# ps2_host_transmitter

File: src/rtl/ps2_host_transmitter.sv
// Host-to-device PS/2 transmitter: request-to-send, 8 data bits + odd parity + stop
// shifted on device clock falls, then ACK check. Outputs are open-drain pull-down enables.
module ps2_host_transmitter #(
    parameter int INHIBIT_CYCLES = 15000,
    parameter int TIMEOUT_CYCLES = 2000000
) (
    input  logic       clk,
    input  logic       reset_n,
    input  logic       keyb_clk,
    input  logic       kdata,
    input  logic [7:0] tx_data,
    input  logic       tx_valid,
    output logic       tx_ready,
    output logic       keyb_clk_drv,
    output logic       kdata_drv,
    output logic       tx_done,
    output logic       tx_error
);

    localparam int IW = $clog2(INHIBIT_CYCLES + 1);
    localparam int TW = $clog2(TIMEOUT_CYCLES + 1);
    localparam logic [IW-1:0] INH_LAST = IW'(INHIBIT_CYCLES - 1);
    localparam logic [TW-1:0] TO_LAST  = TW'(TIMEOUT_CYCLES - 1);
    localparam logic [TW-1:0] TO_MAX   = TW'(TIMEOUT_CYCLES);

    typedef enum logic [2:0] {
        IDLE,
        INHIBIT,
        RELEASE,
        SHIFT,
        ACK,
        WAIT_IDLE
    } state_e;

    state_e        state_q;
    logic [1:0]    clkSync_q;
    logic [1:0]    dataSync_q;
    logic          clkPrev_q;
    logic [9:0]    frame_q;
    logic [3:0]    bitCnt_q;
    logic [IW-1:0] inhibitCnt_q;
    logic [IW-1:0] inhibitCnt_d;
    logic [TW-1:0] timeoutCnt_q;
    logic [TW-1:0] timeoutCnt_d;
    logic          txReady_q;
    logic          clkDrv_q;
    logic          dataDrv_q;
    logic          txDone_q;
    logic          txError_q;

    logic clkLine;
    logic dataLine;
    logic fall;
    logic activeState;
    logic abort;

    // Idle-high reset on the synchronisers so leaving reset never looks like a falling edge.
    always_ff @(posedge clk or negedge reset_n) begin
        if (!reset_n) begin
            clkSync_q  <= 2'b11;
            dataSync_q <= 2'b11;
            clkPrev_q  <= 1'b1;
        end else begin
            clkSync_q  <= {clkSync_q[0], keyb_clk};
            dataSync_q <= {dataSync_q[0], kdata};
            clkPrev_q  <= clkSync_q[1];
        end
    end

    always_comb begin
        clkLine      = clkSync_q[1];
        dataLine     = dataSync_q[1];
        fall         = clkPrev_q & ~clkLine;
        inhibitCnt_d = (inhibitCnt_q >= INH_LAST) ? inhibitCnt_q : inhibitCnt_q + IW'(1);
        timeoutCnt_d = (timeoutCnt_q >= TO_MAX) ? timeoutCnt_q : timeoutCnt_q + TW'(1);
        activeState  = state_q inside {RELEASE, SHIFT, ACK, WAIT_IDLE};
        // A bus that has already returned to idle in WAIT_IDLE completes rather than times out.
        abort        = activeState && !fall && (timeoutCnt_q >= TO_LAST) &&
                       !(state_q == WAIT_IDLE && clkLine && dataLine);
    end

    always_ff @(posedge clk or negedge reset_n) begin
        if (!reset_n) begin
            state_q      <= IDLE;
            frame_q      <= '0;
            bitCnt_q     <= '0;
            inhibitCnt_q <= '0;
            timeoutCnt_q <= '0;
            txReady_q    <= 1'b1;
            clkDrv_q     <= 1'b0;
            dataDrv_q    <= 1'b0;
            txDone_q     <= 1'b0;
            txError_q    <= 1'b0;
        end else begin
            txDone_q  <= 1'b0;
            txError_q <= 1'b0;
            case (state_q)
                IDLE: begin
                    if (tx_valid) begin
                        frame_q      <= {1'b1, ~^tx_data, tx_data};
                        bitCnt_q     <= '0;
                        inhibitCnt_q <= '0;
                        timeoutCnt_q <= '0;
                        txReady_q    <= 1'b0;
                        clkDrv_q     <= 1'b1;
                        dataDrv_q    <= (INHIBIT_CYCLES <= 1);
                        state_q      <= INHIBIT;
                    end
                end
                INHIBIT: begin
                    if (inhibitCnt_q >= INH_LAST) begin
                        clkDrv_q     <= 1'b0;
                        dataDrv_q    <= 1'b1;
                        timeoutCnt_q <= '0;
                        state_q      <= RELEASE;
                    end else begin
                        inhibitCnt_q <= inhibitCnt_d;
                        if (inhibitCnt_d == INH_LAST) begin
                            dataDrv_q <= 1'b1;
                        end
                    end
                end
                RELEASE: begin
                    if (fall) begin
                        dataDrv_q <= ~frame_q[0];
                        frame_q   <= {1'b1, frame_q[9:1]};
                        bitCnt_q  <= 4'd1;
                        state_q   <= SHIFT;
                    end
                end
                SHIFT: begin
                    if (fall) begin
                        dataDrv_q <= ~frame_q[0];
                        frame_q   <= {1'b1, frame_q[9:1]};
                        bitCnt_q  <= bitCnt_q + 4'd1;
                        if (bitCnt_q == 4'd9) begin
                            state_q <= ACK;
                        end
                    end
                end
                ACK: begin
                    if (fall) begin
                        if (dataLine) begin
                            txError_q <= 1'b1;
                            txReady_q <= 1'b1;
                            state_q   <= IDLE;
                        end else begin
                            state_q <= WAIT_IDLE;
                        end
                    end
                end
                WAIT_IDLE: begin
                    if (clkLine && dataLine) begin
                        txDone_q  <= 1'b1;
                        txReady_q <= 1'b1;
                        state_q   <= IDLE;
                    end
                end
                default: state_q <= IDLE;
            endcase

            if (activeState) begin
                timeoutCnt_q <= fall ? '0 : timeoutCnt_d;
            end
            if (abort) begin
                txError_q <= 1'b1;
                txReady_q <= 1'b1;
                clkDrv_q  <= 1'b0;
                dataDrv_q <= 1'b0;
                state_q   <= IDLE;
            end
        end
    end

    assign tx_ready     = txReady_q;
    assign keyb_clk_drv = clkDrv_q;
    assign kdata_drv    = dataDrv_q;
    assign tx_done      = txDone_q;
    assign tx_error     = txError_q;

endmodule
File: config.mk
export PLATFORM = sky130hd
export DESIGN_NAME = ps2_host_transmitter
export DESIGN_NICKNAME = d
export VERILOG_FILES = /design/src/rtl/ps2_host_transmitter.sv
export SDC_FILE = /design/constraint.sdc
export NUM_CORES = 1
export LEC_CHECK = 0
export ABC_AREA = 1
export CAP_MARGIN = 20
export CORE_UTILIZATION = 23
export CTS_BUF_LIST = sky130_fd_sc_hd__clkbuf_16
export DETAILED_ROUTE_END_ITERATION = 16
export PLACE_DENSITY = 0.43
export SLEW_MARGIN = 10
export SYNTH_ARGS = -nofsm -noshare
export SYNTH_HDL_FRONTEND = slang
export SYNTH_SLANG_ARGS = --single-unit
File: constraint.sdc
create_clock -name clk -period 3.2 [get_ports clk]
set_clock_uncertainty 0.1 [all_clocks]
set_input_delay 0.64 -clock clk [delete_from_list [all_inputs] [get_ports clk]]
set_output_delay 0.64 -clock clk [all_outputs]
set_load 0.01 [all_outputs]
Fig. 1: ps2_host_transmitter, sequential cells colored by netlist name
Drawn at 3 px/micron. Other sequential cells in the stronger gray, the rest of the logic in the fainter gray.
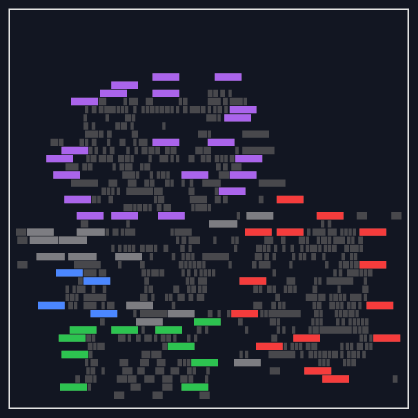
bitCnt_q: marked blue, sequential cells 4. timeoutCnt_q: marked purple, sequential cells 21. frame_q: marked green, sequential cells 10. inhibitCnt_q: marked red, sequential cells 14.
Seq. cell area: 1560 sq um
Seq group: 0.00100 W
Seq/total area: 33.6%
post-layout util: 28.0%

Fig. 2: ps2_host_transmitter, drive-strength map
Drawn at 4 px/micron.
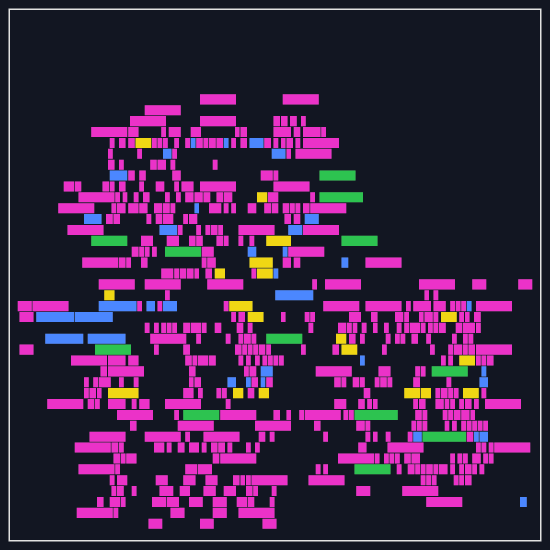
x2: marked blue, cells 35, share 6.4%. x1 and smaller: marked magenta, cells 477, share 88%. x3 and x4: marked yellow, cells 19, share 3.5%. x6 and larger: marked green, cells 12, share 2.2%.
Signal buffers: 24
Synth-to-Final Area Change: 18.6%
Final Instance Area: 4650 sq um
Final WS setup: 0.642 ns

==> changes_impl.md <==
### Changed

- Status: complete, no violations
- DRT Pass-1 Iters: 4
- CTS sink count: 62
- Port bufs: 17
- Worst setup path endpoint: timeoutCnt_q[18]$_DFFE_PN0P_
- RSZ-0062 raised after global routing: false
- Crit-path max cell delay: around 0.44 ns
- Buf/Inv on CP: 1
- Num sequential: 62
- Layout Nets: roughly 560
- Cell area after placement: 4310 sq um
- Layer with the highest usage: met2
- Fin crit period: ~2.6 ns
- Worst hold margin: roughly 0.22 ns
- DR WL/cell: about 13 microns
- Worst reg-to-reg path cell count: 14
- Ys async rst share: 100%
- # Cells Yosys: around 520

# modport_bridge_flat

$ cat src/rtl/modport_bridge_if.sv
// Interfaces used by modport_bridge.
//
// modport_bridge_stream_if : one AXI-stream style beat channel.
//   val  - beat valid (driven by master)
//   rdy  - beat ready (driven by slave)
//   sop  - packet start
//   eop  - packet end
//   err  - error flag carried with the beat
//   ctl  - sideband control, CTL_BITS wide
//   dat  - beat data, DAT_BITS wide
//   mod  - valid-byte count on the last beat (0 means all bytes)
//
// modport_bridge_mm_if : simple memory-mapped register port.
//   addr       - word address (master)
//   wr / rd    - write / read strobes (master)
//   wr_dat     - write data (master)
//   rd_dat     - read data (slave)
//   rd_dat_val - read data valid, one cycle after the read strobe (slave)
//   wait_rq    - wait request, tied low by the slave (slave)

interface modport_bridge_stream_if #(
  parameter int DAT_BYTS = 8,
  parameter int CTL_BITS = 8,
  parameter int DAT_BITS = DAT_BYTS * 8,
  parameter int MOD_BITS = (DAT_BYTS == 1) ? 1 : $clog2(DAT_BYTS)
);
  logic                val;
  logic                rdy;
  logic                sop;
  logic                eop;
  logic                err;
  logic [CTL_BITS-1:0] ctl;
  logic [DAT_BITS-1:0] dat;
  logic [MOD_BITS-1:0] mod;

  modport master (
    output val, sop, eop, err, ctl, dat, mod,
    input  rdy
  );

  modport slave (
    input  val, sop, eop, err, ctl, dat, mod,
    output rdy
  );
endinterface

interface modport_bridge_mm_if #(
  parameter int MM_A_BITS = 8,
  parameter int MM_D_BITS = 64
);
  logic [MM_A_BITS-1:0] addr;
  logic                 wr;
  logic                 rd;
  logic [MM_D_BITS-1:0] wr_dat;
  logic [MM_D_BITS-1:0] rd_dat;
  logic                 rd_dat_val;
  logic                 wait_rq;

  modport master (
    output addr, wr, rd, wr_dat,
    input  rd_dat, rd_dat_val, wait_rq
  );

  modport slave (
    input  addr, wr, rd, wr_dat,
    output rd_dat, rd_dat_val, wait_rq
  );
endinterface

$ cat src/rtl/modport_bridge.sv
// modport_bridge: registered stream pass-through with a 2-entry skid
// buffer, a framing checker and memory-mapped statistics counters.
//
// Ports:
//   i_clk   - single clock
//   i_rst_n - asynchronous active-low reset, released synchronously upstream
//   snk     - upstream beat channel (this block is the slave)
//   src     - downstream beat channel (this block is the master)
//   mm      - register port: 0x00 PKT, 0x01 BEAT, 0x02 BYTE, 0x03 ERR
//             (read-only), 0x04 CTRL (write bit0=1 clears counters)

module modport_bridge #(
  parameter int DAT_BYTS  = 8,
  parameter int DAT_BITS  = DAT_BYTS * 8,
  parameter int CTL_BITS  = 8,
  parameter int MOD_BITS  = (DAT_BYTS == 1) ? 1 : $clog2(DAT_BYTS),
  parameter int MM_D_BITS = 64,
  parameter int MM_A_BITS = 8
) (
  input logic                      i_clk,
  input logic                      i_rst_n,
  modport_bridge_stream_if.slave   snk,
  modport_bridge_stream_if.master  src,
  modport_bridge_mm_if.slave       mm
);

  localparam logic [MM_A_BITS-1:0] ADDR_PKT  = MM_A_BITS'(0);
  localparam logic [MM_A_BITS-1:0] ADDR_BEAT = MM_A_BITS'(1);
  localparam logic [MM_A_BITS-1:0] ADDR_BYTE = MM_A_BITS'(2);
  localparam logic [MM_A_BITS-1:0] ADDR_ERR  = MM_A_BITS'(3);
  localparam logic [MM_A_BITS-1:0] ADDR_CTRL = MM_A_BITS'(4);

  typedef struct packed {
    logic                sop;
    logic                eop;
    logic                err;
    logic [CTL_BITS-1:0] ctl;
    logic [DAT_BITS-1:0] dat;
    logic [MOD_BITS-1:0] mod;
  } beat_t;

  typedef enum logic {
    ST_IDLE,
    ST_IN_PKT
  } frm_state_t;

  frm_state_t frm_state;

  beat_t in_beat;
  beat_t out_q;
  beat_t skid_q;
  logic  out_val_q;
  logic  skid_val_q;
  logic  rdy_q;

  logic  accept;
  logic  drain;
  logic  load_out;
  logic  out_val_n;
  logic  skid_val_n;

  logic [31:0] pkt_cnt;
  logic [31:0] beat_cnt;
  logic [31:0] byte_cnt;
  logic [31:0] err_cnt;
  logic [31:0] beat_bytes;
  logic        clear;

  logic [MM_D_BITS-1:0] rd_mux;
  logic [MM_D_BITS-1:0] rd_dat_q;
  logic                 rd_dat_val_q;

  logic unused_wr_bits;

  assign accept   = snk.val && rdy_q;
  assign drain    = out_val_q && src.rdy;
  // The output register can take a new beat when it is empty or emptying.
  assign load_out = !out_val_q || drain;

  // Framing fix-ups applied to the incoming beat: a stray beat in IDLE is
  // promoted to a packet start, a sop inside a packet flags truncation.
  always_comb begin
    in_beat.sop = snk.sop;
    in_beat.eop = snk.eop;
    in_beat.err = snk.err;
    in_beat.ctl = snk.ctl;
    in_beat.dat = snk.dat;
    in_beat.mod = snk.mod;
    if (frm_state == ST_IDLE && !snk.sop) begin
      in_beat.sop = 1'b1;
      in_beat.err = 1'b1;
    end
    if (frm_state == ST_IN_PKT && snk.sop) begin
      in_beat.err = 1'b1;
    end
  end

  // Occupancy after this edge; the skid entry only fills while the output
  // register is stalled, and empties into the output register first.
  always_comb begin
    if (load_out) begin
      out_val_n  = skid_val_q || accept;
      skid_val_n = skid_val_q && accept;
    end else begin
      out_val_n  = 1'b1;
      skid_val_n = skid_val_q || accept;
    end
  end

  // Framing state advances on every accepted beat.
  always_ff @(posedge i_clk or negedge i_rst_n) begin
    if (!i_rst_n) begin
      frm_state <= ST_IDLE;
    end else if (accept) begin
      frm_state <= snk.eop ? ST_IDLE : ST_IN_PKT;
    end
  end

  // Skid buffer storage; ready is registered from next-cycle occupancy.
  always_ff @(posedge i_clk or negedge i_rst_n) begin
    if (!i_rst_n) begin
      out_q      <= '0;
      skid_q     <= '0;
      out_val_q  <= 1'b0;
      skid_val_q <= 1'b0;
      rdy_q      <= 1'b0;
    end else begin
      out_val_q  <= out_val_n;
      skid_val_q <= skid_val_n;
      rdy_q      <= !(out_val_n && skid_val_n);
      if (load_out) begin
        if (skid_val_q) begin
          out_q <= skid_q;
        end else if (accept) begin
          out_q <= in_beat;
        end
      end
      if (accept && (skid_val_q || !load_out)) begin
        skid_q <= in_beat;
      end
    end
  end

  assign snk.rdy = rdy_q;
  assign src.val = out_val_q;
  assign src.sop = out_q.sop;
  assign src.eop = out_q.eop;
  assign src.err = out_q.err;
  assign src.ctl = out_q.ctl;
  assign src.dat = out_q.dat;
  assign src.mod = out_q.mod;

  // A full beat is counted unless it is the last one with a partial count.
  assign beat_bytes = (!out_q.eop || out_q.mod == '0) ? 32'(DAT_BYTS)
                                                      : 32'(out_q.mod);

  assign clear = mm.wr && (mm.addr == ADDR_CTRL) && mm.wr_dat[0];

  // Statistics on source transfers; a clear overrides any increment.
  always_ff @(posedge i_clk or negedge i_rst_n) begin
    if (!i_rst_n) begin
      pkt_cnt  <= '0;
      beat_cnt <= '0;
      byte_cnt <= '0;
      err_cnt  <= '0;
    end else if (clear) begin
      pkt_cnt  <= '0;
      beat_cnt <= '0;
      byte_cnt <= '0;
      err_cnt  <= '0;
    end else if (drain) begin
      pkt_cnt  <= pkt_cnt + 32'(out_q.eop);
      beat_cnt <= beat_cnt + 32'd1;
      byte_cnt <= byte_cnt + beat_bytes;
      err_cnt  <= err_cnt + 32'(out_q.err);
    end
  end

  // Register read mux; CTRL and unmapped addresses read as zero.
  always_comb begin
    rd_mux = '0;
    case (mm.addr)
      ADDR_PKT:  rd_mux = MM_D_BITS'(pkt_cnt);
      ADDR_BEAT: rd_mux = MM_D_BITS'(beat_cnt);
      ADDR_BYTE: rd_mux = MM_D_BITS'(byte_cnt);
      ADDR_ERR:  rd_mux = MM_D_BITS'(err_cnt);
      default:   rd_mux = '0;
    endcase
  end

  // Read data is captured on the strobe and held until the next read.
  always_ff @(posedge i_clk or negedge i_rst_n) begin
    if (!i_rst_n) begin
      rd_dat_q     <= '0;
      rd_dat_val_q <= 1'b0;
    end else begin
      rd_dat_val_q <= mm.rd;
      if (mm.rd) begin
        rd_dat_q <= rd_mux;
      end
    end
  end

  assign mm.rd_dat     = rd_dat_q;
  assign mm.rd_dat_val = rd_dat_val_q;
  assign mm.wait_rq    = 1'b0;

  assign unused_wr_bits = ^mm.wr_dat[MM_D_BITS-1:1];

endmodule

$ cat src/flat_wrapper.sv
// flat-port wrapper written by rule: the top's interface ports become plain ports
module modport_bridge_flat 
#(
  parameter int DAT_BYTS  = 8,
  parameter int DAT_BITS  = DAT_BYTS * 8,
  parameter int CTL_BITS  = 8,
  parameter int MOD_BITS  = (DAT_BYTS == 1) ? 1 : $clog2(DAT_BYTS),
  parameter int MM_D_BITS = 64,
  parameter int MM_A_BITS = 8
)
  (i_clk, i_rst_n, snk_val, snk_sop, snk_eop, snk_err, snk_ctl, snk_dat, snk_mod, snk_rdy, src_val, src_sop, src_eop, src_err, src_ctl, src_dat, src_mod, src_rdy, mm_addr, mm_wr, mm_rd, mm_wr_dat, mm_rd_dat, mm_rd_dat_val, mm_wait_rq);
  modport_bridge_stream_if #(.DAT_BYTS(DAT_BYTS), .CTL_BITS(CTL_BITS), .DAT_BITS(DAT_BITS), .MOD_BITS(MOD_BITS)) snk_i ();
  modport_bridge_stream_if #(.DAT_BYTS(DAT_BYTS), .CTL_BITS(CTL_BITS), .DAT_BITS(DAT_BITS), .MOD_BITS(MOD_BITS)) src_i ();
  modport_bridge_mm_if #(.MM_A_BITS(MM_A_BITS), .MM_D_BITS(MM_D_BITS)) mm_i ();
  input logic i_clk;
  input logic i_rst_n;
  input wire logic [$bits(snk_i.val)-1:0] snk_val;
  input wire logic [$bits(snk_i.sop)-1:0] snk_sop;
  input wire logic [$bits(snk_i.eop)-1:0] snk_eop;
  input wire logic [$bits(snk_i.err)-1:0] snk_err;
  input wire logic [$bits(snk_i.ctl)-1:0] snk_ctl;
  input wire logic [$bits(snk_i.dat)-1:0] snk_dat;
  input wire logic [$bits(snk_i.mod)-1:0] snk_mod;
  output wire logic [$bits(snk_i.rdy)-1:0] snk_rdy;
  output wire logic [$bits(src_i.val)-1:0] src_val;
  output wire logic [$bits(src_i.sop)-1:0] src_sop;
  output wire logic [$bits(src_i.eop)-1:0] src_eop;
  output wire logic [$bits(src_i.err)-1:0] src_err;
  output wire logic [$bits(src_i.ctl)-1:0] src_ctl;
  output wire logic [$bits(src_i.dat)-1:0] src_dat;
  output wire logic [$bits(src_i.mod)-1:0] src_mod;
  input wire logic [$bits(src_i.rdy)-1:0] src_rdy;
  input wire logic [$bits(mm_i.addr)-1:0] mm_addr;
  input wire logic [$bits(mm_i.wr)-1:0] mm_wr;
  input wire logic [$bits(mm_i.rd)-1:0] mm_rd;
  input wire logic [$bits(mm_i.wr_dat)-1:0] mm_wr_dat;
  output wire logic [$bits(mm_i.rd_dat)-1:0] mm_rd_dat;
  output wire logic [$bits(mm_i.rd_dat_val)-1:0] mm_rd_dat_val;
  output wire logic [$bits(mm_i.wait_rq)-1:0] mm_wait_rq;
  assign snk_i.val = snk_val;
  assign snk_i.sop = snk_sop;
  assign snk_i.eop = snk_eop;
  assign snk_i.err = snk_err;
  assign snk_i.ctl = snk_ctl;
  assign snk_i.dat = snk_dat;
  assign snk_i.mod = snk_mod;
  assign snk_rdy = snk_i.rdy;
  assign src_val = src_i.val;
  assign src_sop = src_i.sop;
  assign src_eop = src_i.eop;
  assign src_err = src_i.err;
  assign src_ctl = src_i.ctl;
  assign src_dat = src_i.dat;
  assign src_mod = src_i.mod;
  assign src_i.rdy = src_rdy;
  assign mm_i.addr = mm_addr;
  assign mm_i.wr = mm_wr;
  assign mm_i.rd = mm_rd;
  assign mm_i.wr_dat = mm_wr_dat;
  assign mm_rd_dat = mm_i.rd_dat;
  assign mm_rd_dat_val = mm_i.rd_dat_val;
  assign mm_wait_rq = mm_i.wait_rq;
  modport_bridge #(.DAT_BYTS(DAT_BYTS), .DAT_BITS(DAT_BITS), .CTL_BITS(CTL_BITS), .MOD_BITS(MOD_BITS), .MM_D_BITS(MM_D_BITS), .MM_A_BITS(MM_A_BITS)) u_core (.i_clk(i_clk), .i_rst_n(i_rst_n), .snk(snk_i), .src(src_i), .mm(mm_i));
endmodule
$ cat config.mk
export PLATFORM = sky130hd
export DESIGN_NAME = modport_bridge_flat
export DESIGN_NICKNAME = d
export VERILOG_FILES = /design/src/rtl/modport_bridge_if.sv /design/src/rtl/modport_bridge.sv /design/src/flat_wrapper.sv
export SDC_FILE = /design/constraint.sdc
export NUM_CORES = 1
export LEC_CHECK = 0
export CAP_MARGIN = 0
export CORE_ASPECT_RATIO = 0.5
export CORE_MARGIN = 2
export CORE_UTILIZATION = 40
export DETAILED_ROUTE_END_ITERATION = 16
export PLACE_DENSITY = 0.65
export RECOVER_POWER = 100
export SKIP_CTS_REPAIR_TIMING = 1
export SYNTH_ARGS = -nofsm -noshare
export SYNTH_HDL_FRONTEND = slang
export SYNTH_SLANG_ARGS = --single-unit
$ cat constraint.sdc
create_clock -name i_clk -period 3 [get_ports i_clk]
set_input_delay 0.6 -clock i_clk [delete_from_list [all_inputs] [get_ports i_clk]]
set_output_delay 0.6 -clock i_clk [all_outputs]
set_load 0.01 [all_outputs]
==> changes_impl.md <==
### Changed

- RSZ-0062 raised after global routing: false
- Post-DP HPWL: 26100 microns
- Adder share: 0.863%
- Ys async rst share: 100%
- Synth-to-Final Area Change: 23.1%
- Final WS setup: between 0.3 and 0.4 ns
- Non-clock inverters: between 50 and 60
- Setup_tns: 0 ns
- MaxCap Viol Count: 2
- IO Count: 302
- Switching share of power: 32.7%
- Top-count cell post-synth: dfrtp_1
- Met1 Use GR: about a quarter
- Final Instance Area: 18900 sq um
- Final Slew Violations: around 98
- Failing checks: capacitance limit, slew limit
- Status: finished with violations
- # Cells Yosys: ~1.5k
Fig. 3: modport_bridge_flat, metal 3
Drawn at 2 px/micron.
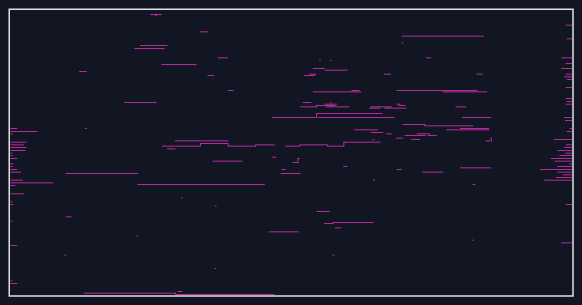
The layer carries 1280 microns of wire. 106 nets have wire on it. The longest straight run is 63.3 microns.
via count: 11.5k
met3 Usage GRT: 2.58%
Total Wirelength: 37700 microns

Fig. 4: modport_bridge_flat, the clock network
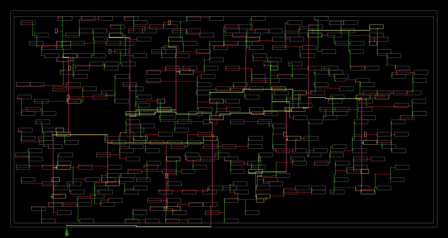
total CTS buffers: 31
clk latency late pin: 0.57 ns
Clock buffer cells: 48
Worst Clk Skew: 0.00788 ns


# riscv_mc_controller

Fig. 5: riscv_mc_controller, metal 3
Drawn at 12 px/micron.
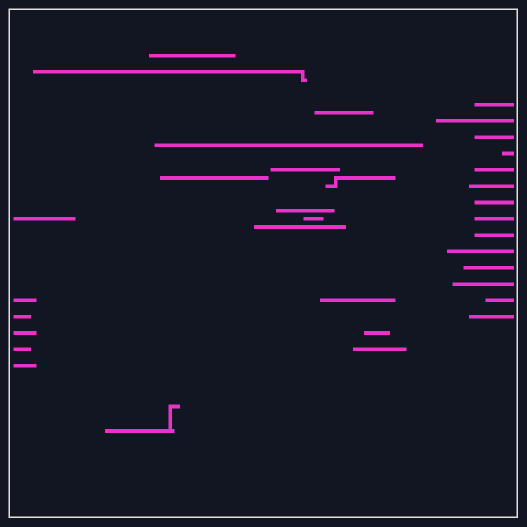
### src/rtl/riscv_mc_controller.sv
// riscv_mc_controller: multi-cycle RV32 control FSM (3-5 cycles per instr).
// Define RV_MC_BRANCH_UNSIGNED_EN to add bltu/bgeu to the branch decoder.
module riscv_mc_controller (
  input  logic       clk,
  input  logic       rst,
  input  logic [6:0] op,
  input  logic [2:0] funct3,
  input  logic       funct7_5,
  input  logic       Zero,
  input  logic       Neg,
  output logic       PCWrite,
  output logic       AdrSrc,
  output logic       MemWrite,
  output logic       IRWrite,
  output logic       RegWrite,
  output logic [1:0] ResultSrc,
  output logic [1:0] ALUSrcA,
  output logic [1:0] ALUSrcB,
  output logic [2:0] ImmSrc,
  output logic [2:0] ALUOp,
  output logic       Illegal
);

  localparam logic [6:0] OP_LOAD  = 7'b0000011;
  localparam logic [6:0] OP_STORE = 7'b0100011;
  localparam logic [6:0] OP_R     = 7'b0110011;
  localparam logic [6:0] OP_I     = 7'b0010011;
  localparam logic [6:0] OP_BR    = 7'b1100011;
  localparam logic [6:0] OP_JAL   = 7'b1101111;
  localparam logic [6:0] OP_JALR  = 7'b1100111;
  localparam logic [6:0] OP_LUI   = 7'b0110111;

  localparam logic [2:0] ALU_ADD  = 3'b000;
  localparam logic [2:0] ALU_SUB  = 3'b001;
  localparam logic [2:0] ALU_AND  = 3'b010;
  localparam logic [2:0] ALU_OR   = 3'b011;
  localparam logic [2:0] ALU_SLT  = 3'b100;
  localparam logic [2:0] ALU_SLTU = 3'b101;
  localparam logic [2:0] ALU_XOR  = 3'b110;

  localparam logic [1:0] RS_ALUOUT = 2'b00;
  localparam logic [1:0] RS_MEM    = 2'b01;
  localparam logic [1:0] RS_ALURES = 2'b10;
  localparam logic [1:0] RS_IMM    = 2'b11;

  localparam logic [1:0] A_PC    = 2'b00;
  localparam logic [1:0] A_OLDPC = 2'b01;
  localparam logic [1:0] A_RD1   = 2'b10;

  localparam logic [1:0] B_RD2  = 2'b00;
  localparam logic [1:0] B_IMM  = 2'b01;
  localparam logic [1:0] B_FOUR = 2'b10;

  localparam logic [2:0] IMM_I = 3'b000;
  localparam logic [2:0] IMM_S = 3'b001;
  localparam logic [2:0] IMM_B = 3'b010;
  localparam logic [2:0] IMM_J = 3'b011;
  localparam logic [2:0] IMM_U = 3'b100;

  typedef enum logic [3:0] {
    S_FETCH,
    S_DECODE,
    S_MEMADR,
    S_MEMREAD,
    S_MEMWB,
    S_MEMWRITE,
    S_EXECR,
    S_EXECI,
    S_ALUWB,
    S_BRANCH,
    S_JAL,
    S_JALR,
    S_JALRPC,
    S_LUI
  } state_t;

  state_t state, state_n;

  logic       arith_ok;
  logic [2:0] arith_op;
  logic       br_ok;
  logic [2:0] br_op;
  logic       br_take;
  logic       legal;

  logic pcw, mw, irw, rw, ill;

  always_ff @(posedge clk or posedge rst) begin
    if (rst) state <= S_FETCH;
    else     state <= state_n;
  end

  // funct3 decode shared by EXECR and EXECI; sub only for R-type
  always_comb begin
    arith_ok = 1'b1;
    arith_op = ALU_ADD;
    unique case (funct3)
      3'b000: arith_op = (op == OP_R && funct7_5) ? ALU_SUB : ALU_ADD;
      3'b111: arith_op = ALU_AND;
      3'b110: arith_op = ALU_OR;
      3'b100: arith_op = ALU_XOR;
      3'b010: arith_op = ALU_SLT;
      3'b011: arith_op = ALU_SLTU;
      default: arith_ok = 1'b0;
    endcase
  end

  // slt-based compares take the branch when the ALU result is nonzero
  always_comb begin
    br_ok   = 1'b1;
    br_op   = ALU_SUB;
    br_take = 1'b0;
    unique case (funct3)
      3'b000: br_take = Zero;
      3'b001: br_take = !Zero;
      3'b100: begin br_op = ALU_SLT; br_take = !Zero; end
      3'b101: begin br_op = ALU_SLT; br_take = Zero;  end
`ifdef RV_MC_BRANCH_UNSIGNED_EN
      3'b110: begin br_op = ALU_SLTU; br_take = !Zero; end
      3'b111: begin br_op = ALU_SLTU; br_take = Zero;  end
`endif
      default: br_ok = 1'b0;
    endcase
  end

  always_comb begin
    legal = 1'b0;
    unique case (op)
      OP_LOAD, OP_STORE: legal = (funct3 == 3'b010);
      OP_R:    legal = arith_ok && !(funct7_5 && funct3 != 3'b000);
      OP_I:    legal = arith_ok;
      OP_BR:   legal = br_ok;
      OP_JAL, OP_JALR, OP_LUI: legal = 1'b1;
      default: legal = 1'b0;
    endcase
  end

  always_comb begin
    state_n   = state;
    pcw       = 1'b0;
    mw        = 1'b0;
    irw       = 1'b0;
    rw        = 1'b0;
    ill       = 1'b0;
    AdrSrc    = 1'b0;
    ResultSrc = RS_ALUOUT;
    ALUSrcA   = A_PC;
    ALUSrcB   = B_RD2;
    ImmSrc    = IMM_I;
    ALUOp     = ALU_ADD;
    unique case (state)
      S_FETCH: begin
        irw       = 1'b1;
        pcw       = 1'b1;
        ALUSrcB   = B_FOUR;
        ResultSrc = RS_ALURES;
        state_n   = S_DECODE;
      end
      S_DECODE: begin
        ALUSrcA = A_OLDPC;
        ALUSrcB = B_IMM;
        ImmSrc  = (op == OP_JAL) ? IMM_J : IMM_B;
        if (!legal) begin
          ill     = 1'b1;
          state_n = S_FETCH;
        end else begin
          unique case (op)
            OP_LOAD, OP_STORE: state_n = S_MEMADR;
            OP_R:    state_n = S_EXECR;
            OP_I:    state_n = S_EXECI;
            OP_BR:   state_n = S_BRANCH;
            OP_JAL:  state_n = S_JAL;
            OP_JALR: state_n = S_JALR;
            OP_LUI:  state_n = S_LUI;
            default: state_n = S_FETCH;
          endcase
        end
      end
      S_MEMADR: begin
        ALUSrcA = A_RD1;
        ALUSrcB = B_IMM;
        ImmSrc  = (op == OP_STORE) ? IMM_S : IMM_I;
        state_n = (op == OP_STORE) ? S_MEMWRITE : S_MEMREAD;
      end
      S_MEMREAD: begin
        AdrSrc  = 1'b1;
        state_n = S_MEMWB;
      end
      S_MEMWB: begin
        ResultSrc = RS_MEM;
        rw        = 1'b1;
        state_n   = S_FETCH;
      end
      S_MEMWRITE: begin
        AdrSrc  = 1'b1;
        mw      = 1'b1;
        state_n = S_FETCH;
      end
      S_EXECR: begin
        ALUSrcA = A_RD1;
        ALUOp   = arith_op;
        state_n = S_ALUWB;
      end
      S_EXECI: begin
        ALUSrcA = A_RD1;
        ALUSrcB = B_IMM;
        ALUOp   = arith_op;
        state_n = S_ALUWB;
      end
      S_ALUWB: begin
        rw      = 1'b1;
        state_n = S_FETCH;
      end
      S_BRANCH: begin
        ALUSrcA = A_RD1;
        ALUOp   = br_op;
        pcw     = br_take;
        state_n = S_FETCH;
      end
      S_JAL: begin
        pcw     = 1'b1;
        ALUSrcA = A_OLDPC;
        ALUSrcB = B_FOUR;
        state_n = S_ALUWB;
      end
      S_JALR: begin
        ALUSrcA = A_RD1;
        ALUSrcB = B_IMM;
        state_n = S_JALRPC;
      end
      S_JALRPC: begin
        pcw     = 1'b1;
        ALUSrcA = A_OLDPC;
        ALUSrcB = B_FOUR;
        state_n = S_ALUWB;
      end
      S_LUI: begin
        ImmSrc    = IMM_U;
        ResultSrc = RS_IMM;
        rw        = 1'b1;
        state_n   = S_FETCH;
      end
      default: state_n = S_FETCH;
    endcase
  end

  // reset kills every side effect at once, even mid-cycle
  assign PCWrite  = pcw & ~rst;
  assign MemWrite = mw  & ~rst;
  assign IRWrite  = irw & ~rst;
  assign RegWrite = rw  & ~rst;
  assign Illegal  = ill & ~rst;

  logic unused_neg;
  assign unused_neg = Neg;

endmodule

### config.mk
export PLATFORM = sky130hd
export DESIGN_NAME = riscv_mc_controller
export DESIGN_NICKNAME = d
export VERILOG_FILES = /design/src/rtl/riscv_mc_controller.sv
export SDC_FILE = /design/constraint.sdc
export NUM_CORES = 1
export LEC_CHECK = 0
export ABC_AREA = 1
export CORE_UTILIZATION = 43
export DETAILED_ROUTE_END_ITERATION = 12
export GPL_TIMING_DRIVEN = 0
export HOLD_SLACK_MARGIN = 0.03
export PLACE_DENSITY = 0.85
export SYNTH_ARGS = -nofsm -noshare
export SYNTH_HDL_FRONTEND = slang
export SYNTH_SLANG_ARGS = --single-unit
### constraint.sdc
create_clock -name clk -period 3.55 [get_ports clk]
set_clock_uncertainty 0.05 [all_clocks]
set_input_delay 1.065 -clock clk [delete_from_list [all_inputs] [get_ports clk]]
set_output_delay 1.065 -clock clk [all_outputs]
set_load 0.02 [all_outputs]
==> changes_impl.md <==
### Changed

- Status: complete, no violations
- Antenna violations before repair: 0
- Clock buffer cells: 3
- Layout cells sized above 1: around 17%
- Number of remaining DRC errors: 0
- Share of the synthesized area in the top cell type: approximately a fifth
- Port bufs: 30
- Top_reg_cell synth: dfrtp_1
- Worst path arrival time: 2.40 ns
- Synth-to-Final Area Change: 52.7%
- MaxCap Viol Count: 0
- Cell taking the most area after synthesis: nand2_1
- Hold Path Depth: 2
- Final setup vio count: 0
- First-pass GRT wire length: approximately 3500 microns
- Largest regs: state: 4 flops
- Crit-path max cell delay: roughly 0.50 ns
- WS Path Type: in -> out
- Post-synth cell types: 23
- Peak supply drop: 330 uV
## Picture notes: Fig. 5
The longest straight run is 22.3 microns. The layer holds 8.5% of the routed length. The layer carries 171 microns of wire. 34 nets have wire on it.
Total Wirelength: 2000 microns
via count: 968


# max_calculator_seq

Fig. 6: max_calculator_seq, routed metal per tile
Drawn at 6 px/micron. The die is cut into 12 by 12 equal tiles; black is low, pale yellow is high, scaled to the fullest tile. Values are wire area over tile area, all layers added.
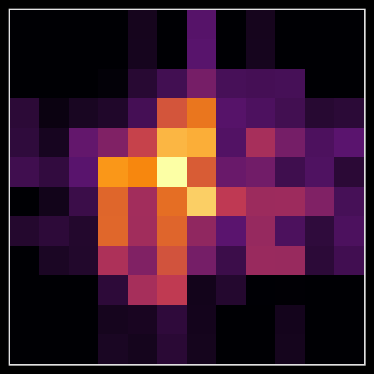
Fig. 7: max_calculator_seq, the clock network
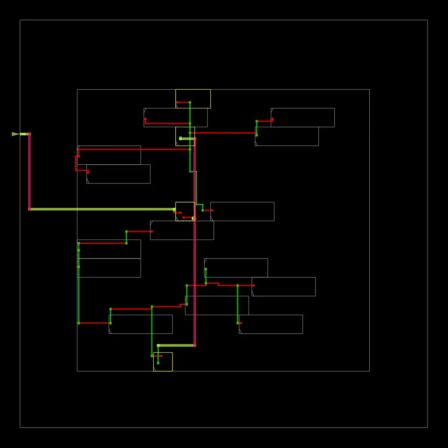
Fig. 8: max_calculator_seq, metal 3
Drawn at 8 px/micron.
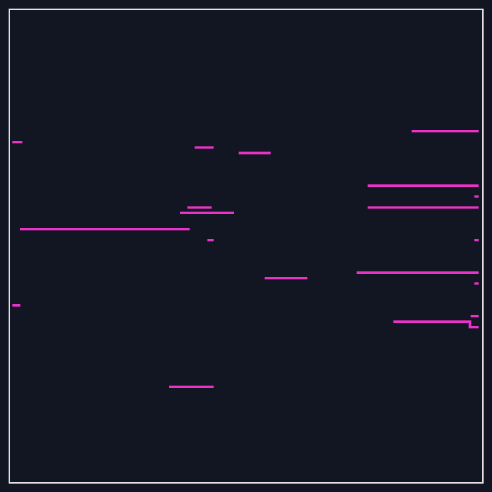
## src/rtl/max_calc_pkg.sv

```systemverilog
// Shared types and default sizing for the sequential max calculator.
package max_calc_pkg;

  localparam int DEF_NUM = 4;
  localparam int DEF_W   = 4;
  localparam int DEF_IW  = 4;

  typedef enum logic [1:0] {
    IDLE = 2'd0,
    LOAD = 2'd1,
    DONE = 2'd2
  } state_t;

endpackage

```

## src/rtl/max_step_cmp.sv

```systemverilog
// One compare step of the running max: pick the candidate when it is the first operand or strictly larger.
module max_step_cmp #(
  parameter int W = 4
) (
  input  logic [W-1:0] cur_max,
  input  logic [W-1:0] cand,
  input  logic         first,
  output logic         take,
  output logic [W-1:0] next_max
);

  // Strict compare so ties keep the earlier operand.
  assign take     = first | (cand > cur_max);
  assign next_max = take ? cand : cur_max;

endmodule

```

## src/rtl/max_calculator_seq.sv

```systemverilog
// Running max over NUM operands accepted on a valid/ready stream; done one cycle after the last accept.
// in_ready is a pure state decode (high only in LOAD); in_valid low stalls the run indefinitely.
module max_calculator_seq
  import max_calc_pkg::*;
#(
  parameter int NUM = DEF_NUM,
  parameter int W   = DEF_W,
  parameter int IW  = DEF_IW
) (
  input  logic            clk,
  input  logic            rst,
  input  logic            start,
  input  logic            in_valid,
  input  logic [W-1:0]    in_data,
  output logic            in_ready,
  output logic            busy,
  output logic            done,
  output logic [2*W-1:0]  max_out,
  output logic [IW-1:0]   max_idx
);

  state_t          state, state_nxt;
  logic [IW-1:0]   count;
  logic [W-1:0]    max_q;
  logic            accept;
  logic            last;
  logic            take;
  logic [W-1:0]    next_max;

  assign in_ready = (state == LOAD);
  assign busy     = (state != IDLE);
  assign done     = (state == DONE);
  assign max_out  = {{W{1'b0}}, max_q};

  assign accept = in_valid & in_ready;
  assign last   = (count == IW'(NUM - 1));

  max_step_cmp #(.W(W)) u_cmp (
    .cur_max  (max_q),
    .cand     (in_data),
    .first    (count == '0),
    .take     (take),
    .next_max (next_max)
  );

  always_ff @(posedge clk or posedge rst) begin
    if (rst) begin
      state <= IDLE;
    end else begin
      state <= state_nxt;
    end
  end

  always_comb begin
    state_nxt = state;
    case (state)
      IDLE:    if (start) state_nxt = LOAD;
      LOAD:    if (accept && last) state_nxt = DONE;
      DONE:    state_nxt = IDLE;
      default: state_nxt = IDLE;
    endcase
  end

  always_ff @(posedge clk or posedge rst) begin
    if (rst) begin
      count   <= '0;
      max_q   <= '0;
      max_idx <= '0;
    end else if (state == IDLE && start) begin
      count   <= '0;
      max_q   <= '0;
      max_idx <= '0;
    end else if (accept) begin
      if (take) begin
        max_q   <= next_max;
        max_idx <= count;
      end
      count <= count + 1'b1;
    end
  end

endmodule

```

## config.mk

```make
export PLATFORM = sky130hd
export DESIGN_NAME = max_calculator_seq
export DESIGN_NICKNAME = d
export VERILOG_FILES = /design/src/rtl/max_calc_pkg.sv /design/src/rtl/max_step_cmp.sv /design/src/rtl/max_calculator_seq.sv
export SDC_FILE = /design/constraint.sdc
export NUM_CORES = 1
export LEC_CHECK = 0
export ABC_AREA = 1
export CAP_MARGIN = 20
export CORE_MARGIN = 8
export CORE_UTILIZATION = 47
export CTS_CLUSTER_DIAMETER = 40
export DETAILED_ROUTE_END_ITERATION = 16
export PLACE_DENSITY = 0.78
export SYNTH_ARGS = -nofsm -noshare
export SYNTH_HDL_FRONTEND = slang
export SYNTH_SLANG_ARGS = --single-unit
```

## constraint.sdc

```tcl
create_clock -name clk -period 1.6 [get_ports clk]
set_input_delay 0.16 -clock clk [delete_from_list [all_inputs] [get_ports clk]]
set_output_delay 0.16 -clock clk [all_outputs]
set_load 0.02 [all_outputs]
```

==> changes_impl.md <==
### Changed

- Commonest Layout Cell: nand2_1
- Init Core Util: roughly 50%
- Clock-cell share: under 10%
- Met2 routed WL: roughly 970 microns
- Status: complete, no violations
- Clk pwr share: about an eighth
- First-pass GRT wire length: around 3100 microns
- Post-DR vias/cell: 4.78
- Top_reg_cell synth: dfrtp_1
- Initial DRC count: 15
- Post-Place Worst Slack: -0.0592 ns
- Number of global-route vias before repair: slightly above 700
- Buf/Inv on CP: 2
- Crit-path cells: buf_4 > clkdlybuf4s50_1
- Layout Nets: between 100 and 150
Notes on Fig. 6 above:
The densest ninth of the die: center. 33% of the tiles are nearly empty. The fullest tile reaches 0.46. The emptiest ninth of the die: north-west. 12% of the tiles are over half the peak. The mean over all tiles is 0.088.
via count: 756
gr usage total: 11.7%
Total Wirelength: 1900 microns
DR WL/cell: 12.1 microns

Notes on Fig. 7 above:
power in the clock group: 0.000263 W
clk latency late pin: 0.29 ns
total CTS buffers: 3
num sequential: 14
Worst Clk Skew: 0.00131 ns

Notes on Fig. 8 above:
16 nets have wire on it. The layer carries 111 microns of wire.
met3 Usage GRT: 3.47%


# sdram_rw_arbiter

Fig. 9: sdram_rw_arbiter, metal 3
Drawn at 6 px/micron.
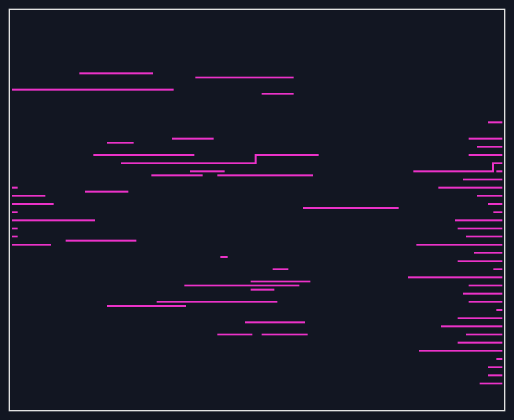
--- src/rtl/sdram_rw_arbiter.sv ---
// Arbitrates SDRAM burst slots between the camera write FIFO and the display read FIFO.
// Optional ping-pong frame banks are enabled by defining DOUBLE_BUFFER_EN.
module sdram_rw_arbiter #(
    parameter int BURST_LEN     = 64,
    parameter int FRAME_WORDS   = 384000,
    parameter int RD_FIFO_DEPTH = 1024,
    parameter int RD_URGENT     = 256
) (
    input  logic        CLK,
    input  logic        RSTn,
    input  logic        init_done,
    input  logic [10:0] wr_fifo_level,
    input  logic [10:0] rd_fifo_level,
    input  logic        frame_start_wr,
    input  logic        frame_start_rd,
    output logic        cmd_req,
    output logic        cmd_wr,
    output logic [19:0] cmd_addr,
    output logic [7:0]  cmd_len,
    input  logic        cmd_ack,
    input  logic        cmd_done,
    output logic        busy
);

    typedef enum logic [2:0] {IDLE, WR_REQ, WR_BUSY, RD_REQ, RD_BUSY} state_e;

    localparam logic [10:0] WR_THRESH  = 11'(BURST_LEN);
    localparam logic [10:0] RD_THRESH  = 11'(RD_FIFO_DEPTH - BURST_LEN);
    localparam logic [10:0] URG_THRESH = 11'(RD_URGENT);
    localparam logic [19:0] ADDR_STEP  = 20'(BURST_LEN);
    localparam logic [19:0] ADDR_END   = 20'(FRAME_WORDS);
    localparam logic [7:0]  LEN        = 8'(BURST_LEN);

    state_e      state_q, state_d;
    logic [18:0] wr_addr_q, wr_addr_d, rd_addr_q, rd_addr_d;
    logic        wr_pend_q, wr_pend_d, rd_pend_q, rd_pend_d;
    logic        last_wr_q, last_wr_d;
    logic        wr_elig, rd_elig, rd_urgent;
    logic        grant_wr, grant_rd;
    logic        wr_bank, rd_bank;

    function automatic logic [18:0] next_addr(input logic [18:0] a);
        logic [19:0] sum;
        sum = {1'b0, a} + ADDR_STEP;
        return (sum >= ADDR_END) ? '0 : sum[18:0];
    endfunction

    always_comb begin
        wr_elig   = wr_fifo_level >= WR_THRESH;
        rd_elig   = rd_fifo_level <= RD_THRESH;
        rd_urgent = rd_fifo_level < URG_THRESH;
        grant_wr  = 1'b0;
        grant_rd  = 1'b0;
        // A starving display beats fairness; otherwise alternate when both sides want the bus
        if (state_q == IDLE && init_done) begin
            if (rd_urgent) begin
                grant_rd = 1'b1;
            end else if (wr_elig && rd_elig) begin
                grant_wr = ~last_wr_q;
                grant_rd = last_wr_q;
            end else if (wr_elig) begin
                grant_wr = 1'b1;
            end else if (rd_elig) begin
                grant_rd = 1'b1;
            end
        end
    end

    always_ff @(posedge CLK or negedge RSTn) begin
        if (!RSTn) state_q <= IDLE;
        else       state_q <= state_d;
    end

    always_comb begin
        state_d = state_q;
        case (state_q)
            IDLE:    if (grant_wr) state_d = WR_REQ;
                     else if (grant_rd) state_d = RD_REQ;
            WR_REQ:  if (cmd_ack) state_d = WR_BUSY;
            WR_BUSY: if (cmd_done) state_d = IDLE;
            RD_REQ:  if (cmd_ack) state_d = RD_BUSY;
            RD_BUSY: if (cmd_done) state_d = IDLE;
            default: state_d = IDLE;
        endcase
    end

    always_comb begin
        cmd_req  = (state_q == WR_REQ) || (state_q == RD_REQ);
        cmd_wr   = (state_q == WR_REQ) || (state_q == WR_BUSY);
        busy     = state_q != IDLE;
        cmd_len  = cmd_req ? LEN : '0;
        cmd_addr = '0;
        if (state_q == WR_REQ)      cmd_addr = {wr_bank, wr_addr_q};
        else if (state_q == RD_REQ) cmd_addr = {rd_bank, rd_addr_q};
    end

    // Frame restarts are deferred to IDLE so an in-flight burst keeps its address
    always_comb begin
        wr_addr_d = wr_addr_q;
        rd_addr_d = rd_addr_q;
        wr_pend_d = wr_pend_q | frame_start_wr;
        rd_pend_d = rd_pend_q | frame_start_rd;
        last_wr_d = last_wr_q;
        if (state_q == WR_BUSY && cmd_done) begin
            wr_addr_d = next_addr(wr_addr_q);
            last_wr_d = 1'b1;
        end
        if (state_q == RD_BUSY && cmd_done) begin
            rd_addr_d = next_addr(rd_addr_q);
            last_wr_d = 1'b0;
        end
        if (state_q == IDLE && wr_pend_q) begin
            wr_addr_d = '0;
            wr_pend_d = frame_start_wr;
        end
        if (state_q == IDLE && rd_pend_q) begin
            rd_addr_d = '0;
            rd_pend_d = frame_start_rd;
        end
    end

    always_ff @(posedge CLK or negedge RSTn) begin
        if (!RSTn) begin
            wr_addr_q <= '0;
            rd_addr_q <= '0;
            wr_pend_q <= 1'b0;
            rd_pend_q <= 1'b0;
            last_wr_q <= 1'b0;
        end else begin
            wr_addr_q <= wr_addr_d;
            rd_addr_q <= rd_addr_d;
            wr_pend_q <= wr_pend_d;
            rd_pend_q <= rd_pend_d;
            last_wr_q <= last_wr_d;
        end
    end

`ifdef DOUBLE_BUFFER_EN
    logic wr_bank_q, wr_bank_d, rd_bank_q, rd_bank_d, done_bank_q, done_bank_d;

    // The bank just closed by a camera frame restart becomes the one the display reads next
    always_comb begin
        wr_bank_d   = wr_bank_q;
        rd_bank_d   = rd_bank_q;
        done_bank_d = done_bank_q;
        if (state_q == IDLE && wr_pend_q) begin
            done_bank_d = wr_bank_q;
            wr_bank_d   = ~wr_bank_q;
        end
        if (state_q == IDLE && rd_pend_q) rd_bank_d = done_bank_d;
    end

    always_ff @(posedge CLK or negedge RSTn) begin
        if (!RSTn) begin
            wr_bank_q   <= 1'b0;
            rd_bank_q   <= 1'b0;
            done_bank_q <= 1'b0;
        end else begin
            wr_bank_q   <= wr_bank_d;
            rd_bank_q   <= rd_bank_d;
            done_bank_q <= done_bank_d;
        end
    end

    assign wr_bank = wr_bank_q;
    assign rd_bank = rd_bank_q;
`else
    assign wr_bank = 1'b0;
    assign rd_bank = 1'b0;
`endif

endmodule

--- config.mk ---
export PLATFORM = sky130hd
export DESIGN_NAME = sdram_rw_arbiter
export DESIGN_NICKNAME = d
export VERILOG_FILES = /design/src/rtl/sdram_rw_arbiter.sv
export SDC_FILE = /design/constraint.sdc
export NUM_CORES = 1
export LEC_CHECK = 0
export CAP_MARGIN = 25
export CORE_ASPECT_RATIO = 0.8
export CORE_MARGIN = 2
export CORE_UTILIZATION = 52
export CTS_BUF_LIST = sky130_fd_sc_hd__clkbuf_4
export CTS_CLUSTER_DIAMETER = 60
export DETAILED_ROUTE_END_ITERATION = 16
export PLACE_DENSITY = 0.83
export REMOVE_ABC_BUFFERS = 1
export SYNTH_ARGS = -nofsm -noshare
export SYNTH_HDL_FRONTEND = slang
export SYNTH_SLANG_ARGS = --single-unit
--- constraint.sdc ---
create_clock -name CLK -period 2.43 [get_ports CLK]
set_input_delay 0.3645 -clock CLK [delete_from_list [all_inputs] [get_ports CLK]]
set_output_delay 0.3645 -clock CLK [all_outputs]
set_load 0.02 [all_outputs]
==> changes_impl.md <==
### Changed

- Routed wl met3: between 400 and 500 microns
- Seq/Total Area, Yosys: 31.4%
- Xor/xnor share: around 1.4%
- Status: complete, no violations
- Flop-to-flop setup slack: about 0.23 ns
- Top cells by area: dfrtp_1 31%, mux2i_1 7.1%, nand2_1 6.8%
- Total CTS buffers: 5
- Leak pwr: around 1.3 nW
- YS chip area: about 2600 sq um
- Ys async rst share: 100%
- Worst hold margin: approximately 0.44 ns
- Diodes inserted: 0
- FMAX: about 0.44 GHz
- Clock-pin slew on the worst setup and hold paths: about 0.090 ns
- Largest regs: rd_addr_q: 13 flops, wr_addr_q: 13 flops, state_q: 3 flops
- Adder share: under 10%
- CP max-delay cell: clkdlybuf4s50_1
- Final Power: around 0.0018 W
- Gr usage total: 23.4%
- Post-CTS Resized: 1
- Tapcell count: approximately 60
- Final Slew Violations: 0
- # fillers: a little under 400
- Crit Reg-Reg Endpoint: wr_addr_q[8]$_DFFE_PN0P_
- Worst path arrival time: ~1.9 ns
Notes on Fig. 9 above:
The layer holds 8.1% of the routed length. The wires run mostly horizontal. The layer carries 500 microns of wire. 62 nets have wire on it. The longest straight run is 26.7 microns.
met3 Usage GRT: 4.88%
Total Wirelength: 6170 microns
via count: 2423


# mod_n_counter

Fig. 10: mod_n_counter, metal 3
Drawn at 10 px/micron.
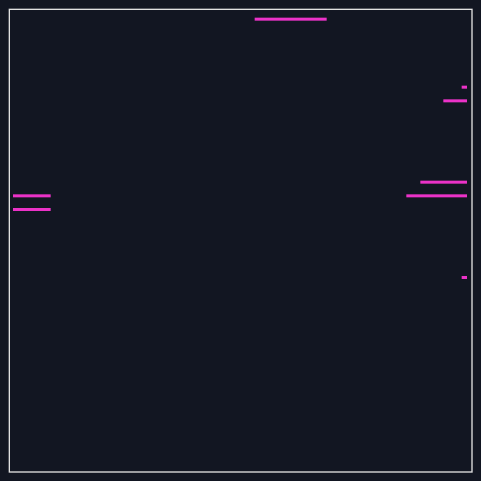
Fig. 11: mod_n_counter, the clock network
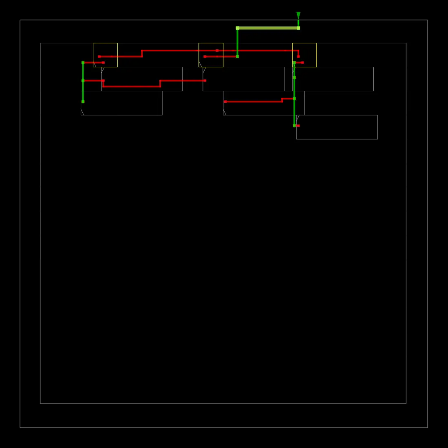
===== config.mk =====
export PLATFORM = sky130hd
export DESIGN_NAME = mod_n_counter
export DESIGN_NICKNAME = d
export VERILOG_FILES = /design/src/rtl/mod_n_counter.sv
export SDC_FILE = /design/constraint.sdc
export NUM_CORES = 1
export LEC_CHECK = 0
export CAP_MARGIN = 20
export CORE_MARGIN = 2
export CORE_UTILIZATION = 43
export DETAILED_ROUTE_END_ITERATION = 6
export GPL_TIMING_DRIVEN = 0
export PLACE_DENSITY = 0.72
export SLEW_MARGIN = 10
export SYNTH_ARGS = -nofsm -noshare
export SYNTH_HDL_FRONTEND = slang
export SYNTH_SLANG_ARGS = --single-unit

===== constraint.sdc =====
create_clock -name clk -period 3.48 [get_ports clk]
set_clock_uncertainty 0.2 [all_clocks]
set_input_delay 0.696 -clock clk [delete_from_list [all_inputs] [get_ports clk]]
set_output_delay 0.696 -clock clk [all_outputs]
set_load 0.01 [all_outputs]

===== src/rtl/mod_n_counter.sv =====
// mod_n_counter: modulo-N counter with a run-time modulus, up/down counting,
// count enable, synchronous load and registered wrap flags. The combinational
// terminal count lets instances be chained into multi-digit counters.
//
// Parameters:
//   WIDTH       counter width in bits (2..16)
//   DEFAULT_MOD modulus used when mod_val < 2 (2..2^WIDTH-1)
//   WRAP_CNT_W  width of wrap_cnt (used only with the macro below)
//
// Ports:
//   clk        rising-edge clock
//   rst        asynchronous active-high reset
//   en         count enable, one step per edge
//   up_dn      1 = up, 0 = down
//   load       synchronous load strobe; has priority over en
//   load_val   value to load, clamped to N-1
//   mod_val    run-time modulus N
//   count      registered count
//   overflow   registered pulse while count shows the value after an up-wrap
//   underflow  registered pulse while count shows the value after a down-wrap
//   tc         combinational terminal count: en & (up ? count >= N-1 : count == 0)
//   wrap_cnt   saturating wrap-event count (only with the macro below)
//
// Optional feature: define MOD_N_COUNTER_WRAP_CNT_EN to build the wrap_cnt
// port and its counter.

module mod_n_counter #(
    parameter int unsigned WIDTH       = 4,
    parameter int unsigned DEFAULT_MOD = 10,
    parameter int unsigned WRAP_CNT_W  = 8
) (
    input  logic             clk,
    input  logic             rst,
    input  logic             en,
    input  logic             up_dn,
    input  logic             load,
    input  logic [WIDTH-1:0] load_val,
    input  logic [WIDTH-1:0] mod_val,
    output logic [WIDTH-1:0] count,
    output logic             overflow,
    output logic             underflow,
    output logic             tc
`ifdef MOD_N_COUNTER_WRAP_CNT_EN
    ,
    output logic [WRAP_CNT_W-1:0] wrap_cnt
`endif
);

    localparam logic [WIDTH-1:0] DEF_MOD = WIDTH'(DEFAULT_MOD);

    if (WIDTH < 2 || WIDTH > 16) begin : g_bad_width
        $error("mod_n_counter: WIDTH out of range");
    end
    if (DEFAULT_MOD < 2 || DEFAULT_MOD > (2 ** WIDTH) - 1) begin : g_bad_default
        $error("mod_n_counter: DEFAULT_MOD out of range");
    end
    if (WRAP_CNT_W < 1) begin : g_bad_wrap_w
        $error("mod_n_counter: WRAP_CNT_W must be at least 1");
    end

    logic [WIDTH-1:0] modulus;
    logic [WIDTH-1:0] term;
    logic [WIDTH-1:0] count_nxt;
    logic             ovf_nxt;
    logic             unf_nxt;

    assign modulus = (mod_val >= WIDTH'(2)) ? mod_val : DEF_MOD;
    assign term    = modulus - WIDTH'(1);

    // Up uses >= so a count left above a shrunk modulus still wraps to 0.
    assign tc = en & (up_dn ? (count >= term) : (count == '0));

    always_comb begin
        count_nxt = count;
        ovf_nxt   = 1'b0;
        unf_nxt   = 1'b0;
        if (load) begin
            count_nxt = (load_val > term) ? term : load_val;
        end else if (en) begin
            if (up_dn) begin
                if (count >= term) begin
                    count_nxt = '0;
                    ovf_nxt   = 1'b1;
                end else begin
                    count_nxt = count + WIDTH'(1);
                end
            end else begin
                if (count == '0) begin
                    count_nxt = term;
                    unf_nxt   = 1'b1;
                end else if (count > term) begin
                    // Out-of-range after a modulus cut: settle at T, no wrap event.
                    count_nxt = term;
                end else begin
                    count_nxt = count - WIDTH'(1);
                end
            end
        end
    end

    always_ff @(posedge clk or posedge rst) begin
        if (rst) begin
            count     <= '0;
            overflow  <= 1'b0;
            underflow <= 1'b0;
        end else begin
            count     <= count_nxt;
            overflow  <= ovf_nxt;
            underflow <= unf_nxt;
        end
    end

`ifdef MOD_N_COUNTER_WRAP_CNT_EN
    always_ff @(posedge clk or posedge rst) begin
        if (rst) begin
            wrap_cnt <= '0;
        end else if (load) begin
            wrap_cnt <= '0;
        end else if ((ovf_nxt || unf_nxt) && (wrap_cnt != '1)) begin
            wrap_cnt <= wrap_cnt + WRAP_CNT_W'(1);
        end
    end
`endif

endmodule


==> changes_impl.md <==
### Changed

- Top-count cell post-synth: inv_1
- Combinational share of cell area: between 50% and 60%
- Logic gate share of total power: between 60% and 70%
- Synth logic family: AND-OR/OR-AND gates
- P_int: approximately 0.00027 W
- Sequential Power Share: a little under a quarter
- CTS sink count: 6
- Status: complete, no violations
- Top_reg_cell synth: dfrtp_1
- CORE AREA: roughly 1700 sq um
- Top cell category: multi-input combinational cells
- Mapped Nets: around 120
- Seq/total area: about 14%
- Tool warnings: 29
- Commonest cells in the netlist: 11 x inv_1, 10 x ha_1, 8 x a21oi_1
- Total CTS buffers: 3
- Non-clock inverters: 11
- DR WL/cell: 12.3 microns
- Peak supply drop: about 280 uV
- Clock-cell share: 2.07%
- Critical path fanouts, max: 3
About Fig. 10:
The layer holds 1.6% of the routed length. The longest straight run is 6.90 microns. 8 nets have wire on it. The layer carries 26.4 microns of wire.
met3 Usage GRT: 4.71%
via count: 728

About Fig. 11:
power in the clock group: 0.0000610 W
Clock buffer cells: 3


# ref_mer_measure

--- src/rtl/ref_mer_measure.sv ---
// Reference-level and MER measurement: per-window I/Q level estimate, squared
// error of filtered samples against re-mapped 4-ASK decisions, and mapper power.
module ref_mer_measure #(
    parameter int DATA_W       = 18,
    parameter int LOG2_WIN_MAX = 20,
    parameter int REF_INIT     = 1460
) (
    input  logic                                   clk,
    input  logic                                   reset_n,
    input  logic                                   sym_clk_ena,
    input  logic                                   meas_en,
    input  logic [4:0]                             log2_win,
    input  logic signed [DATA_W-1:0]               recovered_i,
    input  logic signed [DATA_W-1:0]               recovered_q,
    input  logic [1:0]                             syms_i,
    input  logic [1:0]                             syms_q,
    input  logic signed [DATA_W-1:0]               filt_out_i,
    input  logic signed [DATA_W-1:0]               filt_out_q,
    output logic signed [DATA_W-1:0]               measured_ref_i,
    output logic signed [DATA_W-1:0]               measured_ref_q,
    output logic [2*DATA_W:0]                      mapper_output_power_i,
    output logic [2*DATA_W:0]                      mapper_output_power_q,
    output logic [2*DATA_W+1+LOG2_WIN_MAX:0]       accumulated_square_error_i,
    output logic [2*DATA_W+1+LOG2_WIN_MAX:0]       accumulated_square_error_q,
    output logic                                   meas_valid,
    output logic [15:0]                            window_count,
    output logic [1:0]                             o_dbg_state
);
    localparam int AW = DATA_W + LOG2_WIN_MAX;
    localparam int PW = 2 * DATA_W + 1;
    localparam int SW = 2 * DATA_W + 2;
    localparam int EW = 2 * DATA_W + 2 + LOG2_WIN_MAX;
    localparam int CW = LOG2_WIN_MAX;
    localparam logic [DATA_W-1:0] MOST_NEG = {1'b1, {(DATA_W-1){1'b0}}};

    typedef enum logic [1:0] {IDLE = 2'd0, ACQ = 2'd1, TRACK = 2'd2} state_t;

    state_t                   r_state;
    logic [4:0]               r_k;
    logic [CW-1:0]            r_cnt;
    logic [AW-1:0]            r_lvl_i, r_lvl_q;
    logic [EW-1:0]            r_err_i, r_err_q;
    logic signed [DATA_W-1:0] r_ref_i, r_ref_q;
    logic [PW-1:0]            r_pwr_i, r_pwr_q;
    logic [EW-1:0]            r_ase_i, r_ase_q;
    logic                     r_valid;
    logic [15:0]              r_wcnt;

    logic [DATA_W-1:0]        w_mag_i, w_mag_q;
    logic [AW-1:0]            w_lvl_sum_i, w_lvl_sum_q;
    logic [EW-1:0]            w_err_sum_i, w_err_sum_q;
    logic                     w_last;

    function automatic logic [4:0] f_clamp(input logic [4:0] k);
        if (k < 5'd2) return 5'd2;
        if (int'(k) > LOG2_WIN_MAX) return 5'(LOG2_WIN_MAX);
        return k;
    endfunction

    // The most negative code has no positive twin, so it saturates.
    function automatic logic [DATA_W-1:0] f_mag(input logic [DATA_W-1:0] x);
        if (x == MOST_NEG) return ~MOST_NEG;
        if (x[DATA_W-1]) return -x;
        return x;
    endfunction

    function automatic logic signed [DATA_W:0] f_remap(input logic signed [DATA_W-1:0] r,
                                                        input logic [1:0] s);
        logic signed [DATA_W:0] w_r, w_h, w_rh;
        w_r  = {r[DATA_W-1], r};
        w_h  = w_r >>> 1;
        w_rh = w_r + w_h;
        case (s)
            2'b00:   return -w_rh;
            2'b01:   return -w_h;
            2'b10:   return w_h;
            default: return w_rh;
        endcase
    endfunction

    function automatic logic [SW-1:0] f_esq(input logic signed [DATA_W-1:0] f,
                                            input logic signed [DATA_W:0] m);
        logic signed [DATA_W:0] w_e;
        logic signed [SW-1:0]   w_x;
        w_e = {f[DATA_W-1], f} - m;
        w_x = SW'(w_e);
        return w_x * w_x;
    endfunction

    function automatic logic [PW-1:0] f_power(input logic signed [DATA_W-1:0] r);
        logic signed [PW-1:0] w_r;
        logic [PW-1:0]        w_sq;
        w_r  = PW'(r);
        w_sq = w_r * w_r;
        return w_sq + (w_sq >> 2);
    endfunction

    // Window sums include the current strobe so a window-ending sample counts.
    assign w_mag_i     = f_mag(recovered_i);
    assign w_mag_q     = f_mag(recovered_q);
    assign w_lvl_sum_i = r_lvl_i + AW'(w_mag_i);
    assign w_lvl_sum_q = r_lvl_q + AW'(w_mag_q);
    assign w_err_sum_i = r_err_i + EW'(f_esq(filt_out_i, f_remap(r_ref_i, syms_i)));
    assign w_err_sum_q = r_err_q + EW'(f_esq(filt_out_q, f_remap(r_ref_q, syms_q)));
    assign w_last      = (r_cnt == CW'((32'd1 << r_k) - 32'd1));

    always_ff @(posedge clk) begin
        if (!reset_n) begin
            r_state <= IDLE;
            r_k     <= 5'd2;
            r_cnt   <= '0;
            r_lvl_i <= '0;
            r_lvl_q <= '0;
            r_err_i <= '0;
            r_err_q <= '0;
            r_ref_i <= DATA_W'(REF_INIT);
            r_ref_q <= DATA_W'(REF_INIT);
            r_pwr_i <= '0;
            r_pwr_q <= '0;
            r_ase_i <= '0;
            r_ase_q <= '0;
            r_valid <= 1'b0;
            r_wcnt  <= '0;
        end else begin
            r_valid <= 1'b0;
            r_pwr_i <= f_power(r_ref_i);
            r_pwr_q <= f_power(r_ref_q);
            if (!meas_en) begin
                r_state <= IDLE;
                r_cnt   <= '0;
                r_lvl_i <= '0;
                r_lvl_q <= '0;
                r_err_i <= '0;
                r_err_q <= '0;
            end else begin
                case (r_state)
                    IDLE: begin
                        r_state <= ACQ;
                        r_k     <= f_clamp(log2_win);
                    end
                    default: begin
                        if (sym_clk_ena) begin
                            if (w_last) begin
                                r_state <= TRACK;
                                r_k     <= f_clamp(log2_win);
                                r_ref_i <= DATA_W'(w_lvl_sum_i >> r_k);
                                r_ref_q <= DATA_W'(w_lvl_sum_q >> r_k);
                                r_ase_i <= w_err_sum_i;
                                r_ase_q <= w_err_sum_q;
                                r_valid <= 1'b1;
                                if (r_wcnt != 16'hFFFF) r_wcnt <= r_wcnt + 16'd1;
                                r_cnt   <= '0;
                                r_lvl_i <= '0;
                                r_lvl_q <= '0;
                                r_err_i <= '0;
                                r_err_q <= '0;
                            end else begin
                                r_cnt   <= r_cnt + CW'(1);
                                r_lvl_i <= w_lvl_sum_i;
                                r_lvl_q <= w_lvl_sum_q;
                                r_err_i <= w_err_sum_i;
                                r_err_q <= w_err_sum_q;
                            end
                        end
                    end
                endcase
            end
        end
    end

    assign measured_ref_i             = r_ref_i;
    assign measured_ref_q             = r_ref_q;
    assign mapper_output_power_i      = r_pwr_i;
    assign mapper_output_power_q      = r_pwr_q;
    assign accumulated_square_error_i = r_ase_i;
    assign accumulated_square_error_q = r_ase_q;
    assign meas_valid                 = r_valid;
    assign window_count               = r_wcnt;
    assign o_dbg_state                = r_state;
endmodule

--- config.mk ---
export PLATFORM = sky130hd
export DESIGN_NAME = ref_mer_measure
export DESIGN_NICKNAME = d
export VERILOG_FILES = /design/src/rtl/ref_mer_measure.sv
export SDC_FILE = /design/constraint.sdc
export NUM_CORES = 2
export LEC_CHECK = 0
export CORE_MARGIN = 2
export CORE_UTILIZATION = 35
export CTS_CLUSTER_DIAMETER = 150
export DETAILED_ROUTE_END_ITERATION = 8
export MAX_ROUTING_LAYER = met4
export PLACE_DENSITY = 0.58
export RECOVER_POWER = 50
export SYNTH_ARGS = -nofsm -noshare
export SYNTH_HDL_FRONTEND = slang
export SYNTH_SLANG_ARGS = --single-unit
--- constraint.sdc ---
create_clock -name clk -period 43 [get_ports clk]
set_input_delay 10.75 -clock clk [delete_from_list [all_inputs] [get_ports clk]]
set_output_delay 10.75 -clock clk [all_outputs]
set_load 0.005 [all_outputs]
Fig. 12: ref_mer_measure, metal 3
Drawn at 1 px/micron.
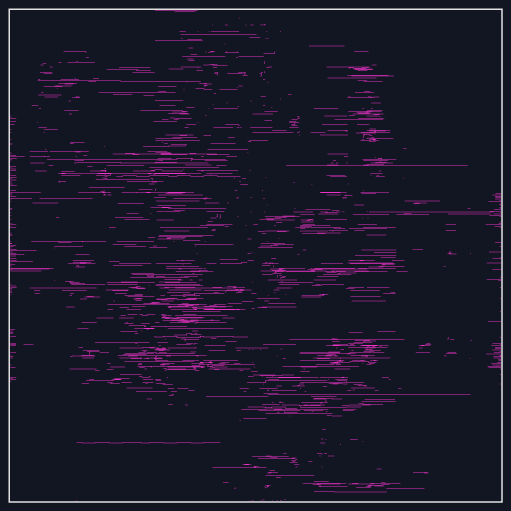
The layer carries 17700 microns of wire. The layer holds 6.5% of the routed length. 854 nets have wire on it. The longest straight run is 202 microns. The wires run mostly horizontal.
met3 Usage GRT: 2.86%
Total Wirelength: 271000 microns
via count: 69.4k

Fig. 13: ref_mer_measure, sequential cells colored by netlist name
Drawn at 1 px/micron. Other sequential cells in the stronger gray, the rest of the logic in the fainter gray.
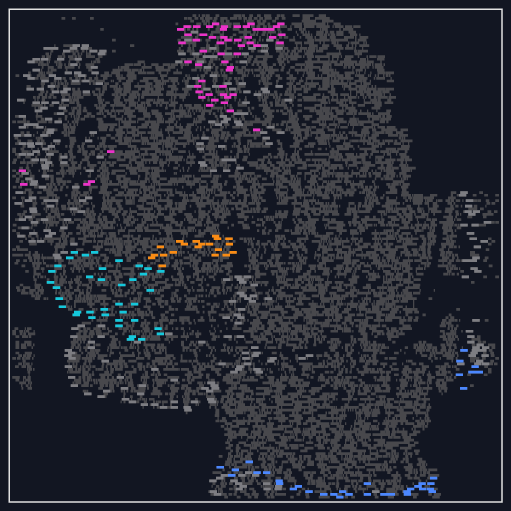
r_lvl_q: marked cyan, sequential cells 38, where west. mapper_output_power_i: marked blue, sequential cells 37. accumulated_square_error_i: marked magenta, sequential cells 58, where north. r_cnt: marked orange, sequential cells 20, where center.
Another 309 sequential cells are not colored.
Seq/total area: 10.1%
post-layout util: 39.0%

==> changes_impl.md <==
### Changed

- Met1 Use GR: around a third
- Critical Path Most Common Cell: fa_1
- Failing checks: capacitance limit, slew limit
- Ys async rst share: 0%
- Aoi share: about 14%
- Flip-flops with a built-in enable: 0
- Commonest Layout Cell: inv_1
- Diodes inserted: 4
- Post-CTS repair timing setup buffer count: 0
- Hold Crit Endpoint: accumulated_square_error_i[26]$_SDFFE_PN0P_
- Final Slew Violations: slightly above 500
- MaxCap Viol Count: 17
- CORE AREA: 236000 sq um
- Layer with the highest usage: met2
- Tapcell count: ~3.2k
- Status: finished with violations
Fig. 14: ref_mer_measure, the clock network
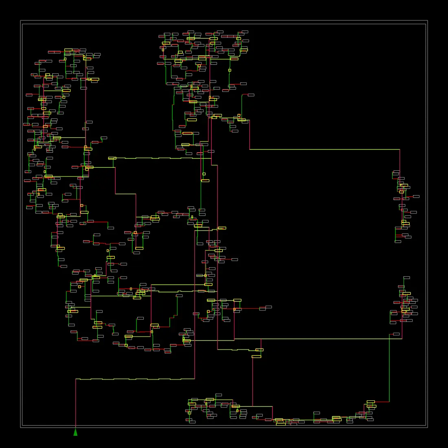
total CTS buffers: 60
CTS sink count: 462


# hazard_ctrl

Fig. 15: hazard_ctrl, the clock network
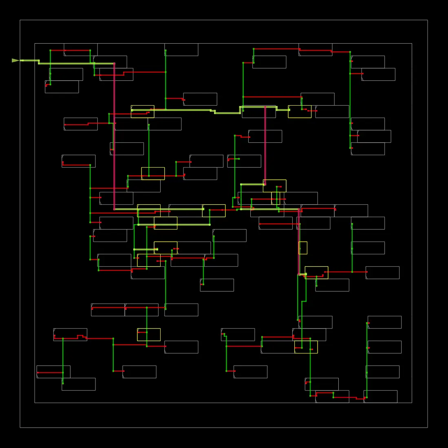
Fig. 16: hazard_ctrl, metal 3
Drawn at 6 px/micron.
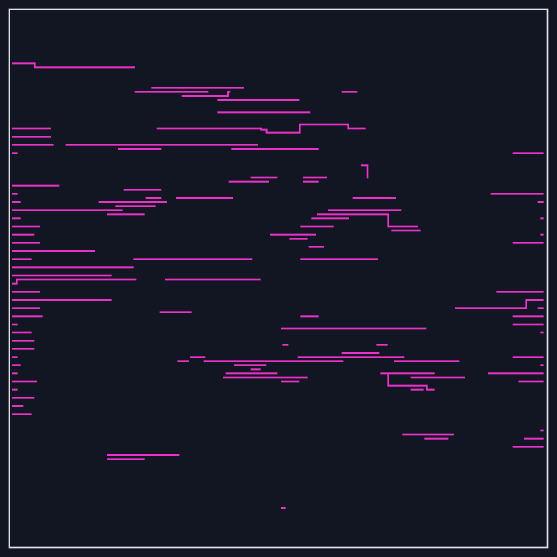
--- src/rtl/hazard_ctrl_pkg.sv ---
// hazard_ctrl_pkg
// Shared definitions for the F/D/E hazard sequencer: load-info encodings,
// boolean constants, FSM state codes and the load-use hazard helper.
package hazard_ctrl_pkg;

    // Load-info encodings carried with the instruction in E.
    // NOTLOAD marks an instruction that does not read data memory.
    localparam logic [2:0] NOTLOAD = 3'd0;
    localparam logic [2:0] LB      = 3'd1;
    localparam logic [2:0] LH      = 3'd2;
    localparam logic [2:0] LW      = 3'd3;
    localparam logic [2:0] LBU     = 3'd4;
    localparam logic [2:0] LHU     = 3'd5;

    localparam logic TRUE  = 1'b1;
    localparam logic FALSE = 1'b0;

    typedef enum logic [1:0] {
        HC_RUN      = 2'd0,
        HC_REDIRECT = 2'd1,
        HC_MEMWAIT  = 2'd2
    } hc_state_t;

    // Register x0 is hard-wired to zero, so a load targeting it never
    // creates a real dependency.
    function automatic logic load_use_hazard(
        input logic [2:0] e_info_load,
        input logic [4:0] e_dstreg_num,
        input logic       use_r1,
        input logic [4:0] srcreg1_num,
        input logic       use_r2,
        input logic [4:0] srcreg2_num
    );
        return (e_info_load != NOTLOAD) && (e_dstreg_num != 5'd0) &&
               ((use_r1 && (srcreg1_num == e_dstreg_num)) ||
                (use_r2 && (srcreg2_num == e_dstreg_num)));
    endfunction

endpackage

--- src/rtl/hazard_ctrl_sat_counter.sv ---
// sat_counter
// Saturating up-counter used for the performance counters.
// Ports:
//   clk  - system clock
//   rst  - synchronous active-high reset, clears q
//   inc  - count enable for this cycle
//   q    - current count; sticks at all-ones instead of wrapping
module sat_counter #(
    parameter int W = 32
) (
    input  logic         clk,
    input  logic         rst,
    input  logic         inc,
    output logic [W-1:0] q
);

    always_ff @(posedge clk) begin
        if (rst) begin
            q <= '0;
        end else if (inc && (q != {W{1'b1}})) begin
            q <= q + {{(W-1){1'b0}}, 1'b1};
        end
    end

endmodule

--- src/rtl/hazard_ctrl.sv ---
// hazard_ctrl
// Pipeline sequencer for the F/D/E core. Generates stall and flush controls
// around the decode stage register: load-use bubbles, wrong-path squashing
// after a taken branch/jump resolved in E, and a full front-end freeze while
// data memory is busy. Keeps saturating stall/flush performance counters.
// Ports:
//   clk, rst                  - clock, synchronous active-high reset
//   srcreg1_num, srcreg2_num  - rs1/rs2 of the instruction in D
//   use_r1, use_r2            - instruction in D actually reads rs1/rs2
//   E_info_load, E_dstreg_num - load info and rd of the instruction in E
//   branch_taken              - E resolved a taken branch/JAL/JALR
//   mem_busy                  - data memory cannot complete this cycle
//   stall_fd, stall_e, flush  - pipeline controls (combinational)
//   state_o                   - registered FSM state for debug
//   perf_stall, perf_flush    - saturating cycle counters
module hazard_ctrl
    import hazard_ctrl_pkg::*;
#(
    parameter int BRANCH_PENALTY = 2,
    parameter int CNT_W          = 32
) (
    input  logic             clk,
    input  logic             rst,
    input  logic [4:0]       srcreg1_num,
    input  logic [4:0]       srcreg2_num,
    input  logic             use_r1,
    input  logic             use_r2,
    input  logic [2:0]       E_info_load,
    input  logic [4:0]       E_dstreg_num,
    input  logic             branch_taken,
    input  logic             mem_busy,
    output logic             stall_fd,
    output logic             stall_e,
    output logic             flush,
    output logic [1:0]       state_o,
    output logic [CNT_W-1:0] perf_stall,
    output logic [CNT_W-1:0] perf_flush
);

    // rem counts the flush cycles still owed after the current one.
    localparam logic [1:0] REM_INIT = 2'(BRANCH_PENALTY - 1);

    hc_state_t  state, next_state;
    logic [1:0] rem, rem_next;
    logic       ldhaz;
    logic       stall_fd_c, stall_e_c, flush_c;

    assign ldhaz = load_use_hazard(E_info_load, E_dstreg_num, use_r1,
                                   srcreg1_num, use_r2, srcreg2_num);

    always_ff @(posedge clk) begin
        if (rst) begin
            state <= HC_RUN;
            rem   <= 2'd0;
        end else begin
            state <= next_state;
            rem   <= rem_next;
        end
    end

    // MEMWAIT behaves exactly like RUN: while mem_busy is high RUN's top
    // priority rule holds the freeze, and once it drops RUN's remaining
    // rules are evaluated in that same cycle.
    always_comb begin
        next_state = state;
        rem_next   = rem;
        stall_fd_c = FALSE;
        stall_e_c  = FALSE;
        flush_c    = FALSE;

        case (state)
            HC_REDIRECT: begin
                if (mem_busy) begin
                    stall_fd_c = TRUE;
                    stall_e_c  = TRUE;
                end else if (branch_taken) begin
                    flush_c    = TRUE;
                    rem_next   = REM_INIT;
                    next_state = (REM_INIT != 2'd0) ? HC_REDIRECT : HC_RUN;
                end else begin
                    // ldhaz deliberately ignored: D holds a wrong-path instruction.
                    flush_c    = TRUE;
                    rem_next   = rem - 2'd1;
                    next_state = (rem <= 2'd1) ? HC_RUN : HC_REDIRECT;
                end
            end
            default: begin
                if (mem_busy) begin
                    stall_fd_c = TRUE;
                    stall_e_c  = TRUE;
                    next_state = HC_MEMWAIT;
                end else if (branch_taken) begin
                    flush_c    = TRUE;
                    rem_next   = REM_INIT;
                    next_state = (REM_INIT != 2'd0) ? HC_REDIRECT : HC_RUN;
                end else if (ldhaz) begin
                    // Hold F/D and push one bubble into E.
                    stall_fd_c = TRUE;
                    flush_c    = TRUE;
                    next_state = HC_RUN;
                end else begin
                    next_state = HC_RUN;
                end
            end
        endcase

        if (rst) begin
            stall_fd_c = FALSE;
            stall_e_c  = FALSE;
            flush_c    = FALSE;
        end
    end

    assign stall_fd = stall_fd_c;
    assign stall_e  = stall_e_c;
    assign flush    = flush_c;
    assign state_o  = state;

    sat_counter #(.W(CNT_W)) u_perf_stall (
        .clk (clk),
        .rst (rst),
        .inc (stall_fd_c),
        .q   (perf_stall)
    );

    sat_counter #(.W(CNT_W)) u_perf_flush (
        .clk (clk),
        .rst (rst),
        .inc (flush_c),
        .q   (perf_flush)
    );

endmodule
--- config.mk ---
export PLATFORM = sky130hd
export DESIGN_NAME = hazard_ctrl
export DESIGN_NICKNAME = d
export VERILOG_FILES = /design/src/rtl/hazard_ctrl_pkg.sv /design/src/rtl/hazard_ctrl_sat_counter.sv /design/src/rtl/hazard_ctrl.sv
export SDC_FILE = /design/constraint.sdc
export NUM_CORES = 1
export LEC_CHECK = 0
export CORE_MARGIN = 3
export CORE_UTILIZATION = 53
export CTS_CLUSTER_SIZE = 8
export DETAILED_ROUTE_END_ITERATION = 10
export GPL_TIMING_DRIVEN = 0
export PLACE_DENSITY = 0.85
export SLEW_MARGIN = 5
export SYNTH_ARGS = -nofsm -noshare
export SYNTH_HDL_FRONTEND = slang
export SYNTH_HIERARCHICAL = 1
export SYNTH_SLANG_ARGS = --single-unit
export TNS_END_PERCENT = 50
--- constraint.sdc ---
create_clock -name clk -period 4.9 [get_ports clk]
set_clock_uncertainty 0.15 [all_clocks]
set_input_delay 0.98 -clock clk [delete_from_list [all_inputs] [get_ports clk]]
set_output_delay 0.98 -clock clk [all_outputs]
set_load 0.03 [all_outputs]
==> changes_impl.md <==
### Changed

- Max layer used: met4
- Met3 Usage GRT: under 10%
- Layout Nets: roughly 570
- Routed wl met3: 807 microns
- Gr usage total: between 20% and 30%
- Average size of a mapped cell: ~8.4 sq um
- Diodes inserted: 0
- Critical path capture point type: primary output
- Post-synth cell types: approximately 45
- Hold Crit Endpoint: u_perf_flush/q[15]$_SDFFE_PP0P_
- Status: complete, no violations
- Top cells by area: dfxtp_1 37%, a21oi_1 6.4%, or4_1 5.3%
- Reg2Reg Launch Point: state_o[0]$_SDFFE_PP0P_
- Mapped Nets: about 470
- Fin crit period: roughly 4.7 ns
Notes on Fig. 15 above:
power in the clock group: 0.000418 W
CTS sink count: 68
num sequential: 68
Clock buffer cells: 12
clk latency late pin: 0.34 ns

Notes on Fig. 16 above:
The wires run mostly horizontal. The longest straight run is 31.7 microns. The layer carries 807 microns of wire. 92 nets have wire on it.
via count: 3970
Total Wirelength: 10500 microns


# uart_rx_os

Fig. 17: uart_rx_os, the clock network
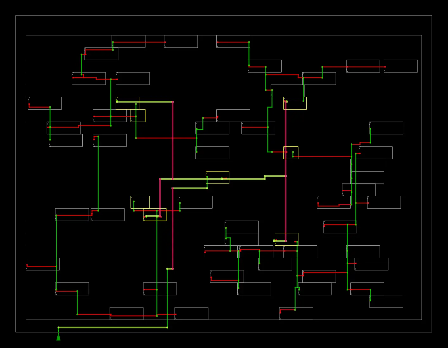
===== src/rtl/uart_pkg.sv =====
// Shared UART definitions: receiver state encoding, stop-bit encodings,
// data-bit clamping and frame-length helper (also used by uart_tx_os).
package uart_pkg;

    typedef enum logic [2:0] {
        ST_IDLE,
        ST_START,
        ST_DATA,
        ST_PARITY,
        ST_STOP,
        ST_WAIT_STOP,
        ST_BREAK
    } rx_state_e;

    localparam logic [1:0] STOP_1   = 2'd0;
    localparam logic [1:0] STOP_1P5 = 2'd1;
    localparam logic [1:0] STOP_2   = 2'd2;

    // Legal data widths are 5..9; anything else falls back to 8.
    function automatic logic [3:0] clamp_data_bits(input logic [3:0] n);
        if (n >= 4'd5 && n <= 4'd9) return n;
        return 4'd8;
    endfunction

    // Frame length in bit times: start + data + parity + stop (1.5 counts as 2).
    function automatic logic [3:0] frame_len(input logic [3:0] nbits,
                                             input logic       par_en,
                                             input logic [1:0] stop);
        logic [3:0] s;
        s = (stop == STOP_1P5 || stop == STOP_2) ? 4'd2 : 4'd1;
        return 4'd1 + nbits + {3'b000, par_en} + s;
    endfunction

endpackage


===== src/rtl/uart_rx_sampler.sv =====
// rxd synchroniser and baud-tick sample register.
// UART_RX_MAJORITY_EN: bit_o is the 2-of-3 vote over the last three tick
// samples instead of the latest single sample.
module uart_rx_sampler (
    input  logic clk_i,
    input  logic clr_i,
    input  logic tick_i,
    input  logic rxd_i,
    output logic bit_o,
    output logic valid_o
);

    logic [1:0] sync_q;
    logic       smp_q;
    logic       vld_q;

    // Two-flop synchroniser, sample capture on each tick, strobe aligned to the new sample
    always_ff @(posedge clk_i) begin
        if (clr_i) begin
            sync_q <= 2'b11;
            smp_q  <= 1'b1;
            vld_q  <= 1'b0;
        end else begin
            sync_q <= {sync_q[0], rxd_i};
            vld_q  <= tick_i;
            if (tick_i) smp_q <= sync_q[1];
        end
    end

`ifdef UART_RX_MAJORITY_EN
    logic [1:0] hist_q;

    // Two previous tick samples for the vote
    always_ff @(posedge clk_i) begin
        if (clr_i)       hist_q <= 2'b11;
        else if (tick_i) hist_q <= {hist_q[0], smp_q};
    end

    // The vote lags the raw line by one tick, which shifts every decision
    // (start detect included) one tick later with no change to counter reloads.
    assign bit_o = (smp_q & hist_q[0]) | (smp_q & hist_q[1]) | (hist_q[0] & hist_q[1]);
`else
    assign bit_o = smp_q;
`endif

    assign valid_o = vld_q;

endmodule


===== src/rtl/uart_rx_os.sv =====
// Oversampling UART receiver with AXI4-Stream word output, break detection
// and idle-line timeout. Optional macro UART_RX_MAJORITY_EN selects
// 3-sample majority bit decisions inside uart_rx_sampler.
module uart_rx_os
    import uart_pkg::*;
#(
    parameter int unsigned OVERSAMPLE    = 16,
    parameter int unsigned MAX_DATA_BITS = 9,
    parameter int unsigned IDLE_CHARS    = 1
) (
    input  logic                     Clk,
    input  logic                     Rst,
    input  logic                     En,
    input  logic                     baud_clk,
    output logic [MAX_DATA_BITS-1:0] m_axis_tdata,
    output logic                     m_axis_tvalid,
    input  logic                     m_axis_tready,
    output logic                     m_axis_tkeep,
    output logic                     m_axis_tlast,
    input  logic [3:0]               data_bits,
    input  logic [1:0]               stop_bits,
    input  logic                     parity_en,
    input  logic                     parity_type,
    output logic                     busy,
    output logic                     idle,
    output logic                     overrun_error,
    output logic                     frame_error,
    output logic                     parity_error,
    output logic                     break_detect,
    input  logic                     rxd
);

    localparam int unsigned CNT_W    = $clog2(OVERSAMPLE);
    localparam int unsigned IDLE_MAX = IDLE_CHARS * 13 * OVERSAMPLE;
    localparam int unsigned IDLE_W   = $clog2(IDLE_MAX + 1);
    localparam logic [CNT_W-1:0] HALF_M1 = CNT_W'(OVERSAMPLE / 2 - 1);
    localparam logic [CNT_W-1:0] FULL_M1 = CNT_W'(OVERSAMPLE - 1);

    logic clr;
    logic smp, smp_vld;
    logic [3:0] nbits;
    logic [CNT_W-1:0] stop_reload;
    logic [IDLE_W-1:0] idle_target;

    rx_state_e state_q, state_d;
    logic [CNT_W-1:0] cnt_q, cnt_d;
    logic [3:0] bitn_q, bitn_d;
    logic [MAX_DATA_BITS-1:0] shreg_q, shreg_d, tdata_q, tdata_d;
    logic acc_q, acc_d, pend_q, pend_d, pbit_q, pbit_d, tvalid_q, tvalid_d;
    logic ovr_q, ovr_d, fe_q, fe_d, pe_q, pe_d, brk_q, brk_d, idle_q, idle_d;
    logic act_q, act_d;
    logic [IDLE_W-1:0] idle_cnt_q, idle_cnt_d;

    assign clr   = Rst | ~En;
    assign nbits = clamp_data_bits(data_bits);
    assign idle_target = IDLE_W'(IDLE_CHARS) * IDLE_W'(frame_len(nbits, parity_en, stop_bits))
                       * IDLE_W'(OVERSAMPLE);

    uart_rx_sampler u_sampler (
        .clk_i   (Clk),
        .clr_i   (clr),
        .tick_i  (baud_clk),
        .rxd_i   (rxd),
        .bit_o   (smp),
        .valid_o (smp_vld)
    );

    // Stop-window reload selected by stop_bits (3 behaves as one stop bit)
    always_comb begin
        stop_reload = '0;
        case (stop_bits)
            STOP_1P5: stop_reload = HALF_M1;
            STOP_2:   stop_reload = FULL_M1;
            default:  stop_reload = '0;
        endcase
    end

    // Next-state, datapath and pulse generation
    always_comb begin
        state_d    = state_q;
        cnt_d      = cnt_q;
        bitn_d     = bitn_q;
        shreg_d    = shreg_q;
        acc_d      = acc_q;
        pend_d     = pend_q;
        pbit_d     = pbit_q;
        tdata_d    = tdata_q;
        tvalid_d   = tvalid_q;
        act_d      = act_q;
        idle_cnt_d = idle_cnt_q;
        ovr_d      = 1'b0;
        fe_d       = 1'b0;
        pe_d       = 1'b0;
        brk_d      = 1'b0;
        idle_d     = 1'b0;

        if (tvalid_q && m_axis_tready) tvalid_d = 1'b0;

        if (state_q != ST_IDLE) begin
            idle_cnt_d = '0;
        end else if (smp_vld) begin
            if (!smp)                  idle_cnt_d = '0;
            else if (idle_cnt_q != '1) idle_cnt_d = idle_cnt_q + 1'b1;
        end

        if (act_q && idle_cnt_q >= idle_target) begin
            idle_d = 1'b1;
            act_d  = 1'b0;
        end

        if (smp_vld) begin
            case (state_q)
                ST_IDLE: begin
                    if (!smp) begin
                        state_d = ST_START;
                        cnt_d   = HALF_M1;
                    end
                end
                ST_START: begin
                    if (cnt_q != '0) begin
                        cnt_d = cnt_q - 1'b1;
                    end else if (smp) begin
                        state_d = ST_IDLE;
                    end else begin
                        state_d = ST_DATA;
                        cnt_d   = FULL_M1;
                        acc_d   = parity_type;
                        bitn_d  = '0;
                        shreg_d = '0;
                        pend_d  = 1'b0;
                        pbit_d  = 1'b0;
                    end
                end
                ST_DATA: begin
                    if (cnt_q != '0) begin
                        cnt_d = cnt_q - 1'b1;
                    end else begin
                        for (int unsigned i = 0; i < MAX_DATA_BITS; i++) begin
                            if (bitn_q == 4'(i)) shreg_d[i] = smp;
                        end
                        acc_d = acc_q ^ smp;
                        cnt_d = FULL_M1;
                        if (bitn_q == nbits - 4'd1) state_d = parity_en ? ST_PARITY : ST_STOP;
                        else                        bitn_d  = bitn_q + 4'd1;
                    end
                end
                ST_PARITY: begin
                    if (cnt_q != '0) begin
                        cnt_d = cnt_q - 1'b1;
                    end else begin
                        pbit_d  = smp;
                        pend_d  = pend_q | (smp != acc_q);
                        cnt_d   = FULL_M1;
                        state_d = ST_STOP;
                    end
                end
                ST_STOP: begin
                    if (cnt_q != '0) begin
                        cnt_d = cnt_q - 1'b1;
                    end else if (smp) begin
                        tdata_d  = shreg_q;
                        tvalid_d = 1'b1;
                        ovr_d    = tvalid_q & ~m_axis_tready;
                        pe_d     = pend_q;
                        act_d    = 1'b1;
                        cnt_d    = stop_reload;
                        state_d  = ST_WAIT_STOP;
                    end else if (shreg_q == '0 && (!parity_en || !pbit_q)) begin
                        brk_d   = 1'b1;
                        state_d = ST_BREAK;
                    end else begin
                        fe_d    = 1'b1;
                        cnt_d   = stop_reload;
                        state_d = ST_WAIT_STOP;
                    end
                end
                ST_WAIT_STOP: begin
                    if (cnt_q != '0) cnt_d = cnt_q - 1'b1;
                    else             state_d = ST_IDLE;
                end
                ST_BREAK: begin
                    if (smp) state_d = ST_IDLE;
                end
                default: state_d = ST_IDLE;
            endcase
        end
    end

    // State and output registers; Rst or !En clears everything
    always_ff @(posedge Clk) begin
        if (clr) begin
            state_q    <= ST_IDLE;
            cnt_q      <= '0;
            bitn_q     <= '0;
            shreg_q    <= '0;
            acc_q      <= 1'b0;
            pend_q     <= 1'b0;
            pbit_q     <= 1'b0;
            tdata_q    <= '0;
            tvalid_q   <= 1'b0;
            act_q      <= 1'b0;
            idle_cnt_q <= '0;
            ovr_q      <= 1'b0;
            fe_q       <= 1'b0;
            pe_q       <= 1'b0;
            brk_q      <= 1'b0;
            idle_q     <= 1'b0;
        end else begin
            state_q    <= state_d;
            cnt_q      <= cnt_d;
            bitn_q     <= bitn_d;
            shreg_q    <= shreg_d;
            acc_q      <= acc_d;
            pend_q     <= pend_d;
            pbit_q     <= pbit_d;
            tdata_q    <= tdata_d;
            tvalid_q   <= tvalid_d;
            act_q      <= act_d;
            idle_cnt_q <= idle_cnt_d;
            ovr_q      <= ovr_d;
            fe_q       <= fe_d;
            pe_q       <= pe_d;
            brk_q      <= brk_d;
            idle_q     <= idle_d;
        end
    end

    assign m_axis_tdata  = tdata_q;
    assign m_axis_tvalid = tvalid_q;
    assign m_axis_tkeep  = 1'b1;
    assign m_axis_tlast  = 1'b1;
    assign busy          = (state_q != ST_IDLE);
    assign idle          = idle_q;
    assign overrun_error = ovr_q;
    assign frame_error   = fe_q;
    assign parity_error  = pe_q;
    assign break_detect  = brk_q;

endmodule


===== config.mk =====
export PLATFORM = sky130hd
export DESIGN_NAME = uart_rx_os
export DESIGN_NICKNAME = d
export VERILOG_FILES = /design/src/rtl/uart_pkg.sv /design/src/rtl/uart_rx_sampler.sv /design/src/rtl/uart_rx_os.sv
export SDC_FILE = /design/constraint.sdc
export NUM_CORES = 1
export LEC_CHECK = 0
export ABC_AREA = 1
export CAP_MARGIN = 10
export CORE_ASPECT_RATIO = 0.75
export CORE_MARGIN = 2
export CORE_UTILIZATION = 51
export DETAILED_ROUTE_END_ITERATION = 12
export PLACE_DENSITY = 0.76
export SYNTH_ARGS = -nofsm -noshare
export SYNTH_HDL_FRONTEND = slang
export SYNTH_SLANG_ARGS = --single-unit

===== constraint.sdc =====
create_clock -name Clk -period 3.01 [get_ports Clk]
set_input_delay 0.602 -clock Clk [delete_from_list [all_inputs] [get_ports Clk]]
set_output_delay 0.602 -clock Clk [all_outputs]
set_load 0.01 [all_outputs]

==> changes_impl.md <==
### Changed

- FMAX: about 0.35 GHz
- Post-Synthesis Cell Area: 2930 sq um
- Post-synth cell types: 38
- Total Wirelength: 6720 microns
- Crit path max-delay family: adder cells
- Slew of the pin with the lowest slew margin: about 0.64 ns
- Power in the clock group: roughly 0.00044 W
- Crit-path cells: clkdlybuf4s50_1 > inv_1 > ha_4 > inv_1 > ha_2 > fa_1 > inv_2 > ha_4 > inv_1 > nor2_1 > o211ai_1 > o311ai_2 > nand2_1 > nor2_1
- Met2 routed WL: around 2800 microns
- Crit-path max cell delay: between 0.5 and 0.6 ns
- Cell area after placement: 3340 sq um
- Logic gate share of total power: a little over a tenth
- Setup_tns: 0 ns
- Layout Cells excl Fill: about 530
- Worst reg-to-reg path cell count: 8
- Port bufs: 29
- Status: complete, no violations
- DIE WIDTH: about 90 microns
- Buf/Inv on CP: 5
- Hold Path Depth: 1
- Switching share of power: a little over a quarter
- Die height: 69.6 microns
- Largest net degree at the start of global routing: 26
- Non-clock inverters: 59
- Average size of a mapped cell: 6.97 sq um
## Picture notes: Fig. 17
Worst Clk Skew: 0.00701 ns
clk latency late pin: 0.32 ns
num sequential: 51


# radix3_input_sequencer

Fig. 18: radix3_input_sequencer, clock wires, drivers and flops
Drawn at 2 px/micron.
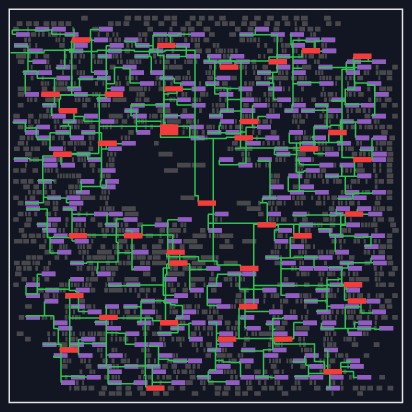
Fig. 19: radix3_input_sequencer, routed metal per tile
Drawn at 2 px/micron. The die is cut into 39 by 39 equal tiles; black is low, pale yellow is high, scaled to the fullest tile. Values are wire area over tile area, all layers added.
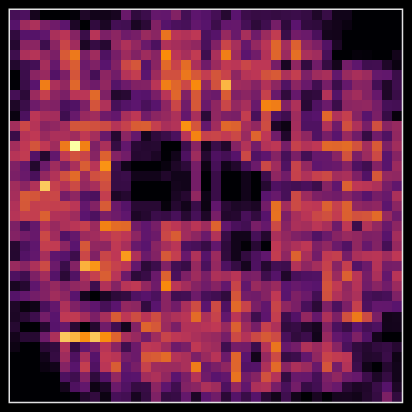
### src/rtl/r3_pkg.sv
// Shared definitions for the radix-3 input sequencer: FSM encoding,
// pad-count constants and default widths.
package r3_pkg;

    localparam int R3_W_DEFAULT  = 32;
    localparam int R3_GW_DEFAULT = 8;

    typedef enum logic [1:0] {
        LOAD_A = 2'd0,
        LOAD_B = 2'd1,
        LOAD_C = 2'd2
    } r3_state_e;

    localparam logic [1:0] PAD_NONE = 2'd0;
    localparam logic [1:0] PAD_ONE  = 2'd1;
    localparam logic [1:0] PAD_TWO  = 2'd2;

endpackage

### src/rtl/r3_valid_delay.sv
// DEPTH-stage shift register carrying {valid, last, grp} so that sideband
// lines up with butterfly-pipeline results DEPTH cycles after acceptance.
module r3_valid_delay #(
    parameter int DEPTH = 4,
    parameter int GW    = 8
) (
    input  logic          clk,
    input  logic          rst,
    input  logic          in_valid,
    input  logic          in_last,
    input  logic [GW-1:0] in_grp,
    output logic          res_valid,
    output logic          res_last,
    output logic [GW-1:0] res_grp
);

    logic          vld_q [DEPTH];
    logic          vld_d [DEPTH];
    logic          lst_q [DEPTH];
    logic          lst_d [DEPTH];
    logic [GW-1:0] grp_q [DEPTH];
    logic [GW-1:0] grp_d [DEPTH];

    for (genvar gi = 0; gi < DEPTH; gi++) begin : g_stage
        if (gi == 0) begin : g_head
            always_comb begin
                vld_d[gi] = in_valid;
                lst_d[gi] = in_last;
                grp_d[gi] = in_grp;
            end
        end else begin : g_tail
            always_comb begin
                vld_d[gi] = vld_q[gi-1];
                lst_d[gi] = lst_q[gi-1];
                grp_d[gi] = grp_q[gi-1];
            end
        end

        always_ff @(posedge clk) begin
            if (rst) begin
                vld_q[gi] <= 1'b0;
                lst_q[gi] <= 1'b0;
                grp_q[gi] <= '0;
            end else begin
                vld_q[gi] <= vld_d[gi];
                lst_q[gi] <= lst_d[gi];
                grp_q[gi] <= grp_d[gi];
            end
        end
    end

    assign res_valid = vld_q[DEPTH-1];
    assign res_last  = lst_q[DEPTH-1];
    assign res_grp   = grp_q[DEPTH-1];

endmodule

### src/rtl/radix3_input_sequencer.sv
// Groups a serial complex sample stream into (a, b, c) triples for the radix-3
// butterfly, zero-padding short frame tails. Optional R3SEQ_LAT_TRACK_EN adds res_* tracking.
module radix3_input_sequencer
    import r3_pkg::*;
#(
    parameter int W        = R3_W_DEFAULT,
    parameter int GW       = R3_GW_DEFAULT,
    parameter int PIPE_LAT = 4
) (
    input  logic          clk,
    input  logic          rst,
    input  logic          s_valid,
    output logic          s_ready,
    input  logic [W-1:0]  s_re,
    input  logic [W-1:0]  s_img,
    input  logic          s_last,
    output logic          o_valid,
    input  logic          o_ready,
    output logic [W-1:0]  a_re,
    output logic [W-1:0]  a_img,
    output logic [W-1:0]  b_re,
    output logic [W-1:0]  b_img,
    output logic [W-1:0]  c_re,
    output logic [W-1:0]  c_img,
    output logic          o_last,
    output logic [1:0]    o_pad,
    output logic [GW-1:0] grp_idx
`ifdef R3SEQ_LAT_TRACK_EN
    ,
    output logic          res_valid,
    output logic          res_last,
    output logic [GW-1:0] res_grp
`endif
);

    r3_state_e     state_q, state_d;
    logic [W-1:0]  col_a_re_q, col_a_re_d, col_a_img_q, col_a_img_d;
    logic [W-1:0]  col_b_re_q, col_b_re_d, col_b_img_q, col_b_img_d;
    logic [GW-1:0] grp_cnt_q, grp_cnt_d;

    logic          o_valid_q, o_valid_d;
    logic [W-1:0]  a_re_q, a_re_d, a_img_q, a_img_d;
    logic [W-1:0]  b_re_q, b_re_d, b_img_q, b_img_d;
    logic [W-1:0]  c_re_q, c_re_d, c_img_q, c_img_d;
    logic          o_last_q, o_last_d;
    logic [1:0]    o_pad_q, o_pad_d;
    logic [GW-1:0] grp_idx_q, grp_idx_d;

    logic completing;
    logic s_fire;
    logic complete;

    // Only a sample that would finish a triple must wait for the output slot.
    assign completing = (state_q == LOAD_C) || s_last;
    assign s_ready    = !(o_valid_q && !o_ready && completing);
    assign s_fire     = s_valid && s_ready;
    assign complete   = s_fire && completing;

    always_comb begin
        state_d     = state_q;
        col_a_re_d  = col_a_re_q;
        col_a_img_d = col_a_img_q;
        col_b_re_d  = col_b_re_q;
        col_b_img_d = col_b_img_q;
        grp_cnt_d   = grp_cnt_q;
        o_valid_d   = o_valid_q;
        a_re_d      = a_re_q;
        a_img_d     = a_img_q;
        b_re_d      = b_re_q;
        b_img_d     = b_img_q;
        c_re_d      = c_re_q;
        c_img_d     = c_img_q;
        o_last_d    = o_last_q;
        o_pad_d     = o_pad_q;
        grp_idx_d   = grp_idx_q;

        if (s_fire) begin
            case (state_q)
                LOAD_A: begin
                    col_a_re_d  = s_re;
                    col_a_img_d = s_img;
                    state_d     = s_last ? LOAD_A : LOAD_B;
                end
                LOAD_B: begin
                    col_b_re_d  = s_re;
                    col_b_img_d = s_img;
                    state_d     = s_last ? LOAD_A : LOAD_C;
                end
                default: state_d = LOAD_A;
            endcase
        end

        if (o_valid_q && o_ready) begin
            o_valid_d = 1'b0;
        end

        // A new triple overrides the drain above, giving bubble-free back-to-back.
        if (complete) begin
            o_valid_d = 1'b1;
            o_last_d  = s_last;
            grp_idx_d = grp_cnt_q;
            grp_cnt_d = s_last ? '0 : grp_cnt_q + 1'b1;
            case (state_q)
                LOAD_A: begin
                    a_re_d  = s_re;
                    a_img_d = s_img;
                    b_re_d  = '0;
                    b_img_d = '0;
                    c_re_d  = '0;
                    c_img_d = '0;
                    o_pad_d = PAD_TWO;
                end
                LOAD_B: begin
                    a_re_d  = col_a_re_q;
                    a_img_d = col_a_img_q;
                    b_re_d  = s_re;
                    b_img_d = s_img;
                    c_re_d  = '0;
                    c_img_d = '0;
                    o_pad_d = PAD_ONE;
                end
                default: begin
                    a_re_d  = col_a_re_q;
                    a_img_d = col_a_img_q;
                    b_re_d  = col_b_re_q;
                    b_img_d = col_b_img_q;
                    c_re_d  = s_re;
                    c_img_d = s_img;
                    o_pad_d = PAD_NONE;
                end
            endcase
        end
    end

    always_ff @(posedge clk) begin
        if (rst) begin
            state_q     <= LOAD_A;
            col_a_re_q  <= '0;
            col_a_img_q <= '0;
            col_b_re_q  <= '0;
            col_b_img_q <= '0;
            grp_cnt_q   <= '0;
            o_valid_q   <= 1'b0;
            a_re_q      <= '0;
            a_img_q     <= '0;
            b_re_q      <= '0;
            b_img_q     <= '0;
            c_re_q      <= '0;
            c_img_q     <= '0;
            o_last_q    <= 1'b0;
            o_pad_q     <= PAD_NONE;
            grp_idx_q   <= '0;
        end else begin
            state_q     <= state_d;
            col_a_re_q  <= col_a_re_d;
            col_a_img_q <= col_a_img_d;
            col_b_re_q  <= col_b_re_d;
            col_b_img_q <= col_b_img_d;
            grp_cnt_q   <= grp_cnt_d;
            o_valid_q   <= o_valid_d;
            a_re_q      <= a_re_d;
            a_img_q     <= a_img_d;
            b_re_q      <= b_re_d;
            b_img_q     <= b_img_d;
            c_re_q      <= c_re_d;
            c_img_q     <= c_img_d;
            o_last_q    <= o_last_d;
            o_pad_q     <= o_pad_d;
            grp_idx_q   <= grp_idx_d;
        end
    end

    assign o_valid = o_valid_q;
    assign a_re    = a_re_q;
    assign a_img   = a_img_q;
    assign b_re    = b_re_q;
    assign b_img   = b_img_q;
    assign c_re    = c_re_q;
    assign c_img   = c_img_q;
    assign o_last  = o_last_q;
    assign o_pad   = o_pad_q;
    assign grp_idx = grp_idx_q;

`ifdef R3SEQ_LAT_TRACK_EN
    r3_valid_delay #(
        .DEPTH (PIPE_LAT),
        .GW    (GW)
    ) u_lat_track (
        .clk       (clk),
        .rst       (rst),
        .in_valid  (o_valid_q && o_ready),
        .in_last   (o_last_q),
        .in_grp    (grp_idx_q),
        .res_valid (res_valid),
        .res_last  (res_last),
        .res_grp   (res_grp)
    );
`else
    // Tracking path compiled out; PIPE_LAT is kept so both builds share one parameter list.
    if (PIPE_LAT < 1) begin : g_lat_unused
    end
`endif

endmodule

### config.mk
export PLATFORM = sky130hd
export DESIGN_NAME = radix3_input_sequencer
export DESIGN_NICKNAME = d
export VERILOG_FILES = /design/src/rtl/r3_pkg.sv /design/src/rtl/r3_valid_delay.sv /design/src/rtl/radix3_input_sequencer.sv
export SDC_FILE = /design/constraint.sdc
export NUM_CORES = 1
export LEC_CHECK = 0
export CAP_MARGIN = 20
export CORE_UTILIZATION = 35
export CTS_CLUSTER_DIAMETER = 80
export DETAILED_ROUTE_END_ITERATION = 16
export GPL_ROUTABILITY_DRIVEN = 0
export HOLD_SLACK_MARGIN = 0.06
export PLACE_DENSITY = 0.55
export REMOVE_ABC_BUFFERS = 1
export SYNTH_ARGS = -nofsm -noshare
export SYNTH_HDL_FRONTEND = slang
export SYNTH_HIERARCHICAL = 1
export SYNTH_SLANG_ARGS = --single-unit
### constraint.sdc
create_clock -name clk -period 1.86 [get_ports clk]
set_input_delay 0.558 -clock clk [delete_from_list [all_inputs] [get_ports clk]]
set_output_delay 0.558 -clock clk [all_outputs]
set_load 0.01 [all_outputs]
==> changes_impl.md <==
### Changed

- Power per cell area: slightly below 1000 nW/um^2
- Combinational share of cell area: between 30% and 40%
- CP max-delay cell: dfxtp_4
- Top_reg_cell synth: dfxtp_1
- Worst setup path endpoint: s_ready
- Seq/total area: 38.5%
- Hold Crit Endpoint: c_re[23]$_SDFFE_PP0P_
- Post-synth cell types: 36
- Average size of a mapped cell: 8.11 sq um
- Most instantiated logic cells after routing: 417 x nand2_1, 340 x dfxtp_1, 207 x a21oi_1, 205 x dlygate4sd2_1, 134 x nor2_1
- Final Hold Vio Count: 0
- Final Instance Area: around 18000 sq um
- Top-count cell post-synth: nand2_1
- Critical path capture point type: primary output
- Status: complete, no violations
- Area fraction in mux cells: 0%
- Setup crit start: state_q[0]$_SDFFE_PP0N_
- Top cells by area: dfxtp_1 52%, nand2_1 12%, a21oi_1 7.9%
- Leak pwr: 7.19 nW
- CP required: 1.30 ns
- Seq group: ~0.008 W
- CTS tree: done
- DIE WIDTH: slightly below 200 microns
Notes on Fig. 18 above:
clock-net drivers: marked red, count 39. flip-flops: marked purple, count 342. clock wires: marked green, length 4360 microns.
There are 40 routed clock nets. Position of the flops: all over the die.
power in the clock group: 0.00747 W
Clk pwr share: 42.7%

Notes on Fig. 19 above:
16% of the tiles are over half the peak. 6.4% of the tiles are nearly empty. The emptiest ninth of the die: center. The fullest tile reaches 0.54. The mean over all tiles is 0.17.
Total Wirelength: 41600 microns
DR WL/cell: 17.7 microns
via count: 12.5k


# lsu_wb_bridge

<file path="src/rtl/lsu_wb_bridge_pkg.sv">
// Shared definitions for the load/store unit Wishbone bridge.
// Contents: funct3 access encodings, FSM state encoding, byte-select width,
// and a helper that maps funct3 onto an access size.
package lsu_wb_bridge_pkg;

  localparam logic [2:0] F3_B  = 3'b000;
  localparam logic [2:0] F3_H  = 3'b001;
  localparam logic [2:0] F3_W  = 3'b010;
  localparam logic [2:0] F3_BU = 3'b100;
  localparam logic [2:0] F3_HU = 3'b101;

  localparam int WB_SEL_W = 4;

  typedef enum logic [1:0] {
    ST_IDLE = 2'd0,
    ST_BUS  = 2'd1,
    ST_DONE = 2'd2
  } state_t;

  typedef enum logic [1:0] {
    SZ_BYTE = 2'd0,
    SZ_HALF = 2'd1,
    SZ_WORD = 2'd2
  } size_t;

  // Undefined encodings (011, 110, 111) fall through to a word access.
  function automatic size_t access_size(input logic [2:0] funct3);
    case (funct3)
      F3_B, F3_BU: access_size = SZ_BYTE;
      F3_H, F3_HU: access_size = SZ_HALF;
      default:     access_size = SZ_WORD;
    endcase
  endfunction

endpackage

</file>
<file path="src/rtl/lsu_lane_align.sv">
// Combinational byte-lane logic for the LSU bridge.
// Ports:
//   funct3     access size/sign
//   addr_lo    byte offset within the word
//   wdata      right-justified store data
//   bus_rdata  raw Wishbone read word
//   wb_dat     lane-replicated store data
//   wb_sel     byte selects
//   load_data  extracted and sign/zero-extended load value
//   misaligned access does not fit its natural alignment
module lsu_lane_align
  import lsu_wb_bridge_pkg::*;
#(
  parameter int DATA_WIDTH = 32
) (
  input  logic [2:0]            funct3,
  input  logic [1:0]            addr_lo,
  input  logic [DATA_WIDTH-1:0] wdata,
  input  logic [DATA_WIDTH-1:0] bus_rdata,
  output logic [DATA_WIDTH-1:0] wb_dat,
  output logic [WB_SEL_W-1:0]   wb_sel,
  output logic [DATA_WIDTH-1:0] load_data,
  output logic                  misaligned
);

  logic [DATA_WIDTH-1:0] shifted;
  logic                  is_unsigned;

  always_comb begin
    // One right shift by the byte offset serves both byte and half loads;
    // for an aligned half the offset is 0 or 2.
    shifted     = bus_rdata >> {addr_lo, 3'b000};
    is_unsigned = funct3[2];
    wb_dat      = wdata;
    wb_sel      = 4'b1111;
    load_data   = bus_rdata;
    misaligned  = 1'b0;
    case (access_size(funct3))
      SZ_BYTE: begin
        wb_dat    = {4{wdata[7:0]}};
        wb_sel    = 4'b0001 << addr_lo;
        load_data = is_unsigned ? {24'd0, shifted[7:0]}
                                : {{24{shifted[7]}}, shifted[7:0]};
      end
      SZ_HALF: begin
        wb_dat     = {2{wdata[15:0]}};
        wb_sel     = 4'b0011 << {addr_lo[1], 1'b0};
        load_data  = is_unsigned ? {16'd0, shifted[15:0]}
                                 : {{16{shifted[15]}}, shifted[15:0]};
        misaligned = addr_lo[0];
      end
      default: begin
        misaligned = |addr_lo;
      end
    endcase
  end

endmodule

</file>
<file path="src/rtl/lsu_wb_bridge.sv">
// Load/store unit: turns each MEM-stage access into one Wishbone classic
// cycle, stalls the pipeline while it is outstanding, and returns extended
// load data with a one-cycle o_done pulse.
// Optional build macro LSU_TIMEOUT_EN adds a bus wait limit of
// TIMEOUT_CYCLES BUS cycles, ending the access with o_bus_err.
// Ports:
//   clk, rst (async active-low)
//   i_req_M/i_we_M/i_funct3_M/i_addr_M/i_wdata_M  MEM-stage request
//   o_rdata_M/o_done/o_stall/o_misaligned/o_bus_err  pipeline response
//   o_wb_* / i_wb_*  Wishbone classic master
//   dbg_state  current FSM state
// Handshake: the MEM request is sampled only in IDLE; the pipeline holds it
// while o_stall=1 and advances in the cycle where o_done=1. On the bus,
// cyc/stb stay high until a cycle in which ack or err is seen (err wins).
module lsu_wb_bridge
  import lsu_wb_bridge_pkg::*;
#(
  parameter int DATA_WIDTH     = 32,
  parameter int TIMEOUT_CYCLES = 255
) (
  input  logic                  clk,
  input  logic                  rst,
  input  logic                  i_req_M,
  input  logic                  i_we_M,
  input  logic [2:0]            i_funct3_M,
  input  logic [DATA_WIDTH-1:0] i_addr_M,
  input  logic [DATA_WIDTH-1:0] i_wdata_M,
  output logic [DATA_WIDTH-1:0] o_rdata_M,
  output logic                  o_done,
  output logic                  o_stall,
  output logic                  o_misaligned,
  output logic                  o_bus_err,
  output logic                  o_wb_cyc,
  output logic                  o_wb_stb,
  output logic                  o_wb_we,
  output logic [DATA_WIDTH-1:0] o_wb_adr,
  output logic [DATA_WIDTH-1:0] o_wb_dat,
  output logic [WB_SEL_W-1:0]   o_wb_sel,
  input  logic [DATA_WIDTH-1:0] i_wb_dat,
  input  logic                  i_wb_ack,
  input  logic                  i_wb_err,
  output logic [1:0]            dbg_state
);

  if (TIMEOUT_CYCLES < 1 || TIMEOUT_CYCLES > 255) begin : g_timeout_range
    $error("TIMEOUT_CYCLES must be in 1..255");
  end

  state_t                state_q, state_d;
  logic                  we_q, mis_q, err_q;
  logic [2:0]            f3_q;
  logic [1:0]            lo_q;
  logic [DATA_WIDTH-1:0] adr_q, dat_q, rdata_q;
  logic [WB_SEL_W-1:0]   sel_q;
  logic                  expire;

  logic [2:0]            al_f3;
  logic [1:0]            al_lo;
  logic [DATA_WIDTH-1:0] al_dat, al_load;
  logic [WB_SEL_W-1:0]   al_sel;
  logic                  al_mis;

  // In IDLE the aligner looks at the incoming request; in BUS it looks at
  // the latched request so the load extract matches the issued access.
  assign al_f3 = (state_q == ST_IDLE) ? i_funct3_M    : f3_q;
  assign al_lo = (state_q == ST_IDLE) ? i_addr_M[1:0] : lo_q;

  lsu_lane_align #(.DATA_WIDTH(DATA_WIDTH)) u_align (
    .funct3     (al_f3),
    .addr_lo    (al_lo),
    .wdata      (i_wdata_M),
    .bus_rdata  (i_wb_dat),
    .wb_dat     (al_dat),
    .wb_sel     (al_sel),
    .load_data  (al_load),
    .misaligned (al_mis)
  );

`ifdef LSU_TIMEOUT_EN
  logic [7:0] cnt_q;
  // The counter holds the number of silent BUS cycles already elapsed, so
  // comparing against TIMEOUT_CYCLES-1 ends the access after exactly
  // TIMEOUT_CYCLES BUS cycles. Ack/err are checked first and win.
  assign expire = (cnt_q == 8'(TIMEOUT_CYCLES - 1));
`else
  assign expire = 1'b0;
`endif

  always_comb begin
    state_d = state_q;
    o_stall = 1'b0;
    case (state_q)
      ST_IDLE: begin
        o_stall = i_req_M;
        if (i_req_M) state_d = al_mis ? ST_DONE : ST_BUS;
      end
      ST_BUS: begin
        o_stall = 1'b1;
        if (i_wb_err || i_wb_ack || expire) state_d = ST_DONE;
      end
      ST_DONE: state_d = ST_IDLE;
      default: state_d = ST_IDLE;
    endcase
  end

  always_ff @(posedge clk or negedge rst) begin
    if (!rst) begin
      state_q <= ST_IDLE;
      we_q    <= 1'b0;
      mis_q   <= 1'b0;
      err_q   <= 1'b0;
      f3_q    <= 3'd0;
      lo_q    <= 2'd0;
      adr_q   <= '0;
      dat_q   <= '0;
      sel_q   <= '0;
      rdata_q <= '0;
    end else begin
      state_q <= state_d;
      case (state_q)
        ST_IDLE: begin
          if (i_req_M) begin
            mis_q   <= al_mis;
            err_q   <= 1'b0;
            rdata_q <= '0;
            if (!al_mis) begin
              we_q  <= i_we_M;
              f3_q  <= i_funct3_M;
              lo_q  <= i_addr_M[1:0];
              adr_q <= {i_addr_M[DATA_WIDTH-1:2], 2'b00};
              dat_q <= al_dat;
              sel_q <= al_sel;
            end
          end
        end
        ST_BUS: begin
          if (i_wb_err) begin
            err_q   <= 1'b1;
            rdata_q <= '0;
          end else if (i_wb_ack) begin
            rdata_q <= we_q ? '0 : al_load;
          end else if (expire) begin
            err_q   <= 1'b1;
            rdata_q <= '0;
          end
        end
        default: ;
      endcase
    end
  end

`ifdef LSU_TIMEOUT_EN
  always_ff @(posedge clk or negedge rst) begin
    if (!rst)                                    cnt_q <= 8'd0;
    else if (state_q != ST_BUS)                  cnt_q <= 8'd0;
    else if (!i_wb_ack && !i_wb_err && !expire)  cnt_q <= cnt_q + 8'd1;
  end
`endif

  assign o_wb_cyc     = (state_q == ST_BUS);
  assign o_wb_stb     = (state_q == ST_BUS);
  assign o_wb_we      = we_q;
  assign o_wb_adr     = adr_q;
  assign o_wb_dat     = dat_q;
  assign o_wb_sel     = sel_q;
  assign o_done       = (state_q == ST_DONE);
  assign o_misaligned = (state_q == ST_DONE) && mis_q;
  assign o_bus_err    = (state_q == ST_DONE) && err_q;
  assign o_rdata_M    = (state_q == ST_DONE) ? rdata_q : '0;
  assign dbg_state    = state_q;

endmodule

</file>
<file path="config.mk">
export PLATFORM = sky130hd
export DESIGN_NAME = lsu_wb_bridge
export DESIGN_NICKNAME = d
export VERILOG_FILES = /design/src/rtl/lsu_wb_bridge_pkg.sv /design/src/rtl/lsu_lane_align.sv /design/src/rtl/lsu_wb_bridge.sv
export SDC_FILE = /design/constraint.sdc
export NUM_CORES = 1
export LEC_CHECK = 0
export CORE_AREA = 4 4 116 118
export DETAILED_ROUTE_END_ITERATION = 10
export DIE_AREA = 0 0 120 122
export PLACE_DENSITY = 0.83
export SYNTH_ARGS = -nofsm -noshare
export SYNTH_HDL_FRONTEND = slang
export SYNTH_SLANG_ARGS = --single-unit
</file>
<file path="constraint.sdc">
create_clock -name clk -period 3.2 [get_ports clk]
set_input_delay 0.32 -clock clk [delete_from_list [all_inputs] [get_ports clk]]
set_output_delay 0.32 -clock clk [all_outputs]
set_load 0.02 [all_outputs]
</file>
Fig. 20: lsu_wb_bridge, metal 3
Drawn at 4 px/micron.
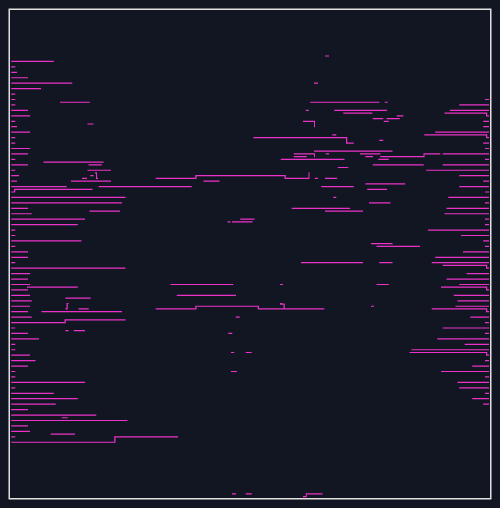
The longest straight run is 28.8 microns. 183 nets have wire on it. The wires run mostly horizontal. The layer carries 1440 microns of wire. The layer holds 8.8% of the routed length.
met3 Usage GRT: 6.45%
via count: 4864
Total Wirelength: 16400 microns

Fig. 21: lsu_wb_bridge, routed metal per tile
Drawn at 3 px/micron. The die is cut into 24 by 24 equal tiles; black is low, pale yellow is high, scaled to the fullest tile. Values are wire area over tile area, all layers added.
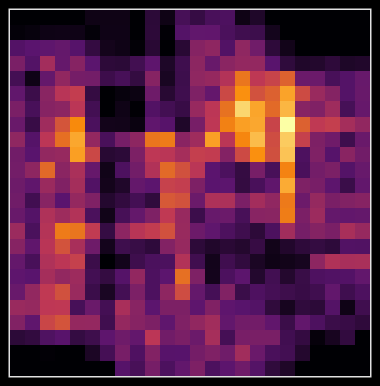
12% of the tiles are over half the peak. The fullest tile reaches 0.67. 9.9% of the tiles are nearly empty. The mean over all tiles is 0.19.
DR WL/cell: 18.8 microns
gr usage total: 22.2%

==> changes_impl.md <==
### Changed

- Combinational share of cell area: around 32%
- Crit path max-delay family: multiplexers
- Post-Synthesis Cell Area: about 5500 sq um
- Crit-path max cell delay: approximately 0.64 ns
- Aoi share: between 10% and 20%
- Routed Antenna Nets: 0
- Seq group: ~0.0023 W
- # Cells Yosys: between 500 and 600
- Post-Place Worst Slack: ~0.38 ns
- Switching share of power: about two fifths
- Syn Inst Count: 502
- WS Path Type: reg -> reg
- Layout Cells excl Fill: approximately 870
- Crit share post-route: 88.3%
- Area fraction in mux cells: between 10% and 20%
- Hold Path Class: in -> async
- Routed length on met1: 6950 microns
- Seq/Total Area, Yosys: about 49%
- Average size of a mapped cell: roughly 11 sq um
- Status: complete, no violations
- Num rows: 41
- Met2 routed WL: around 7600 microns

# uart_tx_buffer

`config.mk`:
```
export PLATFORM = sky130hd
export DESIGN_NAME = uart_tx_buffer
export DESIGN_NICKNAME = d
export VERILOG_FILES = /design/src/rtl/uart_tx_buffer.sv
export SDC_FILE = /design/constraint.sdc
export NUM_CORES = 1
export LEC_CHECK = 0
export CAP_MARGIN = 30
export CORE_ASPECT_RATIO = 1.4
export CORE_MARGIN = 5
export CORE_UTILIZATION = 42
export CTS_BUF_LIST = sky130_fd_sc_hd__clkbuf_16
export DETAILED_ROUTE_END_ITERATION = 12
export GPL_ROUTABILITY_DRIVEN = 0
export PLACE_DENSITY = 0.67
export SETUP_SLACK_MARGIN = 0.3
export SYNTH_ARGS = -nofsm -noshare
export SYNTH_HDL_FRONTEND = slang
export SYNTH_SLANG_ARGS = --single-unit
```
`constraint.sdc`:
```
create_clock -name clk -period 2.7 [get_ports clk]
set_input_delay 0.81 -clock clk [delete_from_list [all_inputs] [get_ports clk]]
set_output_delay 0.81 -clock clk [all_outputs]
set_load 0.1 [all_outputs]
```
`src/rtl/uart_tx_buffer.sv`:
```
// Byte FIFO feeding a UART transmitter that has no busy/done signal.
// This block owns frame timing: en is high for one frame per byte, followed by a guard gap.
module uart_tx_buffer #(
    parameter int CLK_FREQ   = 100000000,
    parameter int Baud       = 9600,
    parameter int FRAME_BITS = 12,
    parameter int GAP_BITS   = 2,
    parameter int DEPTH      = 16
) (
    input  logic                     clk,
    input  logic                     rst,
    input  logic [7:0]               wr_data,
    input  logic                     wr_valid,
    output logic                     wr_ready,
    input  logic                     flush,
    output logic [7:0]               data_send,
    output logic                     en,
    output logic                     busy,
    output logic [$clog2(DEPTH):0]   count
);

    localparam int BIT_CYCLES   = CLK_FREQ / Baud;
    localparam int FRAME_CYCLES = FRAME_BITS * BIT_CYCLES;
    localparam int GAP_CYCLES   = GAP_BITS * BIT_CYCLES;
    localparam int AW           = $clog2(DEPTH);
    localparam int CW           = AW + 1;
    localparam int TMAX         = (FRAME_CYCLES > GAP_CYCLES) ? FRAME_CYCLES : GAP_CYCLES;
    localparam int TW           = (TMAX > 2) ? $clog2(TMAX) : 1;

    localparam logic [TW-1:0] FRAME_LAST = TW'(FRAME_CYCLES - 1);
    localparam logic [TW-1:0] GAP_LAST   = TW'(GAP_CYCLES - 1);
    localparam logic [CW-1:0] FULL_COUNT = CW'(DEPTH);

    typedef enum logic [1:0] {
        IDLE = 2'd0,
        LOAD = 2'd1,
        SEND = 2'd2,
        GAP  = 2'd3
    } state_t;

    state_t          state_q, state_d;
    logic [TW-1:0]   timer_q, timer_d;
    logic [AW-1:0]   wr_ptr_q, wr_ptr_d;
    logic [AW-1:0]   rd_ptr_q, rd_ptr_d;
    logic [CW-1:0]   count_q, count_d;
    logic [7:0]      data_send_q, data_send_d;
    logic            en_q, en_d;
    logic [7:0]      mem [DEPTH];
    logic            push;
    logic            pop;

    assign wr_ready  = (count_q != FULL_COUNT);
    assign count     = count_q;
    assign data_send = data_send_q;
    assign en        = en_q;
    assign busy      = (state_q != IDLE) || (count_q != '0);

    // Flush wins over both a same-cycle write and a pop from IDLE.
    always_comb begin
        push     = wr_valid && wr_ready && !flush;
        pop      = (state_q == IDLE) && (count_q != '0) && !flush;
        wr_ptr_d = wr_ptr_q;
        rd_ptr_d = rd_ptr_q;
        count_d  = count_q;
        if (flush) begin
            wr_ptr_d = '0;
            rd_ptr_d = '0;
            count_d  = '0;
        end else begin
            if (push) begin
                wr_ptr_d = wr_ptr_q + AW'(1);
            end
            if (pop) begin
                rd_ptr_d = rd_ptr_q + AW'(1);
            end
            case ({push, pop})
                2'b10:   count_d = count_q + CW'(1);
                2'b01:   count_d = count_q - CW'(1);
                default: count_d = count_q;
            endcase
        end
    end

    always_comb begin
        state_d     = state_q;
        timer_d     = timer_q;
        data_send_d = data_send_q;
        case (state_q)
            IDLE: begin
                if (pop) begin
                    data_send_d = mem[rd_ptr_q];
                    state_d     = LOAD;
                end
            end
            LOAD: begin
                timer_d = '0;
                state_d = SEND;
            end
            SEND: begin
                if (timer_q == FRAME_LAST) begin
                    timer_d = '0;
                    state_d = GAP;
                end else begin
                    timer_d = timer_q + TW'(1);
                end
            end
            GAP: begin
                if (timer_q == GAP_LAST) begin
                    timer_d = '0;
                    state_d = IDLE;
                end else begin
                    timer_d = timer_q + TW'(1);
                end
            end
            default: begin
                timer_d = '0;
                state_d = IDLE;
            end
        endcase
        // en is registered from the next state so it is glitch-free and exactly one frame long.
        en_d = (state_d == SEND);
    end

    always_ff @(posedge clk or posedge rst) begin
        if (rst) begin
            state_q     <= IDLE;
            timer_q     <= '0;
            wr_ptr_q    <= '0;
            rd_ptr_q    <= '0;
            count_q     <= '0;
            data_send_q <= 8'h00;
            en_q        <= 1'b0;
        end else begin
            state_q     <= state_d;
            timer_q     <= timer_d;
            wr_ptr_q    <= wr_ptr_d;
            rd_ptr_q    <= rd_ptr_d;
            count_q     <= count_d;
            data_send_q <= data_send_d;
            en_q        <= en_d;
        end
    end

    always_ff @(posedge clk) begin
        if (push) begin
            mem[wr_ptr_q] <= wr_data;
        end
    end

endmodule
```
==> changes_impl.md <==
### Changed

- WP depth: 9
- Layout Nets: about 540
- CP required: about 3 ns
- Worst Clk Skew: ~0.014 ns
- Reg2Reg Launch Point: count[3]$_DFFE_PP0P_
- Status: complete, no violations
- CTS Buffer Depth: 2
- Peak supply drop: between 600 and 700 uV
- Syn. warnings: 0
- CP max-delay cell: or4_4
- WS Path Type: reg -> reg
- Tool warnings: 32
- Crit path max-delay family: AND-OR/OR-AND gates
- Syn Inst Count: ~450
- Number of flip-flops in the largest register: around 130
- RSZ-0062 raised after global routing: true
- Post-Place Worst Slack: -0.254 ns
- P_int: ~0.0046 W
- Comb. pwr: 0.00110 W
- Post-synth cell types: around 60
- Share of the synthesized area in the top cell type: approximately half
Fig. 22: uart_tx_buffer, metal 3
Drawn at 3 px/micron.
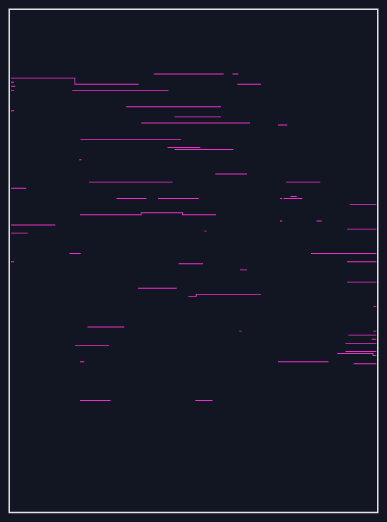
The wires run mostly horizontal. The longest straight run is 35.9 microns. The layer carries 630 microns of wire. 42 nets have wire on it. The layer holds 4.1% of the routed length.
Total Wirelength: 15300 microns
via count: 4156

Fig. 23: uart_tx_buffer, routed metal per tile
Drawn at 2 px/micron. The die is cut into 24 by 33 equal tiles; black is low, pale yellow is high, scaled to the fullest tile. Values are wire area over tile area, all layers added.
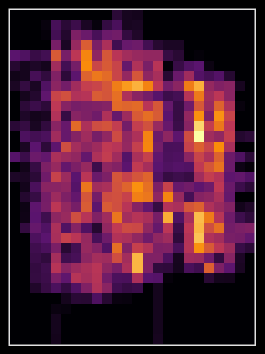
The fullest tile reaches 0.47. 29% of the tiles are nearly empty. The mean over all tiles is 0.12.
gr usage total: 15.7%
DR WL/cell: 19.8 microns


# apb_master_bridge

[config.mk]
export PLATFORM = sky130hd
export DESIGN_NAME = apb_master_bridge
export DESIGN_NICKNAME = d
export VERILOG_FILES = /design/src/rtl/apb_master_bridge.sv
export SDC_FILE = /design/constraint.sdc
export NUM_CORES = 1
export LEC_CHECK = 0
export ABC_CLOCK_PERIOD_IN_PS = 8720
export CAP_MARGIN = 40
export CORE_MARGIN = 1
export CORE_UTILIZATION = 48
export CTS_CLUSTER_SIZE = 28
export DETAILED_ROUTE_END_ITERATION = 8
export PLACE_DENSITY_LB_ADDON = 0.25
export SYNTH_ARGS = -nofsm -noshare
export SYNTH_HDL_FRONTEND = slang
export SYNTH_SLANG_ARGS = --single-unit
[constraint.sdc]
create_clock -name clk_periph_100mhz -period 8.72 [get_ports clk_periph_100mhz]
set_input_delay 1.744 -clock clk_periph_100mhz [delete_from_list [all_inputs] [get_ports clk_periph_100mhz]]
set_output_delay 1.744 -clock clk_periph_100mhz [all_outputs]
set_load 0.01 [all_outputs]
[src/rtl/apb_master_bridge.sv]
`timescale 1ns/1ps
// Single-outstanding APB3 requester: valid/ready command in, buffered response out.
// Adds address-window decode, a pready timeout and transaction/error counters.
module apb_master_bridge #(
  parameter logic [31:0] ADDR_BASE      = 32'h4000_0000,
  parameter logic [31:0] ADDR_MASK      = 32'hFFFF_0000,
  parameter int unsigned TIMEOUT_CYCLES = 256,
  parameter int unsigned TIMER_W        = 9
) (
  input  logic        clk_periph_100mhz,
  input  logic        rst_periph_domain_async,
  input  logic        req_valid,
  output logic        req_ready,
  input  logic        req_write,
  input  logic [31:0] req_addr,
  input  logic [31:0] req_wdata,
  output logic        rsp_valid,
  input  logic        rsp_ready,
  output logic [31:0] rsp_rdata,
  output logic        rsp_slverr,
  output logic        rsp_timeout,
  output logic [31:0] apb_paddr,
  output logic        apb_psel_qualified,
  output logic        apb_penable_sync,
  output logic        apb_pwrite_direction,
  output logic [31:0] apb_pwdata,
  input  logic [31:0] apb_prdata,
  input  logic        apb_pready_response,
  input  logic        apb_pslverr_indicator,
  output logic [15:0] txn_count,
  output logic [7:0]  err_count
);

  typedef enum logic [1:0] {
    ST_IDLE   = 2'd0,
    ST_SETUP  = 2'd1,
    ST_ACCESS = 2'd2,
    ST_RESP   = 2'd3
  } state_t;

  localparam logic                  TIMEOUT_EN   = (TIMEOUT_CYCLES != 0);
  localparam int unsigned           TIMER_LAST_I = (TIMEOUT_CYCLES == 0) ? 0 : TIMEOUT_CYCLES - 1;
  localparam logic [TIMER_W-1:0]    TIMER_LAST   = TIMER_LAST_I[TIMER_W-1:0];
  localparam logic [TIMER_W-1:0]    TIMER_ONE    = {{(TIMER_W-1){1'b0}}, 1'b1};

  // Word-aligned and inside the peripheral window.
  function automatic logic addr_ok(input logic [31:0] a);
    return (a[1:0] == 2'b00) && ((a & ADDR_MASK) == ADDR_BASE);
  endfunction

  state_t             r_state;
  logic               r_req_ready;
  logic [31:0]        r_addr;
  logic [31:0]        r_wdata;
  logic               r_write;
  logic               r_psel;
  logic               r_penable;
  logic [TIMER_W-1:0] r_timer;
  logic               r_rsp_valid;
  logic [31:0]        r_rsp_rdata;
  logic               r_rsp_slverr;
  logic               r_rsp_timeout;
  logic [15:0]        r_txn_count;
  logic [7:0]         r_err_count;
  logic               w_accept;

  assign w_accept = req_valid && r_req_ready;

  // Transfer FSM with every output registered.
  always_ff @(posedge clk_periph_100mhz or posedge rst_periph_domain_async) begin
    if (rst_periph_domain_async) begin
      r_state       <= ST_IDLE;
      r_req_ready   <= 1'b0;
      r_addr        <= 32'h0000_0000;
      r_wdata       <= 32'h0000_0000;
      r_write       <= 1'b0;
      r_psel        <= 1'b0;
      r_penable     <= 1'b0;
      r_timer       <= '0;
      r_rsp_valid   <= 1'b0;
      r_rsp_rdata   <= 32'h0000_0000;
      r_rsp_slverr  <= 1'b0;
      r_rsp_timeout <= 1'b0;
      r_txn_count   <= 16'h0000;
      r_err_count   <= 8'h00;
    end else begin
      case (r_state)
        ST_IDLE: begin
          if (w_accept) begin
            r_req_ready <= 1'b0;
            r_addr      <= req_addr;
            r_wdata     <= req_wdata;
            r_write     <= req_write;
            if (addr_ok(req_addr)) begin
              r_psel  <= 1'b1;
              r_state <= ST_SETUP;
            end else begin
              // Decode error: answer locally without touching the bus.
              r_rsp_valid   <= 1'b1;
              r_rsp_rdata   <= 32'h0000_0000;
              r_rsp_slverr  <= 1'b1;
              r_rsp_timeout <= 1'b0;
              r_state       <= ST_RESP;
            end
          end else begin
            r_req_ready <= 1'b1;
          end
        end
        ST_SETUP: begin
          r_penable <= 1'b1;
          r_timer   <= '0;
          r_state   <= ST_ACCESS;
        end
        ST_ACCESS: begin
          if (apb_pready_response) begin
            r_psel        <= 1'b0;
            r_penable     <= 1'b0;
            r_rsp_valid   <= 1'b1;
            r_rsp_rdata   <= (!r_write && !apb_pslverr_indicator) ? apb_prdata : 32'h0000_0000;
            r_rsp_slverr  <= apb_pslverr_indicator;
            r_rsp_timeout <= 1'b0;
            r_state       <= ST_RESP;
          end else if (TIMEOUT_EN && (r_timer == TIMER_LAST)) begin
            // This is the last stalled cycle allowed; abandon the transfer.
            r_psel        <= 1'b0;
            r_penable     <= 1'b0;
            r_rsp_valid   <= 1'b1;
            r_rsp_rdata   <= 32'h0000_0000;
            r_rsp_slverr  <= 1'b1;
            r_rsp_timeout <= 1'b1;
            r_state       <= ST_RESP;
          end else begin
            r_timer <= r_timer + TIMER_ONE;
          end
        end
        ST_RESP: begin
          if (rsp_ready) begin
            r_rsp_valid <= 1'b0;
            r_req_ready <= 1'b1;
            r_txn_count <= r_txn_count + 16'd1;
            if (r_rsp_slverr && (r_err_count != 8'hFF)) begin
              r_err_count <= r_err_count + 8'd1;
            end else begin
              r_err_count <= r_err_count;
            end
            r_state <= ST_IDLE;
          end else begin
            r_state <= ST_RESP;
          end
        end
        default: begin
          r_psel      <= 1'b0;
          r_penable   <= 1'b0;
          r_rsp_valid <= 1'b0;
          r_req_ready <= 1'b0;
          r_state     <= ST_IDLE;
        end
      endcase
    end
  end

  assign req_ready            = r_req_ready;
  assign rsp_valid            = r_rsp_valid;
  assign rsp_rdata            = r_rsp_rdata;
  assign rsp_slverr           = r_rsp_slverr;
  assign rsp_timeout          = r_rsp_timeout;
  assign apb_paddr            = r_addr;
  assign apb_psel_qualified   = r_psel;
  assign apb_penable_sync     = r_penable;
  assign apb_pwrite_direction = r_write;
  assign apb_pwdata           = r_wdata;
  assign txn_count            = r_txn_count;
  assign err_count            = r_err_count;

endmodule

==> changes_impl.md <==
### Changed

- Port bufs: between 200 and 250
- Status: complete, no violations
- WP depth: 6
- Diodes inserted: 0
- Total CTS buffers: 17
- Xor/xnor share: under 10%
- Post-synth cell types: approximately 45
- Comb. pwr: approximately 0.0012 W
- Gr usage total: around a quarter
- Top cell category: flip-flops and latches
- Routed length on met1: approximately 5700 microns
- FMAX: a little over 0.3 GHz
- IO Count: between 200 and 250
- Buf/Inv on CP: 2
- Adder share: around 1.9%
- Layout cells sized above 1: ~16%
- Tapcell count: between 150 and 200
Fig. 24: apb_master_bridge, sequential cells colored by netlist name
Drawn at 3 px/micron. Other sequential cells in the stronger gray, the rest of the logic in the fainter gray.
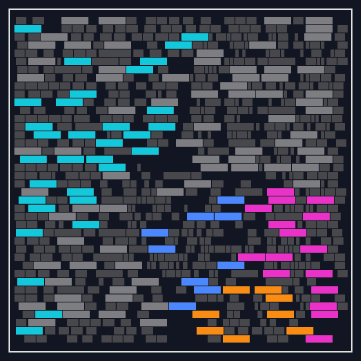
apb_paddr: marked cyan, sequential cells 32. err_count: marked orange, sequential cells 8. txn_count: marked magenta, sequential cells 16. r_timer: marked blue, sequential cells 9.
Another 73 sequential cells are not colored.
Seq. cell area: 3450 sq um
post-layout util: 74.6%
Seq/total area: 38.2%
Seq group: 0.00101 W


# mem_wb_writeback

$ cat src/rtl/mem_wb_writeback_pkg.sv
// Shared datapath constants for the MEM/WB writeback slice.
// Also used by the register file for its widths and the $zero index.
package mem_wb_writeback_pkg;

  localparam int DATA_W_DEF = 32;
  localparam int REG_AW_DEF = 5;
  localparam int ZERO_REG   = 0;
  localparam int RETIRE_W   = 32;

endpackage

$ cat src/rtl/mem_wb_writeback_reg.sv
// MEM/WB pipeline register: async reset, stall hold, flush to bubble.
// Payload is left untouched on flush; only control is cleared.
module mem_wb_reg
  import mem_wb_writeback_pkg::*;
#(
  parameter int DATA_W = DATA_W_DEF,
  parameter int REG_AW = REG_AW_DEF
) (
  input  logic              clk,
  input  logic              reset,
  input  logic              stall,
  input  logic              flush,
  input  logic              in_valid,
  input  logic              in_regwrite,
  input  logic              in_memtoreg,
  input  logic [REG_AW-1:0] in_writereg,
  input  logic [DATA_W-1:0] in_alu_result,
  input  logic [DATA_W-1:0] in_mem_data,
  output logic              q_valid,
  output logic              q_regwrite,
  output logic              q_memtoreg,
  output logic [REG_AW-1:0] q_writereg,
  output logic [DATA_W-1:0] q_alu_result,
  output logic [DATA_W-1:0] q_mem_data
);

  always_ff @(posedge clk or posedge reset) begin
    if (reset) begin
      q_valid      <= 1'b0;
      q_regwrite   <= 1'b0;
      q_memtoreg   <= 1'b0;
      q_writereg   <= '0;
      q_alu_result <= '0;
      q_mem_data   <= '0;
    end else if (flush) begin
      q_valid    <= 1'b0;
      q_regwrite <= 1'b0;
      q_memtoreg <= 1'b0;
    end else if (!stall) begin
      q_valid      <= in_valid;
      q_regwrite   <= in_regwrite;
      q_memtoreg   <= in_memtoreg;
      q_writereg   <= in_writereg;
      q_alu_result <= in_alu_result;
      q_mem_data   <= in_mem_data;
    end
  end

endmodule

$ cat src/rtl/mem_wb_writeback.sv
// Writeback stage: result mux, $zero-suppressed write, ID bypass,
// and retired-instruction counter behind the MEM/WB register.
module mem_wb_writeback
  import mem_wb_writeback_pkg::*;
#(
  parameter int DATA_W = DATA_W_DEF,
  parameter int REG_AW = REG_AW_DEF
) (
  input  logic                clk,
  input  logic                reset,
  input  logic                stall,
  input  logic                flush,
  input  logic                in_valid,
  input  logic                in_regwrite,
  input  logic                in_memtoreg,
  input  logic [REG_AW-1:0]   in_writereg,
  input  logic [DATA_W-1:0]   in_alu_result,
  input  logic [DATA_W-1:0]   in_mem_data,
  input  logic [REG_AW-1:0]   id_rs,
  input  logic [REG_AW-1:0]   id_rt,
  output logic                regwrite,
  output logic [REG_AW-1:0]   writereg,
  output logic [DATA_W-1:0]   writedata,
  output logic                bypass_rs,
  output logic                bypass_rt,
  output logic                wb_valid,
  output logic [RETIRE_W-1:0] retire_count
);

  logic              q_regwrite;
  logic              q_memtoreg;
  logic [DATA_W-1:0] q_alu_result;
  logic [DATA_W-1:0] q_mem_data;
  logic [RETIRE_W-1:0] retire_q;

  mem_wb_reg #(
    .DATA_W (DATA_W),
    .REG_AW (REG_AW)
  ) u_reg (
    .clk           (clk),
    .reset         (reset),
    .stall         (stall),
    .flush         (flush),
    .in_valid      (in_valid),
    .in_regwrite   (in_regwrite),
    .in_memtoreg   (in_memtoreg),
    .in_writereg   (in_writereg),
    .in_alu_result (in_alu_result),
    .in_mem_data   (in_mem_data),
    .q_valid       (wb_valid),
    .q_regwrite    (q_regwrite),
    .q_memtoreg    (q_memtoreg),
    .q_writereg    (writereg),
    .q_alu_result  (q_alu_result),
    .q_mem_data    (q_mem_data)
  );

  assign writedata = q_memtoreg ? q_mem_data : q_alu_result;

  // Non-zero destination also keeps bypass quiet for $zero reads
  assign regwrite = wb_valid && q_regwrite &&
                    (writereg != REG_AW'(ZERO_REG));

  assign bypass_rs = regwrite && (id_rs == writereg);
  assign bypass_rt = regwrite && (id_rt == writereg);

  // A stalled instruction is counted on the edge it finally leaves
  always_ff @(posedge clk or posedge reset) begin
    if (reset) begin
      retire_q <= '0;
    end else if (wb_valid && !stall) begin
      retire_q <= retire_q + 1'b1;
    end
  end

  assign retire_count = retire_q;

endmodule
$ cat config.mk
export PLATFORM = sky130hd
export DESIGN_NAME = mem_wb_writeback
export DESIGN_NICKNAME = d
export VERILOG_FILES = /design/src/rtl/mem_wb_writeback_pkg.sv /design/src/rtl/mem_wb_writeback_reg.sv /design/src/rtl/mem_wb_writeback.sv
export SDC_FILE = /design/constraint.sdc
export NUM_CORES = 1
export LEC_CHECK = 0
export CAP_MARGIN = 20
export CORE_MARGIN = 2
export CORE_UTILIZATION = 50
export DETAILED_ROUTE_END_ITERATION = 16
export MAX_ROUTING_LAYER = met4
export PLACE_DENSITY = 0.86
export RECOVER_POWER = 25
export SLEW_MARGIN = 15
export SYNTH_ARGS = -nofsm -noshare
export SYNTH_HDL_FRONTEND = slang
export SYNTH_HIERARCHICAL = 1
export SYNTH_SLANG_ARGS = --single-unit
$ cat constraint.sdc
create_clock -name clk -period 3.5 [get_ports clk]
set_input_delay 0.7 -clock clk [delete_from_list [all_inputs] [get_ports clk]]
set_output_delay 0.7 -clock clk [all_outputs]
set_load 0.005 [all_outputs]
Fig. 25: mem_wb_writeback, sequential cells colored by netlist name
Drawn at 4 px/micron. Other sequential cells in the stronger gray, the rest of the logic in the fainter gray.
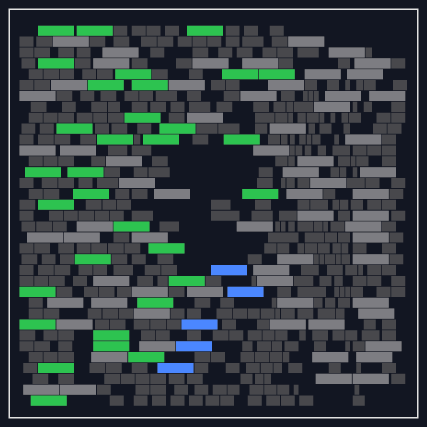
u_reg/q_alu_result: marked green, sequential cells 32. u_reg/q_writereg: marked blue, sequential cells 5, where south.
Seq. cell area: 2600 sq um
Seq/total area: 39.2%
Seq group: 0.00144 W
post-layout util: 71.8%

Fig. 26: mem_wb_writeback, the clock network
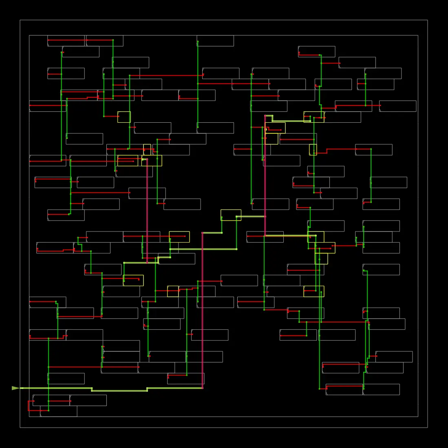
num sequential: 104
clk latency late pin: 0.36 ns
total CTS buffers: 9
Clock buffer cells: 9

==> changes_impl.md <==
### Changed

- Setup crit start: id_rt[0]
- Number of remaining DRC errors: 0
- Slew of the pin with the lowest slew margin: between 1.5 and 2 ns
- Failing checks: capacitance limit, slew limit
- Adder share: less than 1%
- Post-CTS Resized: 0
- Switching share of power: around a quarter
- Routed length on met1: between 4000 and 5000 microns
- MaxCap Viol Count: 1
- Met3 Usage GRT: ~7.7%
- Synth-to-Final Area Change: 38.8%
- Post-Synthesis Cell Area: ~4800 sq um
- Status: finished with violations
- Met2 routed WL: ~5200 microns
- Final Slew Violations: 73
- Combinational share of cell area: about 30%
- Port bufs: between 150 and 200
- Hold wc startpoint: retire_count[31]$_DFFE_PP0P_
- Fin crit period: between 2 and 3 ns
- Signal buffers: approximately 160
- DRT Pass-1 Iters: 4

# bt_cmd_rx

==> config.mk <==
export PLATFORM = sky130hd
export DESIGN_NAME = bt_cmd_rx
export DESIGN_NICKNAME = d
export VERILOG_FILES = /design/src/rtl/bt_cmd_rx.sv
export SDC_FILE = /design/constraint.sdc
export NUM_CORES = 1
export LEC_CHECK = 0
export ABC_AREA = 1
export CAP_MARGIN = 20
export CORE_ASPECT_RATIO = 1.5
export CORE_MARGIN = 10
export CORE_UTILIZATION = 49
export DETAILED_ROUTE_END_ITERATION = 6
export PLACE_DENSITY = 0.69
export SYNTH_ARGS = -nofsm -noshare
export SYNTH_HDL_FRONTEND = slang
export SYNTH_SLANG_ARGS = --single-unit
==> constraint.sdc <==
create_clock -name clk -period 1.8 [get_ports clk]
set_input_delay 0.36 -clock clk [delete_from_list [all_inputs] [get_ports clk]]
set_output_delay 0.36 -clock clk [all_outputs]
set_load 0.01 [all_outputs]
==> src/rtl/bt_cmd_rx.sv <==
// UART (8N1) receiver for the Bluetooth link, decoding single-byte commands into
// a track select and a VS1003 SCI_VOL attenuation word.
module bt_cmd_rx #(
    parameter int unsigned CLK_FREQ  = 100_000_000,
    parameter int unsigned BAUD      = 9600,
    parameter logic [7:0]  VOL_STEP  = 8'h10,
    parameter logic [7:0]  VOL_INIT  = 8'h20,
    parameter logic [7:0]  VOL_FLOOR = 8'hFE
) (
    input  logic        clk,
    input  logic        init_bt,
    input  logic        rxd,
    output logic [1:0]  num,
    output logic [15:0] volume,
    output logic [7:0]  rx_byte,
    output logic        rx_valid,
    output logic        cmd_valid,
    output logic        frame_err
);

    localparam int unsigned DIV  = CLK_FREQ / BAUD;
    localparam int unsigned HALF = DIV / 2;
    localparam int unsigned CW   = (DIV > 2) ? $clog2(DIV) : 1;
    localparam logic [CW-1:0] DIV_M1   = CW'(DIV - 1);
    localparam logic [CW-1:0] HALF_M1  = CW'(HALF - 1);
    localparam logic [CW-1:0] CNT_ZERO = '0;
    localparam logic [CW-1:0] CNT_ONE  = CW'(1);

    typedef enum logic [2:0] {
        S_IDLE  = 3'd0,
        S_START = 3'd1,
        S_DATA  = 3'd2,
        S_STOP  = 3'd3,
        S_BREAK = 3'd4
    } state_t;

    state_t        state_r;
    logic [CW-1:0] cnt_r;
    logic [2:0]    bit_idx_r;
    logic [7:0]    shift_r;
    logic [7:0]    att_r;
    logic          rxd_meta_r;
    logic          rxs_r;

    logic [1:0]    num_nxt_s;
    logic [7:0]    att_nxt_s;
    logic          is_cmd_s;

    function automatic logic [7:0] att_louder(input logic [7:0] att);
        if (att < VOL_STEP) begin
            return 8'h00;
        end else begin
            return att - VOL_STEP;
        end
    endfunction

    function automatic logic [7:0] att_quieter(input logic [7:0] att);
        if (att > (VOL_FLOOR - VOL_STEP)) begin
            return VOL_FLOOR;
        end else begin
            return att + VOL_STEP;
        end
    endfunction

    // Two-flop synchroniser for the asynchronous serial line.
    always_ff @(posedge clk or negedge init_bt) begin
        if (!init_bt) begin
            rxd_meta_r <= 1'b1;
            rxs_r      <= 1'b1;
        end else begin
            rxd_meta_r <= rxd;
            rxs_r      <= rxd_meta_r;
        end
    end

    // Command decode of the fully assembled byte; only consumed on a good stop bit.
    always_comb begin
        num_nxt_s = num;
        att_nxt_s = att_r;
        is_cmd_s  = 1'b1;
        case (shift_r)
            8'h31, 8'h32, 8'h33, 8'h34: num_nxt_s = 2'(shift_r - 8'h31);
            8'h6E:                      num_nxt_s = num + 2'd1;
            8'h70:                      num_nxt_s = num - 2'd1;
            8'h2B:                      att_nxt_s = att_louder(att_r);
            8'h2D:                      att_nxt_s = att_quieter(att_r);
            default:                    is_cmd_s  = 1'b0;
        endcase
    end

    // Receive FSM; counter restarts on every state change, strobes last one cycle.
    always_ff @(posedge clk or negedge init_bt) begin
        if (!init_bt) begin
            state_r   <= S_IDLE;
            cnt_r     <= CNT_ZERO;
            bit_idx_r <= 3'd0;
            shift_r   <= 8'h00;
            att_r     <= VOL_INIT;
            num       <= 2'd0;
            rx_byte   <= 8'h00;
            rx_valid  <= 1'b0;
            cmd_valid <= 1'b0;
            frame_err <= 1'b0;
        end else begin
            rx_valid  <= 1'b0;
            cmd_valid <= 1'b0;
            frame_err <= 1'b0;
            case (state_r)
                S_IDLE: begin
                    cnt_r <= CNT_ZERO;
                    if (!rxs_r) begin
                        state_r <= S_START;
                    end
                end
                S_START: begin
                    if (cnt_r == HALF_M1) begin
                        cnt_r     <= CNT_ZERO;
                        bit_idx_r <= 3'd0;
                        state_r   <= rxs_r ? S_IDLE : S_DATA;
                    end else begin
                        cnt_r <= cnt_r + CNT_ONE;
                    end
                end
                S_DATA: begin
                    if (cnt_r == DIV_M1) begin
                        cnt_r            <= CNT_ZERO;
                        shift_r[bit_idx_r] <= rxs_r;
                        if (bit_idx_r == 3'd7) begin
                            state_r <= S_STOP;
                        end else begin
                            bit_idx_r <= bit_idx_r + 3'd1;
                        end
                    end else begin
                        cnt_r <= cnt_r + CNT_ONE;
                    end
                end
                S_STOP: begin
                    if (cnt_r == DIV_M1) begin
                        cnt_r <= CNT_ZERO;
                        if (rxs_r) begin
                            rx_byte   <= shift_r;
                            rx_valid  <= 1'b1;
                            cmd_valid <= is_cmd_s;
                            num       <= num_nxt_s;
                            att_r     <= att_nxt_s;
                            state_r   <= S_IDLE;
                        end else begin
                            frame_err <= 1'b1;
                            state_r   <= S_BREAK;
                        end
                    end else begin
                        cnt_r <= cnt_r + CNT_ONE;
                    end
                end
                S_BREAK: begin
                    cnt_r <= CNT_ZERO;
                    if (rxs_r) begin
                        state_r <= S_IDLE;
                    end
                end
                default: begin
                    cnt_r   <= CNT_ZERO;
                    state_r <= S_IDLE;
                end
            endcase
        end
    end

    assign volume = {att_r, att_r};

endmodule

Fig. 27: bt_cmd_rx, the clock network
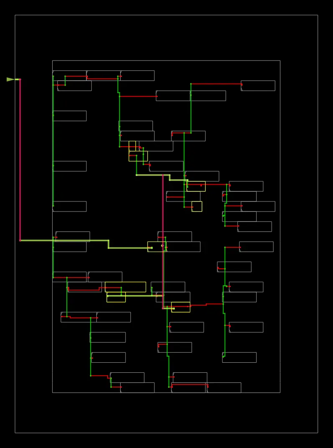
clk latency late pin: 0.30 ns
total CTS buffers: 5
num sequential: 48
power in the clock group: 0.000762 W
Worst Clk Skew: 0.00926 ns

Fig. 28: bt_cmd_rx, sequential cells colored by netlist name
Drawn at 3 px/micron. Other sequential cells in the stronger gray, the rest of the logic in the fainter gray.
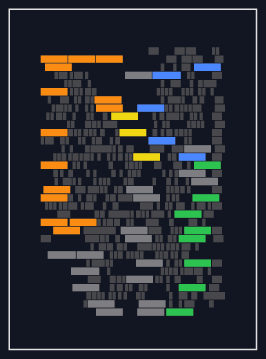
state_r: marked yellow, sequential cells 3. att_r: marked blue, sequential cells 5. cnt_r: marked orange, sequential cells 14. rx_byte: marked green, sequential cells 8.
Seq group: 0.00108 W
Seq/total area: 37.0%
post-layout util: 58.9%

==> changes_impl.md <==
### Changed

- Top cell category: multi-input combinational cells
- Status: complete, no violations
- Remaining global-route overflow: 0
- Seq. cell area: roughly 1200 sq um
- Combinational share of cell area: between 40% and 50%
- Final Power: about 0.0019 W
- DIE WIDTH: slightly above 80 microns
- Init Core Util: between 50% and 60%
- Num rows: 33
- Number of flip-flops in the largest register: 14
- Clk pwr share: roughly two fifths
- Post-DP HPWL: about 4400 microns
- Routability Congestion: about 0.89
- MaxCap Viol Count: 0
- Crit share post-route: 96.5%
- Post-CTS Resized: 2
- Placed cells: 465

# id_ex_stage_reg

**src/rtl/id_ex_stage_reg.sv**
```systemverilog
// ID/EX pipeline register with stall/flush control and saturating
// bubble and stall event counters.
module id_ex_stage_reg #(
  parameter int DATA_W = 32,
  parameter int PC_W   = 8,
  parameter int RA_W   = 5,
  parameter int WB_W   = 2,
  parameter int M_W    = 3,
  parameter int EX_W   = 4,
  parameter int CNT_W  = 16
) (
  input  logic              clk,
  input  logic              rst,
  input  logic              stall,
  input  logic              flush,
  input  logic              in_valid,
  input  logic [WB_W-1:0]   wb,
  input  logic [M_W-1:0]    m,
  input  logic [EX_W-1:0]   ex,
  input  logic [PC_W-1:0]   pc,
  input  logic [DATA_W-1:0] instruction,
  input  logic [DATA_W-1:0] reg1,
  input  logic [DATA_W-1:0] reg2,
  input  logic [DATA_W-1:0] sign_extend,
  input  logic [RA_W-1:0]   rt,
  input  logic [RA_W-1:0]   rd,
  input  logic              cnt_clr,
  output logic              out_valid,
  output logic [WB_W-1:0]   _wb,
  output logic [M_W-1:0]    _m,
  output logic [EX_W-1:0]   _ex,
  output logic [PC_W-1:0]   _pc,
  output logic [DATA_W-1:0] _instruction,
  output logic [DATA_W-1:0] _reg1,
  output logic [DATA_W-1:0] _reg2,
  output logic [DATA_W-1:0] _sign_extend,
  output logic [RA_W-1:0]   _rt,
  output logic [RA_W-1:0]   _rd,
  output logic [CNT_W-1:0]  bubble_cnt,
  output logic [CNT_W-1:0]  stall_cnt
);

  typedef struct packed {
    logic [WB_W-1:0]   wb;
    logic [M_W-1:0]    m;
    logic [EX_W-1:0]   ex;
    logic [PC_W-1:0]   pc;
    logic [DATA_W-1:0] instruction;
    logic [DATA_W-1:0] reg1;
    logic [DATA_W-1:0] reg2;
    logic [DATA_W-1:0] sign_extend;
    logic [RA_W-1:0]   rt;
    logic [RA_W-1:0]   rd;
  } stage_t;

  stage_t           stage_in, stage_d, stage_q;
  logic             valid_d, valid_q;
  logic [CNT_W-1:0] bubble_cnt_d, bubble_cnt_q;
  logic [CNT_W-1:0] stall_cnt_d, stall_cnt_q;
  logic             bubble_ev, stall_ev;

  always_comb begin
    stage_in = '{wb: wb, m: m, ex: ex, pc: pc, instruction: instruction,
                 reg1: reg1, reg2: reg2, sign_extend: sign_extend,
                 rt: rt, rd: rd};
    stage_d   = stage_q;
    valid_d   = valid_q;
    bubble_ev = 1'b0;
    stall_ev  = 1'b0;
    if (flush) begin
      stage_d   = '0;
      valid_d   = 1'b0;
      bubble_ev = 1'b1;
    end else if (stall) begin
      stall_ev  = 1'b1;
    end else if (in_valid) begin
      stage_d   = stage_in;
      valid_d   = 1'b1;
    end else begin
      // Bubble keeps data but kills control so it cannot write RF/memory.
      stage_d    = stage_in;
      stage_d.wb = '0;
      stage_d.m  = '0;
      stage_d.ex = '0;
      valid_d    = 1'b0;
      bubble_ev  = 1'b1;
    end

    bubble_cnt_d = bubble_cnt_q;
    stall_cnt_d  = stall_cnt_q;
    if (cnt_clr) begin
      bubble_cnt_d = '0;
      stall_cnt_d  = '0;
    end else begin
      if (bubble_ev && !(&bubble_cnt_q)) bubble_cnt_d = bubble_cnt_q + 1'b1;
      if (stall_ev  && !(&stall_cnt_q))  stall_cnt_d  = stall_cnt_q + 1'b1;
    end
  end

  always_ff @(posedge clk) begin
    if (rst) begin
      stage_q      <= '0;
      valid_q      <= 1'b0;
      bubble_cnt_q <= '0;
      stall_cnt_q  <= '0;
    end else begin
      stage_q      <= stage_d;
      valid_q      <= valid_d;
      bubble_cnt_q <= bubble_cnt_d;
      stall_cnt_q  <= stall_cnt_d;
    end
  end

  assign out_valid    = valid_q;
  assign _wb          = stage_q.wb;
  assign _m           = stage_q.m;
  assign _ex          = stage_q.ex;
  assign _pc          = stage_q.pc;
  assign _instruction = stage_q.instruction;
  assign _reg1        = stage_q.reg1;
  assign _reg2        = stage_q.reg2;
  assign _sign_extend = stage_q.sign_extend;
  assign _rt          = stage_q.rt;
  assign _rd          = stage_q.rd;
  assign bubble_cnt   = bubble_cnt_q;
  assign stall_cnt    = stall_cnt_q;

endmodule

```
**config.mk**
```make
export PLATFORM = sky130hd
export DESIGN_NAME = id_ex_stage_reg
export DESIGN_NICKNAME = d
export VERILOG_FILES = /design/src/rtl/id_ex_stage_reg.sv
export SDC_FILE = /design/constraint.sdc
export NUM_CORES = 1
export LEC_CHECK = 0
export CAP_MARGIN = 20
export CELL_PAD_IN_SITES_DETAIL_PLACEMENT = 0
export CELL_PAD_IN_SITES_GLOBAL_PLACEMENT = 1
export CORE_AREA = 8 8 178 180
export CTS_BUF_LIST = sky130_fd_sc_hd__clkbuf_8
export CTS_CLUSTER_SIZE = 10
export DETAILED_ROUTE_END_ITERATION = 10
export DIE_AREA = 0 0 186 188
export GPL_TIMING_DRIVEN = 0
export PLACE_DENSITY = 0.75
export SLEW_MARGIN = 5
export SYNTH_ARGS = -nofsm -noshare
export SYNTH_HDL_FRONTEND = slang
export SYNTH_SLANG_ARGS = --single-unit
```
**constraint.sdc**
```tcl
create_clock -name clk -period 5 [get_ports clk]
set_clock_uncertainty 0.05 [all_clocks]
set_input_delay 0.75 -clock clk [delete_from_list [all_inputs] [get_ports clk]]
set_output_delay 0.75 -clock clk [all_outputs]
set_load 0.02 [all_outputs]
```
Fig. 29: id_ex_stage_reg, drive-strength map
Drawn at 2 px/micron.
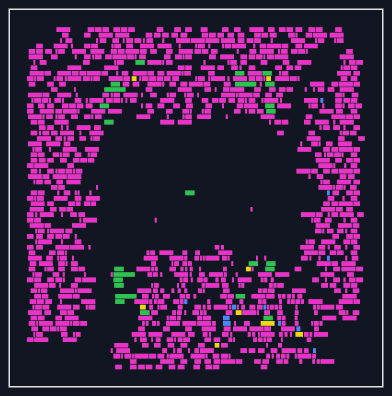
x6 and larger: marked green, cells 24, share 2.2%. x3 and x4: marked yellow, cells 8, share 0.74%. x2: marked blue, cells 11, share 1.0%. x1 and smaller: marked magenta, cells 1041, share 96%.
Synth-to-Final Area Change: 62.5%
Signal buffers: 390
Final Instance Area: 11500 sq um

Fig. 30: id_ex_stage_reg, routed metal per tile
Drawn at 2 px/micron. The die is cut into 37 by 38 equal tiles; black is low, pale yellow is high, scaled to the fullest tile. Values are wire area over tile area, all layers added.
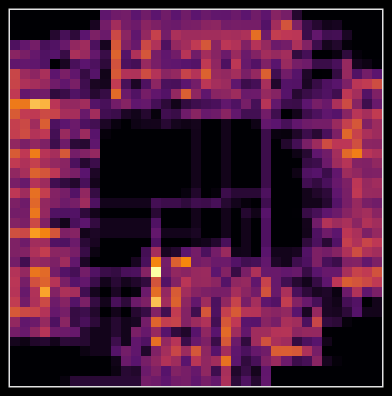
The densest ninth of the die: south. The emptiest ninth of the die: center. The fullest tile reaches 0.53.
DR WL/cell: 17.6 microns
gr usage total: 14.4%
via count: 6407
Total Wirelength: 25900 microns

==> changes_impl.md <==
### Changed

- Flip-flops with a built-in enable: 0
- Num sequential: 188
- Post-CTS Resized: 0
- Synth logic family: multiplexers
- Area fraction in mux cells: between 20% and 30%
- Die area: between 30000 and 40000 sq um
- M2 GR Usage: a little under a quarter
- Power in the clock group: ~0.0012 W
- DIE WIDTH: 186 microns
- Post-Place Worst Slack: approximately 1.9 ns
- RSZ-0062 raised after global routing: false
- Clk pwr share: between 30 and 40%
- Crit-path max cell delay: 0.63 ns
- Flop-to-flop setup slack: 2.91 ns
- Clock root cell: clkbuf_8
- Comb gate area: between 3000 and 4000 sq um
- Cell area after placement: ~11000 sq um
- Top cells by area: dfxtp_1 53%, mux2i_1 21%, nor2_1 8.6%
- Routability Congestion: 0.755
- Commonest cells in the netlist: 188 x dfxtp_1, 162 x nor2_1, 147 x mux2i_1
- Die height: 188 microns
- Status: complete, no violations

# uart_tx_fifo

Fig. 31: uart_tx_fifo, the clock network
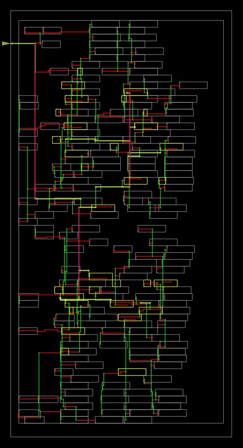
Fig. 32: uart_tx_fifo, drive-strength map
Drawn at 4 px/micron.
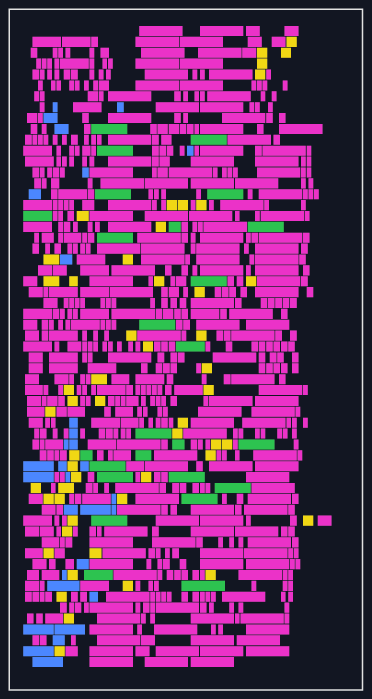
<file path="src/rtl/uart_tx_fifo.sv">
// Purpose: byte FIFO feeding a Uart8 transmitter through an IDLE/START/WAIT/GAP handshake FSM.
// Latency: a byte written into an empty FIFO while idle raises txStart one clock after the write edge.
// Backpressure: writes to a full FIFO are dropped with an overflow pulse unless a pop frees a slot that cycle.
module uart_tx_fifo #(
  parameter int DEPTH       = 16,
  parameter int STALL_LIMIT = 1200
) (
  input  logic                     clk,
  input  logic                     reset,
  input  logic                     en,
  input  logic                     wrEn,
  input  logic [7:0]               wrData,
  output logic                     full,
  output logic                     empty,
  output logic [$clog2(DEPTH):0]   count,
  output logic                     overflow,
  output logic                     stall,
  output logic                     txStart,
  output logic [7:0]               txIn,
  input  logic                     txBusy,
  input  logic                     txDone
);

  localparam int AW = $clog2(DEPTH);
  localparam int CW = AW + 1;
  localparam int SW = $clog2(STALL_LIMIT + 1);

  typedef enum logic [1:0] {
    IDLE  = 2'd0,
    START = 2'd1,
    WAIT  = 2'd2,
    GAP   = 2'd3
  } stateT;

  stateT          state;
  logic [7:0]     mem [DEPTH];
  logic [AW-1:0]  wrPtr;
  logic [AW-1:0]  rdPtr;
  logic [SW-1:0]  stallCnt;
  logic           pop;
  logic           push;

  // Occupancy flags come from the count so a full buffer is never confused with an empty one.
  assign full  = (count == CW'(DEPTH));
  assign empty = (count == '0);

  // A pop only happens from IDLE with a stored byte, so a byte written this cycle can never be popped this cycle.
  assign pop  = (state == IDLE) && en && !empty && !txBusy;
  assign push = wrEn && (!full || pop);

  // Storage array: written at the tail on every accepted push; stale contents are harmless once count is cleared.
  always_ff @(posedge clk) begin
    if (reset && push) begin
      mem[wrPtr] <= wrData;
    end
  end

  // Pointer, occupancy and overflow bookkeeping; pointers wrap naturally because DEPTH is a power of two.
  always_ff @(posedge clk) begin
    if (!reset) begin
      wrPtr    <= '0;
      rdPtr    <= '0;
      count    <= '0;
      overflow <= 1'b0;
    end else begin
      overflow <= wrEn && full && !pop;
      if (push) begin
        wrPtr <= wrPtr + 1'b1;
      end
      if (pop) begin
        rdPtr <= rdPtr + 1'b1;
      end
      case ({push, pop})
        2'b10:   count <= count + 1'b1;
        2'b01:   count <= count - 1'b1;
        default: count <= count;
      endcase
    end
  end

  // Transmit handshake FSM with registered txStart/txIn/stall; en only gates new starts, never an active byte.
  always_ff @(posedge clk) begin
    if (!reset) begin
      state    <= IDLE;
      txStart  <= 1'b0;
      txIn     <= 8'h00;
      stall    <= 1'b0;
      stallCnt <= '0;
    end else begin
      stall <= 1'b0;
      case (state)
        IDLE: begin
          if (pop) begin
            txIn     <= mem[rdPtr];
            txStart  <= 1'b1;
            stallCnt <= '0;
            state    <= START;
          end
        end
        START: begin
          if (txDone) begin
            // Transmitter finished without ever showing busy.
            txStart <= 1'b0;
            state   <= GAP;
          end else if (txBusy) begin
            txStart <= 1'b0;
            state   <= WAIT;
          end else if (stallCnt == SW'(STALL_LIMIT - 1)) begin
            // Transmitter never accepted the byte: give it up.
            txStart <= 1'b0;
            stall   <= 1'b1;
            state   <= GAP;
          end else begin
            stallCnt <= stallCnt + 1'b1;
          end
        end
        WAIT: begin
          if (txDone || !txBusy) begin
            state <= GAP;
          end
        end
        GAP: begin
          state <= IDLE;
        end
        default: begin
          txStart <= 1'b0;
          state   <= IDLE;
        end
      endcase
    end
  end

endmodule

</file>
<file path="config.mk">
export PLATFORM = sky130hd
export DESIGN_NAME = uart_tx_fifo
export DESIGN_NICKNAME = d
export VERILOG_FILES = /design/src/rtl/uart_tx_fifo.sv
export SDC_FILE = /design/constraint.sdc
export NUM_CORES = 1
export LEC_CHECK = 0
export ABC_AREA = 1
export CORE_ASPECT_RATIO = 2
export CORE_MARGIN = 3
export CORE_UTILIZATION = 54
export DETAILED_ROUTE_END_ITERATION = 7
export PLACE_DENSITY = 0.75
export SKIP_LAST_GASP = 1
export SLEW_MARGIN = 20
export SYNTH_ARGS = -nofsm -noshare
export SYNTH_HDL_FRONTEND = slang
export SYNTH_SLANG_ARGS = --single-unit
export TNS_END_PERCENT = 50
</file>
<file path="constraint.sdc">
create_clock -name clk -period 2.3 [get_ports clk]
set_input_delay 0.575 -clock clk [delete_from_list [all_inputs] [get_ports clk]]
set_output_delay 0.575 -clock clk [all_outputs]
set_load 0.05 [all_outputs]
</file>
==> changes_impl.md <==
### Changed

- # Cells Yosys: 723
- Most instantiated logic cells after routing: 183 x nor2_1, 128 x edfxtp_1, 74 x nand2_1, 70 x nand3_1, 57 x o21ai_0
- Clock-cell share: under 10%
- First-pass GRT wire length: 28000 microns
- Largest net degree at the start of global routing: 67
- Power per cell area: a little under 1000 nW/um^2
- Number of global-route vias before repair: about 5.7k
- DR WL/cell: 19.0 microns
- Seq/total area: between 50% and 60%
- Cell taking the most area after synthesis: edfxtp_1
- Status: complete, no violations
- Post-DP HPWL: roughly 13000 microns
- Multi-input gates: 483
- Post-CTS Resized: 2
- Fin crit period: between 2 and 2.5 ns
- Post-synth cell types: 33
- Synth flops: 165
- Layout cells sized above 1: 13.4%
- Seq/Total Area, Yosys: between 60% and 70%
- WP depth: 1
- Reg2Reg Launch Point: state[1]$_SDFFE_PN0P_
- MaxCap Viol Count: 0
- WS Path Type: reg -> out
- Clk pwr share: 32.6%
- P_int: approximately 0.0055 W
- Xor/xnor share: less than 1%
- Die area: approximately 15000 sq um
- FMAX: about 0.45 GHz
- Hold Buf Count CTS: 0
Notes on Fig. 31 above:
power in the clock group: 0.00267 W
Worst Clk Skew: 0.00979 ns

Notes on Fig. 32 above:
x2: marked blue, cells 30, share 3.8%. x6 and larger: marked green, cells 25, share 3.1%. x1 and smaller: marked magenta, cells 689, share 87%. x3 and x4: marked yellow, cells 52, share 6.5%.
Synth-to-Final Area Change: 17.3%
Final WS setup: 0.0707 ns


# wvl_lag_ch_capture

Fig. 33: wvl_lag_ch_capture, routed metal per tile
Drawn at 3 px/micron. The die is cut into 20 by 21 equal tiles; black is low, pale yellow is high, scaled to the fullest tile. Values are wire area over tile area, all layers added.
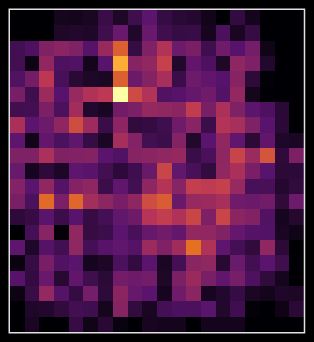
Fig. 34: wvl_lag_ch_capture, the clock network
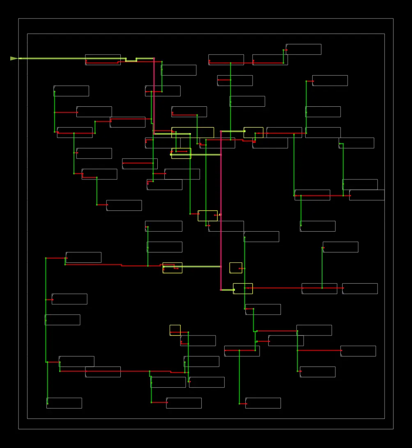
--- config.mk ---
export PLATFORM = sky130hd
export DESIGN_NAME = wvl_lag_ch_capture
export DESIGN_NICKNAME = d
export VERILOG_FILES = /design/src/rtl/wvl_lag_ch_capture.sv
export SDC_FILE = /design/constraint.sdc
export NUM_CORES = 1
export LEC_CHECK = 0
export ABC_AREA = 1
export CAP_MARGIN = 10
export CELL_PAD_IN_SITES_DETAIL_PLACEMENT = 1
export CELL_PAD_IN_SITES_GLOBAL_PLACEMENT = 2
export CORE_ASPECT_RATIO = 1.1
export CORE_MARGIN = 2
export CORE_UTILIZATION = 28
export CTS_CLUSTER_DIAMETER = 40
export DETAILED_ROUTE_END_ITERATION = 12
export PLACE_DENSITY_LB_ADDON = 0.1
export SLEW_MARGIN = 20
export SYNTH_ARGS = -nofsm -noshare
export SYNTH_HDL_FRONTEND = slang
export SYNTH_SLANG_ARGS = --single-unit
--- constraint.sdc ---
create_clock -name user_clk -period 2.2 [get_ports user_clk]
set_clock_uncertainty 0.15 [all_clocks]
set_input_delay 0.44 -clock user_clk [delete_from_list [all_inputs] [get_ports user_clk]]
set_output_delay 0.44 -clock user_clk [all_outputs]
set_load 0.02 [all_outputs]
--- src/rtl/wvl_lag_ch_capture.sv ---
// wvl_lag_ch_capture: measures sync-to-sample lag for one selected channel and packs it for check_lag_data_ch.
// Optional LAG_CAPTURE_AUTO_REARM_EN: re-arm from DONE every frame while arm stays high.
module wvl_lag_ch_capture #(
  parameter int CH_W   = 8,
  parameter int DATA_W = 16,
  parameter int LAG_W  = 12
) (
  input  logic              user_clk,
  input  logic              user_rst_n,
  input  logic              sync_in,
  input  logic              data_valid,
  input  logic [CH_W-1:0]   ch_in,
  input  logic [DATA_W-1:0] data_in,
  input  logic [CH_W-1:0]   sel_ch,
  input  logic              arm,
  output logic              busy,
  output logic [31:0]       lag_data_ch
);
  typedef enum logic [1:0] {IDLE, WAIT_SYNC, SEARCH, DONE} state_t;
  state_t state, state_nx;
  logic arm_d, arm_edge, hit, capture, tmo, resync, start, rearm, busy_nx, resync_q;
  logic [CH_W-1:0] sel_q;
  logic [LAG_W-1:0] lag_cnt, lag_now;
  logic [31:0] word_nx;
`ifdef LAG_CAPTURE_AUTO_REARM_EN
  assign rearm = arm;
`else
  assign rearm = 1'b0;
`endif
  // arm_d resets high so a level already asserted at release is not an edge
  assign arm_edge = arm & ~arm_d;
  assign hit      = data_valid && ch_in == sel_q;
  assign lag_now  = state == WAIT_SYNC ? '0 : lag_cnt;
  assign capture  = !arm_edge && hit && ((state == WAIT_SYNC && sync_in) || state == SEARCH);
  assign resync   = !arm_edge && state == SEARCH && sync_in && !hit;
  assign tmo      = !arm_edge && state == SEARCH && !hit && !sync_in && &lag_cnt;
  assign start    = !arm_edge && ((state == WAIT_SYNC && sync_in) || resync);
  always_ff @(posedge user_clk or negedge user_rst_n)
    if (!user_rst_n) state <= IDLE;
    else state <= state_nx;
  always_comb begin
    state_nx = arm_edge ? WAIT_SYNC :
               state == WAIT_SYNC && sync_in ? (hit ? DONE : SEARCH) :
               state == SEARCH && (capture || tmo) ? DONE :
               state == DONE && rearm ? WAIT_SYNC : state;
  end
  always_comb begin
    busy_nx = state_nx == WAIT_SYNC || state_nx == SEARCH;
    word_nx = arm_edge ? {3'b000, lag_data_ch[28:0]} :
              capture ? {1'b1, 1'b0, resync_q, 13'(lag_now), 16'(data_in)} :
              tmo ? {1'b1, 1'b1, resync_q, 13'({LAG_W{1'b1}}), 16'h0000} : lag_data_ch;
  end
  always_ff @(posedge user_clk or negedge user_rst_n)
    if (!user_rst_n) begin
      arm_d       <= 1'b1;
      sel_q       <= '0;
      lag_cnt     <= '0;
      resync_q    <= 1'b0;
      busy        <= 1'b0;
      lag_data_ch <= '0;
    end else begin
      arm_d       <= arm;
      busy        <= busy_nx;
      lag_data_ch <= word_nx;
      sel_q       <= arm_edge ? sel_ch : sel_q;
      lag_cnt     <= arm_edge ? '0 : start ? LAG_W'(1) : state == SEARCH ? lag_cnt + LAG_W'(1) : lag_cnt;
      resync_q    <= state_nx == WAIT_SYNC ? 1'b0 : resync | resync_q;
    end
endmodule

==> changes_impl.md <==
### Changed

- Status: complete, no violations
- Layer with the highest usage: met2
- Met1 Use GR: between 10% and 20%
- Adder share: 0.920%
- Final Power: about 0.0026 W
- Total Wirelength: between 7000 and 8000 microns
- Post-CTS repair timing setup buffer count: 0
- Post-DP HPWL: 5510 microns
- Seq/Total Area, Yosys: between 50% and 60%
- Crit share post-route: between 90% and 100%
- Worst hold margin: ~0.34 ns
- Hold Path Class: in -> async
- Crit path max-delay family: simple AND/OR/NAND/NOR gates
- Slew of the pin with the lowest slew margin: 0.496 ns
- Signal buffers: approximately 89
- Critical path capture point type: register
- Die height: 107 microns
- Number of remaining DRC errors: 0
- Worst setup path endpoint: busy$_DFF_PN0_
- CP max-delay cell: clkdlybuf4s50_1
- Buf/Inv on CP: 4
- Tapcell count: roughly 120
- Switching pwr: between 0.0008 and 0.0009 W
- Met3 Usage GRT: under 10%
- Syn. warnings: 0
- Critical Path Most Common Cell: nand2_1
- Logic gate share of total power: a little over a quarter
- Clock-cell share: around 3.0%
Notes on Fig. 33 above:
The fullest tile reaches 0.48. The mean over all tiles is 0.11. 5.5% of the tiles are over half the peak. 10% of the tiles are nearly empty.
DR WL/cell: 14.1 microns
via count: 2414
gr usage total: 15.3%

Notes on Fig. 34 above:
num sequential: 56
Clock buffer cells: 5


# sprite_palette_bank

Fig. 35: sprite_palette_bank, routed metal per tile
Drawn at 2 px/micron. The die is cut into 36 by 37 equal tiles; black is low, pale yellow is high, scaled to the fullest tile. Values are wire area over tile area, all layers added.
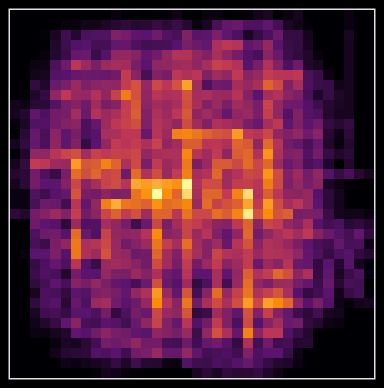
## src/rtl/sprite_palette_pkg.sv

```systemverilog
// Shared types and the power-on colour set for the sprite palette bank.
package sprite_palette_pkg;

  typedef enum logic [1:0] {
    IDLE      = 2'd0,
    FLASH_ON  = 2'd1,
    FLASH_OFF = 2'd2
  } flash_state_t;

  // Native format of the default palette: 4 bits per channel.
  typedef struct packed {
    logic [3:0] r;
    logic [3:0] g;
    logic [3:0] b;
  } rgb_t;

  localparam int DEF_DEPTH = 16;

  // Standard snake colour set, {r,g,b} per entry.
  localparam logic [11:0] DEFAULT_PALETTE [DEF_DEPTH] = '{
    12'h2C7, 12'hF0F, 12'hB5E, 12'h975, 12'hB99, 12'hF69, 12'hE33, 12'h1E6,
    12'hDCC, 12'h9DB, 12'h3D7, 12'h2B6, 12'h5D9, 12'h7A8, 12'h1C6, 12'hE9A
  };

  // Entries beyond the default set come up black.
  function automatic rgb_t default_entry(input int i);
    if (i < DEF_DEPTH) return rgb_t'(DEFAULT_PALETTE[i[3:0]]);
    return '0;
  endfunction

endpackage

```

## src/rtl/palette_flash_ctrl.sv

```systemverilog
// Frame-synchronous flash sequencer: alternates invert on/off every
// FLASH_FRAMES vsync pulses while flash_en is held.
module palette_flash_ctrl
  import sprite_palette_pkg::*;
#(
  parameter int FLASH_FRAMES = 8
) (
  input  logic Clk,
  input  logic Reset,
  input  logic flash_en,
  input  logic vsync_pulse,
  output logic invert_active
);

  localparam int CW = $clog2(FLASH_FRAMES) + 1;
  localparam logic [CW-1:0] LAST = CW'(FLASH_FRAMES - 1);

  flash_state_t state, state_nxt;
  logic [CW-1:0] cnt, cnt_nxt;

  // State and frame counter registers.
  always_ff @(posedge Clk) begin
    if (Reset) begin
      state <= IDLE;
      cnt   <= '0;
    end else begin
      state <= state_nxt;
      cnt   <= cnt_nxt;
    end
  end

  // Next state: dropping flash_en wins over a same-cycle vsync.
  always_comb begin
    state_nxt = state;
    cnt_nxt   = cnt;
    if (!flash_en) begin
      state_nxt = IDLE;
      cnt_nxt   = '0;
    end else begin
      case (state)
        IDLE: begin
          state_nxt = FLASH_ON;
          cnt_nxt   = '0;
        end
        FLASH_ON, FLASH_OFF: begin
          if (vsync_pulse) begin
            if (cnt == LAST) begin
              cnt_nxt   = '0;
              state_nxt = (state == FLASH_ON) ? FLASH_OFF : FLASH_ON;
            end else begin
              cnt_nxt = cnt + 1'b1;
            end
          end
        end
        default: begin
          state_nxt = IDLE;
          cnt_nxt   = '0;
        end
      endcase
    end
  end

  assign invert_active = (state == FLASH_ON);

endmodule

```

## src/rtl/sprite_palette_bank.sv

```systemverilog
// Runtime-writable multi-palette colour lookup with transparency key
// and flash (colour invert); one cycle from index to registered RGB.
module sprite_palette_bank
  import sprite_palette_pkg::*;
#(
  parameter int IDX_W        = 4,
  parameter int COLOR_W      = 4,
  parameter int NUM_PAL      = 2,
  parameter int TRANSP_IDX   = 1,
  parameter int FLASH_FRAMES = 8,
  localparam int PS_W  = (NUM_PAL > 1) ? $clog2(NUM_PAL) : 1,
  localparam int DEPTH = 2 ** IDX_W,
  localparam int RGB_W = 3 * COLOR_W
) (
  input  logic               Clk,
  input  logic               Reset,
  input  logic               pix_valid,
  input  logic [PS_W-1:0]    pal_sel,
  input  logic [IDX_W-1:0]   index,
  input  logic               vsync_pulse,
  input  logic               flash_en,
  input  logic               wr_en,
  input  logic [PS_W-1:0]    wr_pal,
  input  logic [IDX_W-1:0]   wr_idx,
  input  logic [RGB_W-1:0]   wr_rgb,
  output logic [COLOR_W-1:0] red,
  output logic [COLOR_W-1:0] green,
  output logic [COLOR_W-1:0] blue,
  output logic               transparent,
  output logic               out_valid
);

  // Left-justify a 4-bit default channel into COLOR_W bits.
  function automatic logic [COLOR_W-1:0] scale_chan(input logic [3:0] c);
    logic [COLOR_W+3:0] wide;
    wide = {c, {COLOR_W{1'b0}}};
    return wide[COLOR_W+3 -: COLOR_W];
  endfunction

  function automatic logic [RGB_W-1:0] reset_entry(input int i);
    rgb_t d;
    d = default_entry(i);
    return {scale_chan(d.r), scale_chan(d.g), scale_chan(d.b)};
  endfunction

  logic [RGB_W-1:0] mem [NUM_PAL][DEPTH];
  logic             invert_active;
  logic             rd_pal_ok, wr_pal_ok;
  logic [RGB_W-1:0] rd_entry;
  logic [COLOR_W-1:0] r_nxt, g_nxt, b_nxt;
  logic             t_nxt;

  palette_flash_ctrl #(.FLASH_FRAMES(FLASH_FRAMES)) u_flash (
    .Clk          (Clk),
    .Reset        (Reset),
    .flash_en     (flash_en),
    .vsync_pulse  (vsync_pulse),
    .invert_active(invert_active)
  );

  assign rd_pal_ok = 32'(pal_sel) < NUM_PAL;
  assign wr_pal_ok = 32'(wr_pal) < NUM_PAL;
  assign rd_entry  = mem[pal_sel][index];

  // Palette storage: reset reloads defaults and swallows any write.
  always_ff @(posedge Clk) begin
    if (Reset) begin
      for (int p = 0; p < NUM_PAL; p++)
        for (int i = 0; i < DEPTH; i++)
          mem[p][i] <= reset_entry(i);
    end else if (wr_en && wr_pal_ok) begin
      mem[wr_pal][wr_idx] <= wr_rgb;
    end
  end

  // Colour select: keyed/invalid-palette pixels are transparent black,
  // flash inverts only opaque pixels.
  always_comb begin
    r_nxt = '0;
    g_nxt = '0;
    b_nxt = '0;
    t_nxt = 1'b0;
    if (pix_valid) begin
      if (!rd_pal_ok || index == IDX_W'(TRANSP_IDX)) begin
        t_nxt = 1'b1;
      end else begin
        r_nxt = rd_entry[3*COLOR_W-1 -: COLOR_W];
        g_nxt = rd_entry[2*COLOR_W-1 -: COLOR_W];
        b_nxt = rd_entry[COLOR_W-1 -: COLOR_W];
        if (invert_active) begin
          r_nxt = ~r_nxt;
          g_nxt = ~g_nxt;
          b_nxt = ~b_nxt;
        end
      end
    end
  end

  // Output register stage.
  always_ff @(posedge Clk) begin
    if (Reset) begin
      red         <= '0;
      green       <= '0;
      blue        <= '0;
      transparent <= 1'b0;
      out_valid   <= 1'b0;
    end else begin
      red         <= r_nxt;
      green       <= g_nxt;
      blue        <= b_nxt;
      transparent <= t_nxt;
      out_valid   <= pix_valid;
    end
  end

endmodule

```

## config.mk

```make
export PLATFORM = sky130hd
export DESIGN_NAME = sprite_palette_bank
export DESIGN_NICKNAME = d
export VERILOG_FILES = /design/src/rtl/sprite_palette_pkg.sv /design/src/rtl/palette_flash_ctrl.sv /design/src/rtl/sprite_palette_bank.sv
export SDC_FILE = /design/constraint.sdc
export NUM_CORES = 1
export LEC_CHECK = 0
export CORE_AREA = 2 2 180 182
export CTS_CLUSTER_DIAMETER = 60
export DETAILED_ROUTE_END_ITERATION = 10
export DIE_AREA = 0 0 182 184
export PLACE_DENSITY = 0.79
export SLEW_MARGIN = 20
export SYNTH_ARGS = -nofsm -noshare
export SYNTH_HDL_FRONTEND = slang
export SYNTH_HIERARCHICAL = 1
export SYNTH_SLANG_ARGS = --single-unit
```

## constraint.sdc

```tcl
create_clock -name Clk -period 2.4 [get_ports Clk]
set_input_delay 0.48 -clock Clk [delete_from_list [all_inputs] [get_ports Clk]]
set_output_delay 0.48 -clock Clk [all_outputs]
set_load 0.1 [all_outputs]
```

==> changes_impl.md <==
### Changed

- Status: complete, no violations
- Power per cell area: 778 nW/um^2
- Final Power: ~0.016 W
- Fin crit period: around 2.2 ns
- WP depth: 7
- Crit-path max cell delay: 0.61 ns
- Tapcell count: 402
- Total CTS buffers: 42
- Commonest Layout Cell: edfxtp_1
- Post-Synthesis Cell Area: 17400 sq um
- Remaining global-route overflow: 0
- Worst hold margin: just over 0.5 ns
- Sequential Power Share: roughly half
- CP max-delay cell: nor2b_2
- Ys async rst share: 0%
About Fig. 35:
16% of the tiles are over half the peak. The fullest tile reaches 0.92. 16% of the tiles are nearly empty. The densest ninth of the die: center. The mean over all tiles is 0.26.
gr usage total: 30.6%
Total Wirelength: 50200 microns
via count: 11.1k
DR WL/cell: 29.5 microns


# hazard_ctrl_flat

Fig. 36: hazard_ctrl_flat, the clock network
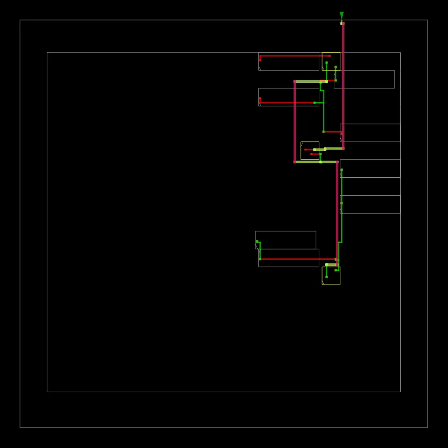
Fig. 37: hazard_ctrl_flat, metal 3
Drawn at 8 px/micron.
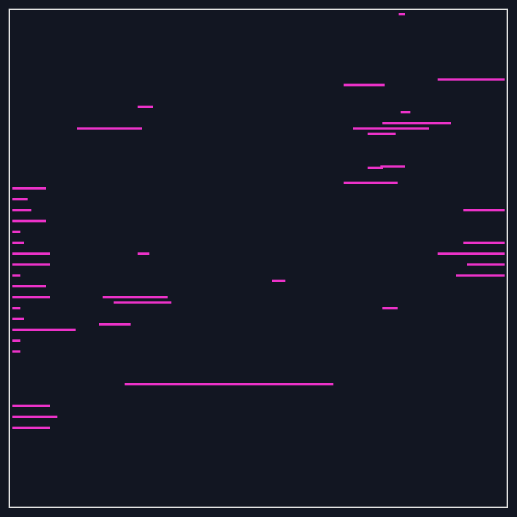
<file path="src/rtl/hazard_ctrl_if.sv">
// Hazard controller bus: pipeline-stage register numbers and control bits
// going in, forwarding selects, stalls, flushes and divider status coming out.
interface hazard_ctrl_if;
  logic [4:0] rs_d;
  logic [4:0] rt_d;
  logic [4:0] rs_e;
  logic [4:0] rt_e;
  logic [4:0] writereg_e;
  logic [4:0] writereg_m;
  logic [4:0] writereg_w;
  logic       regwrite_e;
  logic       regwrite_m;
  logic       regwrite_w;
  logic       memtoreg_e;
  logic       memtoreg_m;
  logic       branch_d;
  logic       div_start_e;
  logic       flush_exc;

  logic [1:0] forward_ae;
  logic [1:0] forward_be;
  logic       forward_ad;
  logic       forward_bd;
  logic       stall_f;
  logic       stall_d;
  logic       stall_e;
  logic       flush_d;
  logic       flush_e;
  logic       flush_m;
  logic       div_busy;
  logic       div_done;

  // Pipeline side: drives stage information, consumes hazard decisions.
  modport master (
    output rs_d, rt_d, rs_e, rt_e, writereg_e, writereg_m, writereg_w,
           regwrite_e, regwrite_m, regwrite_w, memtoreg_e, memtoreg_m,
           branch_d, div_start_e, flush_exc,
    input  forward_ae, forward_be, forward_ad, forward_bd,
           stall_f, stall_d, stall_e, flush_d, flush_e, flush_m,
           div_busy, div_done
  );

  // Hazard unit side.
  modport slave (
    input  rs_d, rt_d, rs_e, rt_e, writereg_e, writereg_m, writereg_w,
           regwrite_e, regwrite_m, regwrite_w, memtoreg_e, memtoreg_m,
           branch_d, div_start_e, flush_exc,
    output forward_ae, forward_be, forward_ad, forward_bd,
           stall_f, stall_d, stall_e, flush_d, flush_e, flush_m,
           div_busy, div_done
  );
endinterface

</file>
<file path="src/rtl/hazard_ctrl.sv">
// Hazard controller for a 5-stage pipeline: operand forwarding into EX and
// the ID compare, load-use and branch stalls, exception flushes, and a
// multi-cycle divider sequencer (IDLE -> BUSY for DIV_CYCLES -> DONE).
module hazard_ctrl #(
  parameter int unsigned DIV_CYCLES = 32  // legal range 2..63
) (
  input  logic         clk,
  input  logic         rst,
  hazard_ctrl_if.slave bus
);

  typedef enum logic [1:0] {
    IDLE = 2'd0,
    BUSY = 2'd1,
    DONE = 2'd2
  } div_state_t;

  localparam logic [5:0] CNT_LOAD = 6'(DIV_CYCLES - 1);

  div_state_t state, state_nxt;
  logic [5:0] cnt, cnt_nxt;
  logic       lwstall;
  logic       brstall;
  logic       divstall;

  // EX operand forwarding: MEM result wins over WB; register 0 is never forwarded.
  always_comb begin
    // NOTE: every output gets a default first so no path leaves it unassigned,
    // which would otherwise infer a latch.
    bus.forward_ae = 2'b00;
    bus.forward_be = 2'b00;
    if (bus.regwrite_m && (bus.writereg_m != 5'd0) && (bus.writereg_m == bus.rs_e))
      bus.forward_ae = 2'b01;
    else if (bus.regwrite_w && (bus.writereg_w != 5'd0) && (bus.writereg_w == bus.rs_e))
      bus.forward_ae = 2'b10;
    if (bus.regwrite_m && (bus.writereg_m != 5'd0) && (bus.writereg_m == bus.rt_e))
      bus.forward_be = 2'b01;
    else if (bus.regwrite_w && (bus.writereg_w != 5'd0) && (bus.writereg_w == bus.rt_e))
      bus.forward_be = 2'b10;
  end

  // ID compare forwarding only ever takes the MEM result.
  assign bus.forward_ad = bus.regwrite_m && (bus.writereg_m != 5'd0) &&
                          (bus.writereg_m == bus.rs_d);
  assign bus.forward_bd = bus.regwrite_m && (bus.writereg_m != 5'd0) &&
                          (bus.writereg_m == bus.rt_d);

  // Load-use: the load in EX cannot supply its data until after MEM.
  assign lwstall = bus.memtoreg_e &&
                   ((bus.rs_d == bus.rt_e) || (bus.rt_d == bus.rt_e));

  // Branch in ID needs an operand still being produced by EX or loaded in MEM.
  assign brstall = bus.branch_d && (
      (bus.regwrite_e && (bus.writereg_e != 5'd0) &&
       ((bus.writereg_e == bus.rs_d) || (bus.writereg_e == bus.rt_d))) ||
      (bus.memtoreg_m && (bus.writereg_m != 5'd0) &&
       ((bus.writereg_m == bus.rs_d) || (bus.writereg_m == bus.rt_d))));

  // Divider state register and cycle counter.
  always_ff @(posedge clk or posedge rst) begin
    if (rst) begin
      state <= IDLE;
      cnt   <= 6'd0;
    end else begin
      // NOTE: non-blocking assignments so every flop samples pre-edge values.
      state <= state_nxt;
      cnt   <= cnt_nxt;
    end
  end

  // Divider next state, counter update and status outputs; an exception
  // flush drops back to IDLE from anywhere and suppresses the done pulse.
  always_comb begin
    state_nxt    = state;
    cnt_nxt      = cnt;
    divstall     = 1'b0;
    bus.div_busy = (state == BUSY);
    bus.div_done = (state == DONE) && !bus.flush_exc;

    if (bus.flush_exc) begin
      state_nxt = IDLE;
      cnt_nxt   = 6'd0;
    end else begin
      unique case (state)
        IDLE: begin
          if (bus.div_start_e) begin
            state_nxt = BUSY;
            cnt_nxt   = CNT_LOAD;
          end
        end
        BUSY: begin
          if (cnt == 6'd0) state_nxt = DONE;
          else             cnt_nxt   = cnt - 6'd1;
        end
        DONE:    state_nxt = IDLE;  // no same-cycle restart out of DONE
        default: state_nxt = IDLE;
      endcase
    end

    if (((state == IDLE) && bus.div_start_e && !bus.flush_exc) || (state == BUSY))
      divstall = 1'b1;
  end

  // Stall and flush combination; a flush request overrides every stall, and a
  // divide stall freezes EX so the bubble for load/branch stalls is withheld.
  always_comb begin
    bus.stall_f = (lwstall || brstall || divstall) && !bus.flush_exc;
    bus.stall_d = bus.stall_f;
    bus.stall_e = divstall && !bus.flush_exc;
    bus.flush_e = ((lwstall || brstall) && !divstall) || bus.flush_exc;
    bus.flush_d = bus.flush_exc;
    bus.flush_m = bus.flush_exc;
  end

endmodule

</file>
<file path="src/flat_wrapper.sv">
// flat-port wrapper written by rule: the top's interface ports become plain ports
module hazard_ctrl_flat 
#(
  parameter int unsigned DIV_CYCLES = 32                      
)
  (clk, rst, bus_rs_d, bus_rt_d, bus_rs_e, bus_rt_e, bus_writereg_e, bus_writereg_m, bus_writereg_w, bus_regwrite_e, bus_regwrite_m, bus_regwrite_w, bus_memtoreg_e, bus_memtoreg_m, bus_branch_d, bus_div_start_e, bus_flush_exc, bus_forward_ae, bus_forward_be, bus_forward_ad, bus_forward_bd, bus_stall_f, bus_stall_d, bus_stall_e, bus_flush_d, bus_flush_e, bus_flush_m, bus_div_busy, bus_div_done);
  hazard_ctrl_if bus_i ();
  input  logic clk;
  input  logic rst;
  input wire logic [$bits(bus_i.rs_d)-1:0] bus_rs_d;
  input wire logic [$bits(bus_i.rt_d)-1:0] bus_rt_d;
  input wire logic [$bits(bus_i.rs_e)-1:0] bus_rs_e;
  input wire logic [$bits(bus_i.rt_e)-1:0] bus_rt_e;
  input wire logic [$bits(bus_i.writereg_e)-1:0] bus_writereg_e;
  input wire logic [$bits(bus_i.writereg_m)-1:0] bus_writereg_m;
  input wire logic [$bits(bus_i.writereg_w)-1:0] bus_writereg_w;
  input wire logic [$bits(bus_i.regwrite_e)-1:0] bus_regwrite_e;
  input wire logic [$bits(bus_i.regwrite_m)-1:0] bus_regwrite_m;
  input wire logic [$bits(bus_i.regwrite_w)-1:0] bus_regwrite_w;
  input wire logic [$bits(bus_i.memtoreg_e)-1:0] bus_memtoreg_e;
  input wire logic [$bits(bus_i.memtoreg_m)-1:0] bus_memtoreg_m;
  input wire logic [$bits(bus_i.branch_d)-1:0] bus_branch_d;
  input wire logic [$bits(bus_i.div_start_e)-1:0] bus_div_start_e;
  input wire logic [$bits(bus_i.flush_exc)-1:0] bus_flush_exc;
  output wire logic [$bits(bus_i.forward_ae)-1:0] bus_forward_ae;
  output wire logic [$bits(bus_i.forward_be)-1:0] bus_forward_be;
  output wire logic [$bits(bus_i.forward_ad)-1:0] bus_forward_ad;
  output wire logic [$bits(bus_i.forward_bd)-1:0] bus_forward_bd;
  output wire logic [$bits(bus_i.stall_f)-1:0] bus_stall_f;
  output wire logic [$bits(bus_i.stall_d)-1:0] bus_stall_d;
  output wire logic [$bits(bus_i.stall_e)-1:0] bus_stall_e;
  output wire logic [$bits(bus_i.flush_d)-1:0] bus_flush_d;
  output wire logic [$bits(bus_i.flush_e)-1:0] bus_flush_e;
  output wire logic [$bits(bus_i.flush_m)-1:0] bus_flush_m;
  output wire logic [$bits(bus_i.div_busy)-1:0] bus_div_busy;
  output wire logic [$bits(bus_i.div_done)-1:0] bus_div_done;
  assign bus_i.rs_d = bus_rs_d;
  assign bus_i.rt_d = bus_rt_d;
  assign bus_i.rs_e = bus_rs_e;
  assign bus_i.rt_e = bus_rt_e;
  assign bus_i.writereg_e = bus_writereg_e;
  assign bus_i.writereg_m = bus_writereg_m;
  assign bus_i.writereg_w = bus_writereg_w;
  assign bus_i.regwrite_e = bus_regwrite_e;
  assign bus_i.regwrite_m = bus_regwrite_m;
  assign bus_i.regwrite_w = bus_regwrite_w;
  assign bus_i.memtoreg_e = bus_memtoreg_e;
  assign bus_i.memtoreg_m = bus_memtoreg_m;
  assign bus_i.branch_d = bus_branch_d;
  assign bus_i.div_start_e = bus_div_start_e;
  assign bus_i.flush_exc = bus_flush_exc;
  assign bus_forward_ae = bus_i.forward_ae;
  assign bus_forward_be = bus_i.forward_be;
  assign bus_forward_ad = bus_i.forward_ad;
  assign bus_forward_bd = bus_i.forward_bd;
  assign bus_stall_f = bus_i.stall_f;
  assign bus_stall_d = bus_i.stall_d;
  assign bus_stall_e = bus_i.stall_e;
  assign bus_flush_d = bus_i.flush_d;
  assign bus_flush_e = bus_i.flush_e;
  assign bus_flush_m = bus_i.flush_m;
  assign bus_div_busy = bus_i.div_busy;
  assign bus_div_done = bus_i.div_done;
  hazard_ctrl #(.DIV_CYCLES(DIV_CYCLES)) u_core (.clk(clk), .rst(rst), .bus(bus_i));
endmodule
</file>
<file path="config.mk">
export PLATFORM = sky130hd
export DESIGN_NAME = hazard_ctrl_flat
export DESIGN_NICKNAME = d
export VERILOG_FILES = /design/src/rtl/hazard_ctrl_if.sv /design/src/rtl/hazard_ctrl.sv /design/src/flat_wrapper.sv
export SDC_FILE = /design/constraint.sdc
export NUM_CORES = 1
export LEC_CHECK = 0
export ABC_AREA = 1
export CORE_MARGIN = 4
export CORE_UTILIZATION = 46
export DETAILED_ROUTE_END_ITERATION = 10
export PLACE_DENSITY = 0.87
export SYNTH_ARGS = -nofsm -noshare
export SYNTH_HDL_FRONTEND = slang
export SYNTH_SLANG_ARGS = --single-unit
</file>
<file path="constraint.sdc">
create_clock -name clk -period 2.25 [get_ports clk]
set_clock_uncertainty 0.15 [all_clocks]
set_input_delay 0.225 -clock clk [delete_from_list [all_inputs] [get_ports clk]]
set_output_delay 0.225 -clock clk [all_outputs]
set_load 0.05 [all_outputs]
</file>
==> changes_impl.md <==
### Changed

- Fin crit period: approximately 2.1 ns
- Critical path fanouts, max: 3
- IO Count: a little under 60
- WS Path Type: in -> out
- Final Power: approximately 0.00083 W
- Status: complete, no violations
- Average size of a mapped cell: between 5 and 6 sq um
- Top cell category: multi-input combinational cells
- Critical path capture point type: primary output
- Largest regs: u_core.cnt: 6 flops, u_core.state: 2 flops
- Hold Path Class: in -> async
- YS chip area: about 1300 sq um
- RSZ-0062 raised after global routing: false
- Crit Reg-Reg Endpoint: u_core.cnt[0]$_DFFE_PP0P_
- Layer with the highest usage: met2
- Hold Buf Count CTS: 0
- Crit path max-delay family: simple AND/OR/NAND/NOR gates
- Non-clock buffer share: 36.9%
- Final Slew Violations: 0
- Aoi share: around 7.0%
- Multi-input gates: 179
## Picture notes: Fig. 36
clk latency late pin: 0.27 ns
Clock buffer cells: 3
num sequential: 8
total CTS buffers: 3

## Picture notes: Fig. 37
The wires run mostly horizontal. The longest straight run is 25.8 microns. 38 nets have wire on it.
via count: 1629
met3 Usage GRT: 1.24%
Total Wirelength: 4100 microns


# serial_to_parallel

===== config.mk =====
export PLATFORM = sky130hd
export DESIGN_NAME = serial_to_parallel
export DESIGN_NICKNAME = d
export VERILOG_FILES = /design/src/rtl/serial_to_parallel.sv
export SDC_FILE = /design/constraint.sdc
export NUM_CORES = 1
export LEC_CHECK = 0
export CORE_AREA = 2 2 39 41
export CTS_BUF_LIST = sky130_fd_sc_hd__clkbuf_4
export CTS_CLUSTER_SIZE = 14
export DETAILED_ROUTE_END_ITERATION = 12
export DIE_AREA = 0 0 41 43
export PLACE_DENSITY = 0.67
export SYNTH_ARGS = -nofsm -noshare
export SYNTH_HDL_FRONTEND = slang
export SYNTH_SLANG_ARGS = --single-unit

===== constraint.sdc =====
create_clock -name clk -period 1.38 [get_ports clk]
set_clock_uncertainty 0.1 [all_clocks]
set_input_delay 0.276 -clock clk [delete_from_list [all_inputs] [get_ports clk]]
set_output_delay 0.276 -clock clk [all_outputs]
set_load 0.01 [all_outputs]

===== src/rtl/serial_to_parallel.sv =====
// Frame-based serial-to-parallel assembler, MSB first; word and one-cycle load pulse registered at the last-bit edge.
// No backpressure: bits are taken whenever bit_valid is high in a frame; a start during a frame restarts it with frame_err.
module serial_to_parallel #(
    parameter int SIZE = 4
) (
    input  logic            clk,
    input  logic            rst_n,
    input  logic            start,
    input  logic            bit_valid,
    input  logic            ser_in,
    output logic [SIZE-1:0] data,
    output logic            load,
    output logic            busy,
    output logic            frame_err
);

    localparam int CNT_W = $clog2(SIZE);
    localparam logic [CNT_W-1:0] LAST = CNT_W'(SIZE - 1);

    typedef enum logic {
        IDLE,
        SHIFT
    } state_t;

    state_t            state_q, state_d;
    logic [CNT_W-1:0]  cnt_q, cnt_d;
    logic [SIZE-1:0]   sh_q, sh_d;
    logic [SIZE-1:0]   data_q, data_d;
    logic              load_q, load_d;
    logic              busy_q, busy_d;
    logic              frame_err_q, frame_err_d;
    logic [SIZE-1:0]   shifted;

    // Oldest bit falls off the top; the incoming bit enters at the LSB.
    assign shifted = SIZE'({sh_q, ser_in});

    always_comb begin
        state_d     = state_q;
        cnt_d       = cnt_q;
        sh_d        = sh_q;
        data_d      = data_q;
        load_d      = 1'b0;
        frame_err_d = 1'b0;

        unique case (state_q)
            IDLE: begin
                if (start) begin
                    state_d = SHIFT;
                    cnt_d   = '0;
                    sh_d    = '0;
                end
            end
            SHIFT: begin
                // A restart wins over a bit offered in the same cycle.
                if (start) begin
                    frame_err_d = 1'b1;
                    cnt_d       = '0;
                    sh_d        = '0;
                end else if (bit_valid) begin
                    if (cnt_q == LAST) begin
                        data_d  = shifted;
                        load_d  = 1'b1;
                        state_d = IDLE;
                        cnt_d   = '0;
                    end else begin
                        sh_d  = shifted;
                        cnt_d = cnt_q + 1'b1;
                    end
                end
            end
            default: begin
                state_d = IDLE;
            end
        endcase

        busy_d = (state_d == SHIFT);
    end

    always_ff @(posedge clk or negedge rst_n) begin
        if (!rst_n) begin
            state_q     <= IDLE;
            cnt_q       <= '0;
            sh_q        <= '0;
            data_q      <= '0;
            load_q      <= 1'b0;
            busy_q      <= 1'b0;
            frame_err_q <= 1'b0;
        end else begin
            state_q     <= state_d;
            cnt_q       <= cnt_d;
            sh_q        <= sh_d;
            data_q      <= data_d;
            load_q      <= load_d;
            busy_q      <= busy_d;
            frame_err_q <= frame_err_d;
        end
    end

    assign data      = data_q;
    assign load      = load_q;
    assign busy      = busy_q;
    assign frame_err = frame_err_q;

endmodule


Fig. 38: serial_to_parallel, sequential cells colored by netlist name
Drawn at 8 px/micron. Other sequential cells in the stronger gray, the rest of the logic in the fainter gray.
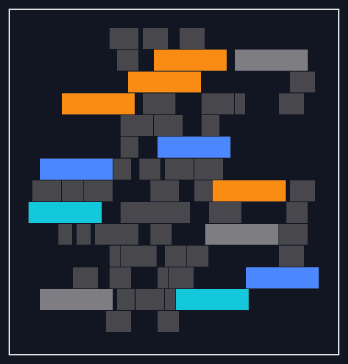
data: marked orange, sequential cells 4, where north. sh_q: marked blue, sequential cells 3. cnt_q: marked cyan, sequential cells 2.
Another 3 sequential cells are not colored.
Seq/total area: 42.3%
post-layout util: 51.3%
Seq group: 0.000380 W
Seq. cell area: 300 sq um

Fig. 39: serial_to_parallel, drive-strength map
Drawn at 12 px/micron.
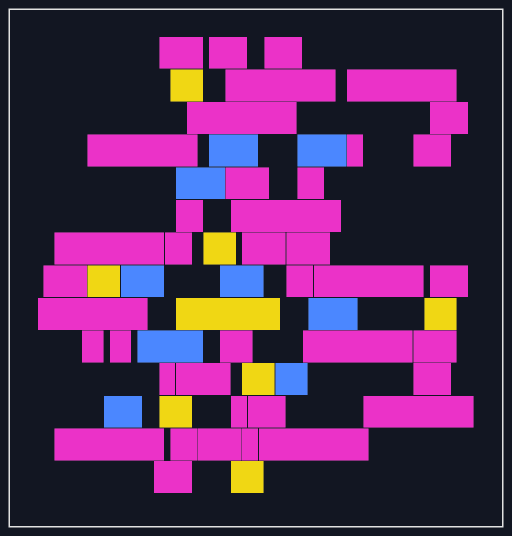
x3 and x4: marked yellow, cells 8, share 14%. x1 and smaller: marked magenta, cells 40, share 70%. x2: marked blue, cells 9, share 16%.
Signal buffers: 15
Synth-to-Final Area Change: 31.9%

Fig. 40: serial_to_parallel, the clock network
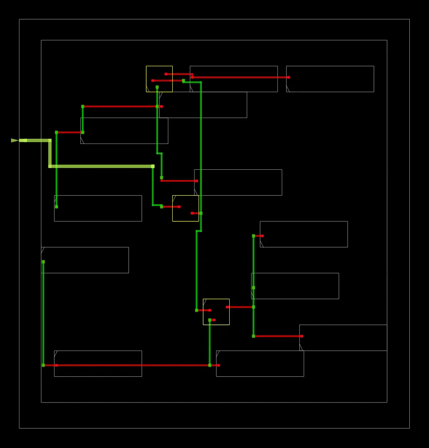
power in the clock group: 0.000204 W
CTS sink count: 12
clk latency late pin: 0.26 ns
num sequential: 12
total CTS buffers: 3

==> changes_impl.md <==
### Changed

- Fin crit period: between 1 and 1.5 ns
- Crit-path cells: ha_2 > nand4b_4 > mux2_2
- Commonest cells in the netlist: 12 x dfrtp_1, 4 x mux2_2, 4 x nand2b_1
- IO Count: 12
- Layout cells sized above 1: between 20% and 30%
- Routed Antenna Nets: 0
- DR WL/cell: 12.3 microns
- CTS Buffer Depth: 2
- Init Core Util: about two fifths
- Gr usage total: ~14%
- Top_reg_cell synth: dfrtp_1
- Via count: 360
- Status: complete, no violations
- Final Instance Area: between 700 and 800 sq um
- Aoi share: 6.05%
- H-tree Lvls: 1
- Critical path capture point type: register
- Cell taking the most area after synthesis: dfrtp_1
- Syn. warnings: 0
- Adder share: under 10%
- Crit Reg-Reg Endpoint: data[2]$_DFFE_PN0P_
- Num rows: 14
- P_int: roughly 0.00052 W
- Average size of a mapped cell: 13.5 sq um
- Post-Place Worst Slack: -0.170 ns
- Cell area after placement: 693 sq um
- Ys async rst share: 100%

# simon_playback_sequencer

Fig. 41: simon_playback_sequencer, metal 3
Drawn at 6 px/micron.
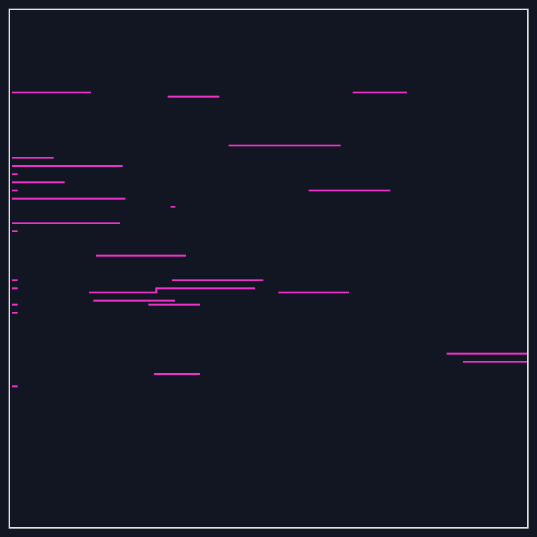
Fig. 42: simon_playback_sequencer, drive-strength map
Drawn at 6 px/micron.
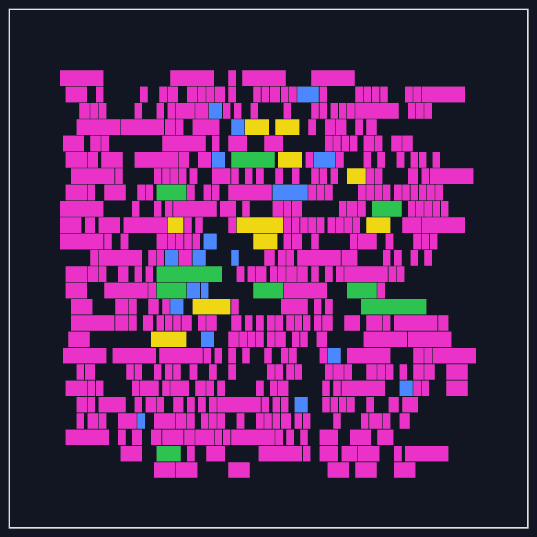
File: src/rtl/simon_pkg.sv
// Shared Simon game constants: playback FSM encoding, default dwell times, LED modes.
// Pure definitions; no logic, no timing.
package simon_pkg;

    localparam logic [2:0] PB_IDLE_ENC   = 3'd0;
    localparam logic [2:0] PB_FETCH_ENC  = 3'd1;
    localparam logic [2:0] PB_SHOW_ENC   = 3'd2;
    localparam logic [2:0] PB_GAP_ENC    = 3'd3;
    localparam logic [2:0] PB_FINISH_ENC = 3'd4;

    typedef enum logic [2:0] {
        PB_IDLE   = PB_IDLE_ENC,
        PB_FETCH  = PB_FETCH_ENC,
        PB_SHOW   = PB_SHOW_ENC,
        PB_GAP    = PB_GAP_ENC,
        PB_FINISH = PB_FINISH_ENC
    } pb_state_t;

    localparam int DEF_ON_CYCLES  = 4;
    localparam int DEF_GAP_CYCLES = 2;

    localparam logic [1:0] LED_MODE_OFF      = 2'd0;
    localparam logic [1:0] LED_MODE_PLAYBACK = 2'd1;
    localparam logic [1:0] LED_MODE_ECHO     = 2'd2;
    localparam logic [1:0] LED_MODE_FAIL     = 2'd3;

endpackage

File: src/rtl/simon_dwell_timer.sv
// Loadable down-counter that stops at zero; zero flag is decoded from the count register.
// Load takes effect on the next edge; no backpressure.
module simon_dwell_timer #(
    parameter int CNT_WIDTH = 16
) (
    input  logic                 clk,
    input  logic                 rst,
    input  logic                 load,
    input  logic [CNT_WIDTH-1:0] value,
    output logic                 zero
);

    logic [CNT_WIDTH-1:0] count;

    always_ff @(posedge clk) begin
        if (rst) begin
            count <= '0;
        end else if (load) begin
            count <= value;
        end else if (count != '0) begin
            count <= count - CNT_WIDTH'(1);
        end
    end

    assign zero = (count == '0);

endmodule

File: src/rtl/simon_playback_sequencer.sv
// Plays pattern memory entries 0..len-1 on the LEDs, each for ON_CYCLES then blank for GAP_CYCLES.
// Per entry 1+ON_CYCLES+GAP_CYCLES cycles, done one cycle after the last; no backpressure, start ignored while busy.
module simon_playback_sequencer
    import simon_pkg::*;
#(
    parameter int IDX_WIDTH  = 6,
    parameter int PAT_WIDTH  = 4,
    parameter int ON_CYCLES  = DEF_ON_CYCLES,
    parameter int GAP_CYCLES = DEF_GAP_CYCLES,
    parameter int CNT_WIDTH  = 16
) (
    input  logic                 clk,
    input  logic                 rst,
    input  logic                 start,
    input  logic [IDX_WIDTH:0]   seq_len,
    input  logic                 abort,
    output logic [IDX_WIDTH-1:0] mem_addr,
    input  logic [PAT_WIDTH-1:0] mem_rdata,
    output logic [PAT_WIDTH-1:0] pattern_leds,
    output logic                 busy,
    output logic                 done
);

    localparam int                   LEN_WIDTH = IDX_WIDTH + 1;
    localparam logic [LEN_WIDTH-1:0] MAX_LEN   = LEN_WIDTH'(1) << IDX_WIDTH;
    localparam logic [CNT_WIDTH-1:0] ON_LOAD   = CNT_WIDTH'(ON_CYCLES - 1);
    localparam logic [CNT_WIDTH-1:0] GAP_LOAD  = CNT_WIDTH'((GAP_CYCLES > 0) ? GAP_CYCLES - 1 : 0);
    localparam bit                   HAS_GAP   = (GAP_CYCLES > 0);

    pb_state_t            state;
    logic [IDX_WIDTH-1:0] idx;
    logic [LEN_WIDTH-1:0] len;
    logic                 tmr_load;
    logic [CNT_WIDTH-1:0] tmr_value;
    logic                 tmr_zero;
    logic                 last_elem;
    logic                 elem_end;

    simon_dwell_timer #(.CNT_WIDTH(CNT_WIDTH)) u_dwell (
        .clk   (clk),
        .rst   (rst),
        .load  (tmr_load),
        .value (tmr_value),
        .zero  (tmr_zero)
    );

    assign last_elem = ({1'b0, idx} == len - LEN_WIDTH'(1));
    assign elem_end  = tmr_zero && ((state == PB_GAP) || ((state == PB_SHOW) && !HAS_GAP));
    assign tmr_load  = (state == PB_FETCH) || ((state == PB_SHOW) && tmr_zero && HAS_GAP);
    assign tmr_value = (state == PB_FETCH) ? ON_LOAD : GAP_LOAD;

    // The memory has one cycle of latency, so the next address is presented in the
    // last cycle of the current element; its data is then ready at the end of FETCH.
    assign mem_addr = (elem_end && !last_elem) ? idx + IDX_WIDTH'(1) : idx;

    always_ff @(posedge clk) begin
        if (rst) begin
            state        <= PB_IDLE;
            idx          <= '0;
            len          <= '0;
            pattern_leds <= '0;
            busy         <= 1'b0;
            done         <= 1'b0;
        end else begin
            done <= 1'b0;
            if (abort && (state != PB_IDLE)) begin
                state        <= PB_IDLE;
                idx          <= '0;
                pattern_leds <= '0;
                busy         <= 1'b0;
            end else begin
                case (state)
                    PB_IDLE: if (start) begin
                        len  <= (seq_len > MAX_LEN) ? MAX_LEN : seq_len;
                        idx  <= '0;
                        busy <= 1'b1;
                        if (seq_len == '0) begin
                            state <= PB_FINISH;
                            done  <= 1'b1;
                        end else begin
                            state <= PB_FETCH;
                        end
                    end
                    PB_FETCH: begin
                        state        <= PB_SHOW;
                        pattern_leds <= mem_rdata;
                    end
                    PB_SHOW, PB_GAP: if (tmr_zero) begin
                        pattern_leds <= '0;
                        if (!elem_end) begin
                            state <= PB_GAP;
                        end else if (last_elem) begin
                            state <= PB_FINISH;
                            done  <= 1'b1;
                        end else begin
                            idx   <= idx + IDX_WIDTH'(1);
                            state <= PB_FETCH;
                        end
                    end
                    PB_FINISH: begin
                        state <= PB_IDLE;
                        idx   <= '0;
                        busy  <= 1'b0;
                    end
                    default: state <= PB_IDLE;
                endcase
            end
        end
    end

endmodule

File: config.mk
export PLATFORM = sky130hd
export DESIGN_NAME = simon_playback_sequencer
export DESIGN_NICKNAME = d
export VERILOG_FILES = /design/src/rtl/simon_pkg.sv /design/src/rtl/simon_dwell_timer.sv /design/src/rtl/simon_playback_sequencer.sv
export SDC_FILE = /design/constraint.sdc
export NUM_CORES = 1
export LEC_CHECK = 0
export ABC_AREA = 1
export CAP_MARGIN = 25
export CORE_MARGIN = 8
export CORE_UTILIZATION = 50
export CTS_BUF_LIST = sky130_fd_sc_hd__clkbuf_2 sky130_fd_sc_hd__clkbuf_4 sky130_fd_sc_hd__clkbuf_8
export DETAILED_ROUTE_END_ITERATION = 16
export GPL_ROUTABILITY_DRIVEN = 1
export PLACE_DENSITY = 0.73
export SLEW_MARGIN = 20
export SYNTH_ARGS = -nofsm -noshare
export SYNTH_HDL_FRONTEND = slang
export SYNTH_HIERARCHICAL = 1
export SYNTH_SLANG_ARGS = --single-unit
File: constraint.sdc
create_clock -name clk -period 5.9 [get_ports clk]
set_input_delay 1.18 -clock clk [delete_from_list [all_inputs] [get_ports clk]]
set_output_delay 1.18 -clock clk [all_outputs]
set_load 0.02 [all_outputs]
==> changes_impl.md <==
### Changed

- Comb. pwr: between 0.0009 and 0.001 W
- Num sequential: 38
- Flop-to-flop setup slack: roughly 3.3 ns
- Number of remaining DRC errors: 0
- DR WL/cell: between 10 and 15 microns
- Met3 Usage GRT: 3.88%
- Status: complete, no violations
- Layout Nets: about 460
- Tool warnings: 26
- Total CTS buffers: 5
- Simple-Gate Area Share: between 40% and 50%
- Leak pwr: 1.41 nW
- Comb gate area: around 1500 sq um
- Xor/xnor share: 5.28%
- Adder share: ~1.5%
- Seq. cell area: 761 sq um
- DRT Pass-1 Iters: 4
- Average size of a mapped cell: approximately 6.2 sq um
- Post-Synthesis Cell Area: ~2500 sq um
Notes on Fig. 41 above:
25 nets have wire on it. The layer holds 4.6% of the routed length. The layer carries 259 microns of wire. The longest straight run is 18.6 microns.
Total Wirelength: 5590 microns
via count: 2403

Notes on Fig. 42 above:
x6 and larger: marked green, cells 9, share 2.1%. x1 and smaller: marked magenta, cells 401, share 92%. x3 and x4: marked yellow, cells 10, share 2.3%. x2: marked blue, cells 18, share 4.1%.
Synth-to-Final Area Change: 21.2%
Final Instance Area: 2980 sq um
Final WS setup: 2.05 ns
Signal buffers: 28


# instr_fetch

--- src/rtl/instr_fetch.sv ---
// -----------------------------------------------------------------------------
// instr_fetch
//   Instruction fetch stage. Owns the program counter, issues reads to a
//   synchronous program memory (one-cycle read latency) and buffers the
//   returned words, tagged with their fetch address, in a small prefetch FIFO.
//   The FIFO head is offered to the decoder over a valid/ready handshake.
//   A jump flushes the FIFO and the in-flight read and redirects the PC;
//   halt stops new reads while letting the in-flight read and FIFO drain.
//
// Optional feature (macro FETCH_PERF_CNT_EN):
//   adds stall_cnt / flush_cnt saturating 16-bit performance counters.
//
// Ports:
//   clk          in   clock, rising edge
//   rst          in   synchronous reset, active low
//   prog_rd_en   out  program memory read strobe
//   prog_addr    out  program memory word address (the PC register)
//   prog_data    in   read data, valid one cycle after prog_rd_en
//   instr        out  FIFO head instruction word (0 when empty)
//   instr_pc     out  fetch address of the head word (0 when empty)
//   instr_valid  out  FIFO head present
//   instr_ready  in   consumer accepts the head this cycle
//   jump_en      in   redirect pulse
//   jump_addr    in   redirect target
//   stall_cnt    out  cycles with instr_valid && !instr_ready (optional)
//   flush_cnt    out  number of jumps seen (optional)
//   halt         in   level, suppresses new reads
// -----------------------------------------------------------------------------
module instr_fetch #(
    parameter int PROG_ADDR_WIDTH = 8,
    parameter int INSTR_WIDTH     = 32,
    parameter int FIFO_DEPTH      = 4
) (
    input  logic                       clk,
    input  logic                       rst,
    output logic                       prog_rd_en,
    output logic [PROG_ADDR_WIDTH-1:0] prog_addr,
    input  logic [INSTR_WIDTH-1:0]     prog_data,
    output logic [INSTR_WIDTH-1:0]     instr,
    output logic [PROG_ADDR_WIDTH-1:0] instr_pc,
    output logic                       instr_valid,
    input  logic                       instr_ready,
    input  logic                       jump_en,
    input  logic [PROG_ADDR_WIDTH-1:0] jump_addr,
`ifdef FETCH_PERF_CNT_EN
    output logic [15:0]                stall_cnt,
    output logic [15:0]                flush_cnt,
`endif
    input  logic                       halt
);

    localparam int PTR_W = $clog2(FIFO_DEPTH);
    localparam int CNT_W = PTR_W + 1;

    logic [PROG_ADDR_WIDTH-1:0] pc_p0;
    logic                       vld_p1;
    logic [PROG_ADDR_WIDTH-1:0] tag_p1;
    logic [CNT_W-1:0]           count;
    logic [PTR_W-1:0]           rd_ptr;
    logic [PTR_W-1:0]           wr_ptr;
    logic [INSTR_WIDTH-1:0]     data_mem [FIFO_DEPTH];
    logic [PROG_ADDR_WIDTH-1:0] pc_mem   [FIFO_DEPTH];
    logic                       credit;
    logic                       issue;
    logic                       push;
    logic                       pop;

    // A read is only issued when the FIFO is guaranteed room for its response,
    // counting the one possibly still in flight. Uses registered state only,
    // so a same-cycle pop does not free credit until the next cycle.
    assign credit = (count + CNT_W'(vld_p1)) < CNT_W'(FIFO_DEPTH);
    assign issue  = rst && !halt && !jump_en && credit;
    // A jump voids both the arriving response and any pop in that cycle.
    assign push   = rst && vld_p1 && !jump_en;
    assign pop    = rst && instr_valid && instr_ready && !jump_en;

    assign prog_rd_en  = issue;
    assign prog_addr   = pc_p0;
    assign instr_valid = (count != '0);
    assign instr       = instr_valid ? data_mem[rd_ptr] : '0;
    assign instr_pc    = instr_valid ? pc_mem[rd_ptr]   : '0;

    // Stage p0 -> p1: PC advances on issue, read is marked in flight
    always_ff @(posedge clk) begin
        if (!rst) begin
            pc_p0  <= '0;
            vld_p1 <= 1'b0;
            count  <= '0;
            rd_ptr <= '0;
            wr_ptr <= '0;
        end else if (jump_en) begin
            pc_p0  <= jump_addr;
            vld_p1 <= 1'b0;
            count  <= '0;
            rd_ptr <= '0;
            wr_ptr <= '0;
        end else begin
            vld_p1 <= issue;
            if (issue) pc_p0 <= pc_p0 + PROG_ADDR_WIDTH'(1);
            if (push)  wr_ptr <= wr_ptr + PTR_W'(1);
            if (pop)   rd_ptr <= rd_ptr + PTR_W'(1);
            if (push && !pop)
                count <= count + CNT_W'(1);
            else if (pop && !push)
                count <= count - CNT_W'(1);
        end
    end

    // Stage p1 -> FIFO: response word and its fetch address are stored together
    always_ff @(posedge clk) begin
        if (issue) tag_p1 <= pc_p0;
        if (push) begin
            data_mem[wr_ptr] <= prog_data;
            pc_mem[wr_ptr]   <= tag_p1;
        end
    end

`ifdef FETCH_PERF_CNT_EN
    function automatic logic [15:0] sat_inc(input logic [15:0] v);
        return (v == 16'hFFFF) ? v : v + 16'd1;
    endfunction

    always_ff @(posedge clk) begin
        if (!rst) begin
            stall_cnt <= '0;
            flush_cnt <= '0;
        end else begin
            if (instr_valid && !instr_ready) stall_cnt <= sat_inc(stall_cnt);
            if (jump_en)                     flush_cnt <= sat_inc(flush_cnt);
        end
    end
`endif

endmodule

--- config.mk ---
export PLATFORM = sky130hd
export DESIGN_NAME = instr_fetch
export DESIGN_NICKNAME = d
export VERILOG_FILES = /design/src/rtl/instr_fetch.sv
export SDC_FILE = /design/constraint.sdc
export NUM_CORES = 1
export LEC_CHECK = 0
export CELL_PAD_IN_SITES_DETAIL_PLACEMENT = 2
export CELL_PAD_IN_SITES_GLOBAL_PLACEMENT = 2
export CORE_ASPECT_RATIO = 1.5
export CORE_MARGIN = 4
export CORE_UTILIZATION = 24
export CTS_BUF_LIST = sky130_fd_sc_hd__clkbuf_8
export CTS_CLUSTER_SIZE = 16
export DETAILED_ROUTE_END_ITERATION = 6
export GPL_ROUTABILITY_DRIVEN = 0
export PLACE_DENSITY = 0.58
export SYNTH_ARGS = -nofsm -noshare
export SYNTH_HDL_FRONTEND = slang
export SYNTH_SLANG_ARGS = --single-unit
--- constraint.sdc ---
create_clock -name clk -period 2.52 [get_ports clk]
set_clock_uncertainty 0.05 [all_clocks]
set_input_delay 0.378 -clock clk [delete_from_list [all_inputs] [get_ports clk]]
set_output_delay 0.378 -clock clk [all_outputs]
set_load 0.01 [all_outputs]
==> changes_impl.md <==
### Changed

- Status: complete, no violations
- Crit Reg-Reg Endpoint: count[2]$_SDFFE_PP0P_
- CTS tree: done
- Clock-cell share: under 10%
- Post-layout util: 31.6%
- Flop-to-flop setup slack: around 0.13 ns
- Mapped Nets: 420
- Crit-path max cell delay: 0.49 ns
- Final Instance Area: ~9400 sq um
- Die height: around 220 microns
- Synth logic family: multiplexers
- First-pass GRT wire length: around 28000 microns
- Init Core Util: 24.4%
- Seq group: 0.00340 W
- Routed wl met3: just over 500 microns
- Diodes inserted: 1
- Largest regs: data_mem: 128 flops, pc_mem: 32 flops
- Multi-input gates: approximately 160
- Worst hold margin: 0.455 ns
- Num sequential: 186
- # fillers: slightly above 3k
- DRT Pass-1 Iters: 4
- H-tree Lvls: 4
Fig. 43: instr_fetch, routed metal per tile
Drawn at 1.5 px/micron. The die is cut into 15 by 22 equal tiles; black is low, pale yellow is high, scaled to the fullest tile. Values are wire area over tile area, all layers added.
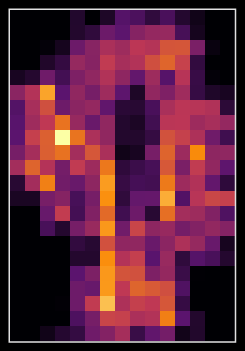
17% of the tiles are over half the peak. The mean over all tiles is 0.083. 20% of the tiles are nearly empty.
Total Wirelength: 18000 microns
DR WL/cell: 19.8 microns

Fig. 44: instr_fetch, metal 3
Drawn at 2 px/micron.
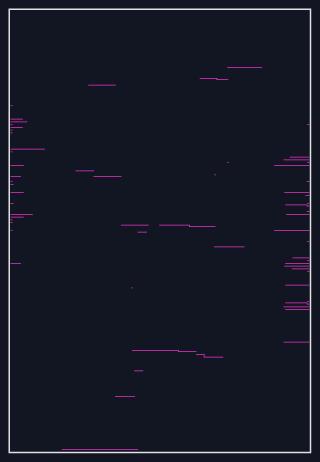
The wires run mostly horizontal. The longest straight run is 38.0 microns. 50 nets have wire on it. The layer holds 2.9% of the routed length.
met3 Usage GRT: 2.50%
via count: 3799


# alu_seq

Fig. 45: alu_seq, sequential cells colored by netlist name
Drawn at 4 px/micron. Other sequential cells in the stronger gray, the rest of the logic in the fainter gray.
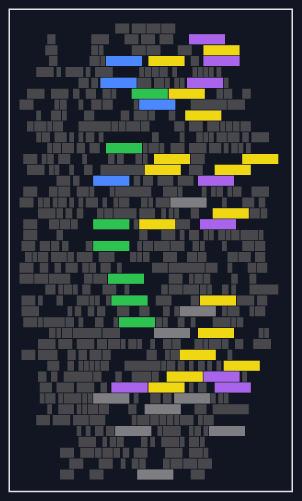
Fig. 46: alu_seq, drive-strength map
Drawn at 4 px/micron.
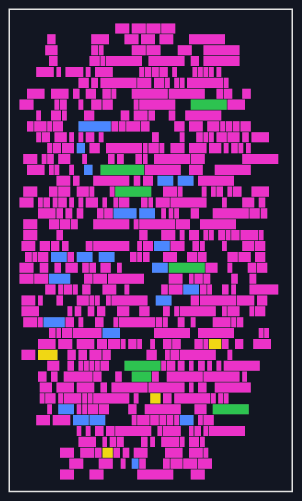
Fig. 47: alu_seq, the clock network
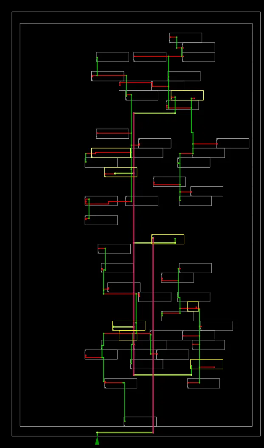
[src/rtl/alu_pkg.sv]
`default_nettype none
// ============================================================================
// Module      : alu_pkg
// Description : Shared definitions for the sequential ALU: opcode encodings,
//               FSM state encoding and bit positions inside the flag vector.
// Revision    : 1.0 - initial release
// ============================================================================
package alu_pkg;

    // Opcode encodings
    localparam logic [2:0] ALU_ADD  = 3'b000;
    localparam logic [2:0] ALU_NAND = 3'b001;
    localparam logic [2:0] ALU_LT   = 3'b010;
    localparam logic [2:0] ALU_SHL  = 3'b011;
    localparam logic [2:0] ALU_SRA  = 3'b100;
    localparam logic [2:0] ALU_EQ   = 3'b101;
    localparam logic [2:0] ALU_MUL  = 3'b110;
    localparam logic [2:0] ALU_SUB  = 3'b111;

    // Control FSM state encoding
    typedef enum logic [1:0] {
        ST_IDLE = 2'd0,
        ST_BUSY = 2'd1,
        ST_DONE = 2'd2
    } alu_state_t;

    // Bit positions in the registered flag vector
    localparam int c_flag_zero  = 0;
    localparam int c_flag_carry = 1;
    localparam int c_flag_neg   = 2;
    localparam int c_flag_ovf   = 3;
    localparam int c_num_flags  = 4;

endpackage
`default_nettype wire

[src/rtl/alu_seq_iter.sv]
`default_nettype none
// ============================================================================
// Module      : alu_seq_iter
// Description : Iterative datapath for SHL, SRA and MUL. One step per cycle
//               while the step counter is non-zero. The next-step value is
//               exposed combinationally so the owner can register the final
//               result on the edge that performs the last step.
// Ports       : clk, rst_n        - clock, async active-low reset
//               start             - load operands and step count
//               op                - ALU_SHL / ALU_SRA / ALU_MUL
//               opa, opb          - operand A (shifted value / multiplicand),
//                                   operand B (multiplier)
//               count             - number of steps to run (>=1)
//               last              - current cycle performs the final step
//               step_result       - low WIDTH bits after this cycle's step
//               step_carry        - shift-out bit or multiply high-half flag
// Revision    : 1.0 - initial release
// ============================================================================
module alu_seq_iter
    import alu_pkg::*;
#(
    parameter int WIDTH = 8,
    parameter int SHW   = $clog2(WIDTH)
) (
    input  logic               clk,
    input  logic               rst_n,
    input  logic               start,
    input  logic [2:0]         op,
    input  logic [WIDTH-1:0]   opa,
    input  logic [WIDTH-1:0]   opb,
    input  logic [SHW:0]       count,
    output logic               last,
    output logic [WIDTH-1:0]   step_result,
    output logic               step_carry
);

    localparam logic [SHW:0] c_cnt_one = {{SHW{1'b0}}, 1'b1};

    // r_acc: for MUL the {high, low} partial product with the multiplier in
    // the low half; for shifts only the low half carries the operand.
    logic [2*WIDTH-1:0] r_acc;
    logic [WIDTH-1:0]   r_mcand;
    logic [2:0]         r_op;
    logic [SHW:0]       r_cnt;

    logic [2*WIDTH-1:0] w_next_acc;
    logic [WIDTH:0]     w_addend;
    logic [WIDTH:0]     w_sum;
    logic               w_carry;

    always_comb begin
        w_next_acc = r_acc;
        w_addend   = '0;
        w_sum      = '0;
        w_carry    = 1'b0;
        case (r_op)
            ALU_MUL: begin
                // Shift-add: add multiplicand to the high half when the
                // current multiplier bit is set, then shift the pair right.
                w_addend   = r_acc[0] ? {1'b0, r_mcand} : '0;
                w_sum      = {1'b0, r_acc[2*WIDTH-1:WIDTH]} + w_addend;
                w_next_acc = {w_sum, r_acc[WIDTH-1:1]};
                w_carry    = |w_next_acc[2*WIDTH-1:WIDTH];
            end
            ALU_SHL: begin
                w_next_acc = {r_acc[2*WIDTH-1:WIDTH], r_acc[WIDTH-2:0], 1'b0};
                w_carry    = r_acc[WIDTH-1];
            end
            ALU_SRA: begin
                w_next_acc = {r_acc[2*WIDTH-1:WIDTH], r_acc[WIDTH-1], r_acc[WIDTH-1:1]};
                w_carry    = r_acc[0];
            end
            default: ;
        endcase
    end

    always_ff @(posedge clk or negedge rst_n) begin
        if (!rst_n) begin
            r_acc   <= '0;
            r_mcand <= '0;
            r_op    <= ALU_ADD;
            r_cnt   <= '0;
        end else if (start) begin
            r_op    <= op;
            r_mcand <= opa;
            r_acc   <= (op == ALU_MUL) ? {{WIDTH{1'b0}}, opb} : {{WIDTH{1'b0}}, opa};
            r_cnt   <= count;
        end else if (r_cnt != '0) begin
            r_acc   <= w_next_acc;
            r_cnt   <= r_cnt - c_cnt_one;
        end
    end

    assign last        = (r_cnt == c_cnt_one);
    assign step_result = w_next_acc[WIDTH-1:0];
    assign step_carry  = w_carry;

endmodule
`default_nettype wire

[src/rtl/alu_seq.sv]
`default_nettype none
// ============================================================================
// Module      : alu_seq
// Description : Clocked ALU with valid/ready handshakes on both sides.
//               Single-cycle ops are computed here; shifts by k>=1 and
//               multiplies run in alu_seq_iter.
// Ports       : clk, rst_n          - clock, async active-low reset
//               in_valid/in_ready   - request handshake
//               op, data1, data2    - opcode and operands
//                                     (data2[SHW-1:0] = shift amount)
//               out_valid/out_ready - result handshake
//               result              - registered result
//               zero, carry, negative, overflow - registered flags
// Revision    : 1.0 - initial release
// ============================================================================
module alu_seq
    import alu_pkg::*;
#(
    parameter int WIDTH = 8,
    parameter int SHW   = $clog2(WIDTH)
) (
    input  logic               clk,
    input  logic               rst_n,
    input  logic               in_valid,
    output logic               in_ready,
    input  logic [2:0]         op,
    input  logic [WIDTH-1:0]   data1,
    input  logic [WIDTH-1:0]   data2,
    output logic               out_valid,
    input  logic               out_ready,
    output logic [WIDTH-1:0]   result,
    output logic               zero,
    output logic               carry,
    output logic               negative,
    output logic               overflow
);

    localparam logic [SHW:0] c_mul_steps = (SHW+1)'(WIDTH);

    alu_state_t r_state, w_next_state;

    logic [WIDTH-1:0]       r_result;
    logic [c_num_flags-1:0] r_flags;

    logic                   w_accept;
    logic                   w_drain;
    logic [SHW-1:0]         w_k;
    logic                   w_multi;
    logic [SHW:0]           w_iter_cnt;

    logic [WIDTH:0]         w_add;
    logic [WIDTH:0]         w_sub;
    logic [WIDTH-1:0]       w_sc_result;
    logic                   w_sc_carry;
    logic                   w_sc_ovf;
    logic                   w_sc_zero;

    logic                   w_iter_last;
    logic [WIDTH-1:0]       w_iter_result;
    logic                   w_iter_carry;

    // Handshakes
    assign in_ready  = (r_state == ST_IDLE) || ((r_state == ST_DONE) && out_ready);
    assign w_accept  = in_valid && in_ready;
    assign w_drain   = (r_state == ST_DONE) && out_ready;

    // Shifts by zero complete in one cycle like the other simple ops
    assign w_k        = data2[SHW-1:0];
    assign w_multi    = (op == ALU_MUL) || (((op == ALU_SHL) || (op == ALU_SRA)) && (w_k != '0));
    assign w_iter_cnt = (op == ALU_MUL) ? c_mul_steps : {1'b0, w_k};

    // Single-cycle datapath
    assign w_add = {1'b0, data1} + {1'b0, data2};
    assign w_sub = {1'b0, data1} - {1'b0, data2};   // w_sub[WIDTH] is the borrow

    always_comb begin
        w_sc_result = '0;
        w_sc_carry  = 1'b0;
        w_sc_ovf    = 1'b0;
        case (op)
            ALU_ADD: begin
                w_sc_result = w_add[WIDTH-1:0];
                w_sc_carry  = w_add[WIDTH];
                w_sc_ovf    = (data1[WIDTH-1] == data2[WIDTH-1]) &&
                              (w_add[WIDTH-1] != data1[WIDTH-1]);
            end
            ALU_SUB: begin
                w_sc_result = w_sub[WIDTH-1:0];
                w_sc_carry  = ~w_sub[WIDTH];
                w_sc_ovf    = (data1[WIDTH-1] != data2[WIDTH-1]) &&
                              (w_sub[WIDTH-1] != data1[WIDTH-1]);
            end
            ALU_NAND: w_sc_result = ~(data1 & data2);
            ALU_LT:   w_sc_result = {{(WIDTH-1){1'b0}}, (data1 < data2)};
            ALU_SHL,
            ALU_SRA:  w_sc_result = data1;      // only reached with k == 0
            default:  w_sc_result = '0;         // EQ; MUL never takes this path
        endcase
    end

    assign w_sc_zero = (op == ALU_EQ) ? (data1 == data2) : (w_sc_result == '0);

    alu_seq_iter #(
        .WIDTH (WIDTH),
        .SHW   (SHW)
    ) u_iter (
        .clk         (clk),
        .rst_n       (rst_n),
        .start       (w_accept && w_multi),
        .op          (op),
        .opa         (data1),
        .opb         (data2),
        .count       (w_iter_cnt),
        .last        (w_iter_last),
        .step_result (w_iter_result),
        .step_carry  (w_iter_carry)
    );

    // FSM state register
    always_ff @(posedge clk or negedge rst_n) begin
        if (!rst_n) begin
            r_state <= ST_IDLE;
        end else begin
            r_state <= w_next_state;
        end
    end

    // FSM next state
    always_comb begin
        w_next_state = r_state;
        case (r_state)
            ST_IDLE: begin
                if (w_accept) begin
                    w_next_state = w_multi ? ST_BUSY : ST_DONE;
                end
            end
            ST_BUSY: begin
                if (w_iter_last) begin
                    w_next_state = ST_DONE;
                end
            end
            ST_DONE: begin
                if (w_accept) begin
                    w_next_state = w_multi ? ST_BUSY : ST_DONE;
                end else if (w_drain) begin
                    w_next_state = ST_IDLE;
                end
            end
            default: w_next_state = ST_IDLE;
        endcase
    end

    // Result/flag registers: loaded at a single-cycle accept or on the
    // final iterative step; otherwise held.
    always_ff @(posedge clk or negedge rst_n) begin
        if (!rst_n) begin
            r_result <= '0;
            r_flags  <= '0;
        end else if (w_accept && !w_multi) begin
            r_result              <= w_sc_result;
            r_flags[c_flag_zero]  <= w_sc_zero;
            r_flags[c_flag_carry] <= w_sc_carry;
            r_flags[c_flag_neg]   <= w_sc_result[WIDTH-1];
            r_flags[c_flag_ovf]   <= w_sc_ovf;
        end else if ((r_state == ST_BUSY) && w_iter_last) begin
            r_result              <= w_iter_result;
            r_flags[c_flag_zero]  <= (w_iter_result == '0);
            r_flags[c_flag_carry] <= w_iter_carry;
            r_flags[c_flag_neg]   <= w_iter_result[WIDTH-1];
            r_flags[c_flag_ovf]   <= 1'b0;
        end
    end

    assign out_valid = (r_state == ST_DONE);
    assign result    = r_result;
    assign zero      = r_flags[c_flag_zero];
    assign carry     = r_flags[c_flag_carry];
    assign negative  = r_flags[c_flag_neg];
    assign overflow  = r_flags[c_flag_ovf];

endmodule
`default_nettype wire

[config.mk]
export PLATFORM = sky130hd
export DESIGN_NAME = alu_seq
export DESIGN_NICKNAME = d
export VERILOG_FILES = /design/src/rtl/alu_pkg.sv /design/src/rtl/alu_seq_iter.sv /design/src/rtl/alu_seq.sv
export SDC_FILE = /design/constraint.sdc
export NUM_CORES = 1
export LEC_CHECK = 0
export CAP_MARGIN = 5
export CORE_ASPECT_RATIO = 1.75
export CORE_MARGIN = 2
export CORE_UTILIZATION = 50
export CTS_CLUSTER_DIAMETER = 60
export DETAILED_ROUTE_END_ITERATION = 8
export PLACE_DENSITY = 0.75
export SYNTH_ARGS = -nofsm -noshare
export SYNTH_HDL_FRONTEND = slang
export SYNTH_SLANG_ARGS = --single-unit
[constraint.sdc]
create_clock -name clk -period 5.7 [get_ports clk]
set_clock_uncertainty 0.2 [all_clocks]
set_input_delay 1.14 -clock clk [delete_from_list [all_inputs] [get_ports clk]]
set_output_delay 1.14 -clock clk [all_outputs]
set_load 0.01 [all_outputs]
==> changes_impl.md <==
### Changed

- Synth flops: ~44
- Commonest Layout Cell: nand2_1
- Share of the synthesized area in the top cell type: approximately 29%
- Layout Nets: approximately 550
- Status: complete, no violations
- Hold Buf Count CTS: 0
- Comb. pwr: about 0.00097 W
- Multi-input gates: about 380
- Placed cells: ~570
- Met2 routed WL: ~5800 microns
- Clock buffer cells: 6
- Total Wirelength: 10500 microns
- Final Power: slightly below 0.002 W
- Critical path fanouts, max: 6
- M2 GR Usage: approximately half
- Post-Synthesis Cell Area: ~3900 sq um
- Met3 Usage GRT: between 2 and 3%
- Top cell category: multi-input combinational cells
- Top-count cell post-synth: nand2_1
About Fig. 45:
u_iter.r_acc: marked yellow, sequential cells 16. u_iter.r_mcand: marked purple, sequential cells 8. result: marked green, sequential cells 7, where center. r_flags: marked blue, sequential cells 4, where north.
Seq group: 0.000621 W
Seq/total area: 25.2%

About Fig. 46:
x6 and larger: marked green, cells 7, share 1.4%. x2: marked blue, cells 22, share 4.5%. x3 and x4: marked yellow, cells 4, share 0.81%. x1 and smaller: marked magenta, cells 460, share 93%.
Final Instance Area: 4370 sq um
Synth-to-Final Area Change: 13.1%
Final WS setup: 1.61 ns

About Fig. 47:
CTS sink count: 44
total CTS buffers: 5
power in the clock group: 0.000344 W
num sequential: 44


# board_loader

Fig. 48: board_loader, the clock network
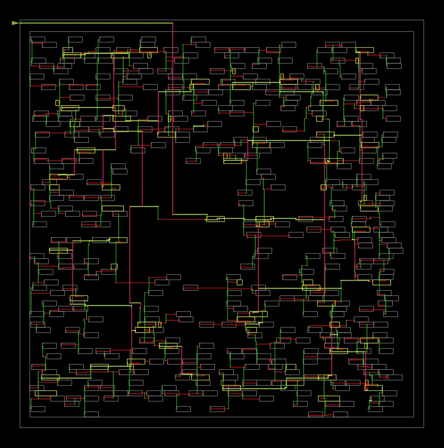
Fig. 49: board_loader, sequential cells colored by netlist name
Drawn at 2 px/micron. Other sequential cells in the stronger gray, the rest of the logic in the fainter gray.
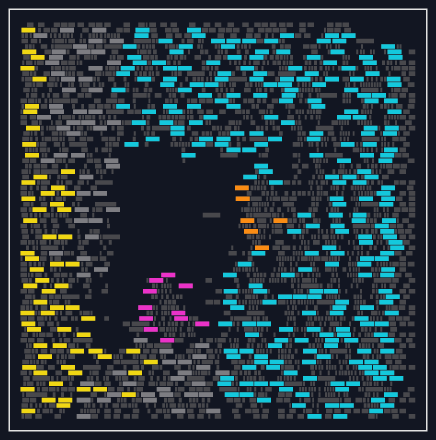
<file path="config.mk">
export PLATFORM = sky130hd
export DESIGN_NAME = board_loader
export DESIGN_NICKNAME = d
export VERILOG_FILES = /design/src/rtl/vchess_pkg.sv /design/src/rtl/board_loader_timeout.sv /design/src/rtl/board_loader.sv
export SDC_FILE = /design/constraint.sdc
export NUM_CORES = 1
export LEC_CHECK = 0
export ABC_AREA = 1
export CAP_MARGIN = 20
export CORE_AREA = 5 5 203 205
export DETAILED_ROUTE_END_ITERATION = 8
export DIE_AREA = 0 0 208 210
export PLACE_DENSITY = 0.72
export SYNTH_ARGS = -nofsm -noshare
export SYNTH_HDL_FRONTEND = slang
export SYNTH_SLANG_ARGS = --single-unit
</file>
<file path="constraint.sdc">
create_clock -name clk -period 4.94 [get_ports clk]
set_input_delay 1.235 -clock clk [delete_from_list [all_inputs] [get_ports clk]]
set_output_delay 1.235 -clock clk [all_outputs]
set_load 0.01 [all_outputs]
</file>
<file path="src/rtl/vchess_pkg.sv">
// Shared chess-engine definitions: loader FSM states, board geometry and
// the square-to-bit-offset helper used by the loader and by board_attack.
package vchess_pkg;

    typedef enum logic [1:0] {
        LOAD   = 2'd0,
        ISSUE  = 2'd1,
        WAIT   = 2'd2,
        RESULT = 2'd3
    } state_t;

    localparam int SQUARES     = 64;
    localparam int EMPTY_PIECE = 0;
    localparam logic [5:0] LAST_SQ = 6'(SQUARES - 1);

    // Bit offset of square sq inside a packed board vector.
    function automatic int sq_offset(input int sq, input int piece_width);
        return sq * piece_width;
    endfunction

endpackage

</file>
<file path="src/rtl/board_loader_timeout.sv">
// Saturating cycle counter for the WAIT state. Cleared whenever the loader
// is not waiting; expired is high once TIMEOUT-1 has been reached.
module board_loader_timeout #(
    parameter int TIMEOUT = 1024
) (
    input  logic clk,
    input  logic reset,
    input  logic clear,
    input  logic enable,
    output logic expired
);

    localparam int CW = $clog2(TIMEOUT) + 1;
    localparam logic [CW-1:0] LIMIT = CW'(TIMEOUT - 1);

    logic [CW-1:0] count;

    // Count WAIT cycles, holding at the limit instead of wrapping.
    always_ff @(posedge clk) begin
        if (!reset) begin
            count <= '0;
        end else if (clear) begin
            count <= '0;
        end else if (enable && (count != LIMIT)) begin
            count <= count + 1'b1;
        end
    end

    assign expired = (count == LIMIT);

endmodule

</file>
<file path="src/rtl/board_loader.sv">
// Host-side feeder for board_attack: assembles 64 streamed square codes into
// a packed board, fires a one-cycle board_valid, waits for the attack maps
// and hands them back to the host with a valid/ack handshake.
module board_loader
    import vchess_pkg::*;
#(
    parameter int PIECE_WIDTH = 4,
    parameter int BOARD_WIDTH = 256,
    parameter int TIMEOUT     = 1024
) (
    input  logic                   clk,
    input  logic                   reset,
    input  logic                   sq_valid,
    output logic                   sq_ready,
    input  logic [PIECE_WIDTH-1:0] sq_piece,
    input  logic                   sq_last,
    input  logic                   sq_white_to_move,
    output logic [BOARD_WIDTH-1:0] board,
    output logic                   board_valid,
    output logic                   white_to_move,
    input  logic                   is_attacking_done,
    input  logic [SQUARES-1:0]     white_is_attacking,
    input  logic [SQUARES-1:0]     black_is_attacking,
    output logic [SQUARES-1:0]     res_white,
    output logic [SQUARES-1:0]     res_black,
    output logic                   res_valid,
    input  logic                   res_ack,
    output logic                   frame_error,
    output logic                   busy
);

    localparam int OW = $clog2(BOARD_WIDTH);

    if (BOARD_WIDTH != SQUARES * PIECE_WIDTH) begin : g_bad_board_width
        $error("board_loader: BOARD_WIDTH must equal 64*PIECE_WIDTH");
    end
    if (TIMEOUT < 2) begin : g_bad_timeout
        $error("board_loader: TIMEOUT must be at least 2");
    end

    state_t        state, state_next;
    logic [5:0]    idx;
    logic [OW-1:0] wr_offset;
    logic          accept;
    logic          error_next;
    logic          capture;
    logic          waiting;
    logic          timeout_expired;

    assign waiting   = (state == WAIT);
    assign wr_offset = OW'(sq_offset(int'(idx), PIECE_WIDTH));

    board_loader_timeout #(
        .TIMEOUT (TIMEOUT)
    ) u_timeout (
        .clk     (clk),
        .reset   (reset),
        .clear   (!waiting),
        .enable  (waiting),
        .expired (timeout_expired)
    );

    // State register.
    always_ff @(posedge clk) begin
        // NOTE: sequential state is always updated with <= so every flop samples pre-edge values.
        if (!reset) begin
            state <= LOAD;
        end else begin
            state <= state_next;
        end
    end

    // Next-state decode, beat acceptance, framing checks and result capture.
    always_comb begin
        // NOTE: every combinational output is defaulted first so no path can infer a latch.
        state_next = state;
        accept     = 1'b0;
        error_next = 1'b0;
        capture    = 1'b0;
        case (state)
            LOAD: begin
                accept = sq_valid && sq_ready;
                if (accept) begin
                    if (sq_last && (idx == LAST_SQ)) begin
                        state_next = ISSUE;
                    end else if (sq_last || (idx == LAST_SQ)) begin
                        error_next = 1'b1;
                    end
                end
            end
            ISSUE: begin
                // A done seen here belongs to an earlier evaluation and is ignored.
                state_next = WAIT;
            end
            WAIT: begin
                if (is_attacking_done) begin
                    capture    = 1'b1;
                    state_next = RESULT;
                end else if (timeout_expired) begin
                    error_next = 1'b1;
                    state_next = LOAD;
                end
            end
            RESULT: begin
                if (res_ack) begin
                    state_next = LOAD;
                end
            end
            default: state_next = LOAD;
        endcase
    end

    // Registered datapath and handshake outputs, all decoded from the next state.
    always_ff @(posedge clk) begin
        if (!reset) begin
            idx           <= '0;
            // NOTE: the board is reset explicitly so a fresh loader presents an empty position.
            board         <= {SQUARES{PIECE_WIDTH'(EMPTY_PIECE)}};
            white_to_move <= 1'b0;
            res_white     <= '0;
            res_black     <= '0;
            board_valid   <= 1'b0;
            res_valid     <= 1'b0;
            frame_error   <= 1'b0;
            busy          <= 1'b0;
            sq_ready      <= 1'b1;
        end else begin
            sq_ready    <= (state_next == LOAD);
            board_valid <= (state_next == ISSUE);
            res_valid   <= (state_next == RESULT);
            busy        <= (state_next != LOAD);
            frame_error <= error_next;
            if (accept) begin
                board[wr_offset +: PIECE_WIDTH] <= sq_piece;
                // Both a completed frame and a framing error restart at square 0.
                idx <= (sq_last || (idx == LAST_SQ)) ? 6'd0 : idx + 6'd1;
                if (sq_last && (idx == LAST_SQ)) begin
                    white_to_move <= sq_white_to_move;
                end
            end
            if (capture) begin
                res_white <= white_is_attacking;
                res_black <= black_is_attacking;
            end
        end
    end

endmodule

</file>
==> changes_impl.md <==
### Changed

- Status: complete, no violations
- Layout cells sized above 1: a little under 6%
- Hold Path Class: reg -> reg
- Number of global-route vias before repair: approximately 16k
- Synth logic family: simple AND/OR/NAND/NOR gates
- CTS Buffer Depth: 3
- Routability Congestion: 0.897
- Crit path max-delay family: buffers and inverters
- Largest regs: board: 256 flops, res_black: 64 flops, res_white: 64 flops
- Post-Place Worst Slack: approximately 1.3 ns
- Final Instance Area: 23100 sq um
- Die height: between 200 and 250 microns
- Top cells by area: dfxtp_1 51%, nand2_1 9.9%, nor2_1 8.5%
- Post-CTS repair timing setup buffer count: 0
- MaxCap Viol Count: 0
- Setup_tns: 0 ns
- Antenna violations before repair: 3
- Worst reg-to-reg path cell count: 9
- Post-DR vias/cell: 5.23
- Commonest Layout Cell: clkdlybuf4s50_1
- Hold Crit Endpoint: res_white[45]$_SDFFE_PN0P_
- Most flops, register: board
- Adder share: less than 1%
- Layout Nets: around 2.8k
- Top cell category: flip-flops and latches
About Fig. 48:
CTS sink count: 409
num sequential: 409
Worst Clk Skew: 0.0190 ns
power in the clock group: 0.00331 W
clk latency late pin: 0.58 ns

About Fig. 49:
res_black: marked yellow, sequential cells 64, where a column on the left. u_timeout.count: marked magenta, sequential cells 11. idx: marked orange, sequential cells 6, where center. board: marked cyan, sequential cells 256.
Another 72 sequential cells are not colored.
post-layout util: 58.8%
Seq group: 0.00332 W
Seq/total area: 35.4%
Seq. cell area: 8190 sq um


# ws2812_receiver

[src/rtl/ws2812_receiver.sv]
// WS2812-style NRZ line decoder: recovers 24-bit pixel words (MSB first, wire order)
// and frame boundaries from a single serial data line sampled on clk.
module ws2812_receiver #(
    parameter int unsigned SYS_FREQ_MHZ     = 100,
    parameter int unsigned BIT_THRESHOLD_NS = 625,
    parameter int unsigned MIN_HIGH_NS      = 150,
    parameter int unsigned MAX_HIGH_NS      = 1100,
    parameter int unsigned RESET_NS         = 50000,
    parameter int unsigned PIXEL_COUNT      = 64,
    localparam int unsigned IW              = $clog2(PIXEL_COUNT + 1)
) (
    input  logic          clk,
    input  logic          reset,
    input  logic          din,
    output logic [23:0]   pixel_data,
    output logic [IW-1:0] pixel_index,
    output logic          pixel_valid,
    output logic          frame_done,
    output logic [IW-1:0] frame_pixels,
    output logic          overflow,
    output logic          bit_error,
    output logic          busy
);

    localparam int unsigned THRESH_CYCLES = BIT_THRESHOLD_NS * SYS_FREQ_MHZ / 1000;
    localparam int unsigned MIN_CYCLES    = MIN_HIGH_NS * SYS_FREQ_MHZ / 1000;
    localparam int unsigned MAX_CYCLES    = MAX_HIGH_NS * SYS_FREQ_MHZ / 1000;
    localparam int unsigned RESET_CYCLES  = RESET_NS * SYS_FREQ_MHZ / 1000;
    localparam int unsigned CW            = $clog2(RESET_CYCLES + 2);

    // hi_lo_cnt reads 0 in the cycle after an edge. On a falling edge the completed high
    // lasted cnt+1 cycles; on a steady level the level has lasted cnt+2 cycles so far.
    localparam logic [CW-1:0] CNT_SAT = CW'(RESET_CYCLES);
    localparam logic [CW-1:0] THR_Q   = CW'(THRESH_CYCLES - 1);
    localparam logic [CW-1:0] MIN_Q   = CW'(MIN_CYCLES - 1);
    localparam logic [CW-1:0] MAX_Q   = CW'(MAX_CYCLES - 1);
    localparam logic [CW-1:0] RST_Q   = CW'(RESET_CYCLES - 2);
    localparam logic [IW-1:0] PIX_LIM = IW'(PIXEL_COUNT);

    typedef enum logic [1:0] {StSync, StIdle, StHigh, StLow} state_e;

    state_e        state_q, state_d;
    logic          din_m, din_s, din_p;
    logic [CW-1:0] hi_lo_cnt;
    logic [22:0]   shift_q, shift_d;
    logic [4:0]    bit_cnt_q, bit_cnt_d;
    logic [IW-1:0] idx_q, idx_d;
    logic          ovf_q, ovf_d;
    logic [23:0]   pdata_q, pdata_d;
    logic [IW-1:0] pindex_q, pindex_d;
    logic          pvalid_q, pvalid_d;
    logic          fdone_q, fdone_d;
    logic [IW-1:0] fpix_q, fpix_d;
    logic          berr_q, berr_d;

    logic din_edge, rise, fall;
    logic hi_too_long, hi_short, bit_val, low_done;

    assign din_edge = din_s ^ din_p;
    assign rise     = din_s & ~din_p;
    assign fall     = ~din_s & din_p;

    assign hi_too_long = din_s && (hi_lo_cnt >= MAX_Q);
    assign hi_short    = fall && (hi_lo_cnt < MIN_Q);
    assign bit_val     = hi_lo_cnt >= THR_Q;
    assign low_done    = !din_s && !din_edge && (hi_lo_cnt >= RST_Q);

    // Two-flop synchronizer plus a delayed copy for edge detection
    always_ff @(posedge clk or negedge reset) begin
        if (!reset) begin
            din_m <= 1'b0;
            din_s <= 1'b0;
            din_p <= 1'b0;
        end else begin
            din_m <= din;
            din_s <= din_m;
            din_p <= din_s;
        end
    end

    // Level-duration counter: clears on any edge, saturates past the latch gap
    always_ff @(posedge clk or negedge reset) begin
        if (!reset) begin
            hi_lo_cnt <= '0;
        end else if (din_edge) begin
            hi_lo_cnt <= '0;
        end else if (hi_lo_cnt != CNT_SAT) begin
            hi_lo_cnt <= hi_lo_cnt + 1'b1;
        end
    end

    // FSM state register
    always_ff @(posedge clk or negedge reset) begin
        if (!reset) state_q <= StSync;
        else        state_q <= state_d;
    end

    // FSM next state
    always_comb begin
        state_d = state_q;
        unique case (state_q)
            StSync: if (low_done) state_d = StIdle;
            StIdle: if (rise) state_d = StHigh;
            StHigh: begin
                if (hi_too_long || hi_short) state_d = StSync;
                else if (fall)               state_d = StLow;
            end
            StLow: begin
                if (rise)          state_d = StHigh;
                else if (low_done) state_d = StIdle;
            end
            default: state_d = StSync;
        endcase
    end

    // Datapath and registered-output next values
    always_comb begin
        shift_d   = shift_q;
        bit_cnt_d = bit_cnt_q;
        idx_d     = idx_q;
        ovf_d     = ovf_q;
        pdata_d   = pdata_q;
        pindex_d  = pindex_q;
        pvalid_d  = 1'b0;
        fdone_d   = 1'b0;
        fpix_d    = fpix_q;
        berr_d    = 1'b0;
        unique case (state_q)
            StIdle: begin
                if (rise) begin
                    idx_d     = '0;
                    bit_cnt_d = '0;
                    ovf_d     = 1'b0;
                end
            end
            StHigh: begin
                if (hi_too_long || hi_short) begin
                    berr_d = 1'b1;
                end else if (fall) begin
                    shift_d = {shift_q[21:0], bit_val};
                    if (bit_cnt_q == 5'd23) begin
                        bit_cnt_d = '0;
                        if (idx_q < PIX_LIM) begin
                            pdata_d  = {shift_q, bit_val};
                            pindex_d = idx_q;
                            pvalid_d = 1'b1;
                            idx_d    = idx_q + 1'b1;
                        end else begin
                            ovf_d = 1'b1;
                        end
                    end else begin
                        bit_cnt_d = bit_cnt_q + 1'b1;
                    end
                end
            end
            StLow: begin
                if (!rise && low_done) begin
                    fdone_d = 1'b1;
                    fpix_d  = idx_q;
                    berr_d  = (bit_cnt_q != 5'd0);
                end
            end
            default: ;
        endcase
    end

    // Datapath and output registers
    always_ff @(posedge clk or negedge reset) begin
        if (!reset) begin
            shift_q   <= '0;
            bit_cnt_q <= '0;
            idx_q     <= '0;
            ovf_q     <= 1'b0;
            pdata_q   <= '0;
            pindex_q  <= '0;
            pvalid_q  <= 1'b0;
            fdone_q   <= 1'b0;
            fpix_q    <= '0;
            berr_q    <= 1'b0;
        end else begin
            shift_q   <= shift_d;
            bit_cnt_q <= bit_cnt_d;
            idx_q     <= idx_d;
            ovf_q     <= ovf_d;
            pdata_q   <= pdata_d;
            pindex_q  <= pindex_d;
            pvalid_q  <= pvalid_d;
            fdone_q   <= fdone_d;
            fpix_q    <= fpix_d;
            berr_q    <= berr_d;
        end
    end

    assign pixel_data   = pdata_q;
    assign pixel_index  = pindex_q;
    assign pixel_valid  = pvalid_q;
    assign frame_done   = fdone_q;
    assign frame_pixels = fpix_q;
    assign overflow     = ovf_q;
    assign bit_error    = berr_q;
    assign busy         = (state_q == StHigh) || (state_q == StLow);

endmodule
[config.mk]
export PLATFORM = sky130hd
export DESIGN_NAME = ws2812_receiver
export DESIGN_NICKNAME = d
export VERILOG_FILES = /design/src/rtl/ws2812_receiver.sv
export SDC_FILE = /design/constraint.sdc
export NUM_CORES = 1
export LEC_CHECK = 0
export CORE_MARGIN = 5
export CORE_UTILIZATION = 55
export DETAILED_ROUTE_END_ITERATION = 10
export PLACE_DENSITY = 0.78
export SLEW_MARGIN = 5
export SYNTH_ARGS = -nofsm -noshare
export SYNTH_HDL_FRONTEND = slang
export SYNTH_SLANG_ARGS = --single-unit
[constraint.sdc]
create_clock -name clk -period 5.22 [get_ports clk]
set_input_delay 0.522 -clock clk [delete_from_list [all_inputs] [get_ports clk]]
set_output_delay 0.522 -clock clk [all_outputs]
set_load 0.1 [all_outputs]
Fig. 50: ws2812_receiver, sequential cells colored by netlist name
Drawn at 4 px/micron. Other sequential cells in the stronger gray, the rest of the logic in the fainter gray.
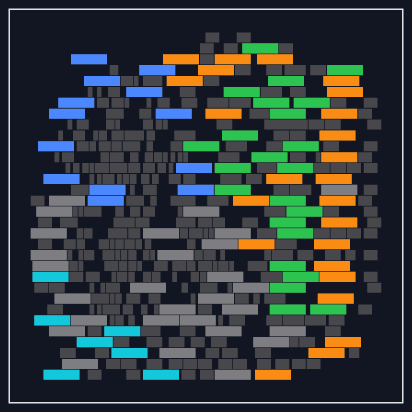
hi_lo_cnt: marked blue, sequential cells 13. pixel_data: marked orange, sequential cells 24. shift_q: marked green, sequential cells 23. frame_pixels: marked cyan, sequential cells 7, where south-west.
Seq group: 0.000749 W
Seq/total area: 48.2%

Fig. 51: ws2812_receiver, metal 3
Drawn at 4 px/micron.
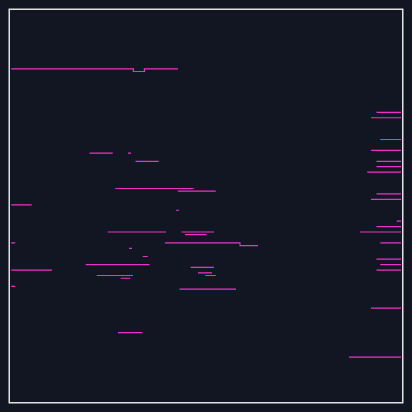
37 nets have wire on it. The longest straight run is 30.4 microns. The layer carries 324 microns of wire.
via count: 2596
met3 Usage GRT: 2.86%
Total Wirelength: 7360 microns

==> changes_impl.md <==
### Changed

- Slew of the pin with the lowest slew margin: just under 1 ns
- RSZ-0062 raised after global routing: false
- Switching share of power: 22.7%
- Routed wl met3: 323 microns
- Hold Buf Count CTS: 0
- Crit Reg-Reg Endpoint: pixel_data[10]$_DFFE_PN0P_
- CP startpoint kind: register
- Post-Synthesis Cell Area: ~4300 sq um
- Port bufs: 45
- Post-DR vias/cell: about 5.5
- Clock buffer cells: 9
- Top-count cell post-synth: dfrtp_1
- P_int: between 0.0009 and 0.001 W
- Flop-to-flop setup slack: between 2 and 2.5 ns
- Peak supply drop: 160 uV
- Status: complete, no violations
- Final setup vio count: 0
- Met2 routed WL: around 3500 microns
- Post-DP HPWL: just over 5000 microns
- Final Slew Violations: 0
- H-tree Lvls: 3
- Power in the clock group: between 0.0004 and 0.0005 W
- Diodes inserted: 0
- Commonest cells in the netlist: 95 x dfrtp_1, 35 x mux2_2, 22 x nand2_1
- Simple-Gate Area Share: 11.8%
- Setup_tns: 0 ns

# hs32_exec_stage

===== src/rtl/hs32_exec_stage.sv =====
// ---------------------------------------------------------------------------
// hs32_exec_stage
//
// Purpose:
//   Two-stage execute block for the HS32 core. S0 holds the issued operands
//   and drives an external combinational ALU. S1 holds the ALU result until
//   the writeback port takes it. The architectural nzcv flags register is
//   updated when an operation leaves S0, so the next operation already sees
//   the new flags on alu_fl_o.
//
// Configuration:
//   HS32_EXEC_SHIFT_EN  defined   -> operand-B barrel shifter (LSL/LSR/ASR/ROR)
//                       undefined -> alu_b_o = S0.b; shdir_i/shamt_i ignored
//
// Ports:
//   clk, reset               rising-edge clock, synchronous active-high reset
//   valid_i / ready_o        issue handshake from decode
//   op_i, a_i, b_i, rd_i     ALU code, operands, destination register
//   wb_en_i, fl_we_i         writeback enable, flags write enable
//   shdir_i, shamt_i         operand-B shift direction and amount
//   flush_i                  drop every in-flight operation
//   alu_a_o, alu_b_o,
//   alu_op_o, alu_fl_o       operands, op code and current flags to the ALU
//   alu_r_i, alu_fl_i        ALU result and resulting flags
//   wb_valid_o / wb_ready_i  writeback handshake
//   wb_rd_o, wb_data_o       writeback destination and data
//   flags_o                  architectural nzcv register
// ---------------------------------------------------------------------------
module hs32_exec_stage #(
    parameter logic [3:0] FLAGS_RST = 4'h0
) (
    input  logic        clk,
    input  logic        reset,
    input  logic        valid_i,
    output logic        ready_o,
    input  logic [3:0]  op_i,
    input  logic [31:0] a_i,
    input  logic [31:0] b_i,
    input  logic [3:0]  rd_i,
    input  logic        wb_en_i,
    input  logic        fl_we_i,
    input  logic [1:0]  shdir_i,
    input  logic [4:0]  shamt_i,
    input  logic        flush_i,
    output logic [31:0] alu_a_o,
    output logic [31:0] alu_b_o,
    output logic [3:0]  alu_op_o,
    output logic [3:0]  alu_fl_o,
    input  logic [31:0] alu_r_i,
    input  logic [3:0]  alu_fl_i,
    output logic        wb_valid_o,
    input  logic        wb_ready_i,
    output logic [3:0]  wb_rd_o,
    output logic [31:0] wb_data_o,
    output logic [3:0]  flags_o
);

    // S0: operand register
    logic        r_s0_valid;
    logic [3:0]  r_s0_op;
    logic [31:0] r_s0_a;
    logic [31:0] r_s0_b;
    logic [3:0]  r_s0_rd;
    logic        r_s0_wb_en;
    logic        r_s0_fl_we;

    // S1: result register
    logic        r_s1_valid;
    logic [31:0] r_s1_data;
    logic [3:0]  r_s1_rd;

    logic [3:0]  r_flags;

    logic        w_s0_adv;
    logic        w_accept;
    logic        w_wb_fire;
    logic [31:0] w_b_shifted;

    // S0 may leave when it needs no S1 slot, or S1 is free, or S1 drains now.
    assign w_s0_adv  = r_s0_valid && (!r_s0_wb_en || !r_s1_valid || wb_ready_i);
    assign ready_o   = !flush_i && (!r_s0_valid || w_s0_adv);
    assign w_accept  = valid_i && ready_o;
    assign w_wb_fire = r_s1_valid && wb_ready_i;

`ifdef HS32_EXEC_SHIFT_EN
    logic [1:0] r_s0_shdir;
    logic [4:0] r_s0_shamt;

    always_comb begin
        // NOTE: every always_comb output gets a default first so no path can
        // leave it unassigned and infer a latch.
        w_b_shifted = r_s0_b;
        case (r_s0_shdir)
            2'd0: w_b_shifted = r_s0_b << r_s0_shamt;
            2'd1: w_b_shifted = r_s0_b >> r_s0_shamt;
            2'd2: w_b_shifted = $unsigned($signed(r_s0_b) >>> r_s0_shamt);
            // A left shift by 32 yields zero, so shamt=0 reduces to b.
            2'd3: w_b_shifted = (r_s0_b >> r_s0_shamt)
                              | (r_s0_b << (6'd32 - {1'b0, r_s0_shamt}));
            default: w_b_shifted = r_s0_b;
        endcase
    end

    always_ff @(posedge clk) begin
        if (w_accept) begin
            r_s0_shdir <= shdir_i;
            r_s0_shamt <= shamt_i;
        end
    end
`else
    logic w_unused_shift;
    assign w_unused_shift = ^{shdir_i, shamt_i};
    assign w_b_shifted    = r_s0_b;
`endif

    // Control state: valid bits, result register, flags.
    always_ff @(posedge clk) begin
        if (reset) begin
            // NOTE: sequential state uses non-blocking assignments so every
            // register samples pre-edge values regardless of block order.
            r_s0_valid <= 1'b0;
            r_s1_valid <= 1'b0;
            r_s1_data  <= '0;
            r_s1_rd    <= '0;
            r_flags    <= FLAGS_RST;
        end else if (flush_i) begin
            r_s0_valid <= 1'b0;
            r_s1_valid <= 1'b0;
        end else begin
            if (w_s0_adv && r_s0_fl_we) begin
                r_flags <= alu_fl_i;
            end

            // A loading advance overrides the drain of the previous result.
            if (w_s0_adv && r_s0_wb_en) begin
                r_s1_valid <= 1'b1;
                r_s1_data  <= alu_r_i;
                r_s1_rd    <= r_s0_rd;
            end else if (w_wb_fire) begin
                r_s1_valid <= 1'b0;
            end

            if (w_accept) begin
                r_s0_valid <= 1'b1;
            end else if (w_s0_adv) begin
                r_s0_valid <= 1'b0;
            end
        end
    end

    // NOTE: the S0 payload has no reset; it is only meaningful while
    // r_s0_valid is set, and leaving it unreset keeps the datapath plain.
    always_ff @(posedge clk) begin
        if (w_accept) begin
            r_s0_op    <= op_i;
            r_s0_a     <= a_i;
            r_s0_b     <= b_i;
            r_s0_rd    <= rd_i;
            r_s0_wb_en <= wb_en_i;
            r_s0_fl_we <= fl_we_i;
        end
    end

    assign alu_a_o    = r_s0_a;
    assign alu_b_o    = w_b_shifted;
    assign alu_op_o   = r_s0_op;
    assign alu_fl_o   = r_flags;
    assign wb_valid_o = r_s1_valid;
    assign wb_rd_o    = r_s1_rd;
    assign wb_data_o  = r_s1_data;
    assign flags_o    = r_flags;

endmodule


===== config.mk =====
export PLATFORM = sky130hd
export DESIGN_NAME = hs32_exec_stage
export DESIGN_NICKNAME = d
export VERILOG_FILES = /design/src/rtl/hs32_exec_stage.sv
export SDC_FILE = /design/constraint.sdc
export NUM_CORES = 1
export LEC_CHECK = 0
export ABC_AREA = 1
export ABC_CLOCK_PERIOD_IN_PS = 6600
export CAP_MARGIN = 20
export CORE_AREA = 2 2 107 109
export DETAILED_ROUTE_END_ITERATION = 6
export DIE_AREA = 0 0 109 111
export PLACE_DENSITY = 0.83
export SETUP_SLACK_MARGIN = 0.2
export SYNTH_ARGS = -nofsm -noshare
export SYNTH_HDL_FRONTEND = slang
export SYNTH_SLANG_ARGS = --single-unit

===== constraint.sdc =====
create_clock -name clk -period 6.6 [get_ports clk]
set_input_delay 1.32 -clock clk [delete_from_list [all_inputs] [get_ports clk]]
set_output_delay 1.32 -clock clk [all_outputs]
set_load 0.005 [all_outputs]

Fig. 52: hs32_exec_stage, the clock network
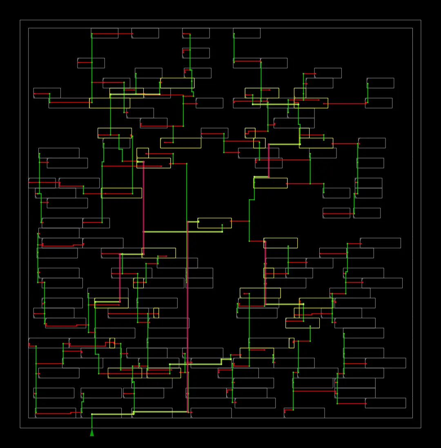
CTS sink count: 116
total CTS buffers: 17
Worst Clk Skew: 0.00826 ns

==> changes_impl.md <==
### Changed

- Final Power: 0.00191 W
- Syn. warnings: 0
- Number of global-route vias before repair: about 3.5k
- Crit path max-delay family: buffers and inverters
- Syn Inst Count: around 360
- Gr usage total: between 15 and 20%
- First-pass GRT wire length: 17400 microns
- Worst setup path endpoint: ready_o
- Slew of the pin with the lowest slew margin: 0.776 ns
- Aoi share: less than 1%
- Routed length on met1: between 3000 and 4000 microns
- Num rows: 39
- Layout cells sized above 1: under 10%
- Post-synth cell types: 15
- Init Core Util: between 30% and 40%
- Cell taking the most area after synthesis: edfxtp_1
- Met2 routed WL: 6240 microns
- Clock buffer cells: 20
- Logic gate share of total power: 7.9%
- Sequential Power Share: 42.5%
- Commonest Layout Cell: clkdlybuf4s50_1
- Die height: 111 microns
- Simple-Gate Area Share: about 17%
- Status: complete, no violations
- Non-clock buffer share: roughly a third
- DIE WIDTH: approximately 110 microns
- Crit-path cells: clkdlybuf4s50_1 > inv_1 > nand4_1 > nand2_1 > inv_1 > clkdlybuf4s50_1
- CP required: ~5.3 ns
- Clock root cell: clkbuf_16
- Synth flops: 116


==> screenshots <==
Drive-strength map.
(a)
Drawn at 4 px/micron.
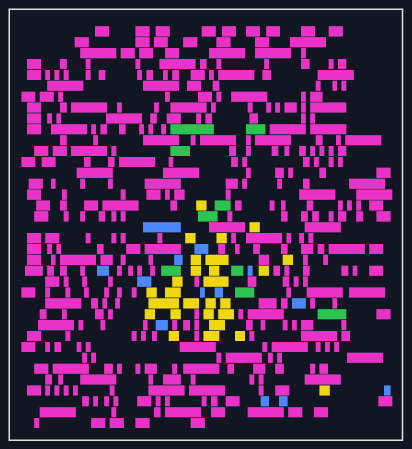
(b)
Drawn at 2 px/micron.
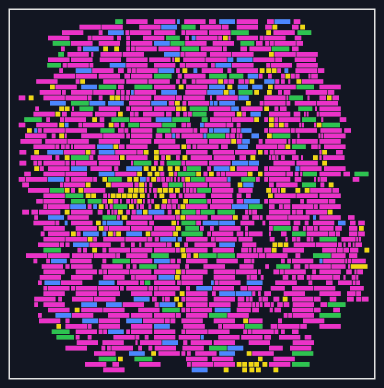
(c)
Drawn at 2 px/micron.
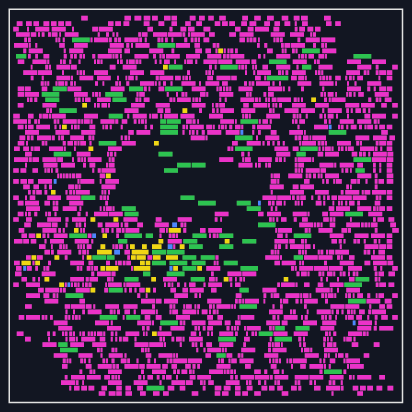
(d)
Drawn at 4 px/micron.
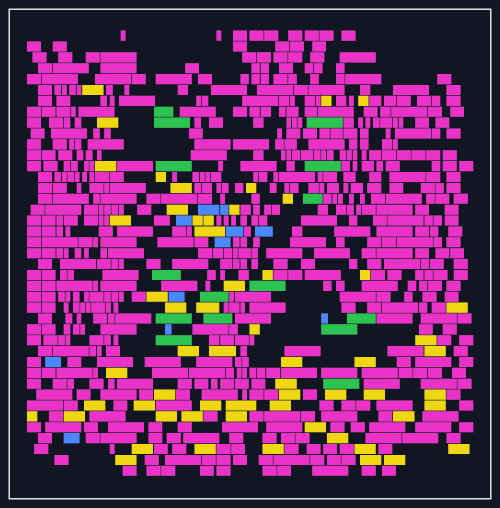
(e)
Drawn at 4 px/micron.
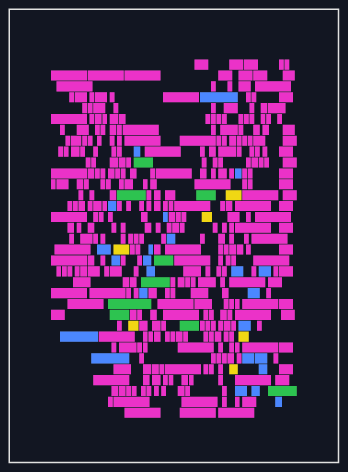
(f)
Drawn at 6 px/micron.
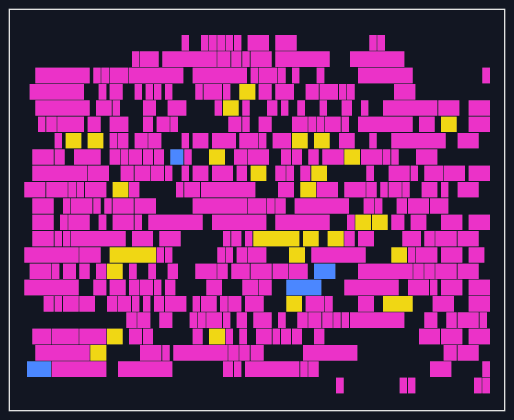
lsu_wb_bridge: (d)
wvl_lag_ch_capture: (a)
radix3_input_sequencer: (c)
sdram_rw_arbiter: (f)
bt_cmd_rx: (e)
sprite_palette_bank: (b)
- most cells: (c)


==> gallery <==
Drive-strength map.
Plate I
Drawn at 4 px/micron.
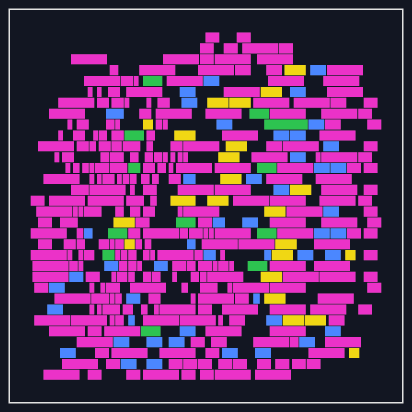
Plate II
Drawn at 4 px/micron.
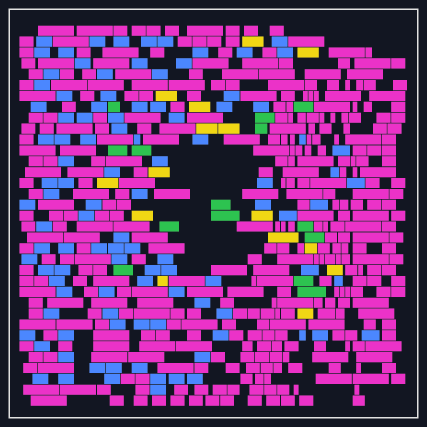
Plate III
Drawn at 8 px/micron.
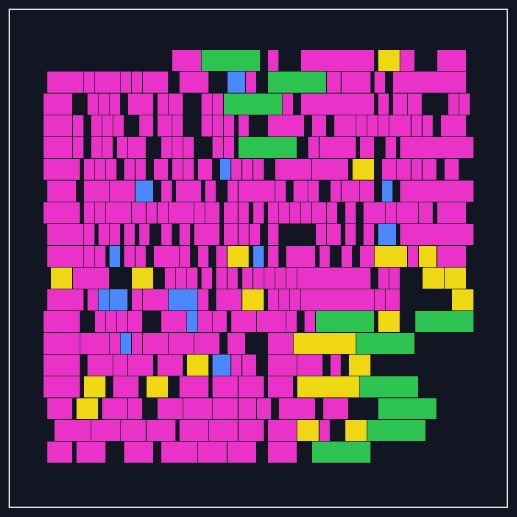
Plate IV
Drawn at 6 px/micron.
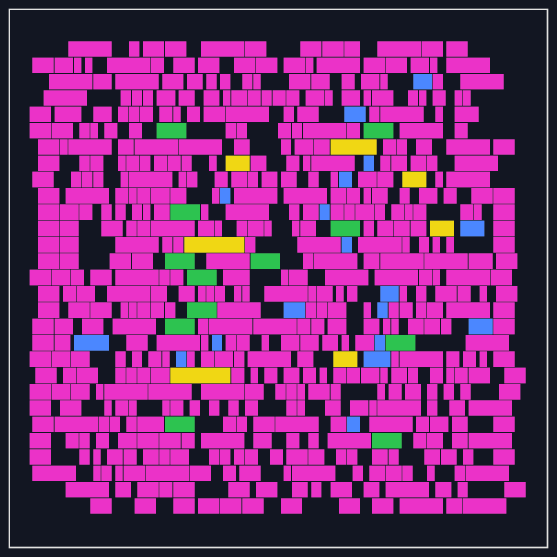
Plate V
Drawn at 2 px/micron.
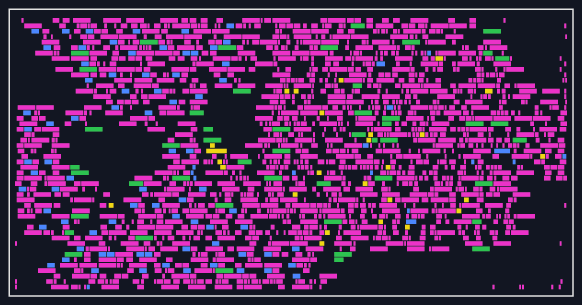
Plate VI
Drawn at 4 px/micron.
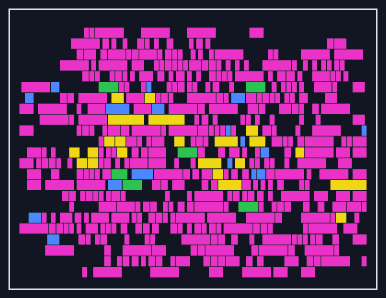
Plate III comes from hazard_ctrl_flat.
Plate I comes from ws2812_receiver.
Plate II comes from mem_wb_writeback.
Plate IV comes from hazard_ctrl.
Plate V comes from modport_bridge_flat.
Plate VI comes from uart_rx_os.
The one with the fewest cells is Plate III.
The one with the most cells is Plate V.

No activity file was given, so power comes from the tool's default toggle rates.
